# ---- onehot_seq_tx_flat ----
**onehot_seq_tx_flat: wiring by layer**

Scale bar: 20 um.
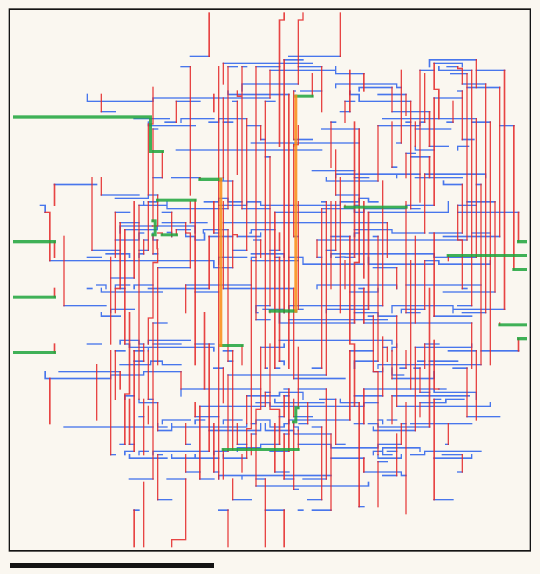
**onehot_seq_tx_flat: placement density heat map**

The die is cut into 10 by 11 equal tiles; dark blue is low, red is high, 0 to 100% covered.
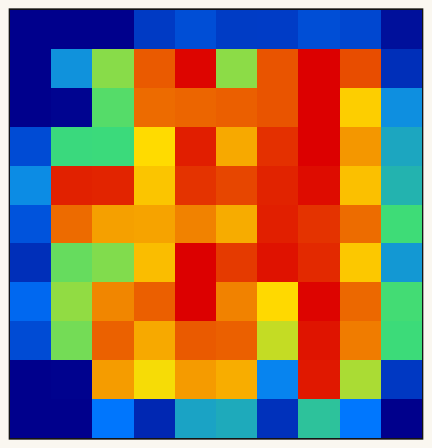
### src/rtl/onehot_seq_tx_if.sv
// Load port and serial-line bundle for the one-hot run detector transmitter.
// master: the transmitter side. slave: the producer/observer side.
interface onehot_seq_tx_if #(
    parameter int unsigned WIDTH = 8
);
    logic [WIDTH-1:0] data_in;
    logic             load_valid;
    logic             load_ready;
    logic             w;
    logic             w_valid;
    logic             frame_done;
    logic [2:0]       state;
    logic             z_exp;

    modport master (
        input  data_in,
        input  load_valid,
        output load_ready,
        output w,
        output w_valid,
        output frame_done,
        output state,
        output z_exp
    );

    modport slave (
        output data_in,
        output load_valid,
        input  load_ready,
        input  w,
        input  w_valid,
        input  frame_done,
        input  state,
        input  z_exp
    );
endinterface

### src/rtl/onehot_seq_tx.sv
// Serial transmitter for the one-hot run detector. A word loaded in IDLE is sent
// MSB-first on w, followed by an idle gap. z_exp is a cycle-exact copy of the
// detector's z output (last two sampled w bits equal).
module onehot_seq_tx #(
    parameter int unsigned WIDTH      = 8,
    parameter int unsigned GAP_CYCLES = 2,
    parameter logic        IDLE_LEVEL = 1'b0
) (
    input logic             clk,
    input logic             rst,
    onehot_seq_tx_if.master tx_io
);

    typedef enum logic [2:0] {
        StIdle  = 3'b001,
        StShift = 3'b010,
        StGap   = 3'b100
    } state_e;

    localparam int unsigned CntW = (WIDTH > 1) ? $clog2(WIDTH) : 1;
    localparam int unsigned GapW = (GAP_CYCLES > 0) ? $clog2(GAP_CYCLES + 1) : 1;

    localparam logic [CntW-1:0] BitLoad = CntW'(WIDTH - 1);
    // Only used when GAP_CYCLES > 0; clamped so the constant stays legal otherwise.
    localparam logic [GapW-1:0] GapLoad = GapW'((GAP_CYCLES > 0) ? GAP_CYCLES - 1 : 0);

    state_e           state_q;
    logic [WIDTH-1:0] shreg_q;
    logic [CntW-1:0]  bitcnt_q;
    logic [GapW-1:0]  gapcnt_q;

    logic             h1_q;
    logic             h2_q;
    logic [1:0]       fill_q;

    logic             w;
    logic             w_valid;
    logic             frame_done;
    logic             load_ready;
    logic             z_exp;

    // Frame sequencer: IDLE accepts a word, SHIFT sends WIDTH bits, GAP pads the line.
    always_ff @(posedge clk or posedge rst) begin
        if (rst) begin
            state_q  <= StIdle;
            shreg_q  <= '0;
            bitcnt_q <= '0;
            gapcnt_q <= '0;
        end else begin
            unique case (state_q)
                StIdle: begin
                    if (tx_io.load_valid) begin
                        shreg_q  <= tx_io.data_in;
                        bitcnt_q <= BitLoad;
                        state_q  <= StShift;
                    end
                end
                StShift: begin
                    shreg_q  <= {shreg_q[WIDTH-2:0], 1'b0};
                    bitcnt_q <= bitcnt_q - CntW'(1);
                    if (bitcnt_q == '0) begin
                        if (GAP_CYCLES == 0) begin
                            state_q <= StIdle;
                        end else begin
                            gapcnt_q <= GapLoad;
                            state_q  <= StGap;
                        end
                    end
                end
                StGap: begin
                    gapcnt_q <= gapcnt_q - GapW'(1);
                    if (gapcnt_q == '0) begin
                        state_q <= StIdle;
                    end
                end
                default: begin
                    state_q <= StIdle;
                end
            endcase
        end
    end

    // Line and handshake outputs, decoded from registered state only.
    always_comb begin
        load_ready = (state_q == StIdle);
        w_valid    = (state_q == StShift);
        w          = w_valid ? shreg_q[WIDTH-1] : IDLE_LEVEL;
        frame_done = w_valid && (bitcnt_q == '0);
        z_exp      = (fill_q == 2'd2) && (h1_q == h2_q);
    end

    // Detector model: shift the sampled w into a two-deep history, saturating fill at 2.
    always_ff @(posedge clk or posedge rst) begin
        if (rst) begin
            h1_q   <= 1'b0;
            h2_q   <= 1'b0;
            fill_q <= 2'd0;
        end else begin
            h2_q   <= h1_q;
            h1_q   <= w;
            fill_q <= (fill_q == 2'd2) ? 2'd2 : fill_q + 2'd1;
        end
    end

    assign tx_io.load_ready = load_ready;
    assign tx_io.w          = w;
    assign tx_io.w_valid    = w_valid;
    assign tx_io.frame_done = frame_done;
    assign tx_io.state      = state_q;
    assign tx_io.z_exp      = z_exp;

    // The state register must never leave the one-hot set.
    a_state_onehot: assert property (@(posedge clk) disable iff (rst) $onehot(state_q));

endmodule

### src/flat_wrapper.sv
// flat-port wrapper written by rule: the top's interface ports become plain ports
module onehot_seq_tx_flat 
#(
    parameter int unsigned WIDTH      = 8,
    parameter int unsigned GAP_CYCLES = 2,
    parameter logic        IDLE_LEVEL = 1'b0
)
  (clk, rst, tx_io_data_in, tx_io_load_valid, tx_io_load_ready, tx_io_w, tx_io_w_valid, tx_io_frame_done, tx_io_state, tx_io_z_exp);
  onehot_seq_tx_if #(.WIDTH(WIDTH)) tx_io_i ();
  input logic clk;
  input logic rst;
  input wire logic [$bits(tx_io_i.data_in)-1:0] tx_io_data_in;
  input wire logic [$bits(tx_io_i.load_valid)-1:0] tx_io_load_valid;
  output wire logic [$bits(tx_io_i.load_ready)-1:0] tx_io_load_ready;
  output wire logic [$bits(tx_io_i.w)-1:0] tx_io_w;
  output wire logic [$bits(tx_io_i.w_valid)-1:0] tx_io_w_valid;
  output wire logic [$bits(tx_io_i.frame_done)-1:0] tx_io_frame_done;
  output wire logic [$bits(tx_io_i.state)-1:0] tx_io_state;
  output wire logic [$bits(tx_io_i.z_exp)-1:0] tx_io_z_exp;
  assign tx_io_i.data_in = tx_io_data_in;
  assign tx_io_i.load_valid = tx_io_load_valid;
  assign tx_io_load_ready = tx_io_i.load_ready;
  assign tx_io_w = tx_io_i.w;
  assign tx_io_w_valid = tx_io_i.w_valid;
  assign tx_io_frame_done = tx_io_i.frame_done;
  assign tx_io_state = tx_io_i.state;
  assign tx_io_z_exp = tx_io_i.z_exp;
  onehot_seq_tx #(.WIDTH(WIDTH), .GAP_CYCLES(GAP_CYCLES), .IDLE_LEVEL(IDLE_LEVEL)) u_core (.clk(clk), .rst(rst), .tx_io(tx_io_i));
endmodule
### config.mk
export PLATFORM = sky130hd
export DESIGN_NAME = onehot_seq_tx_flat
export DESIGN_NICKNAME = d
export VERILOG_FILES = /design/src/rtl/onehot_seq_tx_if.sv /design/src/rtl/onehot_seq_tx.sv /design/src/flat_wrapper.sv
export SDC_FILE = /design/constraint.sdc
export NUM_CORES = 1
export LEC_CHECK = 0
export ABC_AREA = 1
export CAP_MARGIN = 20
export CORE_AREA = 2 2 49 51
export CTS_CLUSTER_SIZE = 25
export DETAILED_ROUTE_END_ITERATION = 8
export DIE_AREA = 0 0 51 53
export PLACE_DENSITY_LB_ADDON = 0.25
export SYNTH_ARGS = -nofsm -noshare
export SYNTH_HDL_FRONTEND = slang
export SYNTH_SLANG_ARGS = --single-unit
export TNS_END_PERCENT = 5
### constraint.sdc
create_clock -name clk -period 1.5 [get_ports clk]
set_input_delay 0.3 -clock clk [delete_from_list [all_inputs] [get_ports clk]]
set_output_delay 0.3 -clock clk [all_outputs]
set_load 0.005 [all_outputs]
==> GITHUB_STEP_SUMMARY <==
### Flow metrics

| Metric | Value |
|---|---|
| Post-synth top area cell | `dfrtp_1` |
| Pre-CTS WS | `-0.1490 ns` |
| N_diodes | `0` |
| Top Metal Used | `met4` |
| Data required time of the critical path | `1.20 ns` |
| Post-cts hold buffer count | `0` |
| CP arrival | `1.32 ns` |
| Setup crit start | `u_core.tx_io.state[2]` |
| Sequential cell area fraction in the yosys report | `0.4861` |
| Synth Instances | `125` |
| Crit-path slowest cell | `dfrtp_1` |
| Reg2reg end | `u_core.shreg_q[1]` |
| P&R area growth vs syn | `57.21%` |
| Die Span X | `51 um` |
| Clock Tree Buf Depth | `2` |
| Seq area share | `0.3092` |
| DP Area | `1349 um2` |
| CP Capture Type | `output port` |
| Final nets | `196` |
| Crit share post-route | `1.083` |
| TritonCTS Sinks | `20` |
| H-tree depth | `1` |
| Final worst setup slack | `-0.1241 ns` |
| Cell mode on critical path | `nor2_4` |
| Primary FF master, synth | `dfrtp_1` |
| Post-CTS setup buffer count | `15` |
| Most common cell in the netlist | `nand2_1` |
| Failing checks | `negative setup slack` |
| Fin crit period | `roughly 1.6 ns` |
| Std-Cell Rows | `17` |
| Final Power | `approximately 2.9 mW` |
| Flip-flops with a built-in enable | `0` |
| Die Y | `between 50 and 60 um` |
| Gate Area | `around 510 um2` |
| DPL Wire Length | `1566 um` |
| Drt initial violations | `20` |
| First-pass GRT wire length | `4077 um` |
| TritonRoute pass-1 iters | `4` |
| NonClk Buf Share | `0.2776` |
| # fillers | `about 140` |
| Distinct cells, synth | `19` |
| CP max FO | `3` |
| Hold WS | `0.3213 ns` |
| Post-synth top cells | `nand2_1, dfrtp_1, inv_1` |
| Biggest area cells | `dfrtp_1, nand2_1, inv_1` |
| Asr flop ratio synth | `1.000` |
| Fin util | `0.7554` |
| Clock buf/inv share | `0.02236` |
| Number of logic gates | `approximately 80` |
| Comb. pwr | `1.70 mW` |
| Met2 usage | `0.3939` |
| Routed wire length per instance | `13.16 um` |
| Status | `finished with violations` |
| CTS tree | `done` |
| Top cells excl fill/tap | `nand2_1, buf_4, dfrtp_1, inv_1, clkdlybuf4s50_1` |
| Comb area share | `0.3153` |
| Finish-stage setup viols | `14` |
| Placed cells | `185` |
## Picture notes: 'wiring by layer' of onehot_seq_tx_flat
orange -> metal 4  # wire length 37.4 um
blue -> metal 1  # wire length 1,100 um
red -> metal 2  # wire length 1,510 um
green -> metal 3  # wire length 72.6 um

## Picture notes: 'placement density heat map' of onehot_seq_tx_flat
densest ninth of the die = middle
mean over tiles = 59%
emptiest ninth of the die = top left
nearly empty tiles = 10%
tiles over 75% full = 51%
fullest tile = 100%

## kinds of logic after synthesis
| group | share of synthesized area |
|---|---|
| DFF | 0.4861 |
| and+or+nand+nor | 0.2994 |
| adders and majority gates | 0.06061 |
| AOI/OAI and AO/OA | 0.05816 |
| buffers and inverters | 0.09576 |
## registers in the layout (all words and copies together) (netlist names)
register	cells
u_core.shreg_q	8
u_core.h1_q	1
u_core.gapcnt_q	2
u_core.fill_q	2
u_core.bitcnt_q	3
u_core.h2_q	1
u_core.tx_io.state	3
## tightest hold or removal path, delay by kind of cell
kind,cells,cell delay [ns]
buffers and inverters,3,0.71

# ---- vtage_update_ctrl ----
--- config.mk ---
export PLATFORM = sky130hd
export DESIGN_NAME = vtage_update_ctrl
export DESIGN_NICKNAME = d
export VERILOG_FILES = /design/src/rtl/vtage_update_ctrl.sv
export SDC_FILE = /design/constraint.sdc
export NUM_CORES = 1
export LEC_CHECK = 0
export CORE_ASPECT_RATIO = 1.1
export CORE_MARGIN = 3
export CORE_UTILIZATION = 55
export DETAILED_ROUTE_END_ITERATION = 6
export PLACE_DENSITY = 0.83
export SYNTH_ARGS = -nofsm -noshare
export SYNTH_HDL_FRONTEND = slang
export SYNTH_SLANG_ARGS = --single-unit
--- constraint.sdc ---
create_clock -name clk_i -period 4 [get_ports clk_i]
set_clock_uncertainty 0.15 [all_clocks]
set_input_delay 0.4 -clock clk_i [delete_from_list [all_inputs] [get_ports clk_i]]
set_output_delay 0.4 -clock clk_i [all_outputs]
set_load 0.05 [all_outputs]
--- src/rtl/vtage_update_ctrl.sv ---
// vtage_update_ctrl: update scheduler for one VTAGE bank.
// Buffers commit groups in a small FIFO, issues non-conflicting lanes of the
// head group each cycle, and decodes them into registered bank update strobes.
// Optional periodic useful-counter sweep: define VTAGE_USEFUL_SWEEP_EN.
module vtage_update_ctrl #(
  parameter int P_NUM_PRED     = 2,
  parameter int P_NUM_ENTRIES  = 256,
  parameter int P_TAG_WIDTH    = 8,
  parameter int P_FIFO_DEPTH   = 4,
  parameter int P_RESET_PERIOD = 1024,
  localparam int LP_INDEX_WIDTH = $clog2(P_NUM_ENTRIES),
  localparam int LP_CNT_WIDTH   = $clog2(P_FIFO_DEPTH) + 1
) (
  input  logic                                  clk_i,
  input  logic                                  rst_i,
  input  logic [P_NUM_PRED-1:0]                 cm_valid_i,
  output logic                                  cm_ready_o,
  input  logic [P_NUM_PRED*LP_INDEX_WIDTH-1:0]  cm_index_i,
  input  logic [P_NUM_PRED*P_TAG_WIDTH-1:0]     cm_tag_i,
  input  logic [P_NUM_PRED*LP_INDEX_WIDTH-1:0]  cm_value_i,
  input  logic [P_NUM_PRED-1:0]                 cm_hit_i,
  input  logic [P_NUM_PRED-1:0]                 cm_correct_i,
  input  logic [P_NUM_PRED-1:0]                 cm_alloc_i,
  output logic [P_NUM_PRED*LP_INDEX_WIDTH-1:0]  ud_index_o,
  output logic [P_NUM_PRED*P_TAG_WIDTH-1:0]     ud_tag_o,
  output logic [P_NUM_PRED*LP_INDEX_WIDTH-1:0]  ud_value_o,
  output logic [P_NUM_PRED-1:0]                 ud_incr_conf_o,
  output logic [P_NUM_PRED-1:0]                 ud_rst_conf_o,
  output logic [P_NUM_PRED-1:0]                 ud_incr_use_o,
  output logic [P_NUM_PRED-1:0]                 ud_decr_use_o,
  output logic [P_NUM_PRED-1:0]                 ud_rst_use_o,
  output logic [P_NUM_PRED-1:0]                 ud_load_tag_o,
  output logic [P_NUM_PRED-1:0]                 ud_load_value_o,
  output logic [LP_CNT_WIDTH-1:0]               fifo_count_o,
  output logic                                  sweep_busy_o
);

  localparam int NP = P_NUM_PRED;
  localparam int IW = LP_INDEX_WIDTH;
  localparam int TW = P_TAG_WIDTH;
  localparam int PW = $clog2(P_FIFO_DEPTH);

  // FIFO storage
  logic [NP-1:0]    f_valid_r   [P_FIFO_DEPTH];
  logic [NP-1:0]    f_hit_r     [P_FIFO_DEPTH];
  logic [NP-1:0]    f_correct_r [P_FIFO_DEPTH];
  logic [NP-1:0]    f_alloc_r   [P_FIFO_DEPTH];
  logic [NP*IW-1:0] f_index_r   [P_FIFO_DEPTH];
  logic [NP*IW-1:0] f_value_r   [P_FIFO_DEPTH];
  logic [NP*TW-1:0] f_tag_r     [P_FIFO_DEPTH];
  logic [PW-1:0]    rd_ptr_r;
  logic [PW-1:0]    wr_ptr_r;
  logic [LP_CNT_WIDTH-1:0] count_r;

  // Head issue signals
  logic             head_valid_s;
  logic [NP-1:0]    head_pend_s;
  logic [NP*IW-1:0] head_index_s;
  logic [NP-1:0]    blocked_s;
  logic [NP-1:0]    issue_s;
  logic [NP-1:0]    left_s;
  logic             pop_s;
  logic             push_s;
  logic             idle_s;

  // Next-value decode of the output registers
  logic [NP*IW-1:0] nxt_index_s;
  logic [NP*TW-1:0] nxt_tag_s;
  logic [NP*IW-1:0] nxt_value_s;
  logic [NP-1:0]    nxt_ic_s, nxt_rc_s, nxt_iu_s, nxt_du_s, nxt_ru_s, nxt_lt_s, nxt_lv_s;

  // Sweep control
  logic             sweep_load_s;
  logic [IW-1:0]    sweep_next_base_s;

  assign fifo_count_o = count_r;
  assign cm_ready_o   = idle_s && (count_r < LP_CNT_WIDTH'(P_FIFO_DEPTH));
  assign push_s       = (|cm_valid_i) && cm_ready_o;

  // Head lane selection: a pending lane issues unless a lower pending lane hits the same entry
  always_comb begin
    head_valid_s = (count_r != {LP_CNT_WIDTH{1'b0}});
    head_pend_s  = head_valid_s ? f_valid_r[rd_ptr_r] : {NP{1'b0}};
    head_index_s = f_index_r[rd_ptr_r];
    blocked_s    = {NP{1'b0}};
    issue_s      = {NP{1'b0}};
    for (int p = 0; p < NP; p++) begin
      for (int q = 0; q < p; q++) begin
        blocked_s[p] = blocked_s[p] |
                       (head_pend_s[q] & (head_index_s[q*IW +: IW] == head_index_s[p*IW +: IW]));
      end
      issue_s[p] = head_pend_s[p] & ~blocked_s[p];
    end
    left_s = head_pend_s & ~issue_s;
    pop_s  = head_valid_s && (left_s == {NP{1'b0}});
  end

  // Translate each issued lane's hit/correct/alloc outcome into bank strobes
  always_comb begin
    nxt_index_s = {(NP*IW){1'b0}};
    nxt_tag_s   = {(NP*TW){1'b0}};
    nxt_value_s = {(NP*IW){1'b0}};
    nxt_ic_s = {NP{1'b0}}; nxt_rc_s = {NP{1'b0}}; nxt_iu_s = {NP{1'b0}};
    nxt_du_s = {NP{1'b0}}; nxt_ru_s = {NP{1'b0}}; nxt_lt_s = {NP{1'b0}};
    nxt_lv_s = {NP{1'b0}};
    for (int p = 0; p < NP; p++) begin
      if (issue_s[p]) begin
        nxt_index_s[p*IW +: IW] = head_index_s[p*IW +: IW];
        nxt_tag_s[p*TW +: TW]   = f_tag_r[rd_ptr_r][p*TW +: TW];
        nxt_value_s[p*IW +: IW] = f_value_r[rd_ptr_r][p*IW +: IW];
        nxt_ic_s[p] =  f_hit_r[rd_ptr_r][p] &  f_correct_r[rd_ptr_r][p];
        nxt_iu_s[p] =  f_hit_r[rd_ptr_r][p] &  f_correct_r[rd_ptr_r][p];
        nxt_du_s[p] =  f_hit_r[rd_ptr_r][p] & ~f_correct_r[rd_ptr_r][p];
        nxt_lt_s[p] = ~f_hit_r[rd_ptr_r][p] &  f_alloc_r[rd_ptr_r][p];
        nxt_ru_s[p] = ~f_hit_r[rd_ptr_r][p] &  f_alloc_r[rd_ptr_r][p];
        nxt_rc_s[p] = nxt_du_s[p] | nxt_lt_s[p];
        nxt_lv_s[p] = nxt_du_s[p] | nxt_lt_s[p];
      end else begin
        nxt_ic_s[p] = 1'b0;
        nxt_rc_s[p] = 1'b0;
      end
    end
  end

  // FIFO pointers, occupancy and per-group pending lane bits
  always_ff @(posedge clk_i) begin
    if (rst_i) begin
      rd_ptr_r <= {PW{1'b0}};
      wr_ptr_r <= {PW{1'b0}};
      count_r  <= {LP_CNT_WIDTH{1'b0}};
      for (int i = 0; i < P_FIFO_DEPTH; i++) begin
        f_valid_r[i] <= {NP{1'b0}};
      end
    end else begin
      if (head_valid_s) begin
        f_valid_r[rd_ptr_r] <= left_s;
      end
      if (push_s) begin
        f_valid_r[wr_ptr_r] <= cm_valid_i;
        wr_ptr_r <= wr_ptr_r + PW'(1);
      end
      if (pop_s) begin
        rd_ptr_r <= rd_ptr_r + PW'(1);
      end
      case ({push_s, pop_s})
        2'b10:   count_r <= count_r + LP_CNT_WIDTH'(1);
        2'b01:   count_r <= count_r - LP_CNT_WIDTH'(1);
        default: count_r <= count_r;
      endcase
    end
  end

  // FIFO payload capture; contents are only meaningful behind a valid pointer
  always_ff @(posedge clk_i) begin
    if (push_s) begin
      f_hit_r[wr_ptr_r]     <= cm_hit_i;
      f_correct_r[wr_ptr_r] <= cm_correct_i;
      f_alloc_r[wr_ptr_r]   <= cm_alloc_i;
      f_index_r[wr_ptr_r]   <= cm_index_i;
      f_value_r[wr_ptr_r]   <= cm_value_i;
      f_tag_r[wr_ptr_r]     <= cm_tag_i;
    end
  end

  // Registered bank update outputs: sweep step, decoded issue, or idle zeros
  always_ff @(posedge clk_i) begin
    if (rst_i) begin
      ud_index_o <= {(NP*IW){1'b0}};
      ud_tag_o   <= {(NP*TW){1'b0}};
      ud_value_o <= {(NP*IW){1'b0}};
      ud_incr_conf_o <= {NP{1'b0}}; ud_rst_conf_o <= {NP{1'b0}};
      ud_incr_use_o  <= {NP{1'b0}}; ud_decr_use_o <= {NP{1'b0}};
      ud_rst_use_o   <= {NP{1'b0}}; ud_load_tag_o <= {NP{1'b0}};
      ud_load_value_o <= {NP{1'b0}};
    end else if (sweep_load_s) begin
      for (int p = 0; p < NP; p++) begin
        ud_index_o[p*IW +: IW] <= sweep_next_base_s + IW'(p);
      end
      ud_tag_o   <= {(NP*TW){1'b0}};
      ud_value_o <= {(NP*IW){1'b0}};
      ud_incr_conf_o <= {NP{1'b0}}; ud_rst_conf_o <= {NP{1'b0}};
      ud_incr_use_o  <= {NP{1'b0}}; ud_decr_use_o <= {NP{1'b0}};
      ud_rst_use_o   <= {NP{1'b1}}; ud_load_tag_o <= {NP{1'b0}};
      ud_load_value_o <= {NP{1'b0}};
    end else begin
      ud_index_o <= nxt_index_s;
      ud_tag_o   <= nxt_tag_s;
      ud_value_o <= nxt_value_s;
      ud_incr_conf_o <= nxt_ic_s; ud_rst_conf_o <= nxt_rc_s;
      ud_incr_use_o  <= nxt_iu_s; ud_decr_use_o <= nxt_du_s;
      ud_rst_use_o   <= nxt_ru_s; ud_load_tag_o <= nxt_lt_s;
      ud_load_value_o <= nxt_lv_s;
    end
  end

`ifdef VTAGE_USEFUL_SWEEP_EN
  localparam int LP_PER_WIDTH = $clog2(P_RESET_PERIOD + 1);
  localparam logic [LP_PER_WIDTH-1:0] LP_PERIOD    = LP_PER_WIDTH'(P_RESET_PERIOD);
  localparam logic [IW-1:0]           LP_LAST_BASE = IW'(P_NUM_ENTRIES - P_NUM_PRED);
  localparam logic [IW-1:0]           LP_STEP      = IW'(P_NUM_PRED);

  typedef enum logic [1:0] {
    ST_IDLE  = 2'b00,
    ST_DRAIN = 2'b01,
    ST_SWEEP = 2'b10
  } state_t;

  state_t                  state_r;
  logic [LP_PER_WIDTH-1:0] period_r;
  logic [IW-1:0]           base_r;
  logic                    iss_any_r;
  logic                    drain_done_s;

  assign idle_s       = (state_r == ST_IDLE);
  assign sweep_busy_o = (state_r != ST_IDLE);

  // Sweep step selection: first step on leaving DRAIN, then advance until the last base
  always_comb begin
    drain_done_s      = (count_r == {LP_CNT_WIDTH{1'b0}}) && !iss_any_r;
    sweep_load_s      = 1'b0;
    sweep_next_base_s = {IW{1'b0}};
    case (state_r)
      ST_DRAIN: begin
        sweep_load_s      = drain_done_s;
        sweep_next_base_s = {IW{1'b0}};
      end
      ST_SWEEP: begin
        sweep_load_s      = (base_r != LP_LAST_BASE);
        sweep_next_base_s = base_r + LP_STEP;
      end
      default: begin
        sweep_load_s      = 1'b0;
        sweep_next_base_s = {IW{1'b0}};
      end
    endcase
  end

  // Tracks whether the issue registers currently hold a retiring lane
  always_ff @(posedge clk_i) begin
    if (rst_i) begin
      iss_any_r <= 1'b0;
    end else begin
      iss_any_r <= (|issue_s) && !sweep_load_s;
    end
  end

  // Sweep FSM with period counter and sweep base
  always_ff @(posedge clk_i) begin
    if (rst_i) begin
      state_r  <= ST_IDLE;
      period_r <= {LP_PER_WIDTH{1'b0}};
      base_r   <= {IW{1'b0}};
    end else begin
      case (state_r)
        ST_IDLE: begin
          if (period_r == LP_PERIOD) begin
            state_r  <= ST_DRAIN;
            period_r <= push_s ? LP_PER_WIDTH'(1) : {LP_PER_WIDTH{1'b0}};
          end else if (push_s) begin
            period_r <= period_r + LP_PER_WIDTH'(1);
          end
        end
        ST_DRAIN: begin
          if (drain_done_s) begin
            state_r <= ST_SWEEP;
            base_r  <= {IW{1'b0}};
          end
        end
        ST_SWEEP: begin
          if (base_r == LP_LAST_BASE) begin
            state_r <= ST_IDLE;
            base_r  <= {IW{1'b0}};
          end else begin
            base_r <= sweep_next_base_s;
          end
        end
        default: begin
          state_r  <= ST_IDLE;
          base_r   <= {IW{1'b0}};
        end
      endcase
    end
  end
`else
  assign idle_s            = 1'b1;
  assign sweep_busy_o      = 1'b0;
  assign sweep_load_s      = 1'b0;
  assign sweep_next_base_s = {IW{1'b0}};
`endif

endmodule

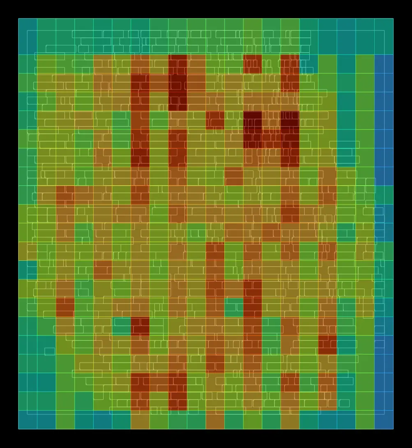
**Above:** vtage_update_ctrl (congestion heat map).
fin util: 0.6961
routed wire length per instance: 22.61 um

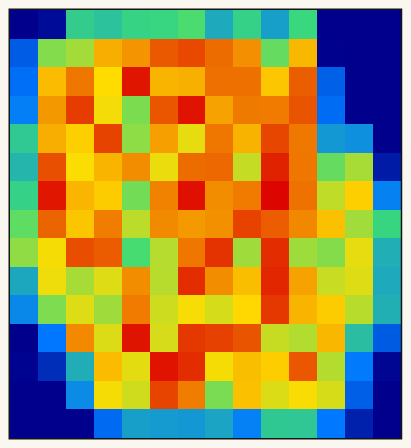
**Above:** vtage_update_ctrl (placement density heat map).
The die is cut into 14 by 15 equal tiles; dark blue is low, red is high, 0 to 100% covered.
fullest tile = 99%
mean over tiles = 61%
emptiest ninth of the die = top right
nearly empty tiles = 11%

==> GITHUB_STEP_SUMMARY <==
### Flow metrics

| Metric | Value |
|---|---|
| Post-CTS setup buffer count | `0` |
| First-pass GRT wire length | `32,920 um` |
| Comb area share | `0.1778` |
| Max Fclk | `0.2919 GHz` |
| Pint | `around 7 mW` |
| Leakage | `4.397 nW` |
| Comb pwr share | `0.308` |
| Clkbuf count | `30` |
| Die Span X | `~140 um` |
| TritonRoute pass-1 iters | `5` |
| Cell Area, Synth | `10,550 um2` |
| Clock buf/inv share | `0.06820` |
| Data required time of the critical path | `4.28 ns` |
| N_taps | `roughly 240` |
| Clock share of power | `0.249` |
| Core area | `18,610 um2` |
| Die footprint | `around 21,000 um2` |
| Primary FF master, synth | `edfxtp_1` |
| Routed Antenna Nets | `0` |
| Final nets | `736` |
| PostCTS Resize Cnt | `0` |
| IO Count | `between 100 and 150` |
| Top Metal Used | `met4` |
| Cell mode on critical path | `a21oi_1` |
| Mux share | `0.1209` |
| Post-synth top cells | `edfxtp_1, dfxtp_1, mux4_2` |
| Gate Area | `2303 um2` |
| Crit-path slowest cell | `mux4_1` |
| Status | `finished clean` |
| Slew margin rel. | `0.4436` |
| Adder share | `0.007825` |
| Yosys Warn Count | `0` |
| Setup TNS | `0 ns` |
| Largest type area fraction | `0.6373` |
| AO/OA Area Share | `0.01589` |
| Distinct cells, synth | `46` |
| # fillers | `about 1,200` |
| Total gr overflow | `0` |
| Post-synth top area cell | `edfxtp_1` |
| H-tree depth | `1` |
| Main logic family | `multiplexers` |
| Hold WS | `0.3674 ns` |
| Worst Max-Slew Pin Slew | `0.8334 ns` |
| Fin crit period | `3.426 ns` |
| Fp util | `0.5672` |
| Most frequent logic cell in the layout | `edfxtp_1` |
| N_diodes | `1` |
| Top cells excl fill/tap | `edfxtp_1, clkdlybuf4s50_1, dfxtp_1, mux4_2, clkbuf_16` |
| Switching share of power | `0.3132` |
| Biggest regs | `f_index_r (64), f_tag_r (64), f_value_r (64)` |
| CP max stage delay | `0.64 ns` |
| Biggest area cells | `edfxtp_1, dfxtp_1, mux4_2` |
| P&R area growth vs syn | `22.73%` |
| CP max FO | `23` |
| GR met1 Demand/Resource | `0.2509` |
| Worst hold path type | `in -> reg` |
| Port Buffers | `123` |
| Final WL | `21,140 um` |
| Worst setup SP type | `flip-flop` |
| Seq area share | `0.6202` |
| Remaining DRCs | `0` |
| Sequential cell area fraction in the yosys report | `0.7606` |
| CP Capture Type | `flip-flop` |
| Die Y | `151.3 um` |
| Final Power | `10.14 mW` |
| Sequential cell count | `a little under 300` |
| DP Area | `12,070 um2` |
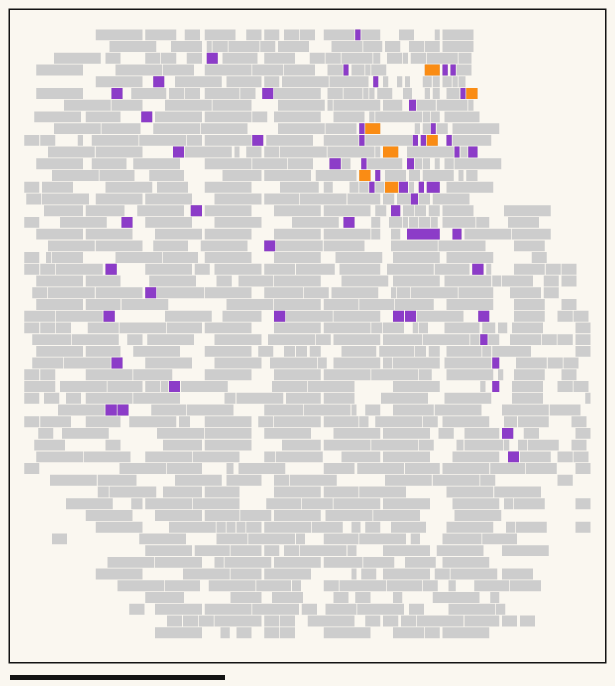
**Above:** vtage_update_ctrl (gate-type map).
Scale bar: 50 um.
purple -> NOR gates  # cells 55
orange -> AND-OR and OR-AND gates  # cells 7

-- metrics by stage --
stage	setup slack (ns)	std cells
after floorplan	0.8122	538
after global placement	0.6436	886
after detailed placement	0.5848	886
after CTS	0.5847	934
after global routing	0.3954	935
final	0.5743	935
-- worst paths after layout --
| path | to | slack (ns) | cells after the start |
|---|---|---|---|
| setup / recovery | fifo_count_o[2] | 0.57 | 11 |
| hold / removal | f_tag_r[2][8] | 0.37 | 1 |
| setup reg to reg | fifo_count_o[2] | 0.57 | 11 |
| hold reg to reg | fifo_count_o[2] | 0.44 | 2 |

# ---- if_id_stage ----
===== src/rtl/if_id_stage.sv =====
// Fetch stage plus IF/ID pipeline register: owns the PC, captures the fetched word
// and PC+4 for decode, applies load-use stalls and EX-resolved redirects.
module if_id_stage #(
  parameter logic [31:0] RESET_PC  = 32'h0000_0000,
  parameter logic [31:0] NOP_INSTR = 32'h0000_0000
) (
  input  logic        Clk,
  input  logic        Reset,
  input  logic        Stall,
  input  logic        Redirect,
  input  logic [31:0] RedirectPC,
  input  logic [31:0] Instruction_IF,
  output logic [31:0] PC_IF,
  output logic [31:0] Instruction_ID,
  output logic [31:0] PCAddResult_ID,
  output logic        Valid_ID,
  output logic        ControlMuxSig,
  output logic [15:0] StallCount,
  output logic [15:0] FlushCount
);

  logic [31:0] pc_plus4_s;

  // Sequential PC increment; natural 32-bit wrap from FFFF_FFFC to 0
  assign pc_plus4_s = PC_IF + 32'd4;

  // ID/EX takes a bubble whenever the decode slot is empty, stalled or squashed
  assign ControlMuxSig = Valid_ID & ~Stall & ~Redirect;

  // PC and IF/ID register; Redirect outranks Stall
  always_ff @(posedge Clk or posedge Reset) begin
    if (Reset) begin
      PC_IF          <= RESET_PC;
      Instruction_ID <= 32'h0000_0000;
      PCAddResult_ID <= 32'h0000_0000;
      Valid_ID       <= 1'b0;
    end else if (Redirect) begin
      PC_IF          <= RedirectPC;
      Instruction_ID <= NOP_INSTR;
      PCAddResult_ID <= 32'h0000_0000;
      Valid_ID       <= 1'b0;
    end else if (Stall) begin
      PC_IF          <= PC_IF;
      Instruction_ID <= Instruction_ID;
      PCAddResult_ID <= PCAddResult_ID;
      Valid_ID       <= Valid_ID;
    end else begin
      PC_IF          <= pc_plus4_s;
      Instruction_ID <= Instruction_IF;
      PCAddResult_ID <= pc_plus4_s;
      Valid_ID       <= 1'b1;
    end
  end

  // Saturating performance counters; a redirect-with-stall counts only as a flush
  always_ff @(posedge Clk or posedge Reset) begin
    if (Reset) begin
      StallCount <= 16'h0000;
      FlushCount <= 16'h0000;
    end else if (Redirect) begin
      StallCount <= StallCount;
      FlushCount <= (FlushCount == 16'hFFFF) ? FlushCount : FlushCount + 16'd1;
    end else if (Stall) begin
      StallCount <= (StallCount == 16'hFFFF) ? StallCount : StallCount + 16'd1;
      FlushCount <= FlushCount;
    end else begin
      StallCount <= StallCount;
      FlushCount <= FlushCount;
    end
  end

endmodule


===== config.mk =====
export PLATFORM = sky130hd
export DESIGN_NAME = if_id_stage
export DESIGN_NICKNAME = d
export VERILOG_FILES = /design/src/rtl/if_id_stage.sv
export SDC_FILE = /design/constraint.sdc
export NUM_CORES = 1
export LEC_CHECK = 0
export CAP_MARGIN = 20
export CORE_MARGIN = 5
export CORE_UTILIZATION = 44
export CTS_BUF_LIST = sky130_fd_sc_hd__clkbuf_4
export DETAILED_ROUTE_END_ITERATION = 7
export GPL_ROUTABILITY_DRIVEN = 0
export GPL_TIMING_DRIVEN = 0
export PLACE_DENSITY = 0.8
export SLEW_MARGIN = 10
export SYNTH_ARGS = -nofsm -noshare
export SYNTH_HDL_FRONTEND = slang
export SYNTH_SLANG_ARGS = --single-unit

===== constraint.sdc =====
create_clock -name Clk -period 4.52 [get_ports Clk]
set_input_delay 1.356 -clock Clk [delete_from_list [all_inputs] [get_ports Clk]]
set_output_delay 1.356 -clock Clk [all_outputs]
set_load 0.02 [all_outputs]

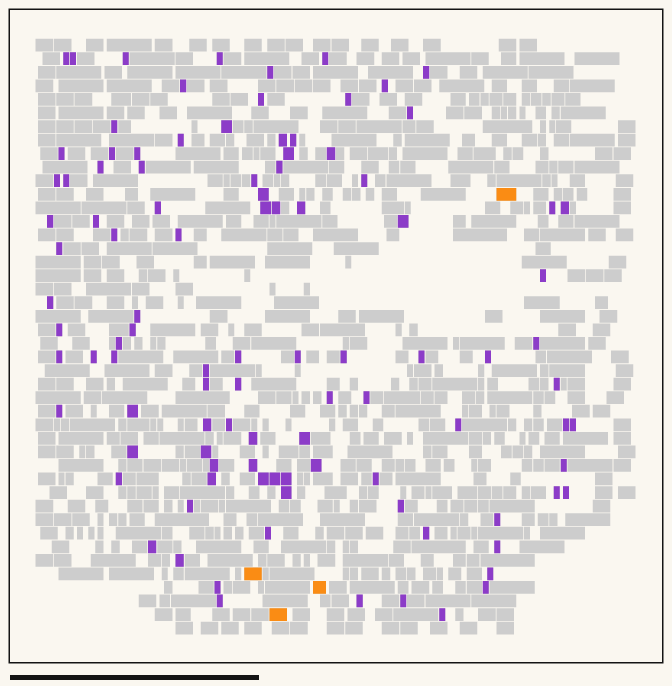
**Above:** if_id_stage (gate-type map).
Scale bar: 50 um.
orange -> AND-OR and OR-AND gates  # cells 4
purple -> NOR gates  # cells 102, where spread over the die

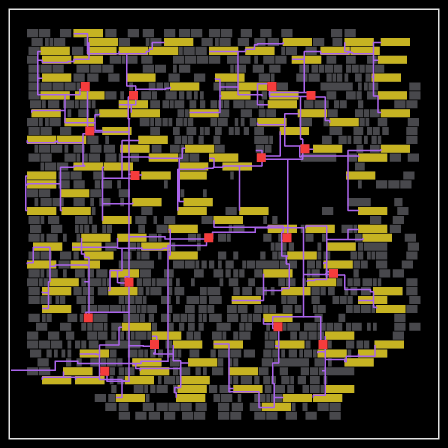
**Above:** if_id_stage (clock distribution).
red -> clock drivers  # count 17
yellow -> flip-flops  # count 129
purple -> clock wires  # length 1,670 um
flops lie = spread over the die

==> GITHUB_STEP_SUMMARY <==
### Flow metrics

| Metric | Value |
|---|---|
| TritonRoute pass-1 iters | `5` |
| CP max stage delay | `0.62 ns` |
| Hold WS | `0.5088 ns` |
| Final worst setup slack | `0.08463 ns` |
| Critical Path End | `ControlMuxSig` |
| Worst hold path type | `reg -> reg` |
| Routed Antenna Nets | `0` |
| Yosys stat cell total | `645` |
| DP Area | `8716 um2` |
| CP top delay family | `buffers and inverters` |
| Final Power | `3.165 mW` |
| Post-CTS setup buffer count | `0` |
| Sequential cell area fraction in the yosys report | `0.5026` |
| Die footprint | `about 17,000 um2` |
| NonClk Buf Share | `0.2499` |
| Pre-CTS WS | `-0.4662 ns` |
| Placed cells | `1,030` |
| Status | `finished clean` |
| Tot GR Track Use | `0.2337` |
| Cell mode on critical path | `clkdlybuf4s50_1` |
| CP Capture Type | `output port` |
| Leakage | `around 3.7 nW` |
| Clkbuf count | `18` |
| Met2 usage | `0.3651` |
| Leading cell kind | `sequential cells` |
| Asr flop ratio synth | `1.000` |
| Comb. pwr | `0.828 mW` |
| Critical path type | `in -> out` |
| CP arrival | `between 3 and 4 ns` |
| Sequential cell count | `129` |
| AND/OR/NAND/NOR Cells, Area Fraction | `0.2075` |
| Core area | `14,420 um2` |
| Seq area share | `0.3570` |
| Yosys Warn Count | `0` |
| Distinct cells, synth | `49` |
| Biggest area cells | `dfrtp_1, mux2i_1, nor2_1` |
| PostCTS Resize Cnt | `3` |
| Power per Cell Area | `350.0 nW/um2` |
| Synth Area in XOR/XNOR | `0.07500` |
| Clock Power | `about 0.9 mW` |
| Most frequent logic cell in the layout | `clkdlybuf4s50_1` |
| Finish-stage setup viols | `0` |
| RSZ-0062 raised after global routing | `no` |
| YS chip area | `6422 um2` |
| Met3 WL post-DR | `1855 um` |
| Primary FF master, synth | `dfrtp_1` |
| Final hold vios | `0` |
| Syn_area_per_cell | `9.957 um2` |
| Fin util | `0.6268` |
| Tool warnings | `26` |
| Top Consumer | `sequential cells` |
| Non-CTS buffers | `246` |
| Mux share | `0.06000` |
| Worst Max-Slew Pin Slew | `roughly 0.94 ns` |
| # fillers | `~1,200` |
| Share of cells above drive strength 1 | `0.07657` |
| Inverter count | `6` |
| Most common cell in the netlist | `dfrtp_1` |
| Routed wire length per instance | `18.41 um` |
| Slew margin rel. | `0.3726` |
| Storage element area | `3228 um2` |
| Clock slew at reported path FFs | `0.10 ns` |
| Port Buffers | `~200` |
-- how the worst min path moves through the flow --
stage	endpoint	start	cells after the start	slack [ns]
6_report	Valid_ID	Valid_ID	1	0.51
5_1_grt	StallCount[5]	StallCount[5]	1	0.53
4_1_cts	Valid_ID	Valid_ID	1	0.51
3_5_place_dp	Valid_ID	Valid_ID	1	0.49
3_3_place_gp	StallCount[5]	StallCount[5]	1	0.48
2_1_floorplan	StallCount[5]	StallCount[5]	1	0.59
-- sequential cells by signal, indices dropped and copies added (netlist names) --
signal          count
Instruction_ID     32
PCAddResult_ID     32
PC_IF              32
FlushCount         16
StallCount         16
Valid_ID            1

# ---- stdp_sweep_scheduler ----
**config.mk**
```make
export PLATFORM = sky130hd
export DESIGN_NAME = stdp_sweep_scheduler
export DESIGN_NICKNAME = d
export VERILOG_FILES = /design/src/rtl/stdp_sweep_scheduler.sv
export SDC_FILE = /design/constraint.sdc
export NUM_CORES = 1
export LEC_CHECK = 0
export ABC_AREA = 1
export CAP_MARGIN = 40
export CORE_MARGIN = 1.5
export CORE_UTILIZATION = 55
export CTS_BUF_LIST = sky130_fd_sc_hd__clkbuf_2
export DETAILED_ROUTE_END_ITERATION = 16
export PLACE_DENSITY = 0.86
export SETUP_SLACK_MARGIN = 0.3
export SYNTH_ARGS = -nofsm -noshare
export SYNTH_HDL_FRONTEND = slang
export SYNTH_SLANG_ARGS = --single-unit
```
**constraint.sdc**
```tcl
create_clock -name clock -period 1.9 [get_ports clock]
set_input_delay 0.285 -clock clock [delete_from_list [all_inputs] [get_ports clock]]
set_output_delay 0.285 -clock clock [all_outputs]
set_load 0.02 [all_outputs]
```
**src/rtl/stdp_sweep_scheduler.sv**
```systemverilog
// Sweep sequencer for the 16-synapse STDP learning datapath: issues mux selects, delayed
// weight write-backs, INIT sweeps, and queues start/init triggers that arrive while busy.
module stdp_sweep_scheduler #(
  parameter int NUM_SYN       = 16,
  parameter int IDX_W         = 4,
  parameter int PIPE_LAT      = 2,
  parameter int WEIGHT_W      = 4,
  parameter int INIT_WEIGHT   = 2,
  parameter int INIT_ON_RESET = 1
) (
  input  logic                clock,
  input  logic                reset,
  input  logic                start,
  input  logic                init_req,
  input  logic                learn_en,
  output logic [IDX_W-1:0]    sel,
  output logic                sel_valid,
  output logic                wr_en,
  output logic [IDX_W-1:0]    wr_addr,
  output logic                wr_init,
  output logic [WEIGHT_W-1:0] init_data,
  output logic                busy,
  output logic                done,
  output logic                pending,
  output logic [7:0]          drop_cnt,
  output logic [15:0]         sweep_cnt
);

  typedef enum logic [2:0] {S_IDLE, S_INIT, S_SWEEP, S_DRAIN, S_FINISH} state_t;

  localparam logic [IDX_W-1:0] LAST = IDX_W'(NUM_SYN - 1);

  state_t           state_q;
  logic             boot_q;
  logic             learn_q;
  logic             init_pend_q, init_pend_d;
  logic             pending_q, pending_d;
  logic [7:0]       drop_cnt_q, drop_cnt_d;
  logic [15:0]      sweep_cnt_q;
  logic [IDX_W-1:0] sel_q, wr_addr_q;
  logic             sel_valid_q, wr_en_q, wr_init_q, busy_q, done_q;
  logic [PIPE_LAT-1:0] pipe_vld_q;
  logic [IDX_W-1:0]    pipe_sel_q [PIPE_LAT];
  logic             go_init, go_sweep, queue_en;

  // Launch decisions are only taken from IDLE or FINISH; INIT always outranks a learning sweep.
  always_comb begin
    go_init  = 1'b0;
    go_sweep = 1'b0;
    if (state_q == S_IDLE) begin
      go_init  = boot_q | init_pend_q | init_req;
      go_sweep = ~go_init & (pending_q | start);
    end else if (state_q == S_FINISH) begin
      go_init  = init_pend_q;
      go_sweep = ~init_pend_q & pending_q;
    end
  end

  // A start that does not itself launch a sweep is queued; a second one while queued is dropped.
  always_comb begin
    queue_en    = (state_q != S_IDLE) | go_init;
    init_pend_d = init_pend_q;
    pending_d   = pending_q;
    drop_cnt_d  = drop_cnt_q;
    if (queue_en && init_req) init_pend_d = 1'b1;
    if (go_init)              init_pend_d = 1'b0;
    if (go_sweep)             pending_d   = 1'b0;
    if (queue_en && start) begin
      if (!pending_d)                pending_d  = 1'b1;
      else if (drop_cnt_q != 8'hFF)  drop_cnt_d = drop_cnt_q + 8'd1;
    end
  end

  always_ff @(posedge clock) begin
    if (reset) begin
      state_q     <= S_IDLE;
      boot_q      <= (INIT_ON_RESET != 0);
      learn_q     <= 1'b0;
      init_pend_q <= 1'b0;
      pending_q   <= 1'b0;
      drop_cnt_q  <= '0;
      sweep_cnt_q <= '0;
      sel_q       <= '0;
      sel_valid_q <= 1'b0;
      wr_en_q     <= 1'b0;
      wr_addr_q   <= '0;
      wr_init_q   <= 1'b0;
      busy_q      <= 1'b0;
      done_q      <= 1'b0;
      pipe_vld_q  <= '0;
      for (int i = 0; i < PIPE_LAT; i++) pipe_sel_q[i] <= '0;
    end else begin
      boot_q      <= 1'b0;
      init_pend_q <= init_pend_d;
      pending_q   <= pending_d;
      drop_cnt_q  <= drop_cnt_d;
      done_q      <= 1'b0;
      sel_valid_q <= 1'b0;
      wr_en_q     <= 1'b0;
      for (int i = PIPE_LAT - 1; i > 0; i--) begin
        pipe_vld_q[i] <= pipe_vld_q[i-1];
        pipe_sel_q[i] <= pipe_sel_q[i-1];
      end
      pipe_vld_q[0] <= 1'b0;

      // Write-back side: the oldest delay-line slot becomes this cycle's write strobe.
      if (state_q == S_SWEEP || state_q == S_DRAIN) begin
        wr_en_q <= pipe_vld_q[PIPE_LAT-1] & learn_q;
        if (pipe_vld_q[PIPE_LAT-1]) wr_addr_q <= pipe_sel_q[PIPE_LAT-1];
      end

      case (state_q)
        S_IDLE, S_FINISH: begin
          if (go_init) begin
            state_q   <= S_INIT;
            busy_q    <= 1'b1;
            wr_en_q   <= 1'b1;
            wr_init_q <= 1'b1;
            wr_addr_q <= '0;
          end else if (go_sweep) begin
            state_q       <= S_SWEEP;
            busy_q        <= 1'b1;
            wr_init_q     <= 1'b0;
            learn_q       <= learn_en;
            sel_q         <= '0;
            sel_valid_q   <= 1'b1;
            pipe_vld_q[0] <= 1'b1;
            pipe_sel_q[0] <= '0;
          end else begin
            state_q <= S_IDLE;
          end
        end
        S_INIT: begin
          if (wr_addr_q == LAST) begin
            state_q   <= S_FINISH;
            busy_q    <= 1'b0;
            done_q    <= 1'b1;
            wr_init_q <= 1'b0;
          end else begin
            wr_en_q   <= 1'b1;
            wr_addr_q <= wr_addr_q + IDX_W'(1);
          end
        end
        S_SWEEP: begin
          if (sel_q == LAST) begin
            state_q <= S_DRAIN;
          end else begin
            sel_q         <= sel_q + IDX_W'(1);
            sel_valid_q   <= 1'b1;
            pipe_vld_q[0] <= 1'b1;
            pipe_sel_q[0] <= sel_q + IDX_W'(1);
          end
        end
        S_DRAIN: begin
          if (pipe_vld_q == '0) begin
            state_q     <= S_FINISH;
            busy_q      <= 1'b0;
            done_q      <= 1'b1;
            sweep_cnt_q <= sweep_cnt_q + 16'd1;
          end
        end
        default: state_q <= S_IDLE;
      endcase
    end
  end

  assign sel       = sel_q;
  assign sel_valid = sel_valid_q;
  assign wr_en     = wr_en_q;
  assign wr_addr   = wr_addr_q;
  assign wr_init   = wr_init_q;
  assign init_data = WEIGHT_W'(INIT_WEIGHT);
  assign busy      = busy_q;
  assign done      = done_q;
  assign pending   = pending_q;
  assign drop_cnt  = drop_cnt_q;
  assign sweep_cnt = sweep_cnt_q;

endmodule
```
==> GITHUB_STEP_SUMMARY <==
### Flow metrics

| Metric | Value |
|---|---|
| Routability cong. | `0.8831` |
| CP top delay family | `simple AND/OR/NAND/NOR gates` |
| Cell Area, Synth | `between 2000 and 3000 um2` |
| Power per Cell Area | `1020 nW/um2` |
| Clock Power | `0.702 mW` |
| Most frequent logic cell in the layout | `nand2_1` |
| Largest type area fraction | `0.3304` |
| WL met1 | `about 2400 um` |
| Sequential cell area fraction in the yosys report | `0.4185` |
| Distinct cells, synth | `29` |
| YS chip area | `2726 um2` |
| Met2 Wirelength | `about 3000 um` |
| P&R area growth vs syn | `22.95%` |
| Max-cap viol count | `0` |
| CP max FO | `7` |
| Setup TNS | `0 ns` |
| Worst Skew | `0.01783 ns` |
| Root Driver | `clkbuf_2` |
| Yosys Warn Count | `0` |
| Post-route design area | `3352 um2` |
| Synth Instances | `between 300 and 400` |
| TritonCTS Sinks | `53` |
| Critical Path End | `pipe_sel_q[0][1]` |
| Largest net degree at the start of global routing | `17` |
| Finish-stage setup viols | `0` |
| Status | `finished clean` |
| Synth Area in XOR/XNOR | `0.03534` |
| Adder share | `0.01836` |
| Drt initial violations | `between 90 and 100` |
| Clock Tree Buf Depth | `2` |
| IO Count | `47` |
| CTS Buf Count | `5` |
| Post-cts hold buffer count | `0` |
| Asr flop ratio synth | `0` |
| First-pass GRT wire length | `9584 um` |
| Pint | `2.125 mW` |
| Remaining DRCs | `0` |
| Primary FF master, synth | `dfxtp_1` |
| Switching power | `1.293 mW` |
| Tool warnings | `28` |
| HP Start | `learn_en` |
| Part of the power in registers | `0.427` |
| Clk latency late pin | `0.44 ns` |
| Vias in the first global route | `2,300` |
| Std-Cell Rows | `25` |
| Total gr overflow | `0` |
[cell type report]
class | count | area, um2 | area share
clock inverter | 3 | 65.06 | 0.01941
inverter | 50 | 187.7 | 0.05599
multi-input combinational | 273 | 1379 | 0.4113
clock buffer | 5 | 25.02 | 0.007465
timing repair buffer | 51 | 444.2 | 0.1325
tap | 67 | 83.83 | 0.02501
sequential | 53 | 1167 | 0.3483
[state kept, by name, summed over array words and instances (netlist names), 2 cells and up]
name / count
state_q: 3
pipe_vld_q: 2
pipe_sel_q: 8
drop_cnt: 8
wr_addr: 4
sweep_cnt: 16
sel: 4
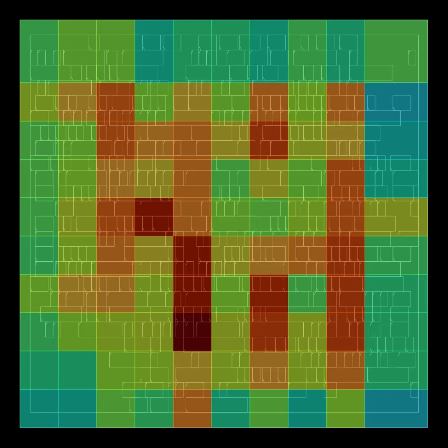
**Above:** stdp_sweep_scheduler (congestion heat map).
met2 usage: 0.4212
Tot GR Track Use: 0.2261
GR Util met3: 0.04664
fin util: 0.7050
routed wire length per instance: 11.28 um

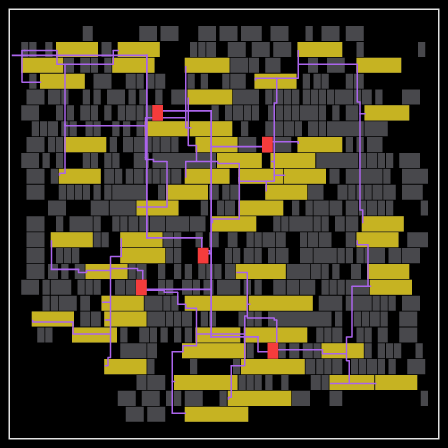
**Above:** stdp_sweep_scheduler (clock distribution).
yellow -> flip-flops  # count 53
purple -> clock wires  # length 585 um
red -> clock drivers  # count 5
flops lie = spread over the die


# ---- plab2_proc_mem_port_arb ----
$ cat src/rtl/plab2_proc_mem_port_arb.sv
// plab2_proc_mem_port_arb
//   Merges the processor imem/dmem request ports onto one memory port and
//   routes the in-order memory responses back to the issuing port. Outgoing
//   opaques are replaced by a tag-FIFO write pointer. The original opaque is
//   restored on the response. Requests from different security domains are
//   never in flight together.
//   Message layouts (MSB..LSB):
//     req  = {type[2:0], opaque, addr, len, data}
//     resp = {type[2:0], opaque, test[1:0], len, data}
//   Optional build macro PLAB2_PROC_MEM_ARB_STATS_EN adds the per-port grant
//   counters imem_grants / dmem_grants.
module plab2_proc_mem_port_arb #(
  parameter int p_opaque_nbits = 8,
  parameter int p_addr_nbits   = 32,
  parameter int p_data_nbits   = 32,
  parameter int p_num_outstand = 4,
  localparam int LEN_NB  = $clog2(p_data_nbits/8),
  localparam int REQ_NB  = 3 + p_opaque_nbits + p_addr_nbits + LEN_NB + p_data_nbits,
  localparam int RESP_NB = 3 + p_opaque_nbits + 2 + LEN_NB + p_data_nbits
) (
  input  logic               clk,
  input  logic               reset,
  input  logic               domain,
  input  logic [REQ_NB-1:0]  imemreq_msg,
  input  logic               imemreq_val,
  output logic               imemreq_rdy,
  output logic [RESP_NB-1:0] imemresp_msg,
  output logic               imemresp_val,
  input  logic               imemresp_rdy,
  input  logic [REQ_NB-1:0]  dmemreq_msg,
  input  logic               dmemreq_val,
  output logic               dmemreq_rdy,
  output logic [RESP_NB-1:0] dmemresp_msg,
  output logic               dmemresp_val,
  input  logic               dmemresp_rdy,
  output logic [REQ_NB-1:0]  memreq_msg,
  output logic               memreq_val,
  input  logic               memreq_rdy,
  input  logic [RESP_NB-1:0] memresp_msg,
  input  logic               memresp_val,
  output logic               memresp_rdy,
  output logic               busy,
`ifdef PLAB2_PROC_MEM_ARB_STATS_EN
  output logic [31:0]        imem_grants,
  output logic [31:0]        dmem_grants,
`endif
  output logic               err
);

  localparam int PTR_NB     = $clog2(p_num_outstand);
  localparam int REQ_OP_LSB = p_addr_nbits + LEN_NB + p_data_nbits;
  localparam int RSP_OP_LSB = 2 + LEN_NB + p_data_nbits;
  localparam logic [PTR_NB:0] FULL = (PTR_NB+1)'(p_num_outstand);

  typedef struct packed {
    logic                      port;  // 0 = imem, 1 = dmem
    logic [p_opaque_nbits-1:0] op;    // opaque supplied by the processor
  } tag_t;

  tag_t                tags [p_num_outstand];
  logic [PTR_NB-1:0]   wr_ptr, rd_ptr;
  logic [PTR_NB:0]     count;
  logic                rr_ptr;   // preferred port: 0 = imem, 1 = dmem
  logic                dom_q;
  logic                err_q;

  logic                grant_d, gnt_val, legal, dom_block, push, pop, empty;
  logic [REQ_NB-1:0]   gnt_msg;
  tag_t                head;

  assign empty     = (count == '0);
  assign dom_block = !empty && (domain != dom_q);
  assign legal     = (count < FULL) && !dom_block;
  assign head      = tags[rd_ptr];

  // Round-robin grant: dmem wins only when imem is idle or it is dmem's turn.
  always_comb begin
    grant_d     = dmemreq_val && (!imemreq_val || rr_ptr);
    gnt_val     = grant_d ? dmemreq_val : imemreq_val;
    gnt_msg     = grant_d ? dmemreq_msg : imemreq_msg;
    memreq_val  = gnt_val && legal;
    imemreq_rdy = !grant_d && memreq_rdy && legal;
    dmemreq_rdy =  grant_d && memreq_rdy && legal;
    memreq_msg  = gnt_msg;
    memreq_msg[REQ_OP_LSB +: p_opaque_nbits] = p_opaque_nbits'(wr_ptr);
  end

  // Response steering to the port recorded at the FIFO head; with nothing
  // outstanding the response is sunk and flagged.
  always_comb begin
    imemresp_msg = memresp_msg;
    imemresp_msg[RSP_OP_LSB +: p_opaque_nbits] = head.op;
    dmemresp_msg = imemresp_msg;
    imemresp_val = 1'b0;
    dmemresp_val = 1'b0;
    memresp_rdy  = 1'b1;
    if (!empty) begin
      memresp_rdy  = head.port ? dmemresp_rdy : imemresp_rdy;
      imemresp_val = memresp_val && !head.port;
      dmemresp_val = memresp_val &&  head.port;
    end
  end

  assign push = memreq_val && memreq_rdy;
  assign pop  = !empty && memresp_val && memresp_rdy;
  assign busy = !empty;
  assign err  = err_q;

  // Tag storage: no reset needed, entries are only read while valid.
  always_ff @(posedge clk) begin
    if (push) tags[wr_ptr] <= '{port: grant_d, op: gnt_msg[REQ_OP_LSB +: p_opaque_nbits]};
  end

  // Pointers, occupancy, round-robin, domain latch and sticky error.
  always_ff @(posedge clk) begin
    if (reset) begin
      wr_ptr <= '0;
      rd_ptr <= '0;
      count  <= '0;
      rr_ptr <= 1'b0;
      dom_q  <= 1'b0;
      err_q  <= 1'b0;
    end else begin
      if (push) begin
        wr_ptr <= wr_ptr + 1'b1;
        rr_ptr <= !grant_d;
        dom_q  <= domain;
      end
      if (pop) rd_ptr <= rd_ptr + 1'b1;
      count <= count + (PTR_NB+1)'(push) - (PTR_NB+1)'(pop);
      if ((memresp_val && empty) ||
          (pop && memresp_msg[RSP_OP_LSB +: p_opaque_nbits] != p_opaque_nbits'(rd_ptr)))
        err_q <= 1'b1;
    end
  end

`ifdef PLAB2_PROC_MEM_ARB_STATS_EN
  // Per-port accepted-request counters, free-running with natural wrap.
  always_ff @(posedge clk) begin
    if (reset) begin
      imem_grants <= '0;
      dmem_grants <= '0;
    end else if (push) begin
      if (grant_d) dmem_grants <= dmem_grants + 32'd1;
      else         imem_grants <= imem_grants + 32'd1;
    end
  end
`endif

endmodule

$ cat config.mk
export PLATFORM = sky130hd
export DESIGN_NAME = plab2_proc_mem_port_arb
export DESIGN_NICKNAME = d
export VERILOG_FILES = /design/src/rtl/plab2_proc_mem_port_arb.sv
export SDC_FILE = /design/constraint.sdc
export NUM_CORES = 1
export LEC_CHECK = 0
export ABC_AREA = 1
export CAP_MARGIN = 20
export CORE_AREA = 2 2 149 151
export DETAILED_ROUTE_END_ITERATION = 7
export DIE_AREA = 0 0 151 153
export RECOVER_POWER = 25
export SYNTH_ARGS = -nofsm -noshare
export SYNTH_HDL_FRONTEND = slang
export SYNTH_SLANG_ARGS = --single-unit
$ cat constraint.sdc
create_clock -name clk -period 7 [get_ports clk]
set_input_delay 1.75 -clock clk [delete_from_list [all_inputs] [get_ports clk]]
set_output_delay 1.75 -clock clk [all_outputs]
set_load 0.02 [all_outputs]
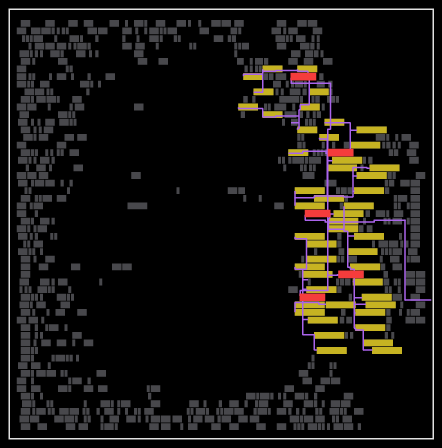
**Above:** plab2_proc_mem_port_arb (clock distribution).
purple -> clock wires  # length 557 um
yellow -> flip-flops  # count 48
red -> clock drivers  # count 5
routed clock nets = 6

==> GITHUB_STEP_SUMMARY <==
### Flow metrics

| Metric | Value |
|---|---|
| Status | `finished clean` |
| Comb area share | `0.2467` |
| Cells along the critical path | `dlygate4sd3_1 -> inv_1 -> a21oi_1 -> inv_1 -> buf_12 -> nand2_1 -> nand2_1 -> clkdlybuf4s50_1` |
| Post-route design area | `approximately 6100 um2` |
| Vias | `3,768` |
| Critical Path End | `memreq_msg[3]` |
| Biggest area cells | `buf_4, edfxtp_1, nand2_1` |
| Part of the power in registers | `0.284` |
| Gate Area | `about 1500 um2` |
| Leakage | `2.627 nW` |
| Largest type area fraction | `0.2873` |
| Total gr overflow | `0` |
| Inverter count | `25` |
| Clkbuf count | `6` |
| Std-Cell Rows | `around 54` |
| RSZ-0062 raised after global routing | `no` |
| Fin crit period | `6.100 ns` |
| Finish-stage setup viols | `0` |
| Hold WS | `0.4841 ns` |
| TritonRoute pass-1 iters | `4` |
| Remaining DRCs | `0` |
| Comb. pwr | `0.739 mW` |
| Pint | `0.8293 mW` |
| Clock buf/inv share | `0.02297` |
| CP max FO | `40` |
| Max Fclk | `between 0.15 and 0.2 GHz` |
| Top reg by flops | `tags` |
| First-pass GRT wire length | `~21,000 um` |
| Routed Antenna Nets | `0` |
| Setup crit start | `dmemreq_val` |
| Die Span X | `roughly 150 um` |
| HP Start | `rr_ptr` |
| DPL Wire Length | `11,510 um` |
| Number of logic gates | `353` |
| Root Driver | `clkbuf_16` |
| Asr flop ratio synth | `0` |
| Largest register FFs | `36` |
| Fp util | `0.1970` |
| Final nets | `918` |
| Initial antenna violation count | `1` |
| Yosys stat cell total | `603` |
| Crit-path slowest cell | `inv_1` |
| Worst vdd ir | `a little over 0.09 mV` |
| R2R depth | `14` |
| Clock Power | `0.227 mW` |
| Final Non-Filler Cells | `982` |
| Most frequent logic cell in the layout | `clkdlybuf4s50_1` |
| Non-CTS buffers | `268` |
| Final worst setup slack | `0.8999 ns` |
| Biggest regs | `tags (36), count (3)` |
| P&R area growth vs syn | `44.13%` |
| Synth Instances | `603` |
| Flip-flops with a built-in enable | `36` |
| PostCTS Resize Cnt | `0` |
| DP Area | `approximately 6000 um2` |
| P_seq | `between 0.3 and 0.4 mW` |
| Syn_area_per_cell | `7.020 um2` |
| Final WL | `between 10,000 and 15,000 um` |
| Post-cts hold buffer count | `0` |
| Tot GR Track Use | `0.1164` |
| NonClk Buf Share | `0.4405` |
| Clock share of power | `0.168` |
| Share of cells above drive strength 1 | `0.02137` |
| Vias in the first global route | `approximately 3,800` |
| CP arrival | `4.35 ns` |
| Fin util | `0.2840` |
| Setup TNS | `0 ns` |
| Cell Area, Synth | `4233 um2` |
| Worst setup SP type | `primary input` |
| Routed wire length per instance | `14.25 um` |
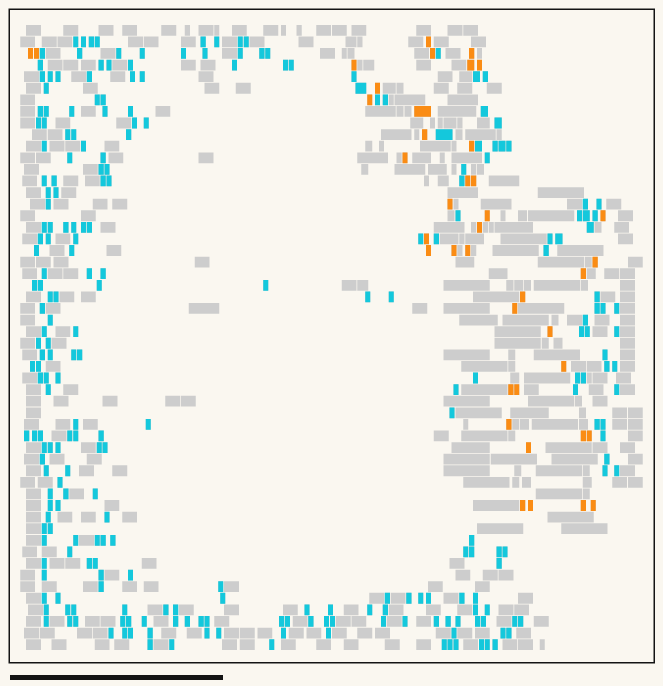
**Above:** plab2_proc_mem_port_arb (gate-type map).
Scale bar: 50 um.
cyan -> NAND gates  # cells 260, where spread over the die
orange -> NOR gates  # cells 40

-- layer usage --
layer / track usage / part of all wire / up-vias / wire length, um
met5: 0.01522 / 0.0040 / - / 56
met4: 0.02359 / 0.012 / 4 / 164
met3: 0.06000 / 0.12 / 13 / 1711
met2: 0.1965 / 0.46 / 250 / 6493
met1: 0.1299 / 0.40 / 1606 / 5569
li1: - / - / 1895 / -
-- cell families after synthesis --
kind of cell	synth area share
AOI/OAI and AO/OA	0.04996
xor gates and xnor gates	0.008276
adders and majority gates	0.02246
buffers and inverters	0.3311
DFF	0.3121
other	0.0008859
and+or+nand+nor	0.2752

# ---- sata_tx_gear3216 ----
**sata_tx_gear3216: gate-type map**

Scale bar: 20 um.
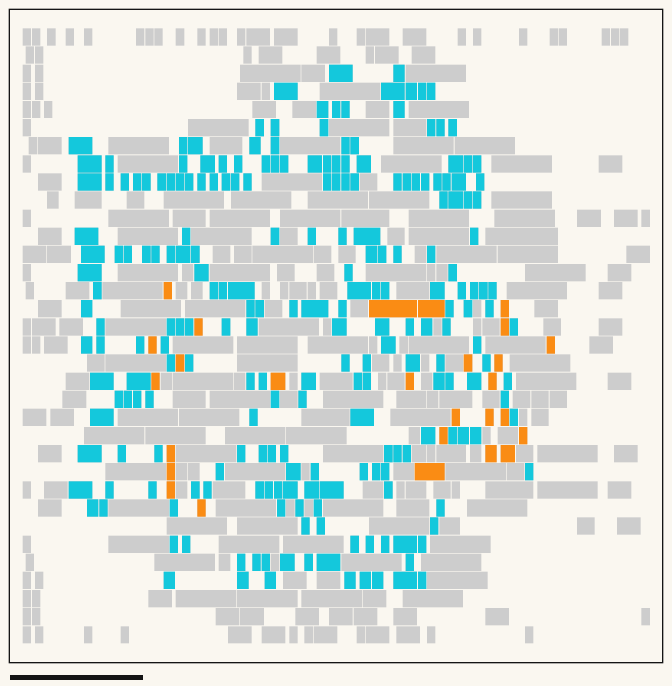
==> config.mk <==
export PLATFORM = sky130hd
export DESIGN_NAME = sata_tx_gear3216
export DESIGN_NICKNAME = d
export VERILOG_FILES = /design/src/rtl/sata_prims_pkg.sv /design/src/rtl/sata_tx_skid.sv /design/src/rtl/sata_tx_gear3216.sv
export SDC_FILE = /design/constraint.sdc
export NUM_CORES = 1
export LEC_CHECK = 0
export ABC_AREA = 1
export CAP_MARGIN = 10
export CORE_MARGIN = 1.5
export CORE_UTILIZATION = 47
export DETAILED_ROUTE_END_ITERATION = 10
export PLACE_DENSITY = 0.82
export REMOVE_ABC_BUFFERS = 1
export SYNTH_ARGS = -nofsm -noshare
export SYNTH_HDL_FRONTEND = slang
export SYNTH_HIERARCHICAL = 1
export SYNTH_SLANG_ARGS = --single-unit
==> constraint.sdc <==
create_clock -name clk -period 1.8 [get_ports clk]
set_input_delay 0.36 -clock clk [delete_from_list [all_inputs] [get_ports clk]]
set_output_delay 0.36 -clock clk [all_outputs]
set_load 0.005 [all_outputs]
==> src/rtl/sata_prims_pkg.sv <==
// Shared SATA primitive constants, used by the TX gearbox and the RX elastic buffer.
package sata_prims_pkg;

  localparam logic [31:0] ALIGN_PRIM   = 32'h7B4A4ABC;
  localparam logic [31:0] SYNC_PRIM    = 32'hB5B5957C;
  localparam logic [3:0]  PRIM_CHARISK = 4'h1;

  // Which dword the gearbox places into the current slot.
  typedef enum logic [1:0] {
    SEL_ALIGN = 2'd0,
    SEL_DATA  = 2'd1,
    SEL_FILL  = 2'd2
  } dword_sel_e;

  // Word phase within a dword: low half goes out first.
  typedef enum logic {
    PH_LOW  = 1'b0,
    PH_HIGH = 1'b1
  } phase_e;

endpackage

==> src/rtl/sata_tx_skid.sv <==
// One-entry holding register between the link layer and the TX gearbox.
// A load and a consume at the same edge keep the register full with the new
// dword, so streaming never inserts a bubble.
module sata_tx_skid (
  input  logic        clk,
  input  logic        rst_n,
  input  logic [31:0] data_in,
  input  logic [3:0]  charisk_in,
  input  logic        valid_in,
  input  logic        consume,
  output logic        ready_out,
  output logic        hold_v,
  output logic [31:0] hold_d,
  output logic [3:0]  hold_k
);

  assign ready_out = !hold_v || consume;

  // Holding register: load on handshake, otherwise drain on consume.
  always_ff @(posedge clk or negedge rst_n) begin
    if (!rst_n) begin
      hold_v <= 1'b0;
      hold_d <= '0;
      hold_k <= '0;
    end else if (valid_in && ready_out) begin
      hold_v <= 1'b1;
      hold_d <= data_in;
      hold_k <= charisk_in;
    end else if (consume) begin
      hold_v <= 1'b0;
    end
  end

endmodule

==> src/rtl/sata_tx_gear3216.sv <==
// SATA TX gearbox: 32-bit dwords in, 16-bit words + K flags out, one word per
// clk. Inserts an ALIGNp burst at the start of every ALIGN_PERIOD dword slots
// and fills empty slots with FILL_PRIM.
// Optional build macro: SATA_TX_GEAR_STATS_EN enables the stat_align/stat_fill
// counters; without it both ports are tied to zero.
module sata_tx_gear3216
  import sata_prims_pkg::*;
#(
  parameter int unsigned  ALIGN_PERIOD = 256,
  parameter int unsigned  ALIGN_BURST  = 2,
  parameter logic [31:0]  FILL_PRIM    = SYNC_PRIM
) (
  input  logic        clk,
  input  logic        rst_n,
  input  logic        align_only,
  input  logic [31:0] data_in,
  input  logic [3:0]  charisk_in,
  input  logic        valid_in,
  output logic        ready_out,
  output logic [15:0] data_out,
  output logic [1:0]  charisk_out,
  output logic        msb_out,
  output logic        align_sent,
  output logic        underrun,
  output logic [31:0] stat_align,
  output logic [31:0] stat_fill
);

  localparam int unsigned CNT_W = $clog2(ALIGN_PERIOD);
  localparam logic [CNT_W-1:0] BURST_C = CNT_W'(ALIGN_BURST);
  localparam logic [CNT_W-1:0] LAST_C  = CNT_W'(ALIGN_BURST - 1);

  phase_e           phase;
  logic [CNT_W-1:0] cnt;

  logic        hold_v;
  logic [31:0] hold_d;
  logic [3:0]  hold_k;
  logic        consume;

  dword_sel_e  sel_kind;
  logic [31:0] sel_d;
  logic [3:0]  sel_k;
  logic        burst_end;
  logic        fill_slot;

  logic [15:0] upper_d;
  logic [1:0]  upper_k;

  sata_tx_skid u_skid (
    .clk        (clk),
    .rst_n      (rst_n),
    .data_in    (data_in),
    .charisk_in (charisk_in),
    .valid_in   (valid_in),
    .consume    (consume),
    .ready_out  (ready_out),
    .hold_v     (hold_v),
    .hold_d     (hold_d),
    .hold_k     (hold_k)
  );

  // Slot selection for the dword that starts at the next low-phase edge.
  always_comb begin
    sel_kind  = SEL_FILL;
    sel_d     = FILL_PRIM;
    sel_k     = PRIM_CHARISK;
    consume   = 1'b0;
    burst_end = 1'b0;
    fill_slot = 1'b0;
    if (align_only || (cnt < BURST_C)) begin
      sel_kind = SEL_ALIGN;
    end else if (hold_v) begin
      sel_kind = SEL_DATA;
    end
    case (sel_kind)
      SEL_ALIGN: begin
        sel_d = ALIGN_PRIM;
        sel_k = PRIM_CHARISK;
      end
      SEL_DATA: begin
        sel_d = hold_d;
        sel_k = hold_k;
      end
      default: begin
        sel_d = FILL_PRIM;
        sel_k = PRIM_CHARISK;
      end
    endcase
    consume   = (phase == PH_LOW) && (sel_kind == SEL_DATA);
    // Continuous ALIGNp under align_only is not a periodic burst.
    burst_end = (sel_kind == SEL_ALIGN) && !align_only && (cnt == LAST_C);
    fill_slot = (sel_kind == SEL_FILL);
  end

  // Word phase and slot counter; align_only parks the counter at slot 0.
  always_ff @(posedge clk or negedge rst_n) begin
    if (!rst_n) begin
      phase <= PH_LOW;
      cnt   <= '0;
    end else begin
      phase <= (phase == PH_LOW) ? PH_HIGH : PH_LOW;
      if (phase == PH_LOW) begin
        cnt <= align_only ? '0 : cnt + CNT_W'(1);
      end
    end
  end

  // Output register: low half plus flags on the low phase, latched upper half next.
  always_ff @(posedge clk or negedge rst_n) begin
    if (!rst_n) begin
      data_out    <= '0;
      charisk_out <= '0;
      msb_out     <= 1'b0;
      align_sent  <= 1'b0;
      underrun    <= 1'b0;
      upper_d     <= '0;
      upper_k     <= '0;
    end else if (phase == PH_LOW) begin
      data_out    <= sel_d[15:0];
      charisk_out <= sel_k[1:0];
      msb_out     <= 1'b0;
      align_sent  <= burst_end;
      underrun    <= fill_slot;
      upper_d     <= sel_d[31:16];
      upper_k     <= sel_k[3:2];
    end else begin
      data_out    <= upper_d;
      charisk_out <= upper_k;
      msb_out     <= 1'b1;
      align_sent  <= 1'b0;
      underrun    <= 1'b0;
    end
  end

`ifdef SATA_TX_GEAR_STATS_EN
  logic [31:0] stat_align_q;
  logic [31:0] stat_fill_q;

  // Wrapping event counters for completed ALIGN bursts and fill dwords.
  always_ff @(posedge clk or negedge rst_n) begin
    if (!rst_n) begin
      stat_align_q <= '0;
      stat_fill_q  <= '0;
    end else if (phase == PH_LOW) begin
      if (burst_end) stat_align_q <= stat_align_q + 32'd1;
      if (fill_slot) stat_fill_q  <= stat_fill_q + 32'd1;
    end
  end

  assign stat_align = stat_align_q;
  assign stat_fill  = stat_fill_q;
`else
  assign stat_align = '0;
  assign stat_fill  = '0;
`endif

endmodule
==> GITHUB_STEP_SUMMARY <==
### Flow metrics

| Metric | Value |
|---|---|
| Status | `finished with violations` |
| Failing checks | `negative setup slack` |
| AND/OR/NAND/NOR Cells, Area Fraction | `0.2852` |
| Crit-path slowest cell | `dfrtp_1` |
| WL met1 | `3536 um` |
| Comb. pwr | `a little over 2 mW` |
| R2r startpoint | `cnt[5]` |
| Flip-flops with a built-in enable | `0` |
| Worst hold path type | `in -> reg` |
| Max-cap viol count | `0` |
| YS chip area | `4233 um2` |
| Final nets | `593` |
| DPL Wire Length | `around 5900 um` |
| Worst R2R Setup Slack | `0.09 ns` |
| CP arrival | `1.51 ns` |
| Cell mode on critical path | `nand2_4` |
| CP Depth | `9` |
| Pre-CTS WS | `-0.3854 ns` |
| Synth Instances | `473` |
| P&R area growth vs syn | `18.18%` |
| Cells along the critical path | `nor2_1 -> nand2_2 -> nor2_4 -> nor2_8 -> nand2_4 -> nor2_2 -> inv_2 -> nand2_4 -> buf_6` |
| Power per Cell Area | `1221 nW/um2` |
| Std-Cell Rows | `34` |
| PostCTS Resize Cnt | `6` |
| Finish-stage setup viols | `1` |
| Die Y | `97.90 um` |
| Switching share of power | `0.3417` |
| Sequential cell area fraction in the yosys report | `0.5025` |
| Pint | `4.021 mW` |
| Critical Path End | `ready_out` |
| Crit share post-route | `1.038` |
| Worst path bufs/invs | `2` |
| IO Count | `126` |
| # fillers | `773` |
| AO/OA Area Share | `0.02867` |
| CP Capture Type | `output port` |
| Post-cts hold buffer count | `1` |
| Clk latency late pin | `0.35 ns` |
| Clock Tree Buf Depth | `2` |
| CTS Buf Count | `9` |
| RSZ-0062 raised after global routing | `yes` |
| Largest net degree at the start of global routing | `39` |
| Final worst setup slack | `-0.06860 ns` |
| Biggest regs | `u_skid/hold_d (32), data_out (16), upper_d (16)` |
| Hold WS | `0.3864 ns` |
| Met2 Wirelength | `roughly 4200 um` |
| Routability cong. | `between 0.8 and 0.9` |
| Vias in the first global route | `3,004` |
| Largest register FFs | `32` |
| Final WL | `8347 um` |
| Yosys Warn Count | `6` |
| Clock Power | `between 1 and 1.5 mW` |
| Tot GR Track Use | `0.1796` |
## Picture notes: 'gate-type map' of sata_tx_gear3216
orange -> NOR gates  # cells 27
cyan -> NAND gates  # cells 227

## area by class of cell
| cell class | count | area (um2) | area share |
|---|---|---|---|
| Clock buffer | 10 | 127.6 | 0.02551 |
| Clock inverter | 3 | 40.04 | 0.008004 |
| Inverter | 22 | 82.58 | 0.01651 |
| Multi-Input combinational cell | 341 | 1613 | 0.3224 |
| Sequential cell | 85 | 2127 | 0.4252 |
| Tap cell | 108 | 135.1 | 0.02701 |
| Timing Repair Buffer | 92 | 877.1 | 0.1753 |

# ---- line_rasterizer ----
**line_rasterizer: wiring by layer**

Scale bar: 50 um.
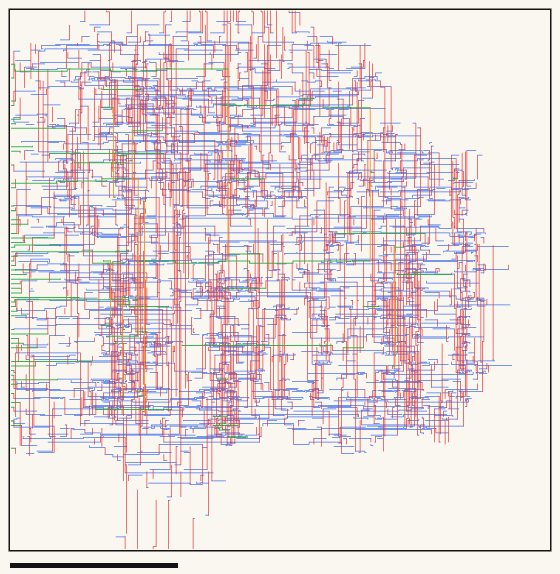
<file path="src/rtl/line_rasterizer.sv">
// Bresenham line rasterizer: turns one endpoint pair into a stream of clipped
// per-pixel frame-store writes with valid/ready backpressure.
module line_rasterizer #(
  parameter int WIDTH   = 480,
  parameter int HEIGHT  = 272,
  parameter int X_W     = 10,
  parameter int Y_W     = 9,
  parameter int COLOR_W = 9
) (
  input  logic               clk,
  input  logic               reset,
  input  logic               start,
  input  logic [X_W-1:0]     x0,
  input  logic [X_W-1:0]     x1,
  input  logic [Y_W-1:0]     y0,
  input  logic [Y_W-1:0]     y1,
  input  logic [COLOR_W-1:0] color,
  output logic               busy,
  output logic               done,
  output logic               pvalid,
  input  logic               pready,
  output logic [X_W-1:0]     px,
  output logic [Y_W-1:0]     py,
  output logic [COLOR_W-1:0] pcolor
);

  localparam int ERR_W = ((X_W > Y_W) ? X_W : Y_W) + 2;
  localparam logic [X_W:0]   L_WIDTH  = (X_W+1)'(WIDTH);
  localparam logic [Y_W:0]   L_HEIGHT = (Y_W+1)'(HEIGHT);
  localparam logic [X_W-1:0] X_ONE    = X_W'(1);
  localparam logic [Y_W-1:0] Y_ONE    = Y_W'(1);

  typedef enum logic [1:0] {S_IDLE, S_SETUP, S_DRAW, S_DONE} state_t;

  state_t                    r_state;
  logic [X_W-1:0]            r_x0, r_x1, r_cx;
  logic [Y_W-1:0]            r_y0, r_y1, r_cy;
  logic [COLOR_W-1:0]        r_color;
  logic signed [ERR_W-1:0]   r_dx, r_dy, r_err;
  logic                      r_sx_neg, r_sy_neg;
  logic                      r_busy, r_done, r_pvalid;

  logic [X_W-1:0]            w_adx, w_nx;
  logic [Y_W-1:0]            w_ady, w_ny;
  logic signed [ERR_W-1:0]   w_dx_init, w_dy_init, w_e2, w_err_n;
  logic                      w_stepx, w_stepy, w_last, w_retire;
  logic                      w_vis_init, w_vis_next;

  assign w_adx     = (r_x1 >= r_x0) ? (r_x1 - r_x0) : (r_x0 - r_x1);
  assign w_ady     = (r_y1 >= r_y0) ? (r_y1 - r_y0) : (r_y0 - r_y1);
  assign w_dx_init = $signed({{(ERR_W-X_W){1'b0}}, w_adx});
  assign w_dy_init = -$signed({{(ERR_W-Y_W){1'b0}}, w_ady});

  // Both axis decisions are taken from the pre-step error term.
  assign w_e2    = r_err <<< 1;
  assign w_stepx = (w_e2 >= r_dy);
  assign w_stepy = (w_e2 <= r_dx);
  assign w_err_n = r_err + (w_stepx ? r_dy : '0) + (w_stepy ? r_dx : '0);
  assign w_nx    = w_stepx ? (r_sx_neg ? r_cx - X_ONE : r_cx + X_ONE) : r_cx;
  assign w_ny    = w_stepy ? (r_sy_neg ? r_cy - Y_ONE : r_cy + Y_ONE) : r_cy;

  assign w_last     = (r_cx == r_x1) && (r_cy == r_y1);
  assign w_retire   = (r_state == S_DRAW) && (!r_pvalid || pready);
  assign w_vis_init = ({1'b0, r_x0} < L_WIDTH) && ({1'b0, r_y0} < L_HEIGHT);
  assign w_vis_next = ({1'b0, w_nx} < L_WIDTH) && ({1'b0, w_ny} < L_HEIGHT);

  always_ff @(posedge clk or posedge reset) begin
    if (reset) begin
      r_state  <= S_IDLE;
      r_x0     <= '0;
      r_x1     <= '0;
      r_y0     <= '0;
      r_y1     <= '0;
      r_cx     <= '0;
      r_cy     <= '0;
      r_color  <= '0;
      r_dx     <= '0;
      r_dy     <= '0;
      r_err    <= '0;
      r_sx_neg <= 1'b0;
      r_sy_neg <= 1'b0;
      r_busy   <= 1'b0;
      r_done   <= 1'b0;
      r_pvalid <= 1'b0;
    end else begin
      case (r_state)
        S_IDLE: begin
          if (start) begin
            r_x0    <= x0;
            r_x1    <= x1;
            r_y0    <= y0;
            r_y1    <= y1;
            r_color <= color;
            r_busy  <= 1'b1;
            r_state <= S_SETUP;
          end
        end
        S_SETUP: begin
          r_dx     <= w_dx_init;
          r_dy     <= w_dy_init;
          r_err    <= w_dx_init + w_dy_init;
          r_sx_neg <= !(r_x0 < r_x1);
          r_sy_neg <= !(r_y0 < r_y1);
          r_cx     <= r_x0;
          r_cy     <= r_y0;
          r_pvalid <= w_vis_init;
          r_state  <= S_DRAW;
        end
        S_DRAW: begin
          if (w_retire) begin
            if (w_last) begin
              r_pvalid <= 1'b0;
              r_done   <= 1'b1;
              r_state  <= S_DONE;
            end else begin
              r_err    <= w_err_n;
              r_cx     <= w_nx;
              r_cy     <= w_ny;
              r_pvalid <= w_vis_next;
            end
          end
        end
        S_DONE: begin
          r_done  <= 1'b0;
          r_busy  <= 1'b0;
          r_state <= S_IDLE;
        end
        default: r_state <= S_IDLE;
      endcase
    end
  end

  assign busy   = r_busy;
  assign done   = r_done;
  assign pvalid = r_pvalid;
  assign px     = r_cx;
  assign py     = r_cy;
  assign pcolor = r_color;

endmodule
</file>
<file path="config.mk">
export PLATFORM = sky130hd
export DESIGN_NAME = line_rasterizer
export DESIGN_NICKNAME = d
export VERILOG_FILES = /design/src/rtl/line_rasterizer.sv
export SDC_FILE = /design/constraint.sdc
export NUM_CORES = 1
export LEC_CHECK = 0
export CAP_MARGIN = 20
export CORE_UTILIZATION = 35
export CTS_BUF_LIST = sky130_fd_sc_hd__clkbuf_8
export CTS_CLUSTER_SIZE = 10
export DETAILED_ROUTE_END_ITERATION = 16
export GPL_TIMING_DRIVEN = 0
export HOLD_SLACK_MARGIN = 0.08
export REMOVE_ABC_BUFFERS = 1
export SYNTH_ARGS = -nofsm -noshare
export SYNTH_HDL_FRONTEND = slang
export SYNTH_SLANG_ARGS = --single-unit
</file>
<file path="constraint.sdc">
create_clock -name clk -period 10.08 [get_ports clk]
set_input_delay 1.512 -clock clk [delete_from_list [all_inputs] [get_ports clk]]
set_output_delay 1.512 -clock clk [all_outputs]
set_load 0.01 [all_outputs]
</file>
==> GITHUB_STEP_SUMMARY <==
### Flow metrics

| Metric | Value |
|---|---|
| Most common cell in the netlist | `dfrtp_1` |
| Vias | `6,912` |
| R2R depth | `18` |
| Worst hold path type | `reg -> reg` |
| Initial antenna violation count | `0` |
| Drt initial violations | `248` |
| Finish-stage setup viols | `0` |
| Hold path depth | `1` |
| Critical path type | `reg -> reg` |
| Tot GR Track Use | `0.1712` |
| Status | `finished clean` |
| RSZ-0062 raised after global routing | `no` |
| YS chip area | `8812 um2` |
| Max-cap viol count | `0` |
| Final nets | `1,170` |
| Worst R2R Setup Slack | `approximately 4.7 ns` |
| Largest type area fraction | `0.3010` |
| Post-CTS setup buffer count | `0` |
| N_taps | `between 300 and 400` |
| Most frequent logic cell in the layout | `dfrtp_1` |
| Routed Antenna Nets | `0` |
| Mux share | `0.1011` |
| R2r startpoint | `r_err[5]` |
About 'wiring by layer' of line_rasterizer:
red -> metal 2  # wire length 10,000 um
green -> metal 3  # wire length 824 um
blue -> metal 1  # wire length 10,200 um
orange -> metal 4  # wire length 336 um

## layer usage
layer  GRT usage  vias to the layer above  routed length (um)
met5           0                        -                   0
met2      0.2841                      135               10010
met1      0.2266                     3313               10180
met4     0.05281                        0                 336
met3     0.02893                       21                 824
li1            -                     3443                   -

# ---- regfile_debug_port ----
**regfile_debug_port: gate-type map**

Scale bar: 20 um.
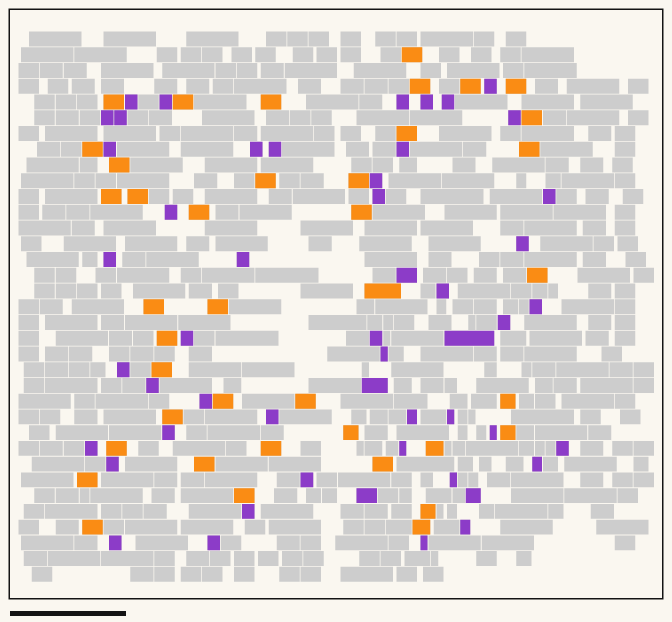
<file path="config.mk">
export PLATFORM = sky130hd
export DESIGN_NAME = regfile_debug_port
export DESIGN_NICKNAME = d
export VERILOG_FILES = /design/src/rtl/regfile_dbg_pkg.sv /design/src/rtl/regfile_debug_port.sv
export SDC_FILE = /design/constraint.sdc
export NUM_CORES = 1
export LEC_CHECK = 0
export ABC_CLOCK_PERIOD_IN_PS = 5300
export CAP_MARGIN = 25
export CORE_ASPECT_RATIO = 0.9
export CORE_UTILIZATION = 51
export CTS_CLUSTER_DIAMETER = 120
export DETAILED_ROUTE_END_ITERATION = 8
export MAX_ROUTING_LAYER = met4
export PLACE_DENSITY = 0.85
export SLEW_MARGIN = 20
export SYNTH_ARGS = -nofsm -noshare
export SYNTH_HDL_FRONTEND = slang
export SYNTH_SLANG_ARGS = --single-unit
</file>
<file path="constraint.sdc">
create_clock -name clk -period 5.3 [get_ports clk]
set_input_delay 0.795 -clock clk [delete_from_list [all_inputs] [get_ports clk]]
set_output_delay 0.795 -clock clk [all_outputs]
set_load 0.02 [all_outputs]
</file>
<file path="src/rtl/regfile_dbg_pkg.sv">
// Shared encodings for the register-file debug port: command opcodes,
// FSM states and the default register file geometry.
package regfile_dbg_pkg;

    localparam int XLEN_DEF = 32;
    localparam int NREG_DEF = 32;

    typedef enum logic [1:0] {
        OP_READ    = 2'b00,
        OP_WRITE   = 2'b01,
        OP_DUMP    = 2'b10,
        OP_ILLEGAL = 2'b11
    } op_e;

    typedef enum logic [2:0] {
        ST_IDLE,
        ST_RD,
        ST_WR,
        ST_DRD,
        ST_RESP
    } state_e;

endpackage

</file>
<file path="src/rtl/regfile_debug_port.sv">
// Debug access to a halted core's register file: single READ/WRITE and a
// full-file DUMP, each answered through a valid/ready response channel.
module regfile_debug_port
    import regfile_dbg_pkg::*;
#(
    parameter int XLEN = XLEN_DEF,
    parameter int NREG = NREG_DEF,
    localparam int AW  = $clog2(NREG)
) (
    input  logic            clk,
    input  logic            reset_n,
    input  logic            core_halted,
    input  logic            cmd_valid,
    output logic            cmd_ready,
    input  logic [1:0]      cmd_op,
    input  logic [AW-1:0]   cmd_addr,
    input  logic [XLEN-1:0] cmd_wdata,
    output logic            rsp_valid,
    input  logic            rsp_ready,
    output logic [XLEN-1:0] rsp_data,
    output logic [AW-1:0]   rsp_addr,
    output logic            rsp_last,
    output logic            rsp_err,
    output logic            rf_write,
    output logic [AW-1:0]   rf_rd,
    output logic [XLEN-1:0] rf_rd_val,
    output logic [AW-1:0]   rf_rs1,
    input  logic [XLEN-1:0] rf_rs1_val
);

    localparam logic [AW-1:0] LAST_IDX = AW'(NREG - 1);

    state_e          state_q;
    op_e             op_q;
    logic [AW-1:0]   addr_q;
    logic [XLEN-1:0] wdata_q;
    logic [AW-1:0]   cnt_q;
    logic            rsp_valid_q;
    logic [XLEN-1:0] rsp_data_q;
    logic [AW-1:0]   rsp_addr_q;
    logic            rsp_last_q;
    logic            rsp_err_q;
    logic            rf_write_q;
    logic [AW-1:0]   rf_rd_q;
    logic [XLEN-1:0] rf_rd_val_q;
    logic [AW-1:0]   rf_rs1_q;

    // Ready follows core_halted in the same cycle so a halt during a wait is
    // accepted on the very next edge; reset_n keeps it low while in reset.
    assign cmd_ready = reset_n && core_halted && (state_q == ST_IDLE);

    assign rsp_valid = rsp_valid_q;
    assign rsp_data  = rsp_data_q;
    assign rsp_addr  = rsp_addr_q;
    assign rsp_last  = rsp_last_q;
    assign rsp_err   = rsp_err_q;
    assign rf_write  = rf_write_q;
    assign rf_rd     = rf_rd_q;
    assign rf_rd_val = rf_rd_val_q;
    assign rf_rs1    = rf_rs1_q;

    // NOTE: all state below is updated with non-blocking assignments so every
    // register samples pre-edge values, independent of statement order.
    always_ff @(posedge clk or negedge reset_n) begin
        if (!reset_n) begin
            state_q     <= ST_IDLE;
            op_q        <= OP_READ;
            addr_q      <= '0;
            wdata_q     <= '0;
            cnt_q       <= '0;
            rsp_valid_q <= 1'b0;
            rsp_data_q  <= '0;
            rsp_addr_q  <= '0;
            rsp_last_q  <= 1'b0;
            rsp_err_q   <= 1'b0;
            rf_write_q  <= 1'b0;
            rf_rd_q     <= '0;
            rf_rd_val_q <= '0;
            rf_rs1_q    <= '0;
        end else begin
            case (state_q)
                ST_IDLE: begin
                    if (cmd_valid && cmd_ready) begin
                        op_q     <= op_e'(cmd_op);
                        addr_q   <= cmd_addr;
                        wdata_q  <= cmd_wdata;
                        rf_rs1_q <= cmd_addr;
                        case (op_e'(cmd_op))
                            OP_READ:  state_q <= ST_RD;
                            OP_WRITE: begin
                                state_q     <= ST_WR;
                                rf_write_q  <= (cmd_addr != '0);
                                rf_rd_q     <= cmd_addr;
                                rf_rd_val_q <= cmd_wdata;
                            end
                            OP_DUMP: begin
                                state_q  <= ST_DRD;
                                cnt_q    <= '0;
                                rf_rs1_q <= '0;
                            end
                            default: begin
                                state_q     <= ST_RESP;
                                rsp_valid_q <= 1'b1;
                                rsp_err_q   <= 1'b1;
                                rsp_last_q  <= 1'b1;
                                rsp_data_q  <= '0;
                                rsp_addr_q  <= cmd_addr;
                            end
                        endcase
                    end
                end
                ST_RD: begin
                    rsp_data_q  <= (addr_q == '0) ? '0 : rf_rs1_val;
                    rsp_addr_q  <= addr_q;
                    rsp_last_q  <= 1'b1;
                    rsp_err_q   <= 1'b0;
                    rsp_valid_q <= 1'b1;
                    state_q     <= ST_RESP;
                end
                ST_WR: begin
                    rf_write_q  <= 1'b0;
                    rsp_data_q  <= (addr_q == '0) ? '0 : wdata_q;
                    rsp_addr_q  <= addr_q;
                    rsp_last_q  <= 1'b1;
                    rsp_err_q   <= 1'b0;
                    rsp_valid_q <= 1'b1;
                    state_q     <= ST_RESP;
                end
                ST_DRD: begin
                    rsp_data_q  <= (cnt_q == '0) ? '0 : rf_rs1_val;
                    rsp_addr_q  <= cnt_q;
                    rsp_last_q  <= (cnt_q == LAST_IDX);
                    rsp_err_q   <= 1'b0;
                    rsp_valid_q <= 1'b1;
                    state_q     <= ST_RESP;
                end
                ST_RESP: begin
                    if (rsp_ready) begin
                        rsp_valid_q <= 1'b0;
                        if (op_q == OP_DUMP && cnt_q != LAST_IDX) begin
                            cnt_q    <= cnt_q + 1'b1;
                            rf_rs1_q <= cnt_q + 1'b1;
                            state_q  <= ST_DRD;
                        end else begin
                            rsp_last_q <= 1'b0;
                            rsp_err_q  <= 1'b0;
                            state_q    <= ST_IDLE;
                        end
                    end
                end
                default: state_q <= ST_IDLE;
            endcase
        end
    end

endmodule

</file>
==> GITHUB_STEP_SUMMARY <==
### Flow metrics

| Metric | Value |
|---|---|
| Status | `finished clean` |
| WL met1 | `5691 um` |
| Comb area share | `0.2791` |
| Worst vdd ir | `approximately 0.35 mV` |
| Post-route design area | `7926 um2` |
| Yosys Warn Count | `0` |
| P_seq | `1.75 mW` |
| Worst path bufs/invs | `1` |
| Clock Tree Buf Depth | `2` |
| Final Slew Violations | `0` |
| Cells along the critical path | `nor2_1 -> and4b_1 -> clkdlybuf4s50_1` |
| CP top delay family | `simple AND/OR/NAND/NOR gates` |
| Die footprint | `11,440 um2` |
| # fillers | `673` |
| Tool warnings | `30` |
| Crit share post-route | `0.6286` |
| CP max stage delay | `0.71 ns` |
| Flip-flops with a built-in enable | `0` |
| Adder share | `0.01559` |
| Sequential cell count | `130` |
| Final Power | `4.845 mW` |
| N_diodes | `0` |
| Synth Instances | `398` |
| Std-Cell Rows | `35` |
| Leakage | `3.415 nW` |
| IO Count | `160` |
| Post-synth top cells | `dfrtp_1, mux2_2, nor2b_1` |
| Largest type area fraction | `0.5789` |
| Hold WS | `0.4637 ns` |
| Worst setup SP type | `flip-flop` |
| Clock share of power | `0.255` |
| CP arrival | `2.54 ns` |
| Drt initial violations | `158` |
| Max Fclk | `0.3002 GHz` |
| CP Capture Type | `output port` |
| Storage element area | `3253 um2` |
| Share of cells above drive strength 1 | `0.2000` |
| Non-CTS buffers | `164` |
| Total gr overflow | `0` |
| Fin util | `0.7573` |
| Post-synth top area cell | `dfrtp_1` |
| Switching power | `1.608 mW` |
| Main logic family | `multiplexers` |
| RSZ-0062 raised after global routing | `no` |
## Picture notes: 'gate-type map' of regfile_debug_port
purple -> NOR gates  # cells 51, where spread over the die
orange -> AND-OR and OR-AND gates  # cells 40, where spread over the die

## final timing paths
| check | startpoint | endpoint | slack [ns] | depth (start not counted) |
|---|---|---|---|---|
| max in group asynchronous | reset_n | rsp_data[17] | 3.45 | 2 |
| setup / recovery | state_q[0] | cmd_ready | 1.97 | 3 |
| setup reg to reg | cnt_q[0] | cnt_q[4] | 2.70 | 7 |
| hold / removal | reset_n | rf_rs1[3] | 0.46 | 1 |
| hold reg to reg | rf_rd[0] | rf_rd[0] | 0.49 | 1 |
| min in group clk | rf_rd[0] | rf_rd[0] | 0.49 | 1 |

# ---- rf_wb_arbiter_flat ----
===== config.mk =====
export PLATFORM = sky130hd
export DESIGN_NAME = rf_wb_arbiter_flat
export DESIGN_NICKNAME = d
export VERILOG_FILES = /design/src/rtl/rf_wb_arbiter_pkg.sv /design/src/rtl/rf_wb_arbiter_if.sv /design/src/rtl/rf_wb_arbiter_rr_arb2.sv /design/src/rtl/rf_wb_arbiter.sv /design/src/flat_wrapper.sv
export SDC_FILE = /design/constraint.sdc
export NUM_CORES = 1
export LEC_CHECK = 0
export CAP_MARGIN = 20
export CORE_UTILIZATION = 36
export DETAILED_ROUTE_END_ITERATION = 8
export GPL_TIMING_DRIVEN = 0
export PLACE_DENSITY = 0.91
export SETUP_SLACK_MARGIN = 0.02
export SLEW_MARGIN = 25
export SYNTH_ARGS = -nofsm -noshare
export SYNTH_HDL_FRONTEND = slang
export SYNTH_SLANG_ARGS = --single-unit

===== constraint.sdc =====
create_clock -name clk -period 2.85 [get_ports clk]
set_input_delay 0.4275 -clock clk [delete_from_list [all_inputs] [get_ports clk]]
set_output_delay 0.4275 -clock clk [all_outputs]
set_load 0.01 [all_outputs]

===== src/rtl/rf_wb_arbiter_pkg.sv =====
// rf_pkg: shared widths and requester encoding for the register-file
// writeback arbiter slice.
package rf_pkg;

  localparam int REG_W     = 16;
  localparam int REG_IDX_W = 4;
  localparam int NUM_REGS  = 16;
  localparam logic [REG_IDX_W-1:0] ZERO_REG = '0;

  // Requester identity; also the meaning of the round-robin pointer value.
  typedef enum logic {
    REQ_ALU = 1'b0,
    REQ_MEM = 1'b1
  } req_e;

endpackage


===== src/rtl/rf_wb_arbiter_if.sv =====
// rf_wb_arbiter_if: writeback request/accept handshakes, issue-side
// pending marks, register-file write port and scoreboard view.
interface rf_wb_arbiter_if;
  import rf_pkg::*;

  logic                 alu_valid;
  logic                 alu_ready;
  logic [REG_IDX_W-1:0] alu_dst;
  logic [REG_W-1:0]     alu_data;

  logic                 mem_valid;
  logic                 mem_ready;
  logic [REG_IDX_W-1:0] mem_dst;
  logic [REG_W-1:0]     mem_data;

  logic                 iss_valid;
  logic [REG_IDX_W-1:0] iss_dst;

  logic                 WriteReg;
  logic [REG_IDX_W-1:0] DstReg;
  logic [REG_W-1:0]     DstData;
  logic [NUM_REGS-1:0]  busy;

  // Arbiter side.
  modport slave (
    input  alu_valid, alu_dst, alu_data,
    input  mem_valid, mem_dst, mem_data,
    input  iss_valid, iss_dst,
    output alu_ready, mem_ready,
    output WriteReg, DstReg, DstData, busy
  );

  // Requester / register-file side.
  modport master (
    output alu_valid, alu_dst, alu_data,
    output mem_valid, mem_dst, mem_data,
    output iss_valid, iss_dst,
    input  alu_ready, mem_ready,
    input  WriteReg, DstReg, DstData, busy
  );

endinterface


===== src/rtl/rf_wb_arbiter_rr_arb2.sv =====
// rr_arb2: two-way round-robin arbiter. Grants are combinational from the
// valids and the pointer; the pointer moves to the loser on every grant so
// back-to-back contention alternates.
module rr_arb2
  import rf_pkg::*;
(
  input  logic       clk,
  input  logic       rst,
  input  logic [1:0] valid,
  output logic [1:0] grant
);

  req_e rrPtr;

  // Grant the sole valid requester, or the pointed-to one under contention.
  always_comb begin
    grant = 2'b00;
    if (!rst) begin
      if (valid[REQ_ALU] && (!valid[REQ_MEM] || rrPtr == REQ_ALU))
        grant[REQ_ALU] = 1'b1;
      else if (valid[REQ_MEM])
        grant[REQ_MEM] = 1'b1;
    end
  end

  // Pointer moves to whichever requester did not win this edge.
  always_ff @(posedge clk) begin
    if (rst)
      rrPtr <= REQ_ALU;
    else if (grant[REQ_ALU])
      rrPtr <= REQ_MEM;
    else if (grant[REQ_MEM])
      rrPtr <= REQ_ALU;
  end

endmodule


===== src/rtl/rf_wb_arbiter.sv =====
// rf_wb_arbiter: arbitrates ALU and load-unit writebacks onto a single
// register-file write port, one write per cycle, with registered outputs.
// Optional pending-write scoreboard enabled by macro RF_WB_SCOREBOARD_EN.
module rf_wb_arbiter
  import rf_pkg::*;
(
  input logic            clk,
  input logic            rst,
  rf_wb_arbiter_if.slave bus
);

  logic [1:0]           grant;
  logic                 accept;
  logic [REG_IDX_W-1:0] selDst;
  logic [REG_W-1:0]     selData;

  logic                 writeVld_p1;
  logic [REG_IDX_W-1:0] dstReg_p1;
  logic [REG_W-1:0]     dstData_p1;

  rr_arb2 uArb (
    .clk   (clk),
    .rst   (rst),
    .valid ({bus.mem_valid, bus.alu_valid}),
    .grant (grant)
  );

  assign bus.alu_ready = grant[REQ_ALU];
  assign bus.mem_ready = grant[REQ_MEM];
  assign accept        = |grant;

  // Steer the winning requester's destination and data.
  always_comb begin
    selDst  = bus.alu_dst;
    selData = bus.alu_data;
    if (grant[REQ_MEM]) begin
      selDst  = bus.mem_dst;
      selData = bus.mem_data;
    end
  end

  // ---- stage p0 -> p1: register-file write port ----
  // Zero-register writes are accepted but never raise the write enable.
  always_ff @(posedge clk) begin
    if (rst) begin
      writeVld_p1 <= 1'b0;
      dstReg_p1   <= '0;
      dstData_p1  <= '0;
    end else begin
      writeVld_p1 <= accept && (selDst != ZERO_REG);
      if (accept) begin
        dstReg_p1  <= selDst;
        dstData_p1 <= selData;
      end
    end
  end

  assign bus.WriteReg = writeVld_p1;
  assign bus.DstReg   = dstReg_p1;
  assign bus.DstData  = dstData_p1;

`ifdef RF_WB_SCOREBOARD_EN
  logic [NUM_REGS-1:0] busyQ;
  logic [NUM_REGS-1:0] busyNext;

  // Clear on accepted writeback, then set on issue so a same-index set wins.
  always_comb begin
    busyNext = busyQ;
    if (accept && (selDst != ZERO_REG))
      busyNext[selDst] = 1'b0;
    if (bus.iss_valid && (bus.iss_dst != ZERO_REG))
      busyNext[bus.iss_dst] = 1'b1;
    busyNext[ZERO_REG] = 1'b0;
  end

  // Scoreboard register.
  always_ff @(posedge clk) begin
    if (rst)
      busyQ <= '0;
    else
      busyQ <= busyNext;
  end

  assign bus.busy = busyQ;
`else
  wire unusedIss = ^{bus.iss_valid, bus.iss_dst};
  assign bus.busy = '0;
`endif

endmodule


===== src/flat_wrapper.sv =====
// flat-port wrapper written by rule: the top's interface ports become plain ports
module rf_wb_arbiter_flat import rf_pkg::*;
  (clk, rst, bus_alu_valid, bus_alu_dst, bus_alu_data, bus_mem_valid, bus_mem_dst, bus_mem_data, bus_iss_valid, bus_iss_dst, bus_alu_ready, bus_mem_ready, bus_WriteReg, bus_DstReg, bus_DstData, bus_busy);
  rf_wb_arbiter_if bus_i ();
  input logic clk;
  input logic rst;
  input wire logic [$bits(bus_i.alu_valid)-1:0] bus_alu_valid;
  input wire logic [$bits(bus_i.alu_dst)-1:0] bus_alu_dst;
  input wire logic [$bits(bus_i.alu_data)-1:0] bus_alu_data;
  input wire logic [$bits(bus_i.mem_valid)-1:0] bus_mem_valid;
  input wire logic [$bits(bus_i.mem_dst)-1:0] bus_mem_dst;
  input wire logic [$bits(bus_i.mem_data)-1:0] bus_mem_data;
  input wire logic [$bits(bus_i.iss_valid)-1:0] bus_iss_valid;
  input wire logic [$bits(bus_i.iss_dst)-1:0] bus_iss_dst;
  output wire logic [$bits(bus_i.alu_ready)-1:0] bus_alu_ready;
  output wire logic [$bits(bus_i.mem_ready)-1:0] bus_mem_ready;
  output wire logic [$bits(bus_i.WriteReg)-1:0] bus_WriteReg;
  output wire logic [$bits(bus_i.DstReg)-1:0] bus_DstReg;
  output wire logic [$bits(bus_i.DstData)-1:0] bus_DstData;
  output wire logic [$bits(bus_i.busy)-1:0] bus_busy;
  assign bus_i.alu_valid = bus_alu_valid;
  assign bus_i.alu_dst = bus_alu_dst;
  assign bus_i.alu_data = bus_alu_data;
  assign bus_i.mem_valid = bus_mem_valid;
  assign bus_i.mem_dst = bus_mem_dst;
  assign bus_i.mem_data = bus_mem_data;
  assign bus_i.iss_valid = bus_iss_valid;
  assign bus_i.iss_dst = bus_iss_dst;
  assign bus_alu_ready = bus_i.alu_ready;
  assign bus_mem_ready = bus_i.mem_ready;
  assign bus_WriteReg = bus_i.WriteReg;
  assign bus_DstReg = bus_i.DstReg;
  assign bus_DstData = bus_i.DstData;
  assign bus_busy = bus_i.busy;
  rf_wb_arbiter u_core (.clk(clk), .rst(rst), .bus(bus_i));
endmodule

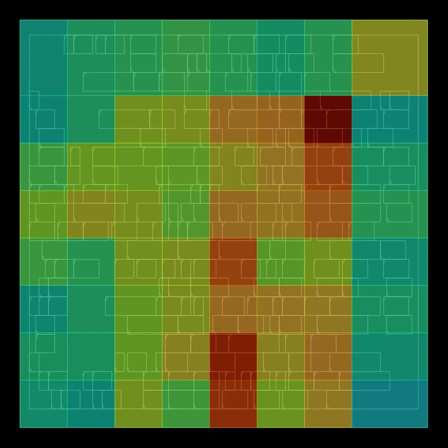
**Above:** rf_wb_arbiter_flat (congestion heat map).
GR Util met3: 0.01965
Tot GR Track Use: 0.1793
met2 usage: 0.3082
routed wire length per instance: 12.28 um
GR peak layer: met2

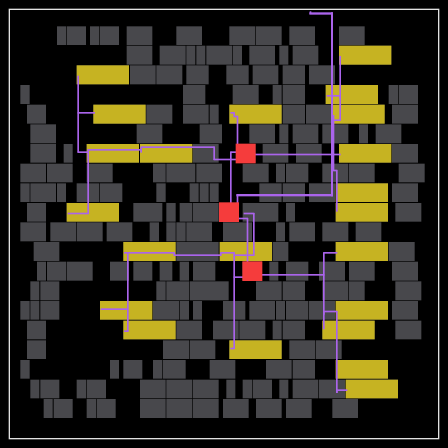
**Above:** rf_wb_arbiter_flat (clock distribution).
yellow -> flip-flops  # count 22
purple -> clock wires  # length 253 um
red -> clock drivers  # count 3
routed clock nets = 4

==> kinds of logic after synthesis <==
logic type | after synthesis | share of synthesized area
AOI/OAI and AO/OA | 44 | 0.3481
buffers and inverters | 50 | 0.2296
DFF | 22 | 0.3725
other | 1 | 0.003172
and+or+nand+nor | 7 | 0.04656
==> worst max path at each step <==
stage                         end  slack [ns]          start
finish              bus_alu_ready        0.22            rst
global route        bus_alu_ready        0.13            rst
CTS                 bus_alu_ready        0.21            rst
detailed placement  bus_alu_ready        0.22            rst
global placement    bus_alu_ready        0.22            rst
floorplan           bus_alu_ready        1.46  bus_mem_valid
==> GITHUB_STEP_SUMMARY <==
### Flow metrics

| Metric | Value |
|---|---|
| Status | `finished clean` |
| Max-cap viol count | `0` |
| Post-route design area | `about 2000 um2` |
| Synth Register Bits | `22` |
| Leading cell kind | `non-clock buffers` |
| IO Count | `between 80 and 90` |
| Crit share post-route | `0.9234` |
| # fillers | `275` |
| Fin crit period | `around 2.6 ns` |
| GR met1 Demand/Resource | `0.2288` |
| Hold path depth | `1` |
| Fin util | `0.6467` |
| Storage element area | `440.4 um2` |
| Comb. pwr | `0.230 mW` |
| Routability cong. | `about 0.74` |
| Data required time of the critical path | `about 2.4 ns` |
| Cell Area, Synth | `1182 um2` |
| Clock Power | `about 0.17 mW` |
| Vias | `1,182` |
| YS chip area | `1182 um2` |
| Clk latency late pin | `0.30 ns` |
| H-tree depth | `1` |
| Root Driver | `clkbuf_4` |
| Worst setup SP type | `primary input` |
| PostCTS Resize Cnt | `0` |
| Vias in the first global route | `1,109` |
| Leakage | `0.8423 nW` |
| Crit-path slowest cell | `clkdlybuf4s50_1` |
| CP Depth | `5` |
| Non-CTS buffers | `about 94` |
| TritonCTS Sinks | `22` |
| NonClk Buf Share | `0.4268` |
| CP top delay family | `buffers and inverters` |
| Hold WS | `0.4988 ns` |
| Post-CTS setup buffer count | `0` |
| HP Start | `u_core.bus.DstReg[0]` |
| Total gr overflow | `0` |
| Number of logic gates | `67` |
| WL met1 | `1326 um` |
| Port Buffers | `66` |
| Biggest area cells | `dfxtp_1, a221o_1, a2111oi_0` |
| N_taps | `approximately 44` |
| Clock Tree Buf Depth | `2` |
| RSZ-0062 raised after global routing | `no` |
| Largest register FFs | `16` |
| Primary FF master, synth | `dfxtp_1` |
| Sequential cell count | `22` |
| Final nets | `259` |
| P&R area growth vs syn | `68.36%` |
| Largest type area fraction | `0.3725` |
| Comb pwr share | `0.308` |
| Synth Instances | `124` |
| Yosys stat cell total | `124` |
| P_seq | `0.347 mW` |
| Sequential cell area fraction in the yosys report | `0.3725` |
| Cells along the critical path | `clkdlybuf4s50_1 -> clkbuf_1 -> a21oi_1 -> and2_2 -> clkdlybuf4s50_1` |

# ---- hex_rotate_monitor ----
==> config.mk <==
export PLATFORM = sky130hd
export DESIGN_NAME = hex_rotate_monitor
export DESIGN_NICKNAME = d
export VERILOG_FILES = /design/src/rtl/hex_rotate_monitor.sv
export SDC_FILE = /design/constraint.sdc
export NUM_CORES = 1
export LEC_CHECK = 0
export CAP_MARGIN = 40
export CORE_MARGIN = 4
export CORE_UTILIZATION = 35
export CTS_CLUSTER_SIZE = 30
export DETAILED_ROUTE_END_ITERATION = 7
export GPL_TIMING_DRIVEN = 1
export PLACE_DENSITY = 0.63
export SLEW_MARGIN = 20
export SYNTH_ARGS = -nofsm -noshare
export SYNTH_HDL_FRONTEND = slang
export SYNTH_SLANG_ARGS = --single-unit
==> constraint.sdc <==
create_clock -name clk -period 3.2 [get_ports clk]
set_input_delay 0.48 -clock clk [delete_from_list [all_inputs] [get_ports clk]]
set_output_delay 0.48 -clock clk [all_outputs]
set_load 0.02 [all_outputs]
==> src/rtl/hex_rotate_monitor.sv <==
// hex_rotate_monitor
//   Samples four active-low 7-segment digit codes on each tick and decodes
//   them to symbols. Each new frame is compared with the previous one and
//   classified as static, rotate-right, rotate-left or jump. A small FSM
//   tracks runs of same-direction rotations and asserts locked after four
//   in a row. All outputs are registered one clk after the tick cycle.
// Ports:
//   clk, reset        rising-edge clock, synchronous active-high reset
//   tick              sample strobe; hex_in is ignored when low
//   hex_in[27:0]      {HEX3,HEX2,HEX1,HEX0}, each bit6..0 = g..a, active low
//   sym3..sym0        decoded symbols (0x00-0x0F hex, 0x10 blank, 0x1F bad)
//   frame_valid       one-clk pulse per sampled frame
//   rot_r/rot_l/jump  one-clk classification pulses, coincident with frame_valid
//   bad_code          level, last frame held an undecodable digit
//   locked            level, steady rotation detected
//   phase[1:0]        digit offset relative to the first captured frame
//   rot_count[7:0]    rotations in either direction since reset (wraps)
module hex_rotate_monitor (
  input  logic        clk,
  input  logic        reset,
  input  logic        tick,
  input  logic [27:0] hex_in,
  output logic [4:0]  sym3,
  output logic [4:0]  sym2,
  output logic [4:0]  sym1,
  output logic [4:0]  sym0,
  output logic        frame_valid,
  output logic        rot_r,
  output logic        rot_l,
  output logic        jump,
  output logic        bad_code,
  output logic        locked,
  output logic [1:0]  phase,
  output logic [7:0]  rot_count
);

  typedef enum logic [1:0] {EMPTY, TRACK, LOCKED, ERROR} state_t;

  state_t      state, state_nx;
  logic [1:0]  streak, streak_nx;
  logic        dir, dir_nx;          // direction of the current run, 1 = right
  logic [27:0] prev;

  function automatic logic [4:0] dec7(input logic [6:0] c);
    case (c)
      7'h40: dec7 = 5'h00;
      7'h79: dec7 = 5'h01;
      7'h24: dec7 = 5'h02;
      7'h30: dec7 = 5'h03;
      7'h19: dec7 = 5'h04;
      7'h12: dec7 = 5'h05;
      7'h02: dec7 = 5'h06;
      7'h78: dec7 = 5'h07;
      7'h00: dec7 = 5'h08;
      7'h10: dec7 = 5'h09;
      7'h08: dec7 = 5'h0A;
      7'h03: dec7 = 5'h0B;
      7'h46: dec7 = 5'h0C;
      7'h21: dec7 = 5'h0D;
      7'h06: dec7 = 5'h0E;
      7'h0E: dec7 = 5'h0F;
      7'h7F: dec7 = 5'h10;
      default: dec7 = 5'h1F;
    endcase
  endfunction

  logic [3:0][4:0] dsym;
  logic [3:0]      dbad;

  for (genvar i = 0; i < 4; i++) begin : g_dec
    assign dsym[i] = dec7(hex_in[7*i +: 7]);
    assign dbad[i] = (dsym[i] == 5'h1F);
  end

  logic bad;
  logic is_static, is_rr, is_rl;
  logic classify, c_rr, c_rl, c_jump, c_rot;

  assign bad       = |dbad;
  assign is_static = (hex_in == prev);
  assign is_rr     = (hex_in == {prev[6:0], prev[27:7]});
  assign is_rl     = (hex_in == {prev[20:0], prev[27:21]});

  // The first frame after reset has nothing to compare against.
  assign classify = (state != EMPTY);
  assign c_rr     = classify && !is_static && is_rr;
  assign c_rl     = classify && !is_static && !is_rr && is_rl;
  assign c_jump   = classify && !is_static && !is_rr && !is_rl;
  assign c_rot    = c_rr || c_rl;

  // Next-state logic; only consumed on tick cycles.
  always_comb begin
    state_nx  = state;
    streak_nx = streak;
    dir_nx    = dir;
    if (bad) begin
      state_nx  = ERROR;
      streak_nx = 2'd0;
    end else begin
      case (state)
        EMPTY, ERROR: begin
          state_nx  = TRACK;
          streak_nx = 2'd0;
        end
        TRACK: begin
          if (c_rot) begin
            if (streak != 2'd0 && dir == c_rr) begin
              // streak holds 1..3; the 4th same-direction step locks
              if (streak == 2'd3) state_nx = LOCKED;
              else                streak_nx = streak + 2'd1;
            end else begin
              streak_nx = 2'd1;
              dir_nx    = c_rr;
            end
          end else begin
            streak_nx = 2'd0;
          end
        end
        LOCKED: begin
          if (c_rot && dir == c_rr) begin
            state_nx = LOCKED;
          end else if (c_rot) begin
            state_nx  = TRACK;
            streak_nx = 2'd1;
            dir_nx    = c_rr;
          end else begin
            state_nx  = TRACK;
            streak_nx = 2'd0;
          end
        end
        default: begin
          state_nx  = EMPTY;
          streak_nx = 2'd0;
        end
      endcase
    end
  end

  always_ff @(posedge clk) begin
    if (reset) begin
      state  <= EMPTY;
      streak <= 2'd0;
      dir    <= 1'b0;
    end else if (tick) begin
      state  <= state_nx;
      streak <= streak_nx;
      dir    <= dir_nx;
    end
  end

  always_ff @(posedge clk) begin
    if (reset) begin
      prev        <= '0;
      sym3        <= 5'h10;
      sym2        <= 5'h10;
      sym1        <= 5'h10;
      sym0        <= 5'h10;
      frame_valid <= 1'b0;
      rot_r       <= 1'b0;
      rot_l       <= 1'b0;
      jump        <= 1'b0;
      bad_code    <= 1'b0;
      locked      <= 1'b0;
      phase       <= 2'd0;
      rot_count   <= 8'd0;
    end else begin
      frame_valid <= 1'b0;
      rot_r       <= 1'b0;
      rot_l       <= 1'b0;
      jump        <= 1'b0;
      if (tick) begin
        prev        <= hex_in;
        sym3        <= dsym[3];
        sym2        <= dsym[2];
        sym1        <= dsym[1];
        sym0        <= dsym[0];
        frame_valid <= 1'b1;
        rot_r       <= c_rr;
        rot_l       <= c_rl;
        jump        <= c_jump;
        bad_code    <= bad;
        locked      <= (state_nx == LOCKED);
        if (!classify)  phase <= 2'd0;
        else if (c_rr)  phase <= phase + 2'd1;
        else if (c_rl)  phase <= phase - 2'd1;
        if (c_rot) rot_count <= rot_count + 8'd1;
      end
    end
  end

endmodule

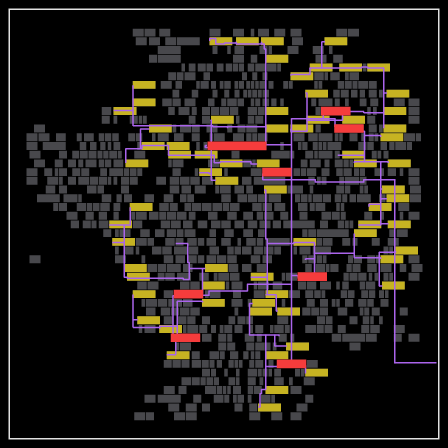
**Above:** hex_rotate_monitor (clock distribution).
purple -> clock wires  # length 1,010 um
red -> clock drivers  # count 9
yellow -> flip-flops  # count 69
routed clock nets = 10

==> GITHUB_STEP_SUMMARY <==
### Flow metrics

| Metric | Value |
|---|---|
| Status | `finished clean` |
| Largest register FFs | `28` |
| Asr flop ratio synth | `0` |
| Biggest regs | `prev (28), rot_count (8)` |
| CP top delay family | `simple AND/OR/NAND/NOR gates` |
| Top cells excl fill/tap | `buf_4, nor2_1, dfxtp_1, clkdlybuf4s50_1, xor2_1` |
| Port Buffers | `66` |
| Primary FF master, synth | `dfxtp_1` |
| NonClk Buf Share | `0.2046` |
| YS chip area | `5515 um2` |
| Biggest area cells | `dfxtp_1, xor2_1, xnor2_1` |
| Hold WS | `0.4646 ns` |
| Part of the power in registers | `0.383` |
| Drt initial violations | `366` |
| Largest net degree at the start of global routing | `36` |
| Max Fclk | `0.3338 GHz` |
| Largest type area fraction | `0.2505` |
| Worst path bufs/invs | `3` |
| PostCTS Resize Cnt | `0` |
| Sequential cell count | `69` |
| RSZ-0062 raised after global routing | `no` |
| Top reg by flops | `prev` |
| Seq area share | `0.1947` |
| Yosys Warn Count | `0` |
| Clock slew at reported path FFs | `0.06 ns` |
| Vias in the first global route | `between 5,000 and 6,000` |
| Top Consumer | `sequential cells` |
| Total gr overflow | `0` |
| Final WL | `15,710 um` |
| Cell Area, Synth | `5515 um2` |
| Setup crit start | `hex_in[16]` |
| Final Non-Filler Cells | `about 1,000` |
| Clock buf/inv share | `0.03774` |
| GR peak layer | `met2` |
| DPL Wire Length | `12,000 um` |
| Vias per Instance | `~5.3` |
| Remaining DRCs | `0` |
| CP max FO | `10` |
| AND/OR/NAND/NOR Cells, Area Fraction | `0.3004` |
| Final Power | `between 2 and 2.5 mW` |
| Die Span X | `roughly 130 um` |
| Fin crit period | `about 3 ns` |
| Main logic family | `simple AND/OR/NAND/NOR gates` |
| TritonRoute pass-1 iters | `7` |
| Clock share of power | `0.365` |
| Met2 usage | `0.2929` |
| Finish-stage setup viols | `0` |
| Pre-CTS WS | `-0.1076 ns` |
[through the flow]
stage	setup TNS (ns)	instance area [um2]
floorplan	0	5515
global route	0	7094
detailed placement	-0.2466	6827
CTS	0	7094
global placement	-0.08396	6827
finish	0	7094
[worst min-delay path by stage]
stage          cells past startpoint  startpoint   endpoint  slack (ns)
2_1_floorplan                      2   streak[0]  streak[0]        0.45
3_3_place_gp                       2     sym0[3]    sym0[3]        0.45
3_5_place_dp                       2     sym0[3]    sym0[3]        0.45
4_1_cts                            2     sym0[3]    sym0[3]        0.46
5_1_grt                            2   streak[0]  streak[0]        0.49
6_report                           2     sym0[3]    sym0[3]        0.46

# ---- axi4_reg_slice ----
===== src/rtl/axi4_reg_slice.sv =====
// AXI4 register slice: per-channel bypass / light / full (skid) retiming of AW, W, B, AR, R.
// Optional outstanding-transaction limit enabled by defining AXI4_SLICE_OUTSTANDING_LIMIT_EN.

module axi4_reg_slice_stage #(
  parameter int WIDTH = 1,
  parameter int MODE  = 2
) (
  input  logic             clk,
  input  logic             rst,
  input  logic             in_valid,
  output logic             in_ready,
  input  logic [WIDTH-1:0] in_data,
  output logic             out_valid,
  input  logic             out_ready,
  output logic [WIDTH-1:0] out_data
);
  generate
    if (MODE == 0) begin : g_bypass
      assign out_valid = in_valid & ~rst;
      assign in_ready  = out_ready & ~rst;
      assign out_data  = in_data;
    end else if (MODE == 1) begin : g_light
      logic             valid_reg, ready_reg, valid_next, load;
      logic [WIDTH-1:0] data_reg;

      assign load       = in_valid & ready_reg;
      assign valid_next = load | (valid_reg & ~out_ready);

      // ready_reg mirrors !valid_reg but stays low throughout reset
      always_ff @(posedge clk or posedge rst) begin
        if (rst) begin
          valid_reg <= 1'b0;
          ready_reg <= 1'b0;
        end else begin
          valid_reg <= valid_next;
          ready_reg <= ~valid_next;
        end
      end

      always_ff @(posedge clk) begin
        if (load) data_reg <= in_data;
      end

      assign in_ready  = ready_reg;
      assign out_valid = valid_reg;
      assign out_data  = data_reg;
    end else begin : g_full
      logic             main_valid_reg, skid_valid_reg, ready_reg;
      logic             main_valid_next, skid_valid_next;
      logic             load, load_main, load_skid, skid_to_main;
      logic [WIDTH-1:0] main_reg, skid_reg;

      assign load = in_valid & ready_reg;

      always_comb begin
        main_valid_next = main_valid_reg;
        skid_valid_next = skid_valid_reg;
        load_main       = 1'b0;
        load_skid       = 1'b0;
        skid_to_main    = 1'b0;
        if (!main_valid_reg || out_ready) begin
          // main is free this edge: refill from skid first, else from input
          if (skid_valid_reg) begin
            skid_to_main    = 1'b1;
            main_valid_next = 1'b1;
            skid_valid_next = 1'b0;
          end else begin
            load_main       = load;
            main_valid_next = load;
          end
        end else if (load) begin
          load_skid       = 1'b1;
          skid_valid_next = 1'b1;
        end
      end

      always_ff @(posedge clk or posedge rst) begin
        if (rst) begin
          main_valid_reg <= 1'b0;
          skid_valid_reg <= 1'b0;
          ready_reg      <= 1'b0;
        end else begin
          main_valid_reg <= main_valid_next;
          skid_valid_reg <= skid_valid_next;
          ready_reg      <= ~skid_valid_next;
        end
      end

      always_ff @(posedge clk) begin
        if (skid_to_main)   main_reg <= skid_reg;
        else if (load_main) main_reg <= in_data;
        if (load_skid)      skid_reg <= in_data;
      end

      assign in_ready  = ready_reg;
      assign out_valid = main_valid_reg;
      assign out_data  = main_reg;
    end
  endgenerate
endmodule

module axi4_reg_slice #(
  parameter int ADDR_WIDTH      = 32,
  parameter int DATA_WIDTH      = 32,
  parameter int ID_WIDTH        = 4,
  parameter int AW_MODE         = 2,
  parameter int W_MODE          = 2,
  parameter int B_MODE          = 2,
  parameter int AR_MODE         = 2,
  parameter int R_MODE          = 2,
  parameter int MAX_OUTSTANDING = 16
) (
  input  logic                    ACLK,
  input  logic                    ARESET,
  // upstream
  input  logic [ID_WIDTH-1:0]     S_AWID,
  input  logic [ADDR_WIDTH-1:0]   S_AWADDR,
  input  logic [7:0]              S_AWLEN,
  input  logic [2:0]              S_AWSIZE,
  input  logic [1:0]              S_AWBURST,
  input  logic                    S_AWLOCK,
  input  logic [3:0]              S_AWCACHE,
  input  logic [2:0]              S_AWPROT,
  input  logic [3:0]              S_AWQOS,
  input  logic [3:0]              S_AWREGION,
  input  logic                    S_AWVALID,
  output logic                    S_AWREADY,
  input  logic [DATA_WIDTH-1:0]   S_WDATA,
  input  logic [DATA_WIDTH/8-1:0] S_WSTRB,
  input  logic                    S_WLAST,
  input  logic                    S_WVALID,
  output logic                    S_WREADY,
  output logic [ID_WIDTH-1:0]     S_BID,
  output logic [1:0]              S_BRESP,
  output logic                    S_BVALID,
  input  logic                    S_BREADY,
  input  logic [ID_WIDTH-1:0]     S_ARID,
  input  logic [ADDR_WIDTH-1:0]   S_ARADDR,
  input  logic [7:0]              S_ARLEN,
  input  logic [2:0]              S_ARSIZE,
  input  logic [1:0]              S_ARBURST,
  input  logic                    S_ARLOCK,
  input  logic [3:0]              S_ARCACHE,
  input  logic [2:0]              S_ARPROT,
  input  logic [3:0]              S_ARQOS,
  input  logic [3:0]              S_ARREGION,
  input  logic                    S_ARVALID,
  output logic                    S_ARREADY,
  output logic [ID_WIDTH-1:0]     S_RID,
  output logic [DATA_WIDTH-1:0]   S_RDATA,
  output logic [1:0]              S_RRESP,
  output logic                    S_RLAST,
  output logic                    S_RVALID,
  input  logic                    S_RREADY,
  // downstream
  output logic [ID_WIDTH-1:0]     M_AWID,
  output logic [ADDR_WIDTH-1:0]   M_AWADDR,
  output logic [7:0]              M_AWLEN,
  output logic [2:0]              M_AWSIZE,
  output logic [1:0]              M_AWBURST,
  output logic                    M_AWLOCK,
  output logic [3:0]              M_AWCACHE,
  output logic [2:0]              M_AWPROT,
  output logic [3:0]              M_AWQOS,
  output logic [3:0]              M_AWREGION,
  output logic                    M_AWVALID,
  input  logic                    M_AWREADY,
  output logic [DATA_WIDTH-1:0]   M_WDATA,
  output logic [DATA_WIDTH/8-1:0] M_WSTRB,
  output logic                    M_WLAST,
  output logic                    M_WVALID,
  input  logic                    M_WREADY,
  input  logic [ID_WIDTH-1:0]     M_BID,
  input  logic [1:0]              M_BRESP,
  input  logic                    M_BVALID,
  output logic                    M_BREADY,
  output logic [ID_WIDTH-1:0]     M_ARID,
  output logic [ADDR_WIDTH-1:0]   M_ARADDR,
  output logic [7:0]              M_ARLEN,
  output logic [2:0]              M_ARSIZE,
  output logic [1:0]              M_ARBURST,
  output logic                    M_ARLOCK,
  output logic [3:0]              M_ARCACHE,
  output logic [2:0]              M_ARPROT,
  output logic [3:0]              M_ARQOS,
  output logic [3:0]              M_ARREGION,
  output logic                    M_ARVALID,
  input  logic                    M_ARREADY,
  input  logic [ID_WIDTH-1:0]     M_RID,
  input  logic [DATA_WIDTH-1:0]   M_RDATA,
  input  logic [1:0]              M_RRESP,
  input  logic                    M_RLAST,
  input  logic                    M_RVALID,
  output logic                    M_RREADY
);
  localparam int AX_W = ID_WIDTH + ADDR_WIDTH + 29;
  localparam int W_W  = DATA_WIDTH + DATA_WIDTH/8 + 1;
  localparam int B_W  = ID_WIDTH + 2;
  localparam int R_W  = ID_WIDTH + DATA_WIDTH + 3;

  logic aw_ready, aw_block, ar_ready, ar_block;

  `ifdef AXI4_SLICE_OUTSTANDING_LIMIT_EN
  localparam int CNT_W = $clog2(MAX_OUTSTANDING + 1);
  logic [CNT_W-1:0] wr_cnt, rd_cnt;
  logic aw_fire, b_fire, ar_fire, r_fire;

  assign aw_fire  = S_AWVALID & S_AWREADY;
  assign b_fire   = S_BVALID & S_BREADY;
  assign ar_fire  = S_ARVALID & S_ARREADY;
  assign r_fire   = S_RVALID & S_RREADY & S_RLAST;
  assign aw_block = (wr_cnt == CNT_W'(MAX_OUTSTANDING));
  assign ar_block = (rd_cnt == CNT_W'(MAX_OUTSTANDING));

  // Saturating at both ends; simultaneous inc/dec leaves the count alone
  always_ff @(posedge ACLK or posedge ARESET) begin
    if (ARESET) begin
      wr_cnt <= '0;
      rd_cnt <= '0;
    end else begin
      if (aw_fire && !b_fire && !aw_block)       wr_cnt <= wr_cnt + 1'b1;
      else if (b_fire && !aw_fire && wr_cnt != '0) wr_cnt <= wr_cnt - 1'b1;
      if (ar_fire && !r_fire && !ar_block)       rd_cnt <= rd_cnt + 1'b1;
      else if (r_fire && !ar_fire && rd_cnt != '0) rd_cnt <= rd_cnt - 1'b1;
    end
  end

  `ifndef SYNTHESIS
  always_ff @(posedge ACLK) begin
    if (!ARESET) begin
      assert (!(b_fire && !aw_fire && wr_cnt == '0)) else $error("wr_cnt decrement at zero");
      assert (!(r_fire && !ar_fire && rd_cnt == '0)) else $error("rd_cnt decrement at zero");
    end
  end
  `endif
  `else
  assign aw_block = 1'b0;
  assign ar_block = 1'b0;
  `endif

  assign S_AWREADY = aw_ready & ~aw_block;
  assign S_ARREADY = ar_ready & ~ar_block;

  axi4_reg_slice_stage #(.WIDTH(AX_W), .MODE(AW_MODE)) u_aw (
    .clk(ACLK), .rst(ARESET),
    .in_valid(S_AWVALID & ~aw_block), .in_ready(aw_ready),
    .in_data({S_AWID, S_AWADDR, S_AWLEN, S_AWSIZE, S_AWBURST, S_AWLOCK,
              S_AWCACHE, S_AWPROT, S_AWQOS, S_AWREGION}),
    .out_valid(M_AWVALID), .out_ready(M_AWREADY),
    .out_data({M_AWID, M_AWADDR, M_AWLEN, M_AWSIZE, M_AWBURST, M_AWLOCK,
               M_AWCACHE, M_AWPROT, M_AWQOS, M_AWREGION})
  );

  axi4_reg_slice_stage #(.WIDTH(W_W), .MODE(W_MODE)) u_w (
    .clk(ACLK), .rst(ARESET),
    .in_valid(S_WVALID), .in_ready(S_WREADY),
    .in_data({S_WDATA, S_WSTRB, S_WLAST}),
    .out_valid(M_WVALID), .out_ready(M_WREADY),
    .out_data({M_WDATA, M_WSTRB, M_WLAST})
  );

  axi4_reg_slice_stage #(.WIDTH(B_W), .MODE(B_MODE)) u_b (
    .clk(ACLK), .rst(ARESET),
    .in_valid(M_BVALID), .in_ready(M_BREADY),
    .in_data({M_BID, M_BRESP}),
    .out_valid(S_BVALID), .out_ready(S_BREADY),
    .out_data({S_BID, S_BRESP})
  );

  axi4_reg_slice_stage #(.WIDTH(AX_W), .MODE(AR_MODE)) u_ar (
    .clk(ACLK), .rst(ARESET),
    .in_valid(S_ARVALID & ~ar_block), .in_ready(ar_ready),
    .in_data({S_ARID, S_ARADDR, S_ARLEN, S_ARSIZE, S_ARBURST, S_ARLOCK,
              S_ARCACHE, S_ARPROT, S_ARQOS, S_ARREGION}),
    .out_valid(M_ARVALID), .out_ready(M_ARREADY),
    .out_data({M_ARID, M_ARADDR, M_ARLEN, M_ARSIZE, M_ARBURST, M_ARLOCK,
               M_ARCACHE, M_ARPROT, M_ARQOS, M_ARREGION})
  );

  axi4_reg_slice_stage #(.WIDTH(R_W), .MODE(R_MODE)) u_r (
    .clk(ACLK), .rst(ARESET),
    .in_valid(M_RVALID), .in_ready(M_RREADY),
    .in_data({M_RID, M_RDATA, M_RRESP, M_RLAST}),
    .out_valid(S_RVALID), .out_ready(S_RREADY),
    .out_data({S_RID, S_RDATA, S_RRESP, S_RLAST})
  );
endmodule


===== config.mk =====
export PLATFORM = sky130hd
export DESIGN_NAME = axi4_reg_slice
export DESIGN_NICKNAME = d
export VERILOG_FILES = /design/src/rtl/axi4_reg_slice.sv
export SDC_FILE = /design/constraint.sdc
export NUM_CORES = 1
export LEC_CHECK = 0
export CORE_AREA = 4 4 250 252
export CTS_BUF_LIST = sky130_fd_sc_hd__clkbuf_4 sky130_fd_sc_hd__clkbuf_8 sky130_fd_sc_hd__clkbuf_16
export CTS_CLUSTER_SIZE = 40
export DETAILED_ROUTE_END_ITERATION = 6
export DIE_AREA = 0 0 254 256
export PLACE_DENSITY = 0.53
export SYNTH_ARGS = -nofsm -noshare
export SYNTH_HDL_FRONTEND = slang
export SYNTH_HIERARCHICAL = 1
export SYNTH_SLANG_ARGS = --single-unit

===== constraint.sdc =====
create_clock -name ACLK -period 6.6 [get_ports ACLK]
set_input_delay 1.32 -clock ACLK [delete_from_list [all_inputs] [get_ports ACLK]]
set_output_delay 1.32 -clock ACLK [all_outputs]
set_load 0.02 [all_outputs]

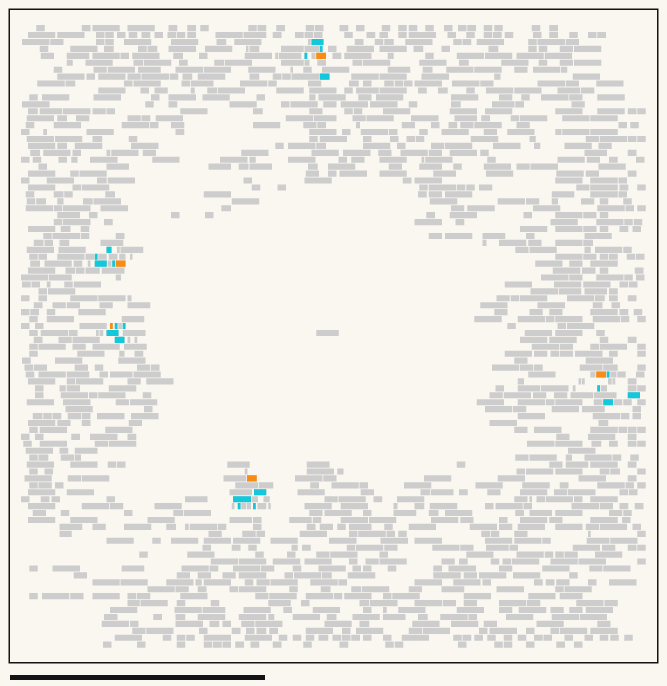
**Above:** axi4_reg_slice (gate-type map).
Scale bar: 100 um.
orange -> NOR gates  # cells 5
cyan -> NAND gates  # cells 20, where spread over the die

==> GITHUB_STEP_SUMMARY <==
### Flow metrics

| Metric | Value |
|---|---|
| Status | `finished clean` |
| Seq area share | `0.5573` |
| Crit-path slowest cell | `buf_4` |
| Yosys Warn Count | `6` |
| N_taps | `782` |
| Comb. pwr | `1.05 mW` |
| Worst Skew | `0.01821 ns` |
| Final Power | `7.126 mW` |
| NonClk Buf Share | `0.1926` |
| Distinct cells, synth | `16` |
| Gate Area | `3277 um2` |
| Yosys stat cell total | `727` |
| Std-Cell Rows | `roughly 90` |
| Final WL | `39,550 um` |
| Syn Nets | `951` |
| Hold WS | `between 0.5 and 0.6 ns` |
| Routed wire length per instance | `19.46 um` |
| Vias per Instance | `between 4 and 5` |
| Cells along the critical path | `clkdlybuf4s50_1 -> nand2b_4 -> nand2_4 -> buf_4 -> mux2_2` |
| Number of logic gates | `252` |
| Crit share post-route | `0.4830` |
| R2r startpoint | `u_ar/out_valid` |
| HP Start | `u_w/g_full.skid_reg[17]` |
| CP Capture Type | `flip-flop` |
| Reg2reg end | `u_ar/out_data[10]` |
| TritonCTS Sinks | `439` |
| Worst R2R Setup Slack | `roughly 4.2 ns` |
| GR peak layer | `met2` |
| Vias | `roughly 8,300` |
| Total gr overflow | `0` |
| Fin util | `0.3911` |
| DP Area | `21,950 um2` |
| Routability cong. | `between 0.7 and 0.8` |
| Worst vdd ir | `0.1861 mV` |
| Leakage | `8.604 nW` |
| Main logic family | `multiplexers` |
==> worst max-delay path, delay by kind of cell <==
| family | cells | cell delay, ns |
|---|---|---|
| buffers and inverters | 2 | 1.05 |
| AND/OR/NAND/NOR | 2 | 0.66 |
| multiplexers | 1 | 0.40 |
==> synth_stat cells (all sizes together) <==
cell type and count:
inv 15, edfxtp 424, or2 5, dfrtp 15, buf 21, nand2b 5, a21oi 10, nand2 15
nor2 5, mux2 212

# ---- mem_port_arbiter ----
File: src/rtl/mem_port_arbiter.sv
// Arbitrates one handshake-driven single-port memory between instruction fetch and the MEM stage.
// Optional starvation guard for fetch is enabled by defining MEM_PORT_ARB_STARVE_GUARD_EN.
module mem_port_arbiter #(
  parameter int ADDR_W     = 32,
  parameter int DATA_W     = 32,
  parameter int STREAK_MAX = 4
) (
  input  logic              clk_i,
  input  logic              rst_i,
  input  logic              if_req_i,
  input  logic [ADDR_W-1:0] if_addr_i,
  output logic              if_gnt_o,
  output logic              if_rvalid_o,
  output logic [DATA_W-1:0] if_rdata_o,
  output logic              if_stall_o,
  input  logic              mem_req_i,
  input  logic              mem_we_i,
  input  logic [ADDR_W-1:0] mem_addr_i,
  input  logic [DATA_W-1:0] mem_wdata_i,
  output logic              mem_gnt_o,
  output logic              mem_rvalid_o,
  output logic [DATA_W-1:0] mem_rdata_o,
  output logic              mem_stall_o,
  output logic              port_req_o,
  output logic              port_we_o,
  output logic [ADDR_W-1:0] port_addr_o,
  output logic [DATA_W-1:0] port_wdata_o,
  input  logic              port_ack_i,
  input  logic [DATA_W-1:0] port_rdata_i
);

  typedef enum logic [1:0] {
    IDLE     = 2'd0,
    BUSY_IF  = 2'd1,
    BUSY_MEM = 2'd2
  } state_t;

  state_t state;
  state_t stateNext;

  logic ifElig;
  logic memElig;
  logic issueIf;
  logic issueMem;
  logic preferIf;

  if (STREAK_MAX < 1) begin : gStreakCheck
    $error("STREAK_MAX must be at least 1");
  end

  // A requester in its rvalid cycle still shows the finished transfer on req_i.
  assign ifElig      = if_req_i & ~if_rvalid_o;
  assign memElig     = mem_req_i & ~mem_rvalid_o;
  assign if_stall_o  = if_req_i & ~if_rvalid_o;
  assign mem_stall_o = mem_req_i & ~mem_rvalid_o;

`ifdef MEM_PORT_ARB_STARVE_GUARD_EN
  localparam int CNT_W = $clog2(STREAK_MAX + 1);

  logic [CNT_W-1:0] streakCnt;

  always_ff @(posedge clk_i) begin
    if (rst_i) begin
      streakCnt <= '0;
    end else if (!if_req_i || issueIf) begin
      streakCnt <= '0;
    end else if (issueMem && (streakCnt < CNT_W'(STREAK_MAX))) begin
      streakCnt <= streakCnt + 1'b1;
    end
  end

  assign preferIf = (streakCnt == CNT_W'(STREAK_MAX));
`else
  assign preferIf = 1'b0;
`endif

  always_ff @(posedge clk_i) begin
    if (rst_i) begin
      state <= IDLE;
    end else begin
      state <= stateNext;
    end
  end

  always_comb begin
    stateNext = state;
    unique case (state)
      IDLE: begin
        if (issueMem) begin
          stateNext = BUSY_MEM;
        end else if (issueIf) begin
          stateNext = BUSY_IF;
        end
      end
      BUSY_IF, BUSY_MEM: begin
        if (port_ack_i) begin
          stateNext = IDLE;
        end
      end
      default: stateNext = IDLE;
    endcase
  end

  // MEM holds the older instruction, so it wins unless the guard hands the slot to IF.
  always_comb begin
    issueIf  = 1'b0;
    issueMem = 1'b0;
    if (state == IDLE) begin
      if (memElig && !(ifElig && preferIf)) begin
        issueMem = 1'b1;
      end else if (ifElig) begin
        issueIf = 1'b1;
      end
    end
  end

  always_ff @(posedge clk_i) begin
    if (rst_i) begin
      if_gnt_o     <= 1'b0;
      mem_gnt_o    <= 1'b0;
      if_rvalid_o  <= 1'b0;
      mem_rvalid_o <= 1'b0;
      port_req_o   <= 1'b0;
      port_we_o    <= 1'b0;
      port_addr_o  <= '0;
      port_wdata_o <= '0;
      if_rdata_o   <= '0;
      mem_rdata_o  <= '0;
    end else begin
      if_gnt_o     <= issueIf;
      mem_gnt_o    <= issueMem;
      if_rvalid_o  <= (state == BUSY_IF) & port_ack_i;
      mem_rvalid_o <= (state == BUSY_MEM) & port_ack_i;
      if (issueMem) begin
        port_req_o   <= 1'b1;
        port_we_o    <= mem_we_i;
        port_addr_o  <= mem_addr_i;
        port_wdata_o <= mem_wdata_i;
      end else if (issueIf) begin
        port_req_o  <= 1'b1;
        port_we_o   <= 1'b0;
        port_addr_o <= if_addr_i;
      end else if ((state != IDLE) && port_ack_i) begin
        port_req_o <= 1'b0;
      end
      if ((state == BUSY_IF) && port_ack_i) begin
        if_rdata_o <= port_rdata_i;
      end
      if ((state == BUSY_MEM) && port_ack_i && !port_we_o) begin
        mem_rdata_o <= port_rdata_i;
      end
    end
  end

endmodule

File: config.mk
export PLATFORM = sky130hd
export DESIGN_NAME = mem_port_arbiter
export DESIGN_NICKNAME = d
export VERILOG_FILES = /design/src/rtl/mem_port_arbiter.sv
export SDC_FILE = /design/constraint.sdc
export NUM_CORES = 1
export LEC_CHECK = 0
export CAP_MARGIN = 5
export CORE_MARGIN = 5
export CORE_UTILIZATION = 43
export DETAILED_ROUTE_END_ITERATION = 8
export PLACE_DENSITY_LB_ADDON = 0.08
export SKIP_LAST_GASP = 1
export SYNTH_ARGS = -nofsm -noshare
export SYNTH_HDL_FRONTEND = slang
export SYNTH_SLANG_ARGS = --single-unit
File: constraint.sdc
create_clock -name clk_i -period 2.29 [get_ports clk_i]
set_input_delay 0.458 -clock clk_i [delete_from_list [all_inputs] [get_ports clk_i]]
set_output_delay 0.458 -clock clk_i [all_outputs]
set_load 0.02 [all_outputs]
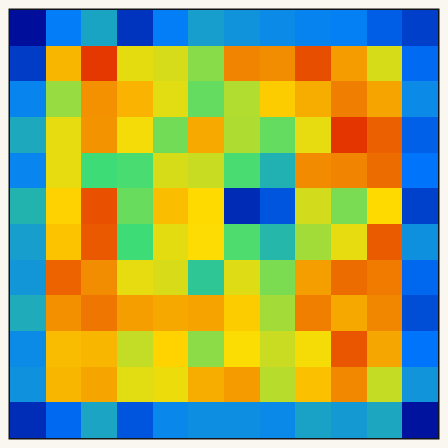
**Above:** mem_port_arbiter (placement density heat map).
The die is cut into 12 by 12 equal tiles; dark blue is low, red is high, 0 to 100% covered.
mean over tiles = 59%
tiles over 75% full = 36%
fullest tile = 94%

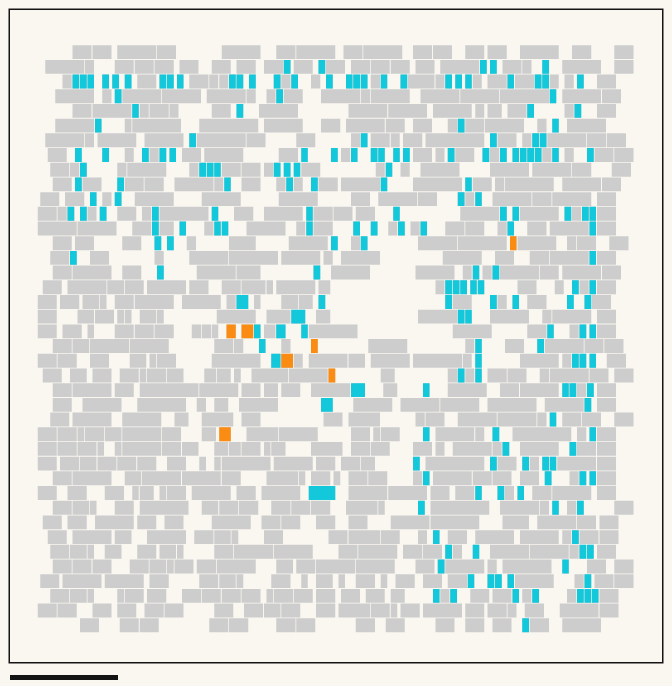
**Above:** mem_port_arbiter (gate-type map).
Scale bar: 20 um.
orange -> NOR gates  # cells 7, where middle
cyan -> NAND gates  # cells 203, where spread over the die

## flip-flops by register name (all words and copies together), names as in the netlist
name	flops
port_addr_o	32
mem_gnt_o	1
port_wdata_o	32
port_we_o	1
state	2
mem_rdata_o	32
if_rdata_o	32
if_gnt_o	1
mem_rvalid_o	1
if_rvalid_o	1
port_req_o	1
## routing by layer
| metal | vias up | routed length [um] | part of all wire |
|---|---|---|---|
| li1 | 2515 | - | - |
| met1 | 2320 | 6171 | 0.38 |
| met2 | 200 | 8356 | 0.51 |
| met3 | 24 | 1510 | 0.092 |
| met4 | 0 | 355 | 0.022 |
| met5 | - | 0 | 0 |
==> GITHUB_STEP_SUMMARY <==
### Flow metrics

| Metric | Value |
|---|---|
| Status | `finished clean` |
| Clkbuf count | `21` |
| N_diodes | `0` |
| Final worst setup slack | `around 0.048 ns` |
| Primary FF master, synth | `dfxtp_1` |
| Seq area share | `0.3129` |
| Vias per Instance | `4.945` |
| Final WL | `16,390 um` |
| Inverter count | `37` |
| Finish-stage setup viols | `0` |
| Fp util | `0.4385` |
| Clk latency late pin | `0.41 ns` |
| CP Capture Type | `output port` |
| Worst Skew | `0.004640 ns` |
| Clock Tree Buf Depth | `2` |
| Mux share | `0.06081` |
| NonClk Buf Share | `0.3293` |
| Yosys Warn Count | `0` |
| Synth Register Bits | `136` |
| Critical path type | `in -> out` |
| Met2 usage | `0.3804` |
| Critical Path End | `mem_stall_o` |
| Asr flop ratio synth | `0` |
| Core area | `12,010 um2` |
| Worst setup SP type | `primary input` |
| First-pass GRT wire length | `25,870 um` |
| Yosys stat cell total | `607` |
| Synth Instances | `607` |
| Tool warnings | `28` |
| Max-cap viol count | `0` |
| Most frequent logic cell in the layout | `clkdlybuf4s50_1` |
| Switching power | `roughly 1.8 mW` |
| Syn Nets | `744` |
| Drt initial violations | `327` |
| TritonCTS Sinks | `136` |
| CP top delay family | `buffers and inverters` |
| Main logic family | `AND-OR/OR-AND gates` |
| AO/OA Area Share | `0.1689` |
| R2R depth | `5` |
| Power per Cell Area | `830.2 nW/um2` |
| Leakage | `3.210 nW` |
| DPL Wire Length | `11,870 um` |
| R2r startpoint | `mem_rvalid_o` |
| Crit share post-route | `0.9791` |
| Largest type area fraction | `0.5169` |
| DP Area | `8013 um2` |
| Post-cts hold buffer count | `0` |
| Std-Cell Rows | `40` |
| Hold WS | `0.4514 ns` |
| Max Fclk | `around 0.45 GHz` |
| Clock Power | `3.11 mW` |
| Clock buf/inv share | `0.07909` |
| Part of the power in registers | `0.366` |
| Post-synth top cells | `nand2_1, dfxtp_1, a21oi_1` |
| Flip-flops with a built-in enable | `0` |
| Sequential cell area fraction in the yosys report | `0.5169` |
| Initial antenna violation count | `0` |
| Crit-path slowest cell | `clkdlybuf4s50_1` |
| P_seq | `2.65 mW` |
| Comb. pwr | `1.47 mW` |
| Worst path bufs/invs | `3` |
| Port Buffers | `269` |
| Number of logic gates | `just under 400` |
| Worst vdd ir | `0.4866 mV` |
| H-tree depth | `4` |
| RSZ-0062 raised after global routing | `no` |
| Fin util | `0.7244` |
| Top Consumer | `clock` |
| Gate Area | `2100 um2` |

# ---- cache_arbiter ----
**cache_arbiter: placement density heat map**

The die is cut into 28 by 28 equal tiles; dark blue is low, red is high, 0 to 100% covered.
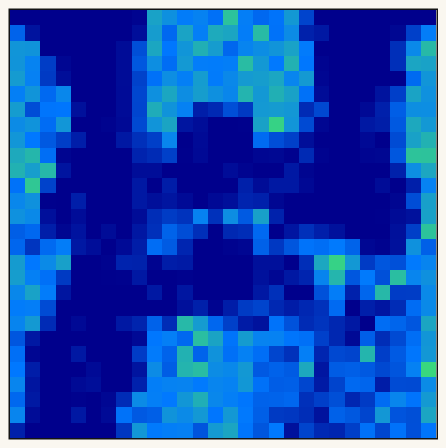
**cache_arbiter: congestion heat map**

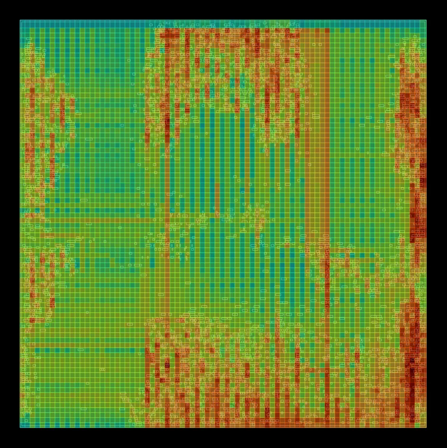
--- config.mk ---
export PLATFORM = sky130hd
export DESIGN_NAME = cache_arbiter
export DESIGN_NICKNAME = d
export VERILOG_FILES = /design/src/rtl/arbiter_types_pkg.sv /design/src/rtl/arb_rr_pick.sv /design/src/rtl/cache_arbiter.sv
export SDC_FILE = /design/constraint.sdc
export NUM_CORES = 1
export LEC_CHECK = 0
export CAP_MARGIN = 0
export CORE_AREA = 2 2 559 561
export DETAILED_ROUTE_END_ITERATION = 10
export DIE_AREA = 0 0 561 563
export PLACE_DENSITY = 0.31
export SETUP_SLACK_MARGIN = 0.2
export SLEW_MARGIN = 15
export SYNTH_ARGS = -nofsm -noshare
export SYNTH_HDL_FRONTEND = slang
export SYNTH_SLANG_ARGS = --single-unit
--- constraint.sdc ---
create_clock -name clk -period 2.95 [get_ports clk]
set_input_delay 0.59 -clock clk [delete_from_list [all_inputs] [get_ports clk]]
set_output_delay 0.59 -clock clk [all_outputs]
set_load 0.01 [all_outputs]
--- src/rtl/arbiter_types_pkg.sv ---
// Shared types for the icache/dcache memory-port arbiter.
// Holds the FSM state encoding, the requester identity and the default widths.
package arbiter_types;

  localparam int DEF_ADDR_W = 32;
  localparam int DEF_LINE_W = 256;
  localparam int DEF_CNT_W  = 32;

  typedef enum logic [1:0] {
    IDLE    = 2'd0,
    SERVE_I = 2'd1,
    SERVE_D = 2'd2,
    RELEASE = 2'd3
  } arb_state_t;

  typedef enum logic {
    REQ_I = 1'b0,
    REQ_D = 1'b1
  } requester_t;

endpackage

--- src/rtl/arb_rr_pick.sv ---
// Combinational two-way round-robin selector.
// A lone requester always wins; a tie goes to the side that was not granted last.
module arb_rr_pick
  import arbiter_types::*;
(
  input  logic i_req,
  input  logic d_req,
  input  logic last_grant,
  output logic valid,
  output logic winner
);

  always_comb begin
    valid  = i_req | d_req;
    winner = REQ_D;
    if (i_req && d_req) begin
      winner = (last_grant == REQ_D) ? REQ_I : REQ_D;
    end else if (i_req) begin
      winner = REQ_I;
    end
  end

endmodule

--- src/rtl/cache_arbiter.sv ---
// Shares the cacheline adaptor between icache and dcache, one whole line
// transaction at a time, with round-robin tie breaking and per-side grant counters.
module cache_arbiter
  import arbiter_types::*;
#(
  parameter int ADDR_W = DEF_ADDR_W,
  parameter int LINE_W = DEF_LINE_W,
  parameter int CNT_W  = DEF_CNT_W
) (
  input  logic              clk,
  input  logic              rst,
  input  logic              i_pmem_read,
  input  logic [ADDR_W-1:0] i_pmem_addr,
  output logic [LINE_W-1:0] i_pmem_rdata,
  output logic              i_pmem_resp,
  input  logic              d_pmem_read,
  input  logic              d_pmem_write,
  input  logic [ADDR_W-1:0] d_pmem_addr,
  input  logic [LINE_W-1:0] d_pmem_wdata,
  output logic [LINE_W-1:0] d_pmem_rdata,
  output logic              d_pmem_resp,
  output logic              ca_read,
  output logic              ca_write,
  output logic [ADDR_W-1:0] ca_addr,
  output logic [LINE_W-1:0] ca_wdata,
  input  logic [LINE_W-1:0] ca_rdata,
  input  logic              ca_resp,
  output logic [CNT_W-1:0]  i_grant_count,
  output logic [CNT_W-1:0]  d_grant_count
);

  arb_state_t        state, state_next;
  logic              last_grant;
  logic [ADDR_W-1:0] addr_q;
  logic [LINE_W-1:0] wdata_q;
  logic              write_q;
  logic              i_req, d_req;
  logic              pick_valid, pick_winner;
  logic              grant_i, grant_d;

  assign i_req = i_pmem_read;
  assign d_req = d_pmem_read | d_pmem_write;

  arb_rr_pick u_pick (
    .i_req      (i_req),
    .d_req      (d_req),
    .last_grant (last_grant),
    .valid      (pick_valid),
    .winner     (pick_winner)
  );

  assign grant_i = (state == IDLE) && pick_valid && (pick_winner == REQ_I);
  assign grant_d = (state == IDLE) && pick_valid && (pick_winner == REQ_D);

  always_ff @(posedge clk) begin
    if (rst) state <= IDLE;
    else     state <= state_next;
  end

  always_comb begin
    state_next = state;
    case (state)
      IDLE:    if (grant_i) state_next = SERVE_I;
               else if (grant_d) state_next = SERVE_D;
      SERVE_I: if (ca_resp) state_next = RELEASE;
      SERVE_D: if (ca_resp) state_next = RELEASE;
      RELEASE: state_next = IDLE;
      default: state_next = IDLE;
    endcase
  end

  // Operation is captured on the granting edge so the downstream view stays
  // stable even if the requester changes its inputs mid-transaction.
  always_ff @(posedge clk) begin
    if (rst) begin
      addr_q        <= '0;
      wdata_q       <= '0;
      write_q       <= 1'b0;
      last_grant    <= REQ_D;
      i_grant_count <= '0;
      d_grant_count <= '0;
    end else if (grant_i) begin
      addr_q        <= i_pmem_addr;
      wdata_q       <= '0;
      write_q       <= 1'b0;
      last_grant    <= REQ_I;
      i_grant_count <= i_grant_count + CNT_W'(1);
    end else if (grant_d) begin
      addr_q        <= d_pmem_addr;
      wdata_q       <= d_pmem_write ? d_pmem_wdata : '0;
      write_q       <= d_pmem_write;
      last_grant    <= REQ_D;
      d_grant_count <= d_grant_count + CNT_W'(1);
    end
  end

  always_comb begin
    ca_read      = 1'b0;
    ca_write     = 1'b0;
    ca_addr      = '0;
    ca_wdata     = '0;
    i_pmem_resp  = 1'b0;
    i_pmem_rdata = '0;
    d_pmem_resp  = 1'b0;
    d_pmem_rdata = '0;
    case (state)
      SERVE_I: begin
        ca_read = 1'b1;
        ca_addr = addr_q;
        if (ca_resp) begin
          i_pmem_resp  = 1'b1;
          i_pmem_rdata = ca_rdata;
        end
      end
      SERVE_D: begin
        ca_read  = ~write_q;
        ca_write = write_q;
        ca_addr  = addr_q;
        ca_wdata = wdata_q;
        if (ca_resp) begin
          d_pmem_resp  = 1'b1;
          d_pmem_rdata = ca_rdata;
        end
      end
      default: ;
    endcase
  end

endmodule
==> GITHUB_STEP_SUMMARY <==
### Flow metrics

| Metric | Value |
|---|---|
| Status | `finished with violations` |
| Failing checks | `negative setup slack` |
| Fp util | `0.06262` |
| Comb pwr share | `0.608` |
| Vias per Instance | `around 3.3` |
| Post-cts hold buffer count | `0` |
| Routability cong. | `0.9360` |
| Std-Cell Rows | `between 200 and 250` |
| Final WL | `305,400 um` |
| Placed cells | `8,115` |
| P&R area growth vs syn | `146.8%` |
| Finish-stage setup viols | `102` |
| First-pass GRT wire length | `366,000 um` |
| Top cells excl fill/tap | `clkdlybuf4s50_1, buf_12, dfxtp_1, and3_1, a21oi_1` |
| H-tree depth | `2` |
| Met2 Wirelength | `134,100 um` |
| Final worst setup slack | `-0.1060 ns` |
| Hold WS | `approximately 0.28 ns` |
| CTS Buf Count | `53` |
| Final Slew Violations | `0` |
| Setup crit start | `state[0]` |
| Largest type area fraction | `0.3667` |
| Die footprint | `around 320,000 um2` |
| Met3 WL post-DR | `44,020 um` |
| IO Count | `1,450` |
| Cell Area, Synth | `19,440 um2` |
| Yosys stat cell total | `about 2,700` |
| Post-route design area | `47,960 um2` |
| Clock slew at reported path FFs | `approximately 0.06 ns` |
| Worst path bufs/invs | `7` |
| Asr flop ratio synth | `0` |
| Adder share | `0.003219` |
| Top Metal Used | `met5` |
| Met2 usage | `0.2913` |
| Fin crit period | `3.056 ns` |
| Final hold vios | `0` |
Notes on 'placement density heat map' of cache_arbiter above:
nearly empty tiles = 34%
mean over tiles = 14%
densest ninth of the die = top middle
fullest tile = 49%

Notes on 'congestion heat map' of cache_arbiter above:
fin util: 0.1545
routed wire length per instance: 36.42 um

-- layout make-up --
cell class	count	area [um2]	area share
inverter	30	115.1	0.002400
tap	4140	5180	0.1080
clock inverter	14	215.2	0.004487
timing repair buffer	1746	21470	0.4476
clock buffer	80	1569	0.03271
sequential	356	7134	0.1487
antenna	39	97.59	0.002035
multi-input combinational	1980	12190	0.2540
-- repair_timing --
action | in CTS | in global routing
cloned | 31 | 18
pin swaps | 7 | 57
setup buffers | 53 | 35
resized | 1191 | 707
endpoints found under the setup margin | 801 | 729

# ---- bus_arbitration_unit_flat ----
## config.mk

```make
export PLATFORM = sky130hd
export DESIGN_NAME = bus_arbitration_unit_flat
export DESIGN_NICKNAME = d
export VERILOG_FILES = /design/src/rtl/bus_arbitration_unit_if.sv /design/src/rtl/bus_arbitration_unit.sv /design/src/flat_wrapper.sv
export SDC_FILE = /design/constraint.sdc
export NUM_CORES = 1
export LEC_CHECK = 0
export CAP_MARGIN = 20
export CORE_ASPECT_RATIO = 1.75
export CORE_UTILIZATION = 48
export DETAILED_ROUTE_END_ITERATION = 16
export PLACE_DENSITY = 0.81
export SYNTH_ARGS = -nofsm -noshare
export SYNTH_HDL_FRONTEND = slang
export SYNTH_SLANG_ARGS = --single-unit
```

## constraint.sdc

```tcl
create_clock -name clk -period 5.15 [get_ports clk]
set_clock_uncertainty 0.05 [all_clocks]
set_input_delay 1.03 -clock clk [delete_from_list [all_inputs] [get_ports clk]]
set_output_delay 1.03 -clock clk [all_outputs]
set_load 0.01 [all_outputs]
```

## src/rtl/bus_arbitration_unit_if.sv

```systemverilog
// Request/grant signal bundle between the request queue, bus ports and the arbiter.
// The arbiter sits on the slave modport; queue and ports drive the master side.
interface bus_arbitration_unit_if;
  logic [3:0] sender;
  logic [3:0] dest;
  logic       req_ready;
  logic       pull;
  logic relIE, relIO, relDEr, relDEw, relDOr, relDOw, relB0, relB1, relB2, relB3, relDMA;
  logic grantIE, grantIO, grantDEr, grantDEw, grantDOr, grantDOw;
  logic grantB0, grantB1, grantB2, grantB3, grantDMA;
  logic recvIE, recvIO, recvDE, recvDO, recvB0, recvB1, recvB2, recvB3, recvDMA;
  // Debug view of the arbiter: 1 = BUSY, plus latched owner/receiver IDs.
  logic       dbg_state;
  logic [3:0] dbg_owner;
  logic [3:0] dbg_receiver;

  modport master (
    output sender, dest, req_ready,
    output relIE, relIO, relDEr, relDEw, relDOr, relDOw, relB0, relB1, relB2, relB3, relDMA,
    input  pull,
    input  grantIE, grantIO, grantDEr, grantDEw, grantDOr, grantDOw,
    input  grantB0, grantB1, grantB2, grantB3, grantDMA,
    input  recvIE, recvIO, recvDE, recvDO, recvB0, recvB1, recvB2, recvB3, recvDMA,
    input  dbg_state, dbg_owner, dbg_receiver
  );

  modport slave (
    input  sender, dest, req_ready,
    input  relIE, relIO, relDEr, relDEw, relDOr, relDOw, relB0, relB1, relB2, relB3, relDMA,
    output pull,
    output grantIE, grantIO, grantDEr, grantDEw, grantDOr, grantDOw,
    output grantB0, grantB1, grantB2, grantB3, grantDMA,
    output recvIE, recvIO, recvDE, recvDO, recvB0, recvB1, recvB2, recvB3, recvDMA,
    output dbg_state, dbg_owner, dbg_receiver
  );
endinterface

```

## src/rtl/bus_arbitration_unit.sv

```systemverilog
// Single-bus arbiter: pops one {sender,dest} request, grants the sender and flags the
// receiver, and holds that connection until the owning sender raises its release.
// Handshake: pull is high (combinational) in IDLE whenever req_ready is high; the
// request presented in that cycle is consumed at the next rising edge.
module bus_arbitration_unit (
  input  logic                  clk,
  input  logic                  clr,
  bus_arbitration_unit_if.slave bus
);

  typedef enum logic {IDLE = 1'b0, BUSY = 1'b1} state_t;

  state_t      r_state;
  logic [3:0]  r_owner;
  logic [3:0]  r_receiver;
  logic [10:0] r_grant;
  logic [8:0]  r_recv;

  logic [10:0] w_rel;
  logic [10:0] w_grant_oh;
  logic [8:0]  w_recv_oh;
  logic        w_pull;
  logic        w_owner_rel;

  // Grant bits: IE,IO,DEr,DEw,DOr,DOw,B0,B1,B2,B3,DMA; zero for invalid sender codes.
  function automatic logic [10:0] grant_onehot(input logic [3:0] id);
    logic [10:0] oh;
    oh = '0;
    case (id)
      4'h0, 4'h1, 4'h2, 4'h3, 4'h4, 4'h5: oh = 11'd1 << id;
      4'h8, 4'h9, 4'hA, 4'hB, 4'hC:       oh = 11'd1 << (id - 4'd2);
      default:                            oh = '0;
    endcase
    return oh;
  endfunction

  // Receiver bits: IE,IO,DE,DO,B0,B1,B2,B3,DMA; DE/DO each cover two codes.
  function automatic logic [8:0] recv_onehot(input logic [3:0] id);
    logic [8:0] oh;
    oh = '0;
    case (id)
      4'h0:                         oh = 9'd1;
      4'h1:                         oh = 9'd2;
      4'h2, 4'h3:                   oh = 9'd4;
      4'h4, 4'h5:                   oh = 9'd8;
      4'h8, 4'h9, 4'hA, 4'hB, 4'hC: oh = 9'd1 << (id - 4'd4);
      default:                      oh = '0;
    endcase
    return oh;
  endfunction

  assign w_rel = {bus.relDMA, bus.relB3, bus.relB2, bus.relB1, bus.relB0,
                  bus.relDOw, bus.relDOr, bus.relDEw, bus.relDEr, bus.relIO, bus.relIE};

  assign w_grant_oh  = grant_onehot(bus.sender);
  assign w_recv_oh   = recv_onehot(bus.dest);
  assign w_pull      = clr & (r_state == IDLE) & bus.req_ready;
  assign w_owner_rel = |(w_rel & grant_onehot(r_owner));

  always_ff @(posedge clk or negedge clr) begin
    if (!clr) begin
      r_state    <= IDLE;
      r_owner    <= '0;
      r_receiver <= '0;
      r_grant    <= '0;
      r_recv     <= '0;
    end else begin
      case (r_state)
        IDLE: begin
          // Requests with an unmapped ID are popped and silently dropped.
          if (w_pull && (|w_grant_oh) && (|w_recv_oh)) begin
            r_state    <= BUSY;
            r_owner    <= bus.sender;
            r_receiver <= bus.dest;
            r_grant    <= w_grant_oh;
            r_recv     <= w_recv_oh;
          end
        end
        BUSY: begin
          if (w_owner_rel) begin
            r_state    <= IDLE;
            r_owner    <= '0;
            r_receiver <= '0;
            r_grant    <= '0;
            r_recv     <= '0;
          end
        end
        default: r_state <= IDLE;
      endcase
    end
  end

  assign bus.pull = w_pull;
  assign {bus.grantDMA, bus.grantB3, bus.grantB2, bus.grantB1, bus.grantB0,
          bus.grantDOw, bus.grantDOr, bus.grantDEw, bus.grantDEr, bus.grantIO,
          bus.grantIE} = r_grant;
  assign {bus.recvDMA, bus.recvB3, bus.recvB2, bus.recvB1, bus.recvB0,
          bus.recvDO, bus.recvDE, bus.recvIO, bus.recvIE} = r_recv;
  assign bus.dbg_state    = r_state;
  assign bus.dbg_owner    = r_owner;
  assign bus.dbg_receiver = r_receiver;

endmodule

```

## src/flat_wrapper.sv

```systemverilog
// flat-port wrapper written by rule: the top's interface ports become plain ports
module bus_arbitration_unit_flat 
  (clk, clr, bus_sender, bus_dest, bus_req_ready, bus_relIE, bus_relIO, bus_relDEr, bus_relDEw, bus_relDOr, bus_relDOw, bus_relB0, bus_relB1, bus_relB2, bus_relB3, bus_relDMA, bus_pull, bus_grantIE, bus_grantIO, bus_grantDEr, bus_grantDEw, bus_grantDOr, bus_grantDOw, bus_grantB0, bus_grantB1, bus_grantB2, bus_grantB3, bus_grantDMA, bus_recvIE, bus_recvIO, bus_recvDE, bus_recvDO, bus_recvB0, bus_recvB1, bus_recvB2, bus_recvB3, bus_recvDMA, bus_dbg_state, bus_dbg_owner, bus_dbg_receiver);
  bus_arbitration_unit_if bus_i ();
  input  logic clk;
  input  logic clr;
  input wire logic [$bits(bus_i.sender)-1:0] bus_sender;
  input wire logic [$bits(bus_i.dest)-1:0] bus_dest;
  input wire logic [$bits(bus_i.req_ready)-1:0] bus_req_ready;
  input wire logic [$bits(bus_i.relIE)-1:0] bus_relIE;
  input wire logic [$bits(bus_i.relIO)-1:0] bus_relIO;
  input wire logic [$bits(bus_i.relDEr)-1:0] bus_relDEr;
  input wire logic [$bits(bus_i.relDEw)-1:0] bus_relDEw;
  input wire logic [$bits(bus_i.relDOr)-1:0] bus_relDOr;
  input wire logic [$bits(bus_i.relDOw)-1:0] bus_relDOw;
  input wire logic [$bits(bus_i.relB0)-1:0] bus_relB0;
  input wire logic [$bits(bus_i.relB1)-1:0] bus_relB1;
  input wire logic [$bits(bus_i.relB2)-1:0] bus_relB2;
  input wire logic [$bits(bus_i.relB3)-1:0] bus_relB3;
  input wire logic [$bits(bus_i.relDMA)-1:0] bus_relDMA;
  output wire logic [$bits(bus_i.pull)-1:0] bus_pull;
  output wire logic [$bits(bus_i.grantIE)-1:0] bus_grantIE;
  output wire logic [$bits(bus_i.grantIO)-1:0] bus_grantIO;
  output wire logic [$bits(bus_i.grantDEr)-1:0] bus_grantDEr;
  output wire logic [$bits(bus_i.grantDEw)-1:0] bus_grantDEw;
  output wire logic [$bits(bus_i.grantDOr)-1:0] bus_grantDOr;
  output wire logic [$bits(bus_i.grantDOw)-1:0] bus_grantDOw;
  output wire logic [$bits(bus_i.grantB0)-1:0] bus_grantB0;
  output wire logic [$bits(bus_i.grantB1)-1:0] bus_grantB1;
  output wire logic [$bits(bus_i.grantB2)-1:0] bus_grantB2;
  output wire logic [$bits(bus_i.grantB3)-1:0] bus_grantB3;
  output wire logic [$bits(bus_i.grantDMA)-1:0] bus_grantDMA;
  output wire logic [$bits(bus_i.recvIE)-1:0] bus_recvIE;
  output wire logic [$bits(bus_i.recvIO)-1:0] bus_recvIO;
  output wire logic [$bits(bus_i.recvDE)-1:0] bus_recvDE;
  output wire logic [$bits(bus_i.recvDO)-1:0] bus_recvDO;
  output wire logic [$bits(bus_i.recvB0)-1:0] bus_recvB0;
  output wire logic [$bits(bus_i.recvB1)-1:0] bus_recvB1;
  output wire logic [$bits(bus_i.recvB2)-1:0] bus_recvB2;
  output wire logic [$bits(bus_i.recvB3)-1:0] bus_recvB3;
  output wire logic [$bits(bus_i.recvDMA)-1:0] bus_recvDMA;
  output wire logic [$bits(bus_i.dbg_state)-1:0] bus_dbg_state;
  output wire logic [$bits(bus_i.dbg_owner)-1:0] bus_dbg_owner;
  output wire logic [$bits(bus_i.dbg_receiver)-1:0] bus_dbg_receiver;
  assign bus_i.sender = bus_sender;
  assign bus_i.dest = bus_dest;
  assign bus_i.req_ready = bus_req_ready;
  assign bus_i.relIE = bus_relIE;
  assign bus_i.relIO = bus_relIO;
  assign bus_i.relDEr = bus_relDEr;
  assign bus_i.relDEw = bus_relDEw;
  assign bus_i.relDOr = bus_relDOr;
  assign bus_i.relDOw = bus_relDOw;
  assign bus_i.relB0 = bus_relB0;
  assign bus_i.relB1 = bus_relB1;
  assign bus_i.relB2 = bus_relB2;
  assign bus_i.relB3 = bus_relB3;
  assign bus_i.relDMA = bus_relDMA;
  assign bus_pull = bus_i.pull;
  assign bus_grantIE = bus_i.grantIE;
  assign bus_grantIO = bus_i.grantIO;
  assign bus_grantDEr = bus_i.grantDEr;
  assign bus_grantDEw = bus_i.grantDEw;
  assign bus_grantDOr = bus_i.grantDOr;
  assign bus_grantDOw = bus_i.grantDOw;
  assign bus_grantB0 = bus_i.grantB0;
  assign bus_grantB1 = bus_i.grantB1;
  assign bus_grantB2 = bus_i.grantB2;
  assign bus_grantB3 = bus_i.grantB3;
  assign bus_grantDMA = bus_i.grantDMA;
  assign bus_recvIE = bus_i.recvIE;
  assign bus_recvIO = bus_i.recvIO;
  assign bus_recvDE = bus_i.recvDE;
  assign bus_recvDO = bus_i.recvDO;
  assign bus_recvB0 = bus_i.recvB0;
  assign bus_recvB1 = bus_i.recvB1;
  assign bus_recvB2 = bus_i.recvB2;
  assign bus_recvB3 = bus_i.recvB3;
  assign bus_recvDMA = bus_i.recvDMA;
  assign bus_dbg_state = bus_i.dbg_state;
  assign bus_dbg_owner = bus_i.dbg_owner;
  assign bus_dbg_receiver = bus_i.dbg_receiver;
  bus_arbitration_unit u_core (.clk(clk), .clr(clr), .bus(bus_i));
endmodule
```

==> GITHUB_STEP_SUMMARY <==
### Flow metrics

| Metric | Value |
|---|---|
| Status | `finished clean` |
| Pre-CTS WS | `0.9867 ns` |
| Largest type area fraction | `0.4008` |
| Fin crit period | `3.871 ns` |
| Hold WS | `0.4278 ns` |
| Drt initial violations | `38` |
| H-tree depth | `2` |
| Yosys stat cell total | `185` |
| Cell Area, Synth | `around 1800 um2` |
| Std-Cell Rows | `29` |
| Routed Antenna Nets | `0` |
| Syn Nets | `about 210` |
| Mux share | `0.05874` |
| Biggest area cells | `dfrtp_1, ha_1, mux2i_1` |
| Post-synth top cells | `dfrtp_1, nor2_1, inv_1` |
| Top reg by flops | `u_core.r_grant` |
| Comb pwr share | `0.440` |
| Synth Instances | `185` |
| Top Metal Used | `met4` |
| R2R depth | `8` |
| Most frequent logic cell in the layout | `clkdlybuf4s50_1` |
| CP arrival | `3.99 ns` |
| CTS Buf Count | `5` |
| WL met1 | `1713 um` |
| Non-CTS buffers | `approximately 52` |
| Vias per Instance | `5.821` |
| NonClk Buf Share | `0.2125` |
| Most common cell in the netlist | `dfrtp_1` |
| Port Buffers | `51` |
| Clock share of power | `0.229` |
| Adder share | `0.04838` |
| Switching share of power | `0.3516` |
| Leakage | `1.049 nW` |
| Vias | `~1,600` |
| Pint | `0.6913 mW` |
| Worst setup SP type | `primary input` |
| PostCTS Resize Cnt | `0` |
| Tot GR Track Use | `0.2309` |
| Sequential cell area fraction in the yosys report | `0.4008` |
| Tool warnings | `30` |
| P&R area growth vs syn | `34.62%` |
| Seq area share | `0.2977` |
| Data required time of the critical path | `5.27 ns` |
==> path summary, 6_finish.rpt <==
kind	from	endpoint	slack (ns)
setup / recovery	bus_dest[2]	u_core.r_grant[3]	1.28
hold / removal	u_core.r_recv[0]	u_core.r_recv[0]	0.43
setup reg to reg	u_core.bus.dbg_owner[1]	u_core.bus.dbg_owner[1]	2.54
hold reg to reg	u_core.r_recv[0]	u_core.r_recv[0]	0.43
max in group asynchronous	clr	u_core.r_recv[4]	3.70
min in group asynchronous	clr	u_core.r_grant[6]	1.07
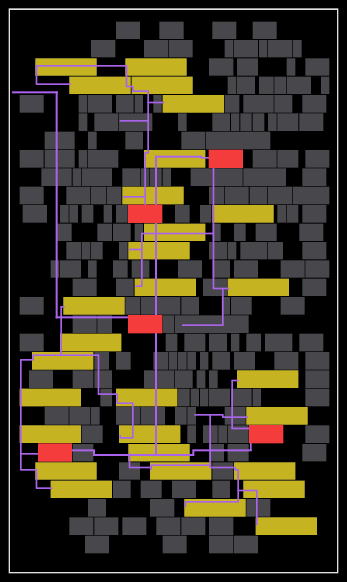
**Above:** bus_arbitration_unit_flat (clock distribution).
red -> clock drivers  # count 5
purple -> clock wires  # length 401 um
yellow -> flip-flops  # count 29
routed clock nets = 6

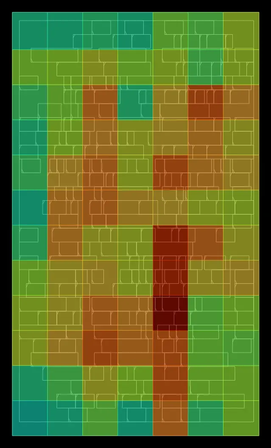
**Above:** bus_arbitration_unit_flat (congestion heat map).
GR peak layer: met2
GR Util met3: 0.05495


# ---- hall_call_dispatcher ----
### src/rtl/hall_call_dispatcher.sv
// Hall-call dispatcher: latches floor calls, scans them round-robin and offers each to a free car (DISPATCH_NEAREST_EN: nearest free car).
// Latency: request->pending 1 cycle, pending->assign_valid 2 cycles; an offer is held stable until assign_ready.
module hall_call_dispatcher #(
  parameter int NUM_FLOORS = 12,
  parameter int NUM_ELEV   = 4
) (
  input  logic                    clk,
  input  logic                    nrst,
  input  logic [1:0]              simState,
  input  logic [NUM_FLOORS-1:0]   floorsRequested,
  input  logic [4*NUM_ELEV-1:0]   elev_floor,
  input  logic [NUM_ELEV-1:0]     elev_arrive,
  input  logic                    assign_ready,
  output logic                    assign_valid,
  output logic [1:0]              assign_elev,
  output logic [3:0]              assign_floor,
  output logic [NUM_FLOORS-1:0]   pending,
  output logic [NUM_ELEV-1:0]     reserved
);

  typedef enum logic [1:0] {IDLE, SCAN, PICK, OFFER} state_t;

  localparam logic [1:0] SIM_RUN   = 2'd1;
  localparam logic [1:0] SIM_PAUSE = 2'd2;

  state_t                state_q, state_d;
  logic [3:0]            ptr_q, ptr_d;
  logic [3:0]            floor_q, floor_d;
  logic [1:0]            elev_q, elev_d;
  logic [NUM_FLOORS-1:0] pending_q, pending_d;
  logic [NUM_ELEV-1:0]   reserved_q, reserved_d;

  logic       active;
  logic       running;
  logic       handshake;
  logic       scan_found;
  logic [3:0] scan_floor;
  logic [4:0] scan_idx;
  logic [1:0] pick_elev;

  assign running   = (simState == SIM_RUN);
  assign active    = running || (simState == SIM_PAUSE);
  // A START/ENDING cycle aborts an open offer without completing it.
  assign handshake = (state_q == OFFER) && assign_ready && active;

  always_comb begin
    scan_found = 1'b0;
    scan_floor = '0;
    scan_idx   = '0;
    for (int k = 0; k < NUM_FLOORS; k++) begin
      scan_idx = {1'b0, ptr_q} + 5'(k);
      if (scan_idx >= 5'(NUM_FLOORS)) scan_idx = scan_idx - 5'(NUM_FLOORS);
      if (!scan_found && pending_q[scan_idx[3:0]]) begin
        scan_found = 1'b1;
        scan_floor = scan_idx[3:0];
      end
    end
  end

`ifdef DISPATCH_NEAREST_EN
  logic [3:0] best_dist;
  logic [3:0] car_floor;
  logic [3:0] dist;
  logic       best_vld;

  // Strict less-than keeps the lowest index on distance ties.
  always_comb begin
    pick_elev = '0;
    best_dist = '1;
    best_vld  = 1'b0;
    car_floor = '0;
    dist      = '0;
    for (int i = 0; i < NUM_ELEV; i++) begin
      car_floor = elev_floor[4*i +: 4];
      dist = (car_floor >= floor_q) ? (car_floor - floor_q) : (floor_q - car_floor);
      if (!reserved_q[i] && (!best_vld || (dist < best_dist))) begin
        best_vld  = 1'b1;
        best_dist = dist;
        pick_elev = 2'(i);
      end
    end
  end
`else
  logic unused_elev_floor;
  assign unused_elev_floor = ^elev_floor;

  always_comb begin
    pick_elev = '0;
    for (int i = NUM_ELEV - 1; i >= 0; i--) begin
      if (!reserved_q[i]) pick_elev = 2'(i);
    end
  end
`endif

  always_comb begin
    state_d    = state_q;
    ptr_d      = ptr_q;
    floor_d    = floor_q;
    elev_d     = elev_q;
    pending_d  = pending_q;
    reserved_d = reserved_q;
    if (!active) begin
      state_d    = IDLE;
      ptr_d      = '0;
      floor_d    = '0;
      elev_d     = '0;
      pending_d  = '0;
      reserved_d = '0;
    end else begin
      // Clears are applied before sets so a coincident set wins.
      reserved_d = reserved_q & ~elev_arrive;
      if (handshake) begin
        for (int i = 0; i < NUM_FLOORS; i++) begin
          if (floor_q == 4'(i)) pending_d[i] = 1'b0;
        end
        for (int i = 0; i < NUM_ELEV; i++) begin
          if (elev_q == 2'(i)) reserved_d[i] = 1'b1;
        end
      end
      pending_d = pending_d | floorsRequested;
      case (state_q)
        IDLE: if (running) state_d = SCAN;
        SCAN: begin
          if (running && scan_found && !(&reserved_q)) begin
            floor_d = scan_floor;
            state_d = PICK;
          end
        end
        PICK: begin
          if (running) begin
            elev_d  = pick_elev;
            state_d = OFFER;
          end
        end
        OFFER: begin
          if (assign_ready) begin
            ptr_d   = (floor_q == 4'(NUM_FLOORS - 1)) ? 4'd0 : floor_q + 4'd1;
            state_d = SCAN;
          end
        end
        default: state_d = IDLE;
      endcase
    end
  end

  always_ff @(posedge clk or negedge nrst) begin
    if (!nrst) begin
      state_q    <= IDLE;
      ptr_q      <= '0;
      floor_q    <= '0;
      elev_q     <= '0;
      pending_q  <= '0;
      reserved_q <= '0;
    end else begin
      state_q    <= state_d;
      ptr_q      <= ptr_d;
      floor_q    <= floor_d;
      elev_q     <= elev_d;
      pending_q  <= pending_d;
      reserved_q <= reserved_d;
    end
  end

  assign assign_valid = (state_q == OFFER);
  assign assign_elev  = elev_q;
  assign assign_floor = floor_q;
  assign pending      = pending_q;
  assign reserved     = reserved_q;

endmodule

### config.mk
export PLATFORM = sky130hd
export DESIGN_NAME = hall_call_dispatcher
export DESIGN_NICKNAME = d
export VERILOG_FILES = /design/src/rtl/hall_call_dispatcher.sv
export SDC_FILE = /design/constraint.sdc
export NUM_CORES = 1
export LEC_CHECK = 0
export ABC_AREA = 1
export CAP_MARGIN = 20
export CORE_ASPECT_RATIO = 1.25
export CORE_MARGIN = 4
export CORE_UTILIZATION = 54
export CTS_CLUSTER_DIAMETER = 100
export DETAILED_ROUTE_END_ITERATION = 16
export GPL_ROUTABILITY_DRIVEN = 1
export MAX_ROUTING_LAYER = met4
export PLACE_DENSITY = 0.86
export SLEW_MARGIN = 15
export SYNTH_ARGS = -nofsm -noshare
export SYNTH_HDL_FRONTEND = slang
export SYNTH_SLANG_ARGS = --single-unit
### constraint.sdc
create_clock -name clk -period 8.2 [get_ports clk]
set_input_delay 2.46 -clock clk [delete_from_list [all_inputs] [get_ports clk]]
set_output_delay 2.46 -clock clk [all_outputs]
set_load 0.005 [all_outputs]
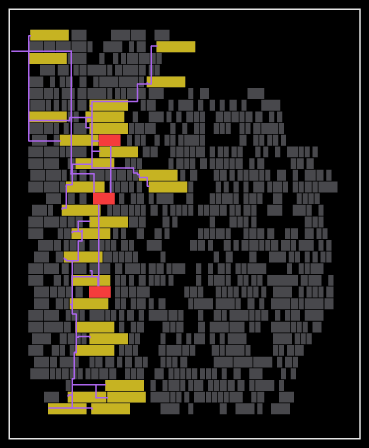
**Above:** hall_call_dispatcher (clock distribution).
purple -> clock wires  # length 337 um
red -> clock drivers  # count 3
yellow -> flip-flops  # count 28
routed clock nets = 4

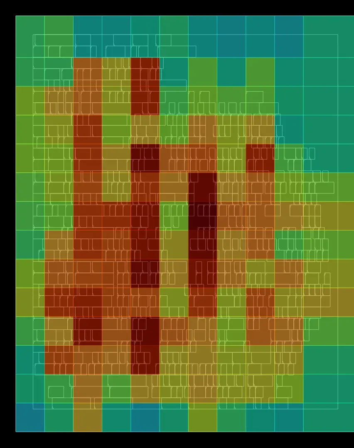
**Above:** hall_call_dispatcher (congestion heat map).
fin util: 0.6324
met2 usage: 0.4705
Tot GR Track Use: 0.2745

==> GITHUB_STEP_SUMMARY <==
### Flow metrics

| Metric | Value |
|---|---|
| Routed Antenna Nets | `0` |
| Cells along the critical path | `clkdlybuf4s50_1 -> inv_1 -> ha_1 -> nor2_1 -> inv_1 -> o311ai_0` |
| Worst Max-Slew Pin Slew | `0.9574 ns` |
| Met2 Wirelength | `5274 um` |
| Gate Area | `2512 um2` |
| Syn Nets | `669` |
| Max Fclk | `0.2064 GHz` |
| Pint | `0.3064 mW` |
| IO Count | `60` |
| Number of logic gates | `roughly 470` |
| Synth Register Bits | `28` |
| Post-CTS setup buffer count | `0` |
| Status | `finished clean` |
| Final Power | `roughly 0.57 mW` |
| Yosys Warn Count | `0` |
| DPL Wire Length | `8291 um` |
| Final Slew Violations | `0` |
| Vias per Instance | `5.561` |
| Drt initial violations | `286` |
| Remaining DRCs | `0` |
| Placed cells | `716` |
| Max-cap viol count | `0` |
| CP arrival | `5.00 ns` |
| Clock Power | `between 0.08 and 0.09 mW` |
| Top Consumer | `combinational cells` |
| Vias in the first global route | `just under 4,000` |
| Std-Cell Rows | `33` |
| HP Start | `state_q[1]` |
-- registers in the layout, summed over array words and instances (netlist names) --
name,count
pending,12
ptr_q,4
assign_floor,4
assign_elev,2
reserved,4
state_q,2
-- through the flow --
step                      cell area (um2)  hold WS (ns)    util
after floorplan                      3632        0.4893       -
after global placement               4096        0.5174  0.6240
after detailed placement             4096        0.5362  0.6240
after CTS                            4151        0.5591  0.6324
after global routing                 4151        0.6212  0.6324
final                                4151        0.5558  0.6324

# ---- button_scan_ctrl ----
**button_scan_ctrl: gate-type map**

Scale bar: 20 um.
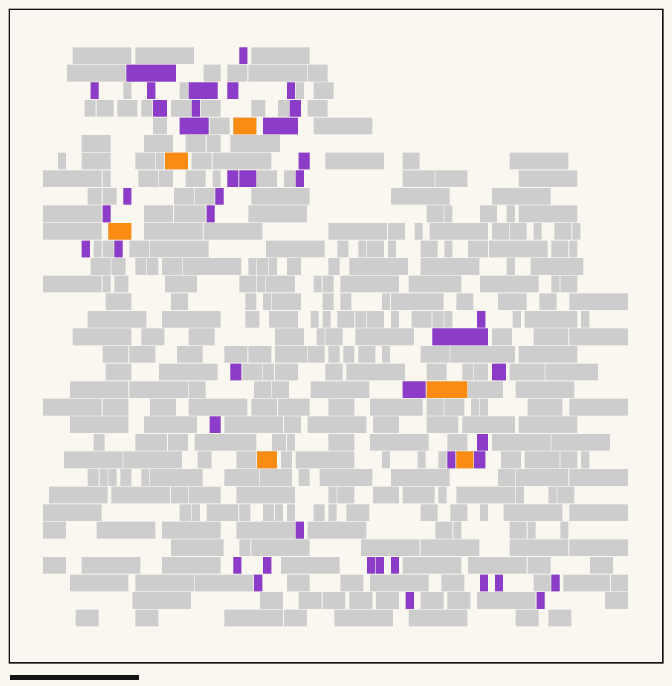
**button_scan_ctrl: clock distribution**

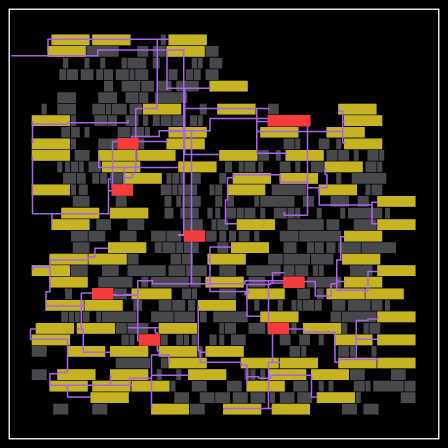
`src/rtl/pong_input_pkg.sv`:
```
// Shared definitions for the button input path.
// Holds the scan FSM state encoding and the default timing constants used
// by button_scan_ctrl and its tick generator.
package pong_input_pkg;

    typedef enum logic [0:0] {
        ST_IDLE = 1'b0,
        ST_SCAN = 1'b1
    } scan_state_e;

    localparam int DEF_NUM_BTN      = 4;
    localparam int DEF_TICK_DIV     = 60000;
    localparam int DEF_STABLE_TICKS = 4;
    localparam int DEF_REPEAT_DELAY = 100;
    localparam int DEF_REPEAT_RATE  = 20;

endpackage

```
`src/rtl/scan_tick_gen.sv`:
```
// Scan tick generator.
// Counts i_clk cycles 0..TICK_DIV-1 and wraps to 0. o_tick is high for exactly
// the one cycle in which the count equals TICK_DIV-1. o_tick comes from a
// register: it is loaded from the next count, so it lines up with the
// counter without a combinational output path.
// Ports:
//   i_clk   - system clock, rising edge
//   i_rst_n - asynchronous active-low reset
//   o_tick  - one-cycle scan tick
module scan_tick_gen
    import pong_input_pkg::*;
#(
    parameter int TICK_DIV = DEF_TICK_DIV
) (
    input  logic i_clk,
    input  logic i_rst_n,
    output logic o_tick
);

    localparam int CNT_W = (TICK_DIV > 1) ? $clog2(TICK_DIV) : 1;
    localparam logic [CNT_W-1:0] CNT_LAST = CNT_W'(TICK_DIV - 1);
    localparam logic [CNT_W-1:0] CNT_ONE  = CNT_W'(1);

    logic [CNT_W-1:0] cnt_r;
    logic [CNT_W-1:0] cnt_s;
    logic             tick_r;

    // next count with wrap at TICK_DIV-1
    always_comb begin
        cnt_s = cnt_r;
        if (cnt_r == CNT_LAST) begin
            cnt_s = '0;
        end else begin
            cnt_s = cnt_r + CNT_ONE;
        end
    end

    // counter and tick registers
    always_ff @(posedge i_clk or negedge i_rst_n) begin
        if (!i_rst_n) begin
            cnt_r  <= '0;
            tick_r <= 1'b0;
        end else begin
            cnt_r  <= cnt_s;
            tick_r <= (cnt_s == CNT_LAST);
        end
    end

    assign o_tick = tick_r;

endmodule

```
`src/rtl/button_scan_ctrl.sv`:
```
// Time-multiplexed button debouncer with press/release/auto-repeat events.
// A scan tick starts a pass over all buttons; one button per cycle goes
// through a single shared update datapath (debounce counter, level, repeat
// counter). All outputs are registered.
// Ports:
//   i_clk     - system clock, rising edge
//   i_rst_n   - asynchronous active-low reset
//   i_buttons - raw asynchronous button levels, 1 = pressed
//   o_level   - debounced levels
//   o_press   - one-cycle pulse on debounced 0->1
//   o_release - one-cycle pulse on debounced 1->0
//   o_repeat  - one-cycle auto-repeat pulse while held
module button_scan_ctrl
    import pong_input_pkg::*;
#(
    parameter int NUM_BTN      = DEF_NUM_BTN,
    parameter int TICK_DIV     = DEF_TICK_DIV,
    parameter int STABLE_TICKS = DEF_STABLE_TICKS,
    parameter int REPEAT_DELAY = DEF_REPEAT_DELAY,
    parameter int REPEAT_RATE  = DEF_REPEAT_RATE
) (
    input  logic               i_clk,
    input  logic               i_rst_n,
    input  logic [NUM_BTN-1:0] i_buttons,
    output logic [NUM_BTN-1:0] o_level,
    output logic [NUM_BTN-1:0] o_press,
    output logic [NUM_BTN-1:0] o_release,
    output logic [NUM_BTN-1:0] o_repeat
);

    localparam int STB_W = $clog2(STABLE_TICKS) + 1;
    localparam int RPT_W = $clog2(REPEAT_DELAY) + 1;
    localparam int IDX_W = (NUM_BTN > 1) ? $clog2(NUM_BTN) : 1;

    localparam logic [STB_W-1:0]   STB_MAX    = STB_W'(STABLE_TICKS);
    localparam logic [STB_W-1:0]   STB_ONE    = STB_W'(1);
    localparam logic [RPT_W-1:0]   RPT_MAX    = RPT_W'(REPEAT_DELAY);
    localparam logic [RPT_W-1:0]   RPT_RELOAD = RPT_W'(REPEAT_DELAY - REPEAT_RATE);
    localparam logic [RPT_W-1:0]   RPT_ONE    = RPT_W'(1);
    localparam logic [IDX_W-1:0]   IDX_LAST   = IDX_W'(NUM_BTN - 1);
    localparam logic [IDX_W-1:0]   IDX_ONE    = IDX_W'(1);
    localparam logic [NUM_BTN-1:0] BTN_ONE    = NUM_BTN'(1);

    // The scan must finish before the next tick can arrive.
    if (TICK_DIV <= NUM_BTN + 1) begin : g_bad_tick_div
        $error("button_scan_ctrl: TICK_DIV must exceed NUM_BTN+1");
    end

    logic               tick_s;
    logic [NUM_BTN-1:0] sync1_r;
    logic [NUM_BTN-1:0] sync2_r;
    scan_state_e        state_r;
    scan_state_e        state_s;
    logic [IDX_W-1:0]   idx_r;
    logic [IDX_W-1:0]   idx_s;

    logic [NUM_BTN-1:0] level_r;
    logic [STB_W-1:0]   stb_cnt_r [NUM_BTN];
    logic [RPT_W-1:0]   rpt_cnt_r [NUM_BTN];
    logic [NUM_BTN-1:0] press_r;
    logic [NUM_BTN-1:0] release_r;
    logic [NUM_BTN-1:0] repeat_r;

    logic               cur_sample_s;
    logic               cur_level_s;
    logic [STB_W-1:0]   cur_stb_s;
    logic [RPT_W-1:0]   cur_rpt_s;
    logic               nxt_level_s;
    logic [STB_W-1:0]   nxt_stb_s;
    logic [RPT_W-1:0]   nxt_rpt_s;
    logic               flip_s;
    logic               rpt_hit_s;
    logic [NUM_BTN-1:0] idx_onehot_s;

    scan_tick_gen #(
        .TICK_DIV (TICK_DIV)
    ) u_tick (
        .i_clk   (i_clk),
        .i_rst_n (i_rst_n),
        .o_tick  (tick_s)
    );

    // two-flop synchronizer on the raw button levels
    always_ff @(posedge i_clk or negedge i_rst_n) begin
        if (!i_rst_n) begin
            sync1_r <= '0;
            sync2_r <= '0;
        end else begin
            sync1_r <= i_buttons;
            sync2_r <= sync1_r;
        end
    end

    // scan FSM next state and index
    always_comb begin
        state_s = state_r;
        idx_s   = idx_r;
        case (state_r)
            ST_IDLE: begin
                if (tick_s) begin
                    state_s = ST_SCAN;
                    idx_s   = '0;
                end else begin
                    state_s = ST_IDLE;
                end
            end
            ST_SCAN: begin
                if (idx_r == IDX_LAST) begin
                    state_s = ST_IDLE;
                    idx_s   = '0;
                end else begin
                    idx_s = idx_r + IDX_ONE;
                end
            end
            default: begin
                state_s = ST_IDLE;
                idx_s   = '0;
            end
        endcase
    end

    // scan FSM registers
    always_ff @(posedge i_clk or negedge i_rst_n) begin
        if (!i_rst_n) begin
            state_r <= ST_IDLE;
            idx_r   <= '0;
        end else begin
            state_r <= state_s;
            idx_r   <= idx_s;
        end
    end

    // shared update datapath for the currently indexed button
    always_comb begin
        cur_sample_s = sync2_r[idx_r];
        cur_level_s  = level_r[idx_r];
        cur_stb_s    = stb_cnt_r[idx_r];
        cur_rpt_s    = rpt_cnt_r[idx_r];
        idx_onehot_s = BTN_ONE << idx_r;
        nxt_level_s  = cur_level_s;
        nxt_stb_s    = cur_stb_s;
        nxt_rpt_s    = cur_rpt_s;
        flip_s       = 1'b0;
        rpt_hit_s    = 1'b0;

        if (cur_sample_s == cur_level_s) begin
            nxt_stb_s = '0;
        end else if ((cur_stb_s + STB_ONE) == STB_MAX) begin
            flip_s      = 1'b1;
            nxt_level_s = ~cur_level_s;
            nxt_stb_s   = '0;
        end else begin
            nxt_stb_s = cur_stb_s + STB_ONE;
        end

        // repeat only runs on a held level that is not flipping this scan
        if (flip_s || !cur_level_s) begin
            nxt_rpt_s = '0;
        end else if ((cur_rpt_s + RPT_ONE) == RPT_MAX) begin
            rpt_hit_s = 1'b1;
            nxt_rpt_s = RPT_RELOAD;
        end else begin
            nxt_rpt_s = cur_rpt_s + RPT_ONE;
        end
    end

    // per-button state write-back and registered event pulses
    always_ff @(posedge i_clk or negedge i_rst_n) begin
        if (!i_rst_n) begin
            level_r   <= '0;
            press_r   <= '0;
            release_r <= '0;
            repeat_r  <= '0;
            for (int i = 0; i < NUM_BTN; i++) begin
                stb_cnt_r[i] <= '0;
                rpt_cnt_r[i] <= '0;
            end
        end else if (state_r == ST_SCAN) begin
            level_r[idx_r]   <= nxt_level_s;
            stb_cnt_r[idx_r] <= nxt_stb_s;
            rpt_cnt_r[idx_r] <= nxt_rpt_s;
            press_r   <= (flip_s && nxt_level_s)  ? idx_onehot_s : '0;
            release_r <= (flip_s && !nxt_level_s) ? idx_onehot_s : '0;
            repeat_r  <= rpt_hit_s                ? idx_onehot_s : '0;
        end else begin
            press_r   <= '0;
            release_r <= '0;
            repeat_r  <= '0;
        end
    end

    assign o_level   = level_r;
    assign o_press   = press_r;
    assign o_release = release_r;
    assign o_repeat  = repeat_r;

endmodule

```
`config.mk`:
```
export PLATFORM = sky130hd
export DESIGN_NAME = button_scan_ctrl
export DESIGN_NICKNAME = d
export VERILOG_FILES = /design/src/rtl/pong_input_pkg.sv /design/src/rtl/scan_tick_gen.sv /design/src/rtl/button_scan_ctrl.sv
export SDC_FILE = /design/constraint.sdc
export NUM_CORES = 1
export LEC_CHECK = 0
export CAP_MARGIN = 40
export CORE_MARGIN = 5
export CORE_UTILIZATION = 50
export CTS_CLUSTER_DIAMETER = 80
export CTS_CLUSTER_SIZE = 30
export DETAILED_ROUTE_END_ITERATION = 10
export PLACE_DENSITY_LB_ADDON = 0.2
export SYNTH_ARGS = -nofsm -noshare
export SYNTH_HDL_FRONTEND = slang
export SYNTH_HIERARCHICAL = 1
export SYNTH_SLANG_ARGS = --single-unit
```
`constraint.sdc`:
```
create_clock -name i_clk -period 2.65 [get_ports i_clk]
set_input_delay 0.265 -clock i_clk [delete_from_list [all_inputs] [get_ports i_clk]]
set_output_delay 0.265 -clock i_clk [all_outputs]
set_load 0.01 [all_outputs]
```
==> GITHUB_STEP_SUMMARY <==
### Flow metrics

| Metric | Value |
|---|---|
| Status | `finished clean` |
| Seq area share | `0.4585` |
| GR Util met3 | `0.04152` |
| Syn Nets | `about 360` |
| Largest type area fraction | `0.5330` |
| Die Y | `100.9 um` |
| Distinct cells, synth | `50` |
| CTS tree | `done` |
| Placed cells | `474` |
| Number of logic gates | `~240` |
| Final hold vios | `0` |
| Cell Area, Synth | `4131 um2` |
| Clk latency late pin | `0.36 ns` |
| N_diodes | `0` |
| Fp util | `0.5079` |
| CTS Buf Count | `9` |
| Root Driver | `clkbuf_8` |
| # fillers | `644` |
| Worst vdd ir | `roughly 0.34 mV` |
| Adder share | `0.02726` |
| HP Start | `i_buttons[2]` |
| Routability cong. | `~0.8` |
| Inverter count | `9` |
| Clkbuf count | `10` |
| Hold path depth | `1` |
| Share of cells above drive strength 1 | `0.2171` |
| CP Capture Type | `flip-flop` |
| TritonCTS Sinks | `88` |
| Yosys stat cell total | `approximately 350` |
| Hold endpoint | `sync1_r[2]` |
| P&R area growth vs syn | `16.32%` |
| Top reg by flops | `rpt_cnt_r` |
| Hold WS | `~0.34 ns` |
| Routed wire length per instance | `16.36 um` |
| Primary FF master, synth | `dfrtp_1` |
| Final Power | `2.270 mW` |
| Final Slew Violations | `0` |
| DPL Wire Length | `5645 um` |
| Biggest regs | `rpt_cnt_r (32), u_tick/cnt_r (16), stb_cnt_r (12)` |
| Leakage | `2.056 nW` |
| Met3 WL post-DR | `roughly 220 um` |
| H-tree depth | `3` |
| Synth Register Bits | `88` |
| GR met1 Demand/Resource | `0.2456` |
| Fin crit period | `~2.6 ns` |
| Sequential cell area fraction in the yosys report | `0.5330` |
| Top cells excl fill/tap | `dfrtp_1, nand2_1, nor2_1, o31ai_1, clkdlybuf4s50_1` |
| Die Span X | `100.9 um` |
| Vias in the first global route | `approximately 2,900` |
| Most common cell in the netlist | `dfrtp_1` |
| Clock buf/inv share | `0.03905` |
| Gate Area | `1899 um2` |
| Std-Cell Rows | `33` |
| Finish-stage setup viols | `0` |
| Slew margin rel. | `0.5808` |
| Critical path type | `reg -> reg` |
| Largest register FFs | `32` |
| Core area | `8134 um2` |
| AND/OR/NAND/NOR Cells, Area Fraction | `0.1666` |
| Final WL | `slightly above 8000 um` |
| Main logic family | `simple AND/OR/NAND/NOR gates` |
| IO Count | `22` |
| Vias | `between 2,000 and 3,000` |
| Fin util | `0.5908` |
| Initial antenna violation count | `0` |
| Vias per Instance | `5.526` |
| Sequential cell count | `88` |
| Final Non-Filler Cells | `492` |
## Picture notes: 'gate-type map' of button_scan_ctrl
orange -> AND-OR and OR-AND gates  # cells 6
purple -> NOR gates  # cells 43

## Picture notes: 'clock distribution' of button_scan_ctrl
red -> clock drivers  # count 9
yellow -> flip-flops  # count 88
purple -> clock wires  # length 1,090 um
flops lie = spread over the die
routed clock nets = 10

[power by group]
part	leakage (nW)	switching [mW]	internal [mW]
Combinational	0.771	0.0296	0.0131
Clock	0.0895	0.502	0.376
Sequential	1.20	0.00147	1.35
Total	2.06	0.533	1.74
[critical path: stages, from the launching register on]
cell and delay [ns]:
dfrtp_2 0.43, mux4_2 0.59, ha_4 0.19, or3b_4 0.38, mux2i_2 0.19, or2_2 0.19
nor3_1 0.06, buf_4 0.15, mux2_2 0.26

# ---- regfile_writeback ----
**regfile_writeback: clock distribution**

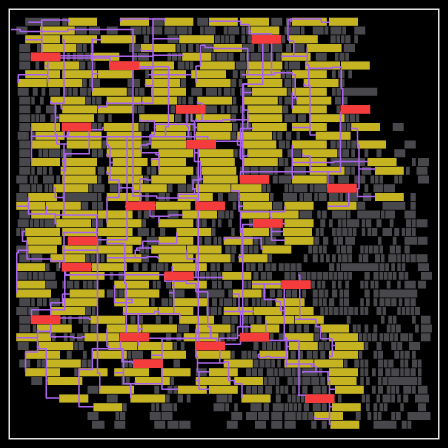
**regfile_writeback: wiring by layer**

Scale bar: 50 um.
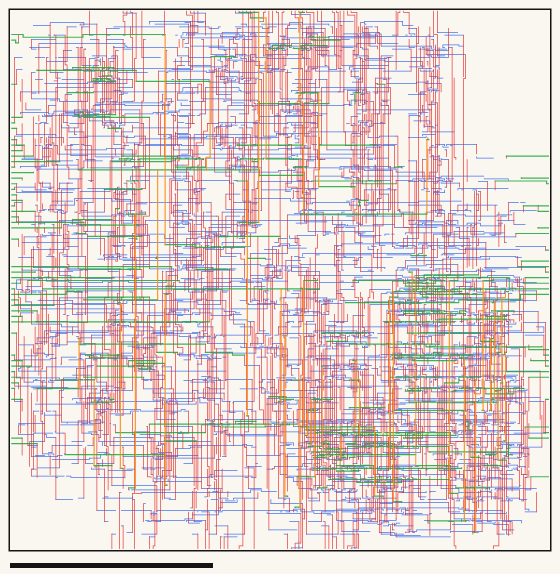
--- src/rtl/regfile_wb_pkg.sv ---
// Shared types and constants for the register-file write-back path.
package regfile_wb_pkg;

    localparam int REG_ADDR_W = 5;
    localparam int NUM_REGS   = 32;
    localparam int WB_DATA_W  = 32;

    // Which source owns the register-file write port in a given cycle.
    typedef enum logic [1:0] {
        WB_NONE = 2'd0,
        WB_ALU  = 2'd1,
        WB_MEM  = 2'd2
    } wb_src_t;

    // One register-file write request (destination plus data).
    typedef struct packed {
        logic [REG_ADDR_W-1:0] rd;
        logic [WB_DATA_W-1:0]  data;
    } wb_req_t;

endpackage

--- src/rtl/sync_fifo.sv ---
// Single-clock FIFO with valid/ready push side and a plain pop strobe.
// push_ready comes from the registered count only, so a full FIFO never
// accepts a push even in a cycle where it is also popped.
module sync_fifo #(
    parameter int WIDTH = 8,
    parameter int DEPTH = 4,
    localparam int AW   = (DEPTH > 1) ? $clog2(DEPTH) : 1,
    localparam int CW   = $clog2(DEPTH + 1)
) (
    input  logic             clk,
    input  logic             rst_n,
    input  logic             push_valid,
    output logic             push_ready,
    input  logic [WIDTH-1:0] push_data,
    input  logic             pop,
    output logic [WIDTH-1:0] pop_data,
    output logic             empty,
    output logic [CW-1:0]    count
);

    logic [WIDTH-1:0] mem [DEPTH];
    logic [AW-1:0]    wr_ptr;
    logic [AW-1:0]    rd_ptr;
    logic             do_push;
    logic             do_pop;

    assign empty      = (count == '0);
    assign push_ready = (count != CW'(DEPTH));
    assign do_push    = push_valid && push_ready;
    assign do_pop     = pop && !empty;
    assign pop_data   = mem[rd_ptr];

    // Pointer and occupancy tracking; DEPTH is a power of two so pointers wrap naturally.
    always_ff @(posedge clk or negedge rst_n) begin
        if (!rst_n) begin
            wr_ptr <= '0;
            rd_ptr <= '0;
            count  <= '0;
        end else begin
            if (do_push) begin
                wr_ptr <= wr_ptr + 1'b1;
            end
            if (do_pop) begin
                rd_ptr <= rd_ptr + 1'b1;
            end
            case ({do_push, do_pop})
                2'b10:   count <= count + 1'b1;
                2'b01:   count <= count - 1'b1;
                default: count <= count;
            endcase
        end
    end

    // Entry storage needs no reset; occupancy alone decides what is valid.
    always_ff @(posedge clk) begin
        if (do_push) begin
            mem[wr_ptr] <= push_data;
        end
    end

endmodule

--- src/rtl/regfile_writeback.sv ---
// Register-file write-back initiator: merges ALU results and buffered load
// returns onto the single write port, and tracks pending loads so the issue
// stage can detect operand hazards.
module regfile_writeback
    import regfile_wb_pkg::*;
#(
    parameter int DATA_W     = 32,
    parameter int FIFO_DEPTH = 4
) (
    input  logic                  clk,
    input  logic                  rst_n,

    input  logic                  alu_valid,
    input  logic [REG_ADDR_W-1:0] alu_rd,
    input  logic [DATA_W-1:0]     alu_data,
    output logic                  alu_stall,

    input  logic                  mem_valid,
    output logic                  mem_ready,
    input  logic [REG_ADDR_W-1:0] mem_rd,
    input  logic [DATA_W-1:0]     mem_data,

    input  logic                  ld_issue,
    input  logic [REG_ADDR_W-1:0] ld_rd,

    input  logic [REG_ADDR_W-1:0] q_rs,
    input  logic [REG_ADDR_W-1:0] q_rt,
    input  logic [REG_ADDR_W-1:0] q_rd,
    output logic                  hazard,

    output logic                  rf_we,
    output logic [REG_ADDR_W-1:0] rf_rd,
    output logic [DATA_W-1:0]     rf_wd
);

    localparam int ENTRY_W = REG_ADDR_W + DATA_W;
    localparam int CNT_W   = $clog2(FIFO_DEPTH + 1);

    logic                  fifo_push_ready;
    logic                  fifo_empty;
    logic                  fifo_pop;
    logic [CNT_W-1:0]      fifo_count;
    logic [ENTRY_W-1:0]    fifo_head;

    wb_src_t               sel_src;
    logic [REG_ADDR_W-1:0] sel_rd;
    logic [DATA_W-1:0]     sel_data;

    wb_src_t               rf_src;
    logic [NUM_REGS-1:0]   pending;
    logic [NUM_REGS-1:0]   pending_nxt;

    sync_fifo #(
        .WIDTH (ENTRY_W),
        .DEPTH (FIFO_DEPTH)
    ) u_load_fifo (
        .clk        (clk),
        .rst_n      (rst_n),
        .push_valid (mem_valid),
        .push_ready (fifo_push_ready),
        .push_data  ({mem_rd, mem_data}),
        .pop        (fifo_pop),
        .pop_data   (fifo_head),
        .empty      (fifo_empty),
        .count      (fifo_count)
    );

    assign mem_ready = fifo_push_ready;
    assign alu_stall = (fifo_count == CNT_W'(FIFO_DEPTH));

    // Write-port arbitration: the ALU always wins, otherwise drain the load buffer head.
    always_comb begin
        sel_src  = WB_NONE;
        sel_rd   = '0;
        sel_data = '0;
        fifo_pop = 1'b0;
        if (alu_valid) begin
            sel_src  = WB_ALU;
            sel_rd   = alu_rd;
            sel_data = alu_data;
        end else if (!fifo_empty) begin
            sel_src            = WB_MEM;
            {sel_rd, sel_data} = fifo_head;
            fifo_pop           = 1'b1;
        end
    end

    // Register the selected write; r0 is hard-wired zero so its writes are consumed but never enabled.
    always_ff @(posedge clk or negedge rst_n) begin
        if (!rst_n) begin
            rf_we  <= 1'b0;
            rf_rd  <= '0;
            rf_wd  <= '0;
            rf_src <= WB_NONE;
        end else begin
            rf_we  <= (sel_src != WB_NONE) && (sel_rd != '0);
            rf_src <= sel_src;
            if (sel_src != WB_NONE) begin
                rf_rd <= sel_rd;
                rf_wd <= sel_data;
            end
        end
    end

    // Next pending vector: a retiring load clears its bit, a new issue sets it and wins a collision.
    always_comb begin
        pending_nxt = pending;
        if (rf_we && (rf_src == WB_MEM)) begin
            pending_nxt[rf_rd] = 1'b0;
        end
        if (ld_issue && (ld_rd != '0)) begin
            pending_nxt[ld_rd] = 1'b1;
        end
    end

    // Pending-load scoreboard; clearing on the retiring write's edge makes hazard drop
    // exactly when the register file holds the loaded value.
    always_ff @(posedge clk or negedge rst_n) begin
        if (!rst_n) begin
            pending <= '0;
        end else begin
            pending <= pending_nxt;
        end
    end

    assign hazard = pending[q_rs] | pending[q_rt] | pending[q_rd];

    // The execute stage must not present a result while the load buffer is full.
    a_no_alu_when_stalled : assert property (
        @(posedge clk) disable iff (!rst_n) !(alu_valid && alu_stall)
    );

endmodule

--- config.mk ---
export PLATFORM = sky130hd
export DESIGN_NAME = regfile_writeback
export DESIGN_NICKNAME = d
export VERILOG_FILES = /design/src/rtl/regfile_wb_pkg.sv /design/src/rtl/sync_fifo.sv /design/src/rtl/regfile_writeback.sv
export SDC_FILE = /design/constraint.sdc
export NUM_CORES = 1
export LEC_CHECK = 0
export ABC_AREA = 1
export ABC_CLOCK_PERIOD_IN_PS = 4200
export CORE_MARGIN = 1.5
export CORE_UTILIZATION = 59
export DETAILED_ROUTE_END_ITERATION = 8
export PLACE_DENSITY = 0.88
export SETUP_SLACK_MARGIN = 0.4
export SLEW_MARGIN = 20
export SYNTH_ARGS = -nofsm -noshare
export SYNTH_HDL_FRONTEND = slang
export SYNTH_SLANG_ARGS = --single-unit
--- constraint.sdc ---
create_clock -name clk -period 4.2 [get_ports clk]
set_input_delay 1.26 -clock clk [delete_from_list [all_inputs] [get_ports clk]]
set_output_delay 1.26 -clock clk [all_outputs]
set_load 0.02 [all_outputs]
==> GITHUB_STEP_SUMMARY <==
### Flow metrics

| Metric | Value |
|---|---|
| Status | `finished clean` |
| Leading cell kind | `sequential cells` |
| N_taps | `220` |
| Final WL | `about 26,000 um` |
| Worst hold path type | `reg -> reg` |
| Yosys stat cell total | `990` |
| Fp util | `0.6020` |
| Synth Register Bits | `227` |
| GR Util met3 | `0.05862` |
| N_diodes | `0` |
| YS chip area | `9947 um2` |
| Leakage | `roughly 5 nW` |
| Clock slew at reported path FFs | `0.06 ns` |
| Setup crit start | `q_rd[1]` |
| Mux share | `0` |
| Initial antenna violation count | `1` |
| AND/OR/NAND/NOR Cells, Area Fraction | `0.1917` |
| Comb area share | `0.2497` |
| Critical Path End | `hazard` |
| Worst vdd ir | `0.4598 mV` |
| Biggest regs | `u_load_fifo.mem (148), pending (32), rf_wd (32)` |
| Number of logic gates | `667` |
| Worst Max-Slew Pin Slew | `0.8048 ns` |
| Post-cts hold buffer count | `0` |
| HP Start | `rf_wd[25]` |
| Seq area share | `0.5181` |
| Post-CTS setup buffer count | `0` |
| Remaining DRCs | `0` |
| Clock Tree Buf Depth | `3` |
| Main logic family | `simple AND/OR/NAND/NOR gates` |
| Switching power | `2.948 mW` |
| Synth Instances | `990` |
| Met2 usage | `0.4919` |
| Reg2reg end | `u_load_fifo.count[2]` |
| Final hold vios | `0` |
| Final nets | `1,232` |
| WL met1 | `9562 um` |
| DPL Wire Length | `roughly 15,000 um` |
| Syn Nets | `around 1,100` |
| Largest net degree at the start of global routing | `80` |
| Hold endpoint | `rf_wd[25]` |
| Cell mode on critical path | `nand3_1` |
| Crit-path slowest cell | `dlygate4sd2_1` |
| TritonRoute pass-1 iters | `5` |
| Asr flop ratio synth | `0.3480` |
| RSZ-0062 raised after global routing | `no` |
| IO Count | `140` |
| Share of cells above drive strength 1 | `0.06912` |
| Drt initial violations | `between 700 and 800` |
| Vias | `about 8,000` |
| Clock Power | `between 2 and 2.5 mW` |
| Met3 WL post-DR | `roughly 2200 um` |
| Sequential cell area fraction in the yosys report | `0.6455` |
| Top Consumer | `sequential cells` |
| Hold path depth | `2` |
| Adder share | `0.008302` |
| Non-CTS buffers | `between 150 and 200` |
| Routability cong. | `0.9310` |
| DP Area | `11,540 um2` |
| CP Capture Type | `output port` |
| Pint | `5.294 mW` |
| Syn_area_per_cell | `10.05 um2` |
| GR peak layer | `met2` |
| Largest type area fraction | `0.4468` |
| Most frequent logic cell in the layout | `nand2_1` |
| P&R area growth vs syn | `24.62%` |
Notes on 'clock distribution' of regfile_writeback above:
yellow -> flip-flops  # count 227
red -> clock drivers  # count 22
purple -> clock wires  # length 2,490 um
routed clock nets = 23

Notes on 'wiring by layer' of regfile_writeback above:
green -> metal 3  # wire length 2,250 um
red -> metal 2  # wire length 12,700 um
blue -> metal 1  # wire length 9,560 um
orange -> metal 4  # wire length 1,190 um

==> metrics by stage <==
step                      power [mW]  instances  hold WS [ns]  worst slack, ns  TNS (ns)
after floorplan                5.042        990        0.4866           0.7598         0
after global placement         5.983       1320        0.4810          -0.1972   -0.1972
after detailed placement       6.096       1320        0.4832          -0.2104   -0.2104
after CTS                      8.221       1362        0.5070           0.4204         0
after global routing           8.660       1363        0.5238           0.4268         0
final                          8.242       1363        0.4972           0.5647         0

# ---- qpsk_mod_param ----
### src/rtl/qpsk_mod_param.sv
// qpsk_mod_param: QPSK carrier modulator; one carrier cycle of SPS signed
// samples per accepted 2-bit symbol, with valid/ready symbol input.
// Ports: clk, rst_n (async low); sym_valid/sym_i/sym_q/sym_ready symbol
// stream; out/out_valid sample stream; underrun pulse on starvation.
// Define QPSK_DIFF_EN for differential (DQPSK) phase encoding.
// LUT_FILE names the matching hex table image; the same sine table is
// generated here at elaboration so no external file is needed.
module qpsk_mod_param #(
  parameter int DATA_W   = 8,
  parameter int SPS      = 16,
  parameter     LUT_FILE = "qpsk_sin.hex"
) (
  input  logic                     clk,
  input  logic                     rst_n,
  input  logic                     sym_valid,
  input  logic                     sym_i,
  input  logic                     sym_q,
  output logic                     sym_ready,
  output logic signed [DATA_W:0]   out,
  output logic                     out_valid,
  output logic                     underrun
);

  localparam int  CW = $clog2(SPS);
  localparam real PI = 3.14159265358979;

  // round((2^(DATA_W-1)-1) * sin(2*pi*k/SPS)), packed entry k at k*DATA_W
  function automatic logic [SPS*DATA_W-1:0] sin_table();
    logic [SPS*DATA_W-1:0] t;
    real x, term, acc, amp, y;
    int  v;
    t   = '0;
    amp = real'((1 << (DATA_W - 1)) - 1);
    for (int k = 0; k < SPS; k++) begin
      x = 2.0 * PI * real'(k) / real'(SPS);
      if (x > PI) x = x - 2.0 * PI;
      term = x;
      acc  = x;
      for (int n = 1; n < 12; n++) begin
        term = -term * x * x / real'((2 * n) * (2 * n + 1));
        acc  = acc + term;
      end
      y = amp * acc;
      if (y >= 0.0) v = $rtoi(y + 0.5);
      else          v = $rtoi(y - 0.5);
      t[k*DATA_W +: DATA_W] = v[DATA_W-1:0];
    end
    return t;
  endfunction

  localparam logic [SPS*DATA_W-1:0] LUT = sin_table();

  typedef enum logic {IDLE, RUN} state_t;

  state_t          state;
  logic [CW-1:0]   cnt;
  logic [1:0]      quad;
  logic            starve;

  logic            accept;
  logic [1:0]      nquad;
  logic [CW-1:0]   cidx;
  logic signed [DATA_W-1:0] sin_v;
  logic signed [DATA_W-1:0] cos_v;
  logic signed [DATA_W:0]   s_x;
  logic signed [DATA_W:0]   c_x;
  logic signed [DATA_W:0]   samp;

  assign sym_ready = (state == IDLE) ||
                     (state == RUN && cnt == CW'(SPS - 1));
  assign accept    = sym_valid && sym_ready;

`ifdef QPSK_DIFF_EN
  // quad doubles as the phase register p; dibit is a phase step
  assign nquad = quad + {sym_i, sym_i ^ sym_q};
`else
  assign nquad = {sym_q, sym_i ^ sym_q};
`endif

  // cos_k is the sine table a quarter cycle ahead; wraps since SPS is 2^n
  assign cidx  = cnt + CW'(SPS / 4);
  assign sin_v = LUT[int'(cnt) * DATA_W +: DATA_W];
  assign cos_v = LUT[int'(cidx) * DATA_W +: DATA_W];
  assign s_x   = {sin_v[DATA_W-1], sin_v};
  assign c_x   = {cos_v[DATA_W-1], cos_v};

  // I negative in p1/p2, Q negative in p2/p3
  assign samp  = ((quad[1] ^ quad[0]) ? -c_x : c_x) +
                 (quad[1] ? -s_x : s_x);

  always_ff @(posedge clk or negedge rst_n) begin
    if (!rst_n) begin
      state     <= IDLE;
      cnt       <= '0;
      quad      <= '0;
      starve    <= 1'b0;
      out       <= '0;
      out_valid <= 1'b0;
      underrun  <= 1'b0;
    end else begin
      // out is built from the current cnt/quad, so sample k of a symbol
      // lands one edge after cnt==k
      out_valid <= (state == RUN);
      out       <= (state == RUN) ? samp : '0;
      underrun  <= starve;
      starve    <= 1'b0;
      if (accept) begin
        state <= RUN;
        cnt   <= '0;
        quad  <= nquad;
      end else if (state == RUN) begin
        cnt <= cnt + CW'(1);
        if (cnt == CW'(SPS - 1)) begin
          state  <= IDLE;
          starve <= 1'b1;
        end
      end
    end
  end

endmodule

### config.mk
export PLATFORM = sky130hd
export DESIGN_NAME = qpsk_mod_param
export DESIGN_NICKNAME = d
export VERILOG_FILES = /design/src/rtl/qpsk_mod_param.sv
export SDC_FILE = /design/constraint.sdc
export NUM_CORES = 1
export LEC_CHECK = 0
export ABC_AREA = 1
export CORE_MARGIN = 2
export CORE_UTILIZATION = 50
export DETAILED_ROUTE_END_ITERATION = 12
export PLACE_DENSITY = 0.74
export SYNTH_ARGS = -nofsm -noshare
export SYNTH_HDL_FRONTEND = slang
export SYNTH_SLANG_ARGS = --single-unit
### constraint.sdc
create_clock -name clk -period 6.1 [get_ports clk]
set_input_delay 0.915 -clock clk [delete_from_list [all_inputs] [get_ports clk]]
set_output_delay 0.915 -clock clk [all_outputs]
set_load 0.02 [all_outputs]
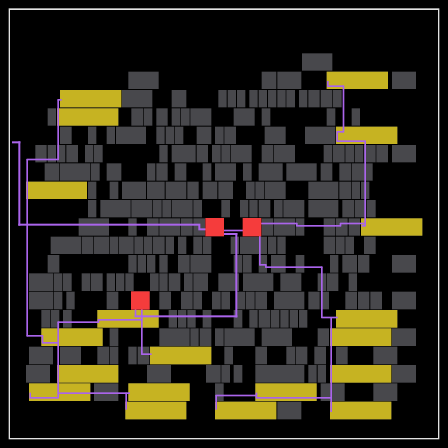
**Above:** qpsk_mod_param (clock distribution).
purple -> clock wires  # length 281 um
red -> clock drivers  # count 3
yellow -> flip-flops  # count 19
routed clock nets = 4

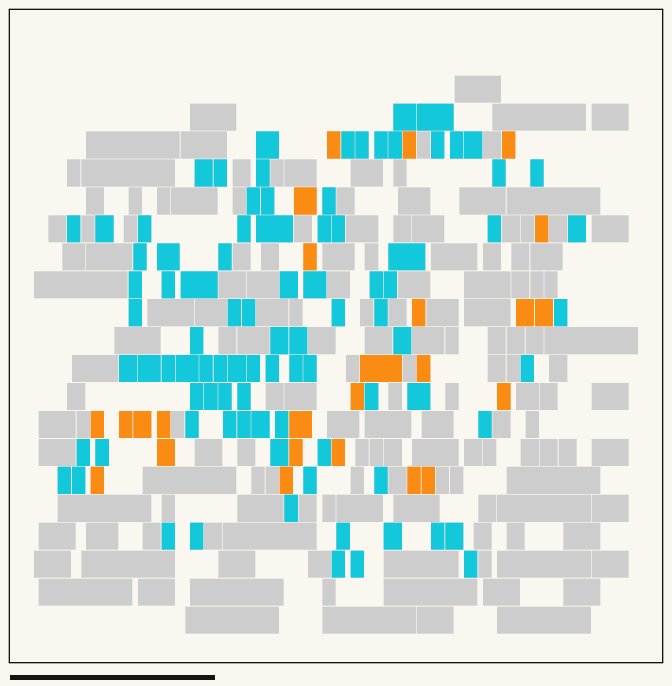
**Above:** qpsk_mod_param (gate-type map).
Scale bar: 20 um.
cyan -> NAND gates  # cells 90
orange -> NOR gates  # cells 25

==> GITHUB_STEP_SUMMARY <==
### Flow metrics

| Metric | Value |
|---|---|
| Most common cell in the netlist | `nand2_1` |
| Worst path bufs/invs | `3` |
| Gate Area | `approximately 1100 um2` |
| Setup crit start | `cnt[2]` |
| CP Capture Type | `flip-flop` |
| Clock slew at reported path FFs | `0.11 ns` |
| Clock Tree Buf Depth | `2` |
| Total gr overflow | `0` |
| # fillers | `between 300 and 400` |
| CP top delay family | `adder cells` |
| Post-route design area | `1973 um2` |
| Largest net degree at the start of global routing | `20` |
| Status | `finished clean` |
| Non-CTS buffers | `16` |
| Worst Max-Slew Pin Slew | `0.8340 ns` |
| Remaining DRCs | `0` |
| Biggest area cells | `dfrtp_1, nand2_1, ha_1` |
| Slew margin rel. | `0.4423` |
| Placed cells | `310` |
| Routability cong. | `around 0.9` |
| Final hold vios | `0` |
| Worst Skew | `0.008488 ns` |
| Max-cap viol count | `0` |
| N_diodes | `0` |
| TritonRoute pass-1 iters | `4` |
| Syn Nets | `274` |
| Tool warnings | `31` |
| Hold endpoint | `underrun` |
| Port Buffers | `16` |
| Final Slew Violations | `0` |
| Asr flop ratio synth | `1.000` |
| Final nets | `292` |
| CTS tree | `done` |
| DP Area | `1947 um2` |
| Most frequent logic cell in the layout | `nand2_1` |
| Synth Instances | `251` |
| Vias per Instance | `5.016` |
| Storage element area | `475.5 um2` |
| Tot GR Track Use | `0.1964` |
| DPL Wire Length | `2877 um` |
| Syn_area_per_cell | `between 7 and 8 um2` |
| Final Non-Filler Cells | `314` |
| Number of logic gates | `193` |
| Sequential cell area fraction in the yosys report | `0.2689` |
| Core area | `3363 um2` |
| N_taps | `46` |
| RSZ-0062 raised after global routing | `no` |
| Die footprint | `4028 um2` |
| TritonCTS Sinks | `19` |
| Met3 WL post-DR | `between 100 and 150 um` |
| Largest type area fraction | `0.2689` |
| Flip-flops with a built-in enable | `0` |
| Fp util | `0.5257` |
| Cells along the critical path | `ha_1 -> inv_1 -> nand2_1 -> o21ai_1 -> inv_1 -> ha_1 -> nand2_1 -> o21ai_0 -> fa_1 -> nand2_1 -> inv_1 -> o21ai_0 -> a21oi_1 -> or2_2 -> a21oi_1 -> o21ai_0 -> a21oi_1` |
| Yosys Warn Count | `0` |
| Post-synth top cells | `nand2_1, inv_1, dfrtp_1` |
-- logic make-up (layout without fill, tap and decap cells) --
logic type / count (synthesis) / in the layout / share of synthesized area
AND-OR/OR-AND: 44 / 44 / 0.1352
XOR/XNOR: 13 / 13 / 0.06440
adder cells (fa/ha/maj): 18 / 18 / 0.1316
buffers and inverters: 39 / 56 / 0.1012
flip-flops: 19 / 19 / 0.2689
AND/OR/NAND/NOR: 118 / 118 / 0.2987
-- registers in the layout, indices dropped and copies added, names as in the netlist --
name       flops
cnt            4
out            9
out_valid      1
quad           2
starve         1
state          1
underrun       1

# ---- pseudo_rand_check ----
**pseudo_rand_check: congestion heat map**

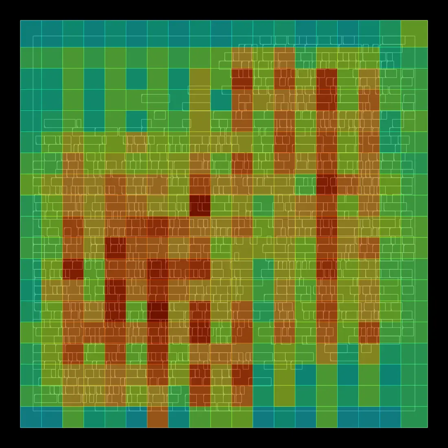
**pseudo_rand_check: clock distribution**

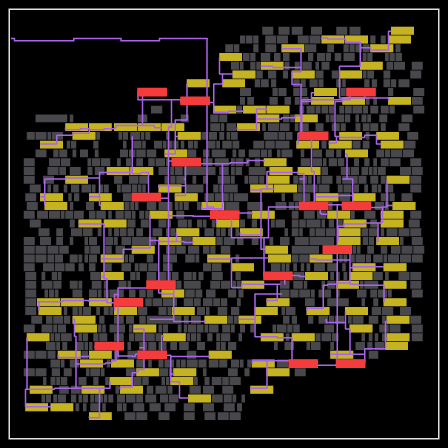
**pseudo_rand_check: wiring by layer**

Scale bar: 50 um.
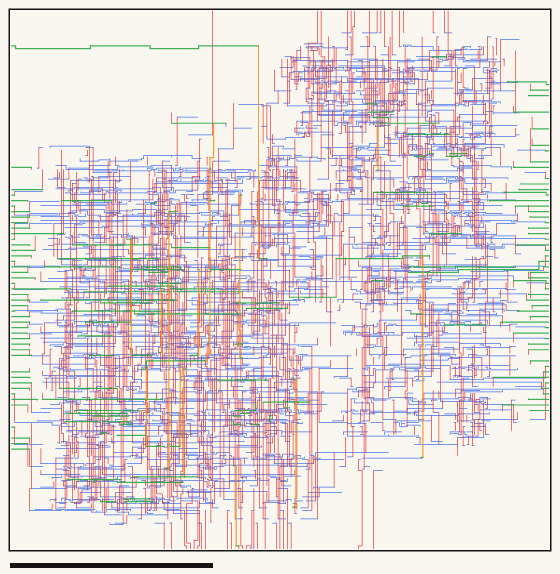
File: src/rtl/pseudo_rand_check.sv
// pseudo_rand_check
//   Self-synchronizing checker for a Galois-LFSR pseudo-random stream.
//   Seeds its predictor from the incoming data (HUNT), confirms lock over
//   LOCK_CNT matching words (VERIFY), then flywheels the predictor and counts
//   mismatches (LOCKED). LOSS_CNT consecutive mismatches drop back to HUNT.
// Ports
//   clk, reset      : rising-edge clock, synchronous active-high reset
//   in_valid        : in_data carries a stream word this cycle
//   in_data[WIDTH]  : received word
//   clear_cnt       : synchronous clear of err_cnt / word_cnt
//   locked          : checker is in LOCKED
//   err_pulse       : previous accepted word mismatched while LOCKED
//   err_cnt[CNT_W]  : mismatches while LOCKED (saturating)
//   word_cnt[CNT_W] : words checked while LOCKED (saturating)
module pseudo_rand_check #(
  parameter int WIDTH    = 64,
  parameter int LOCK_CNT = 4,
  parameter int LOSS_CNT = 8,
  parameter int CNT_W    = 32
) (
  input  logic             clk,
  input  logic             reset,
  input  logic             in_valid,
  input  logic [WIDTH-1:0] in_data,
  input  logic             clear_cnt,
  output logic             locked,
  output logic             err_pulse,
  output logic [CNT_W-1:0] err_cnt,
  output logic [CNT_W-1:0] word_cnt
);

  generate
    if (!(WIDTH == 64 || WIDTH == 128 || WIDTH == 257)) begin : g_bad_width
      $error("pseudo_rand_check: WIDTH must be 64, 128 or 257");
    end
    if (LOCK_CNT < 1 || LOSS_CNT < 1) begin : g_bad_cnt
      $error("pseudo_rand_check: LOCK_CNT and LOSS_CNT must be >= 1");
    end
  endgenerate

  localparam logic [7:0] POLY_LO = (WIDTH == 64)  ? 8'b00011011 :
                                   (WIDTH == 128) ? 8'b10000111 : 8'b11000101;
  localparam logic [WIDTH-1:0] POLY = {{(WIDTH-8){1'b0}}, POLY_LO};

  localparam int RUN_MAX = (LOCK_CNT > LOSS_CNT) ? LOCK_CNT : LOSS_CNT;
  localparam int RUN_W   = $clog2(RUN_MAX + 1);

  typedef enum logic [1:0] {HUNT, VERIFY, LOCKED} state_t;

  function automatic logic [WIDTH-1:0] lfsr_next(input logic [WIDTH-1:0] s);
    return {s[WIDTH-2:0], 1'b0} ^ ({WIDTH{s[WIDTH-1]}} & POLY);
  endfunction

  state_t             state_q, state_d;
  logic [WIDTH-1:0]   exp_q, exp_d;
  logic [RUN_W-1:0]   run_q, run_d;
  logic               err_pulse_q, err_pulse_d;
  logic [CNT_W-1:0]   err_cnt_q, err_cnt_d;
  logic [CNT_W-1:0]   word_cnt_q, word_cnt_d;
  logic [RUN_W-1:0]   run_inc;
  logic               match, nonzero;

  assign run_inc = run_q + 1'b1;
  assign match   = (in_data == exp_q);
  assign nonzero = (in_data != '0);

  always_comb begin
    state_d     = state_q;
    exp_d       = exp_q;
    run_d       = run_q;
    err_pulse_d = 1'b0;
    err_cnt_d   = err_cnt_q;
    word_cnt_d  = word_cnt_q;

    if (in_valid) begin
      unique case (state_q)
        HUNT: begin
          // An all-zero word is the LFSR lockup state and cannot seed.
          if (nonzero) begin
            exp_d   = lfsr_next(in_data);
            run_d   = '0;
            state_d = VERIFY;
          end
        end
        VERIFY: begin
          if (match) begin
            exp_d = lfsr_next(in_data);
            if (run_inc == RUN_W'(LOCK_CNT)) begin
              state_d = LOCKED;
              run_d   = '0;
            end else begin
              run_d = run_inc;
            end
          end else if (nonzero) begin
            exp_d = lfsr_next(in_data);   // re-seed from the new word
            run_d = '0;
          end else begin
            state_d = HUNT;
          end
        end
        LOCKED: begin
          // Flywheel: predict from our own state so one bad word does not
          // corrupt the following predictions.
          exp_d = lfsr_next(exp_q);
          if (word_cnt_q != '1) word_cnt_d = word_cnt_q + 1'b1;
          if (match) begin
            run_d = '0;
          end else begin
            err_pulse_d = 1'b1;
            if (err_cnt_q != '1) err_cnt_d = err_cnt_q + 1'b1;
            if (run_inc == RUN_W'(LOSS_CNT)) begin
              state_d = HUNT;
              run_d   = '0;
            end else begin
              run_d = run_inc;
            end
          end
        end
        default: state_d = HUNT;
      endcase
    end

    // Clear wins over a same-cycle increment; err_pulse is unaffected.
    if (clear_cnt) begin
      err_cnt_d  = '0;
      word_cnt_d = '0;
    end
  end

  always_ff @(posedge clk) begin
    if (reset) begin
      state_q     <= HUNT;
      exp_q       <= '0;
      run_q       <= '0;
      err_pulse_q <= 1'b0;
      err_cnt_q   <= '0;
      word_cnt_q  <= '0;
    end else begin
      state_q     <= state_d;
      exp_q       <= exp_d;
      run_q       <= run_d;
      err_pulse_q <= err_pulse_d;
      err_cnt_q   <= err_cnt_d;
      word_cnt_q  <= word_cnt_d;
    end
  end

  assign locked    = (state_q == LOCKED);
  assign err_pulse = err_pulse_q;
  assign err_cnt   = err_cnt_q;
  assign word_cnt  = word_cnt_q;

endmodule
File: config.mk
export PLATFORM = sky130hd
export DESIGN_NAME = pseudo_rand_check
export DESIGN_NICKNAME = d
export VERILOG_FILES = /design/src/rtl/pseudo_rand_check.sv
export SDC_FILE = /design/constraint.sdc
export NUM_CORES = 1
export LEC_CHECK = 0
export ABC_CLOCK_PERIOD_IN_PS = 3700
export CAP_MARGIN = 20
export CORE_MARGIN = 4
export CORE_UTILIZATION = 46
export CTS_BUF_LIST = sky130_fd_sc_hd__clkbuf_4 sky130_fd_sc_hd__clkbuf_8 sky130_fd_sc_hd__clkbuf_16
export DETAILED_ROUTE_END_ITERATION = 6
export GPL_TIMING_DRIVEN = 0
export PLACE_DENSITY = 0.79
export REMOVE_ABC_BUFFERS = 1
export SLEW_MARGIN = 25
export SYNTH_ARGS = -nofsm -noshare
export SYNTH_HDL_FRONTEND = slang
export SYNTH_SLANG_ARGS = --single-unit
File: constraint.sdc
create_clock -name clk -period 3.7 [get_ports clk]
set_input_delay 0.74 -clock clk [delete_from_list [all_inputs] [get_ports clk]]
set_output_delay 0.74 -clock clk [all_outputs]
set_load 0.02 [all_outputs]
==> GITHUB_STEP_SUMMARY <==
### Flow metrics

| Metric | Value |
|---|---|
| First-pass GRT wire length | `31,840 um` |
| Worst path bufs/invs | `3` |
| Final Slew Violations | `0` |
| Clkbuf count | `18` |
| YS chip area | `7181 um2` |
| Asr flop ratio synth | `0` |
| Crit share post-route | `0.9284` |
| Inverter count | `12` |
| Finish-stage setup viols | `0` |
| N_taps | `211` |
| Storage element area | `approximately 2700 um2` |
| AND/OR/NAND/NOR Cells, Area Fraction | `0.2615` |
| Status | `finished clean` |
| Clock Power | `around 1.6 mW` |
| Top Metal Used | `met4` |
| Setup crit start | `in_data[47]` |
| Vias in the first global route | `approximately 6,400` |
| Switching power | `0.9368 mW` |
| CP Depth | `10` |
| Clock slew at reported path FFs | `0.06 ns` |
| AO/OA Area Share | `0.1788` |
| Flip-flops with a built-in enable | `0` |
| Power per Cell Area | `388.9 nW/um2` |
| Post-CTS setup buffer count | `0` |
| Die Span X | `132.9 um` |
| Final Non-Filler Cells | `1,213` |
| CP arrival | `3.79 ns` |
| Root Driver | `clkbuf_16` |
| Placed cells | `roughly 1,200` |
| Clk latency late pin | `0.42 ns` |
| Final nets | `roughly 1,100` |
| Number of logic gates | `about 690` |
| N_diodes | `0` |
| Worst vdd ir | `0.3300 mV` |
| Crit-path slowest cell | `o21ai_4` |
| R2r startpoint | `exp_q[46]` |
| Yosys Warn Count | `0` |
| Worst hold path type | `reg -> reg` |
About 'congestion heat map' of pseudo_rand_check:
Tot GR Track Use: 0.2173
fin util: 0.6039
GR Util met3: 0.04259

About 'clock distribution' of pseudo_rand_check:
red -> clock drivers  # count 17
yellow -> flip-flops  # count 135
purple -> clock wires  # length 1,770 um
flops lie = spread over the die

About 'wiring by layer' of pseudo_rand_check:
blue -> metal 1  # wire length 8,880 um
orange -> metal 4  # wire length 458 um
red -> metal 2  # wire length 8,650 um
green -> metal 3  # wire length 1,300 um

## cell usage after synthesis (all sizes together), types with 12 or more instances
| master | instances |
|---|---|
| inv | 12 |
| xor2 | 32 |
| nor2 | 171 |
| nor4 | 22 |
| a22oi | 61 |
| or4 | 15 |
| nand2 | 35 |
| o21ai | 16 |
| buf | 19 |
| xnor2 | 72 |
| clkbuf | 35 |
| or3 | 16 |
| dfxtp | 135 |
| o31ai | 16 |
| nand3 | 30 |
| nand4 | 38 |
| a21oi | 91 |
## registers in the layout, indices dropped and copies added, names as in the netlist
register,flops
err_pulse,1
run_q,4
word_cnt,32
state_q,2
exp_q,64
err_cnt,32

# ---- reg_file_2r1w ----
**reg_file_2r1w: clock distribution**

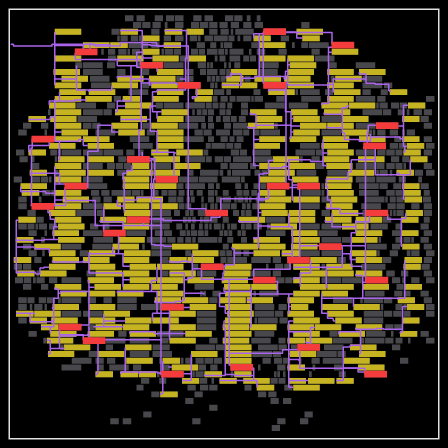
**reg_file_2r1w: placement density heat map**

The die is cut into 17 by 17 equal tiles; dark blue is low, red is high, 0 to 100% covered.
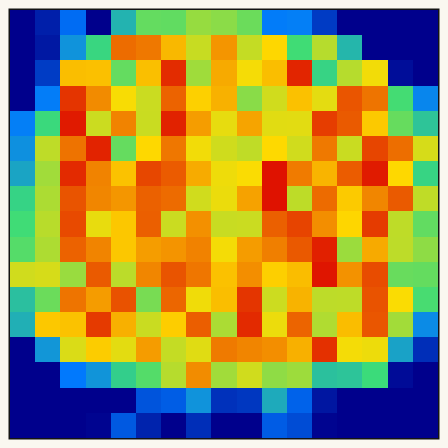
## src/rtl/reg_file_pkg.sv

```systemverilog
// Shared types and helpers for the 2-read/1-write register file.
package reg_file_pkg;

   typedef enum logic [0:0] {
      CLEAR = 1'b0,
      IDLE  = 1'b1
   } clr_state_e;

   // Widest entry the merge helper handles; callers zero-extend and truncate.
   localparam int unsigned MERGE_MAX_W  = 256;
   localparam int unsigned MERGE_MAX_BE = MERGE_MAX_W / 8;

   // Take new_v bytes where be is set, old_v bytes elsewhere.
   function automatic logic [MERGE_MAX_W-1:0] byte_merge(
      input logic [MERGE_MAX_W-1:0]  old_v,
      input logic [MERGE_MAX_W-1:0]  new_v,
      input logic [MERGE_MAX_BE-1:0] be
   );
      logic [MERGE_MAX_W-1:0] m;
      m = old_v;
      for (int i = 0; i < int'(MERGE_MAX_BE); i++) begin
         if (be[i]) m[8*i +: 8] = new_v[8*i +: 8];
      end
      return m;
   endfunction

endpackage

```

## src/rtl/reg_file_clr_ctrl.sv

```systemverilog
// Sequential clear engine: walks every entry once after reset or on request.
//
//   state | meaning
//   ------+---------------------------------------------------------
//   CLEAR | zeroing entry[cnt_q] each cycle, busy high, user ops dropped
//   IDLE  | normal operation, clr_req_i restarts the sweep at entry 0
module reg_file_clr_ctrl
   import reg_file_pkg::*;
#(
   parameter int DEPTH  = 8,
   parameter int ADDR_W = 3
) (
   input  logic              clk_i,
   input  logic              rst_i,
   input  logic              clr_req_i,
   output logic              busy_o,
   output logic              clr_we_o,
   output logic [ADDR_W-1:0] clr_addr_o
);

   localparam logic [ADDR_W-1:0] LAST_ADDR = ADDR_W'(DEPTH - 1);

   clr_state_e        state_q, state_d;
   logic [ADDR_W-1:0] cnt_q, cnt_d;

   // next state: advance the sweep, leave CLEAR after the last entry
   always_comb begin
      state_d = state_q;
      cnt_d   = cnt_q;
      case (state_q)
         CLEAR: begin
            if (cnt_q == LAST_ADDR) begin
               state_d = IDLE;
               cnt_d   = '0;
            end else begin
               cnt_d = cnt_q + ADDR_W'(1);
            end
         end
         IDLE: begin
            if (clr_req_i) begin
               state_d = CLEAR;
               cnt_d   = '0;
            end
         end
         default: begin
            state_d = CLEAR;
            cnt_d   = '0;
         end
      endcase
   end

   // state and counter registers, reset restarts the sweep
   always_ff @(posedge clk_i) begin
      if (rst_i) begin
         state_q <= CLEAR;
         cnt_q   <= '0;
      end else begin
         state_q <= state_d;
         cnt_q   <= cnt_d;
      end
   end

   assign busy_o     = (state_q == CLEAR);
   assign clr_we_o   = busy_o && !rst_i;
   assign clr_addr_o = cnt_q;

endmodule

```

## src/rtl/reg_file_2r1w.sv

```systemverilog
// Register file, one byte-enabled write port and two registered read ports
// with write-first bypass; contents zeroed by a sequential clear engine.
module reg_file_2r1w
   import reg_file_pkg::*;
#(
   parameter  int DATA_W = 32,
   parameter  int DEPTH  = 8,
   localparam int ADDR_W = $clog2(DEPTH),
   localparam int BE_W   = DATA_W / 8
) (
   input  logic              clk_i,
   input  logic              rst_i,
   input  logic              wr_en_i,
   input  logic [ADDR_W-1:0] wr_addr_i,
   input  logic [DATA_W-1:0] wr_data_i,
   input  logic [BE_W-1:0]   wr_be_i,
   input  logic              rd0_en_i,
   input  logic [ADDR_W-1:0] rd0_addr_i,
   output logic [DATA_W-1:0] rd0_data_o,
   output logic              rd0_valid_o,
   input  logic              rd1_en_i,
   input  logic [ADDR_W-1:0] rd1_addr_i,
   output logic [DATA_W-1:0] rd1_data_o,
   output logic              rd1_valid_o,
   input  logic              clr_req_i,
   output logic              busy_o
);

   localparam int unsigned   AW1     = ADDR_W + 1;
   localparam logic [AW1-1:0] DEPTH_C = AW1'(DEPTH);

   // Only non-power-of-2 depths can see an address past the last entry.
   function automatic logic in_range(input logic [ADDR_W-1:0] a);
      return {1'b0, a} < DEPTH_C;
   endfunction

   logic              busy;
   logic              clr_we;
   logic [ADDR_W-1:0] clr_addr;

   reg_file_clr_ctrl #(
      .DEPTH  (DEPTH),
      .ADDR_W (ADDR_W)
   ) u_clr_ctrl (
      .clk_i      (clk_i),
      .rst_i      (rst_i),
      .clr_req_i  (clr_req_i),
      .busy_o     (busy),
      .clr_we_o   (clr_we),
      .clr_addr_o (clr_addr)
   );

   assign busy_o = busy;

   logic [DATA_W-1:0] mem_q [DEPTH];
   logic              user_we;
   logic [DATA_W-1:0] wr_merged;

   assign user_we   = wr_en_i && !busy && !rst_i && in_range(wr_addr_i);
   assign wr_merged = DATA_W'(byte_merge(MERGE_MAX_W'(mem_q[wr_addr_i]),
                                         MERGE_MAX_W'(wr_data_i),
                                         MERGE_MAX_BE'(wr_be_i)));

   // array update; clear and user writes are mutually exclusive via busy
   always_ff @(posedge clk_i) begin
      if (clr_we) begin
         mem_q[clr_addr] <= '0;
      end else if (user_we) begin
         mem_q[wr_addr_i] <= wr_merged;
      end
   end

   logic              rd_en    [2];
   logic [ADDR_W-1:0] rd_addr  [2];
   logic [DATA_W-1:0] rd_data  [2];
   logic              rd_valid [2];

   assign rd_en[0]   = rd0_en_i;
   assign rd_en[1]   = rd1_en_i;
   assign rd_addr[0] = rd0_addr_i;
   assign rd_addr[1] = rd1_addr_i;

   for (genvar p = 0; p < 2; p++) begin : g_rd
      logic              hit;
      logic [BE_W-1:0]   byp_be;
      logic [DATA_W-1:0] data_q, data_d;
      logic              valid_q, valid_d;

      assign hit    = user_we && (wr_addr_i == rd_addr[p]);
      assign byp_be = hit ? wr_be_i : '0;

      // read next-state: write-first merge, zero for out-of-range, hold when idle
      always_comb begin
         valid_d = 1'b0;
         data_d  = data_q;
         if (!busy && rd_en[p]) begin
            valid_d = 1'b1;
            if (!in_range(rd_addr[p])) begin
               data_d = '0;
            end else begin
               data_d = DATA_W'(byte_merge(MERGE_MAX_W'(mem_q[rd_addr[p]]),
                                           MERGE_MAX_W'(wr_data_i),
                                           MERGE_MAX_BE'(byp_be)));
            end
         end
      end

      // registered read outputs
      always_ff @(posedge clk_i) begin
         if (rst_i) begin
            data_q  <= '0;
            valid_q <= 1'b0;
         end else begin
            data_q  <= data_d;
            valid_q <= valid_d;
         end
      end

      assign rd_data[p]  = data_q;
      assign rd_valid[p] = valid_q;
   end

   assign rd0_data_o  = rd_data[0];
   assign rd0_valid_o = rd_valid[0];
   assign rd1_data_o  = rd_data[1];
   assign rd1_valid_o = rd_valid[1];

endmodule

```

## config.mk

```make
export PLATFORM = sky130hd
export DESIGN_NAME = reg_file_2r1w
export DESIGN_NICKNAME = d
export VERILOG_FILES = /design/src/rtl/reg_file_pkg.sv /design/src/rtl/reg_file_clr_ctrl.sv /design/src/rtl/reg_file_2r1w.sv
export SDC_FILE = /design/constraint.sdc
export NUM_CORES = 1
export LEC_CHECK = 0
export CAP_MARGIN = 30
export CORE_MARGIN = 1
export CORE_UTILIZATION = 52
export CTS_BUF_LIST = sky130_fd_sc_hd__clkbuf_16
export DETAILED_ROUTE_END_ITERATION = 7
export PLACE_DENSITY = 0.83
export SYNTH_ARGS = -nofsm -noshare
export SYNTH_HDL_FRONTEND = slang
export SYNTH_SLANG_ARGS = --single-unit
```

## constraint.sdc

```tcl
create_clock -name clk_i -period 3.4 [get_ports clk_i]
set_clock_uncertainty 0.05 [all_clocks]
set_input_delay 0.51 -clock clk_i [delete_from_list [all_inputs] [get_ports clk_i]]
set_output_delay 0.51 -clock clk_i [all_outputs]
set_load 0.01 [all_outputs]
```

==> GITHUB_STEP_SUMMARY <==
### Flow metrics

| Metric | Value |
|---|---|
| Clock slew at reported path FFs | `0.06 ns` |
| Hold endpoint | `rd0_data_o[7]` |
| Status | `finished clean` |
| Vias | `between 9,000 and 10,000` |
| GR met1 Demand/Resource | `0.3249` |
| WL met1 | `13,820 um` |
| Slew margin rel. | `0.5523` |
| Crit share post-route | `0.8242` |
| CP Capture Type | `flip-flop` |
| Comb pwr share | `0.099` |
| Post-CTS setup buffer count | `0` |
| Mux share | `0.2742` |
| Drt initial violations | `840` |
| Asr flop ratio synth | `0` |
| Comb. pwr | `0.837 mW` |
| Power per Cell Area | `467.2 nW/um2` |
| Vias in the first global route | `9,539` |
| Fin util | `0.6280` |
| Final WL | `35,740 um` |
| Largest net degree at the start of global routing | `48` |
| Std-Cell Rows | `between 60 and 70` |
| Clock Power | `3.20 mW` |
| Routed wire length per instance | `~25 um` |
| Max-cap viol count | `0` |
| Worst hold path type | `reg -> reg` |
| Most common cell in the netlist | `edfxtp_1` |
| Root Driver | `clkbuf_16` |
| DP Area | `around 17,000 um2` |
| Pint | `6.509 mW` |
| AO/OA Area Share | `0.04721` |
| Final nets | `~1,100` |
| R2R depth | `7` |
| IO Count | `roughly 120` |
| Most frequent logic cell in the layout | `edfxtp_1` |
| Synth Area in XOR/XNOR | `0` |
| Setup crit start | `u_clr_ctrl.state_q` |
| Final Slew Violations | `0` |
| Sequential cell area fraction in the yosys report | `0.5954` |
| Total gr overflow | `0` |
| Clock share of power | `0.379` |
| Die Span X | `173.3 um` |
| P&R area growth vs syn | `18.39%` |
| Gate Area | `5822 um2` |
## Picture notes: 'clock distribution' of reg_file_2r1w
purple -> clock wires  # length 3,360 um
yellow -> flip-flops  # count 326
red -> clock drivers  # count 31
routed clock nets = 32
flops lie = spread over the die

## Picture notes: 'placement density heat map' of reg_file_2r1w
nearly empty tiles = 13%
fullest tile = 98%
tiles over 75% full = 40%
mean over tiles = 59%

## cell type report
type	count	share of cell area
diodes	1	0.0001385
repair buffers	176	0.08861
inverters	36	0.007477
flip-flops and latches	326	0.5029
well taps	384	0.02658
clock buffers	31	0.04292
multi-input cells	475	0.3221
clock inverters	27	0.009277
## registers in the layout, indices dropped and copies added, names as in the netlist
register	count
mem_q	256
rd1_valid_o	1
rd0_data_o	32
u_clr_ctrl.clr_addr_o	3
u_clr_ctrl.state_q	1
rd0_valid_o	1
rd1_data_o	32

# ---- seq_vedic_mul_8x8 ----
**seq_vedic_mul_8x8: placement density heat map**

The die is cut into 8 by 8 equal tiles; dark blue is low, red is high, 0 to 100% covered.
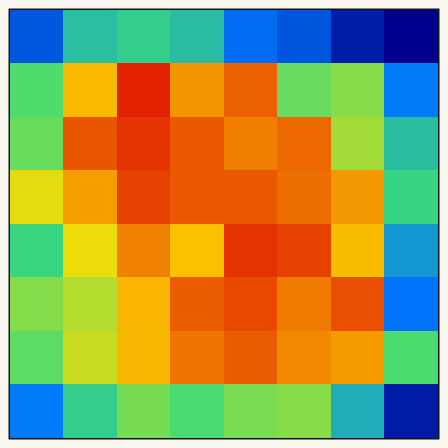
## src/rtl/seq_vedic_mul_8x8.sv

```systemverilog
// Sequential 8x8 unsigned multiplier: one 4x4 Vedic multiplier reused over four
// cycles, accumulating nibble partial products into a 16-bit result.

module vedic_mul_2x2 (
    input  logic [1:0] a,
    input  logic [1:0] b,
    output logic [3:0] p
);
    logic c1;

    assign c1   = a[1] & b[0] & a[0] & b[1];
    assign p[0] = a[0] & b[0];
    assign p[1] = (a[1] & b[0]) ^ (a[0] & b[1]);
    assign p[2] = (a[1] & b[1]) ^ c1;
    assign p[3] = a[1] & b[1] & c1;
endmodule

module vedic_mul_4x4 (
    input  logic [3:0] a,
    input  logic [3:0] b,
    output logic [7:0] p
);
    logic [3:0] q0, q1, q2, q3;

    vedic_mul_2x2 u_ll (.a(a[1:0]), .b(b[1:0]), .p(q0));
    vedic_mul_2x2 u_hl (.a(a[3:2]), .b(b[1:0]), .p(q1));
    vedic_mul_2x2 u_lh (.a(a[1:0]), .b(b[3:2]), .p(q2));
    vedic_mul_2x2 u_hh (.a(a[3:2]), .b(b[3:2]), .p(q3));

    assign p = {4'b0, q0} + {2'b0, q1, 2'b0} + {2'b0, q2, 2'b0} + {q3, 4'b0};
endmodule

module seq_vedic_mul_8x8 (
    input  logic        clk,
    input  logic        rst,
    input  logic        in_valid,
    output logic        in_ready,
    input  logic [7:0]  multiplicand,
    input  logic [7:0]  multiplier,
    output logic        out_valid,
    input  logic        out_ready,
    output logic [15:0] result,
    output logic        busy
);
    typedef enum logic [1:0] {IDLE, CALC, DONE} state_t;

    state_t      state;
    logic [1:0]  step;
    logic [7:0]  a_q;
    logic [7:0]  b_q;
    logic [15:0] acc;
    logic [3:0]  mul_a;
    logic [3:0]  mul_b;
    logic [7:0]  partial;
    logic [15:0] partial_shifted;
    logic        in_ready_q;
    logic        out_valid_q;
    logic        busy_q;

    // step[1] picks the multiplicand nibble, step[0] the multiplier nibble
    assign mul_a = step[1] ? a_q[7:4] : a_q[3:0];
    assign mul_b = step[0] ? b_q[7:4] : b_q[3:0];

    vedic_mul_4x4 u_mul (.a(mul_a), .b(mul_b), .p(partial));

    always_comb begin
        partial_shifted = {8'b0, partial};
        case (step)
            2'd1, 2'd2: partial_shifted = {4'b0, partial, 4'b0};
            2'd3:       partial_shifted = {partial, 8'b0};
            default:    partial_shifted = {8'b0, partial};
        endcase
    end

    always_ff @(posedge clk) begin
        if (rst) begin
            state       <= IDLE;
            step        <= 2'd0;
            acc         <= 16'h0000;
            a_q         <= 8'h00;
            b_q         <= 8'h00;
            in_ready_q  <= 1'b1;
            out_valid_q <= 1'b0;
            busy_q      <= 1'b0;
        end else begin
            case (state)
                IDLE: begin
                    if (in_valid) begin
                        a_q        <= multiplicand;
                        b_q        <= multiplier;
                        acc        <= 16'h0000;
                        step       <= 2'd0;
                        state      <= CALC;
                        in_ready_q <= 1'b0;
                        busy_q     <= 1'b1;
                    end
                end
                CALC: begin
                    acc  <= acc + partial_shifted;
                    step <= step + 2'd1;
                    if (step == 2'd3) begin
                        state       <= DONE;
                        out_valid_q <= 1'b1;
                    end
                end
                DONE: begin
                    if (out_ready) begin
                        state       <= IDLE;
                        out_valid_q <= 1'b0;
                        in_ready_q  <= 1'b1;
                        busy_q      <= 1'b0;
                    end
                end
                default: begin
                    state       <= IDLE;
                    step        <= 2'd0;
                    in_ready_q  <= 1'b1;
                    out_valid_q <= 1'b0;
                    busy_q      <= 1'b0;
                end
            endcase
        end
    end

    assign in_ready  = in_ready_q;
    assign out_valid = out_valid_q;
    assign busy      = busy_q;
    assign result    = acc;
endmodule

```

## config.mk

```make
export PLATFORM = sky130hd
export DESIGN_NAME = seq_vedic_mul_8x8
export DESIGN_NICKNAME = d
export VERILOG_FILES = /design/src/rtl/seq_vedic_mul_8x8.sv
export SDC_FILE = /design/constraint.sdc
export NUM_CORES = 1
export LEC_CHECK = 0
export CAP_MARGIN = 5
export CORE_MARGIN = 2
export CORE_UTILIZATION = 52
export CTS_BUF_LIST = sky130_fd_sc_hd__clkbuf_4 sky130_fd_sc_hd__clkbuf_8
export CTS_CLUSTER_DIAMETER = 50
export DETAILED_ROUTE_END_ITERATION = 10
export PLACE_DENSITY_LB_ADDON = 0.3
export SLEW_MARGIN = 20
export SYNTH_ARGS = -nofsm -noshare
export SYNTH_HDL_FRONTEND = slang
export SYNTH_HIERARCHICAL = 1
export SYNTH_SLANG_ARGS = --single-unit
```

## constraint.sdc

```tcl
create_clock -name clk -period 4.25 [get_ports clk]
set_clock_uncertainty 0.15 [all_clocks]
set_input_delay 1.275 -clock clk [delete_from_list [all_inputs] [get_ports clk]]
set_output_delay 1.275 -clock clk [all_outputs]
set_load 0.1 [all_outputs]
```

==> GITHUB_STEP_SUMMARY <==
### Flow metrics

| Metric | Value |
|---|---|
| Finish-stage setup viols | `10` |
| Status | `finished with violations` |
| N_diodes | `0` |
| Main logic family | `AND-OR/OR-AND gates` |
| Final WL | `7387 um` |
| Drt initial violations | `137` |
| Crit share post-route | `1.050` |
| CTS Buf Count | `5` |
| P&R area growth vs syn | `40.04%` |
| Top Metal Used | `met4` |
| Failing checks | `negative setup slack` |
| NonClk Buf Share | `0.1907` |
| Number of logic gates | `276` |
| Switching share of power | `0.2988` |
| Total gr overflow | `0` |
| Final worst setup slack | `-0.2131 ns` |
| Synth Area in XOR/XNOR | `0.06533` |
| Gate Area | `2177 um2` |
| Leading cell kind | `combinational gates` |
| Distinct cells, synth | `~48` |
| Primary FF master, synth | `dfxtp_1` |
| Share of cells above drive strength 1 | `0.2986` |
| Pint | `0.5551 mW` |
| Leakage | `1.791 nW` |
| # fillers | `361` |
| CP Depth | `20` |
| Asr flop ratio synth | `0` |
| Worst setup SP type | `flip-flop` |
| Worst R2R Setup Slack | `-0.21 ns` |
| Seq area share | `0.1999` |
| HP Start | `b_q[0]` |
| Final nets | `472` |
| N_taps | `70` |
| Comb. pwr | `0.146 mW` |
| TritonCTS Sinks | `39` |
## Picture notes: 'placement density heat map' of seq_vedic_mul_8x8
mean over tiles = 64%
nearly empty tiles = 1.6%
densest ninth of the die = middle
tiles over 75% full = 47%
emptiest ninth of the die = top right

-- flip-flops by register name (all words and copies together), names as in the netlist --
| register | count |
|---|---|
| result | 16 |
| out_valid | 1 |
| state | 2 |
| in_ready | 1 |
| b_q | 8 |
| step | 2 |
| a_q | 8 |
| busy | 1 |
-- metrics by stage --
| stage | cell area [um2] | utilization |
|---|---|---|
| floorplan | 2932 | - |
| global placement | 3537 | 0.6838 |
| detailed placement | 3537 | 0.6838 |
| CTS | 3762 | 0.7274 |
| global route | 3943 | 0.7622 |
| finish | 3943 | 0.7622 |

# ---- rr_mux_reg ----
**rr_mux_reg: gate-type map**

Scale bar: 20 um.
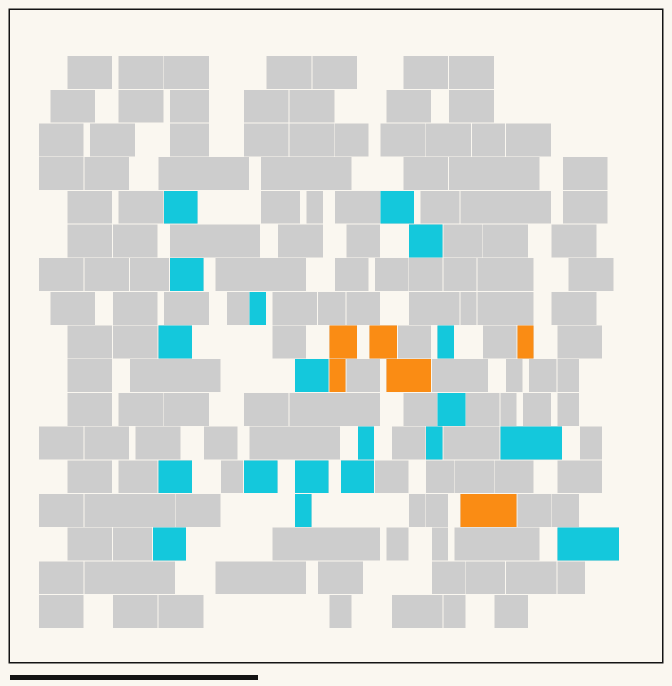
$ cat src/rtl/rr_mux_reg.sv
// rr_mux_reg -- registered N-to-1 channel multiplexer with round-robin arbitration.
//
// Several producers offer words on valid/ready channels. One is granted per
// cycle, and its word is captured into a single output register that a
// consumer drains through its own valid/ready handshake. A new word can load
// in the same cycle the held word drains, so the block sustains one word per
// clock when the consumer never stalls.
//
// Build option:
//   RR_MUX_FIXED_PRIO_EN  when defined, the search always starts at channel 0,
//                         so the lowest valid index wins and no round-robin
//                         pointer exists. When undefined (the default), the
//                         search starts at the channel after the last winner.
//
// Parameters:
//   WIDTH     data width per channel
//   CHANNELS  number of input channels (1..16)
//   SEL_W     derived width of OUT_SEL, max(1, clog2(CHANNELS))
//
// Ports:
//   CLK        clock
//   RST        synchronous active-high reset
//   IN_DATA    packed channel data, channel i at [i*WIDTH +: WIDTH]
//   IN_VALID   per-channel valid
//   IN_READY   per-channel ready, one-hot or zero, combinational
//   OUT_DATA   registered output word
//   OUT_VALID  output register holds a word
//   OUT_READY  consumer accepts the held word
//   OUT_SEL    channel that supplied OUT_DATA
module rr_mux_reg #(
  parameter int WIDTH    = 8,
  parameter int CHANNELS = 4,
  localparam int SEL_W   = (CHANNELS > 1) ? $clog2(CHANNELS) : 1
) (
  input  logic                      CLK,
  input  logic                      RST,
  input  logic [CHANNELS*WIDTH-1:0] IN_DATA,
  input  logic [CHANNELS-1:0]       IN_VALID,
  output logic [CHANNELS-1:0]       IN_READY,
  output logic [WIDTH-1:0]          OUT_DATA,
  output logic                      OUT_VALID,
  input  logic                      OUT_READY,
  output logic [SEL_W-1:0]          OUT_SEL
);

  logic [WIDTH-1:0] data_reg;
  logic             valid_reg;
  logic [SEL_W-1:0] sel_reg;

  // Index where the arbitration search begins.
  logic [SEL_W-1:0] ptr;

  logic             load_en;
  logic             grant_valid;
  logic             take;
  logic [SEL_W-1:0] grant_idx;
  logic [SEL_W-1:0] hi_idx;
  logic [SEL_W-1:0] lo_idx;
  logic             hi_found;

  logic [WIDTH-1:0] chan_data [CHANNELS];

  // The output register can accept a word when it is empty or draining now.
  assign load_en     = !RST && (!valid_reg || OUT_READY);
  assign grant_valid = |IN_VALID;
  assign take        = load_en && grant_valid;

  // Circular search split into two linear ones: the lowest valid index at or
  // above ptr wins; failing that, the wrap-around winner is simply the lowest
  // valid index overall (every valid index is then below ptr).
  // Iterating downwards lets the lowest qualifying index overwrite last.
  always_comb begin
    hi_found = 1'b0;
    hi_idx   = '0;
    lo_idx   = '0;
    for (int i = CHANNELS - 1; i >= 0; i--) begin
      if (IN_VALID[i]) begin
        lo_idx = SEL_W'(i);
        if (SEL_W'(i) >= ptr) begin
          hi_idx   = SEL_W'(i);
          hi_found = 1'b1;
        end
      end
    end
  end

  assign grant_idx = hi_found ? hi_idx : lo_idx;

  generate
    for (genvar gi = 0; gi < CHANNELS; gi++) begin : g_chan
      assign chan_data[gi] = IN_DATA[gi*WIDTH +: WIDTH];
      assign IN_READY[gi]  = take && (grant_idx == SEL_W'(gi));
    end
  endgenerate

`ifdef RR_MUX_FIXED_PRIO_EN
  assign ptr = '0;
`else
  logic [SEL_W-1:0] ptr_reg;
  logic [SEL_W-1:0] ptr_next;

  // Advance past the winner, wrapping explicitly so non-power-of-two
  // channel counts return to 0 rather than to an unused index.
  always_comb begin
    if (grant_idx == SEL_W'(CHANNELS - 1)) begin
      ptr_next = '0;
    end else begin
      ptr_next = grant_idx + SEL_W'(1);
    end
  end

  always_ff @(posedge CLK) begin
    if (RST) begin
      ptr_reg <= '0;
    end else if (take) begin
      ptr_reg <= ptr_next;
    end
  end

  assign ptr = ptr_reg;
`endif

  // Output register: load on a grant, otherwise empty out when drained.
  // A stall (full and not ready) keeps everything as it is.
  always_ff @(posedge CLK) begin
    if (RST) begin
      data_reg  <= '0;
      valid_reg <= 1'b0;
      sel_reg   <= '0;
    end else if (take) begin
      data_reg  <= chan_data[grant_idx];
      sel_reg   <= grant_idx;
      valid_reg <= 1'b1;
    end else if (OUT_READY) begin
      valid_reg <= 1'b0;
    end
  end

  assign OUT_DATA  = data_reg;
  assign OUT_VALID = valid_reg;
  assign OUT_SEL   = sel_reg;

endmodule

$ cat config.mk
export PLATFORM = sky130hd
export DESIGN_NAME = rr_mux_reg
export DESIGN_NICKNAME = d
export VERILOG_FILES = /design/src/rtl/rr_mux_reg.sv
export SDC_FILE = /design/constraint.sdc
export NUM_CORES = 1
export LEC_CHECK = 0
export CORE_MARGIN = 2
export CORE_UTILIZATION = 36
export DETAILED_ROUTE_END_ITERATION = 7
export PLACE_DENSITY = 0.79
export SLEW_MARGIN = 0
export SYNTH_ARGS = -nofsm -noshare
export SYNTH_HDL_FRONTEND = slang
export SYNTH_SLANG_ARGS = --single-unit
$ cat constraint.sdc
create_clock -name CLK -period 2.2 [get_ports CLK]
set_input_delay 0.44 -clock CLK [delete_from_list [all_inputs] [get_ports CLK]]
set_output_delay 0.44 -clock CLK [all_outputs]
set_load 0.01 [all_outputs]
==> GITHUB_STEP_SUMMARY <==
### Flow metrics

| Metric | Value |
|---|---|
| Worst vdd ir | `a little under 0.4 mV` |
| Yosys stat cell total | `89` |
| Final Non-Filler Cells | `188` |
| Storage element area | `264.0 um2` |
| Final Slew Violations | `0` |
| Status | `finished clean` |
| Fin crit period | `2.146 ns` |
| R2R depth | `7` |
| Pre-CTS WS | `-0.6449 ns` |
| Part of the power in registers | `0.334` |
| GR Util met3 | `0.06000` |
| Post-CTS setup buffer count | `4` |
| Switching share of power | `0.3210` |
| Switching power | `0.3125 mW` |
| Placed cells | `roughly 180` |
| Syn Nets | `132` |
| Fp util | `0.3815` |
| Inverter count | `5` |
| HP Start | `OUT_SEL[0]` |
| Vias per Instance | `5.149` |
| Final worst setup slack | `0.05401 ns` |
| CTS Buf Count | `3` |
| Worst setup SP type | `flip-flop` |
| Drt initial violations | `9` |
| Routed wire length per instance | `13.72 um` |
| Distinct cells, synth | `24` |
| Clk latency late pin | `approximately 0.27 ns` |
| Initial antenna violation count | `0` |
| Slew margin rel. | `0.8200` |
| Clock share of power | `0.150` |
| Hold path depth | `2` |
| Worst Max-Slew Pin Slew | `0.2686 ns` |
| RSZ-0062 raised after global routing | `yes` |
| PostCTS Resize Cnt | `29` |
| Data required time of the critical path | `1.76 ns` |
| Die Y | `52.65 um` |
| Leading cell kind | `non-clock buffers` |
| Yosys Warn Count | `0` |
| Syn_area_per_cell | `between 9 and 10 um2` |
| Largest net degree at the start of global routing | `15` |
| Met2 usage | `0.3521` |
| Routability cong. | `0.7457` |
| Sequential cell count | `13` |
| Comb pwr share | `0.516` |
| Met3 WL post-DR | `244 um` |
| AO/OA Area Share | `0.1512` |
| AND/OR/NAND/NOR Cells, Area Fraction | `0.2203` |
| Port Buffers | `roughly 53` |
| Final WL | `2580 um` |
| Setup TNS | `0 ns` |
| DPL Wire Length | `2013 um` |
| CP max stage delay | `about 0.37 ns` |
| Final hold vios | `0` |
| Worst path bufs/invs | `2` |
| Gate Area | `563.0 um2` |
About 'gate-type map' of rr_mux_reg:
orange -> NOR gates  # cells 6, where middle
cyan -> NAND gates  # cells 19

[worst max path at each step]
stage,end,cells after the start
5_1_grt,IN_READY[2],7
4_1_cts,IN_READY[0],7
2_1_floorplan,IN_READY[2],8
3_3_place_gp,IN_READY[1],8
6_report,IN_READY[2],7
3_5_place_dp,IN_READY[1],8
[power groups by stage]
stage,logic (mW),registers [mW],clock network [mW]
after floorplan,0.224,0.340,0
after CTS,0.491,0.323,0.152
final,0.503,0.325,0.146
after detailed placement,0.464,0.325,0
after global routing,0.547,0.333,0.166
after global placement,0.448,0.324,0


==> notes/layouts.md <==
Pictures saved along the way, in no particular order.

Placement density heat map.
panel A
The die is cut into 13 by 13 equal tiles; dark blue is low, red is high, 0 to 100% covered.
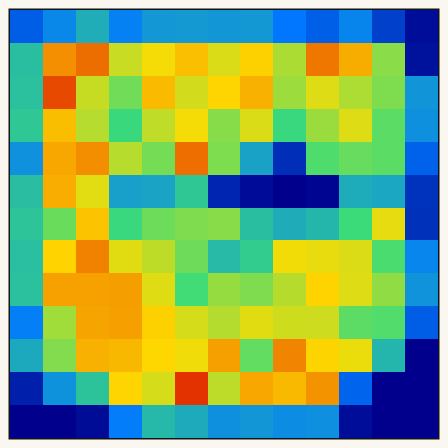
panel B
The die is cut into 6 by 6 equal tiles; dark blue is low, red is high, 0 to 100% covered.
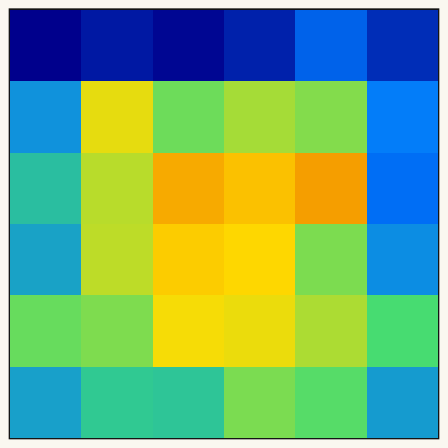
panel C
The die is cut into 7 by 7 equal tiles; dark blue is low, red is high, 0 to 100% covered.
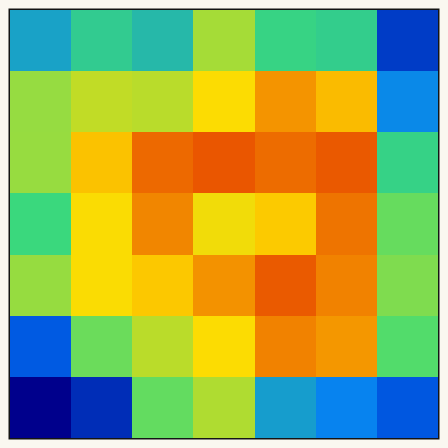
panel D
The die is cut into 16 by 16 equal tiles; dark blue is low, red is high, 0 to 100% covered.
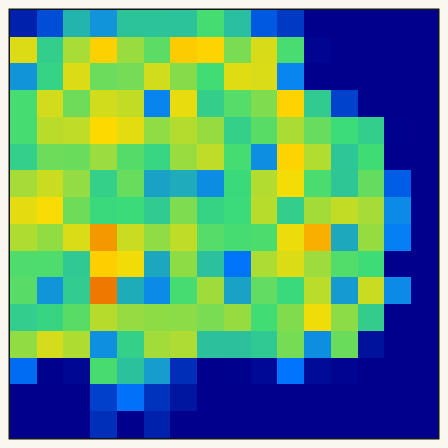
panel E
The die is cut into 10 by 10 equal tiles; dark blue is low, red is high, 0 to 100% covered.
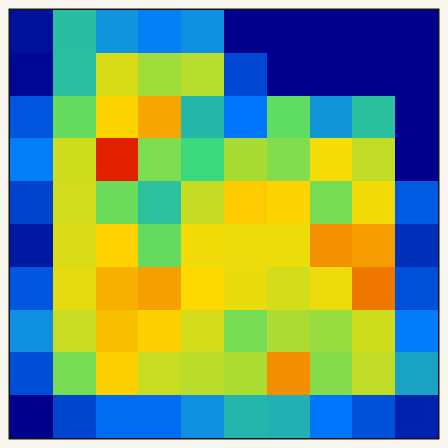
panel F
The die is cut into 11 by 11 equal tiles; dark blue is low, red is high, 0 to 100% covered.
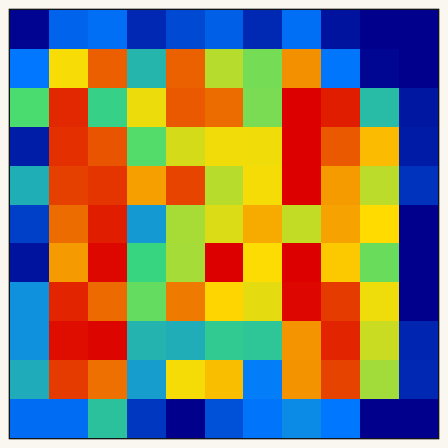
For button_scan_ctrl, see panel E.
For stdp_sweep_scheduler, see panel C.
For line_rasterizer, see panel D.
For rr_mux_reg, see panel F.
For qpsk_mod_param, see panel B.
For if_id_stage, see panel A.
- lowest utilization: panel D


## Gallery

Congestion heat map.
image #1
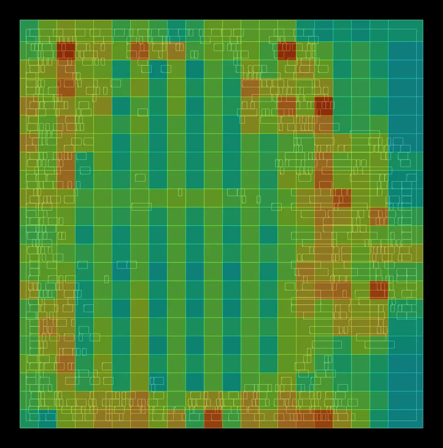
image #2
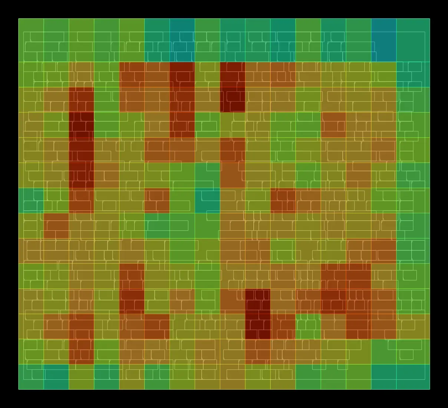
image #3
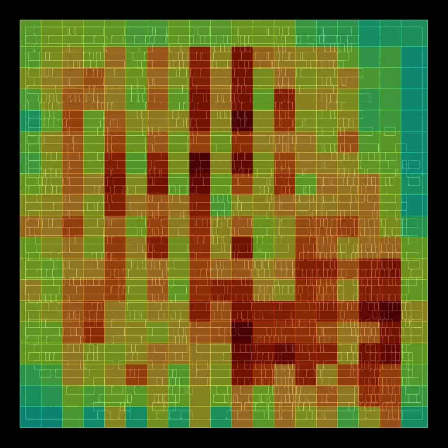
image #4
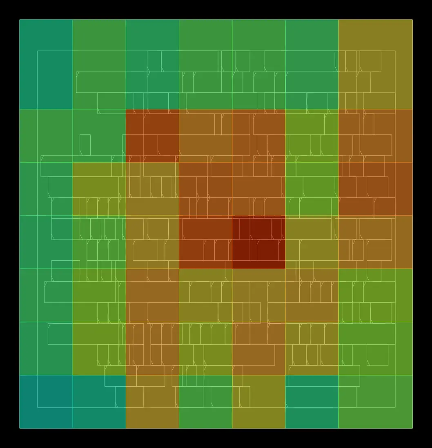
image #5
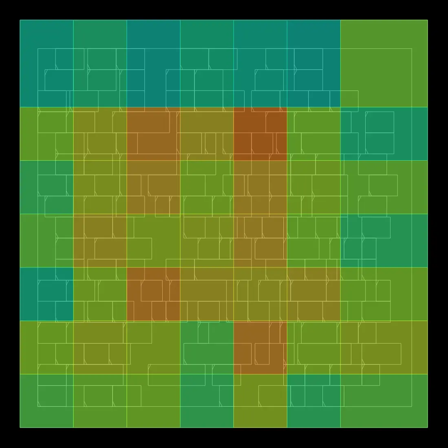
image #6
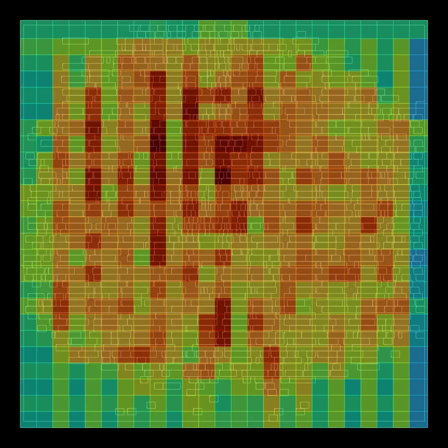
| from | picture |
|---|---|
| regfile_writeback | image #3 |
| regfile_debug_port | image #2 |
| onehot_seq_tx_flat | image #4 |
| plab2_proc_mem_port_arb | image #1 |
| reg_file_2r1w | image #6 |
| rr_mux_reg | image #5 |

Power and IR drop assume default switching activity.
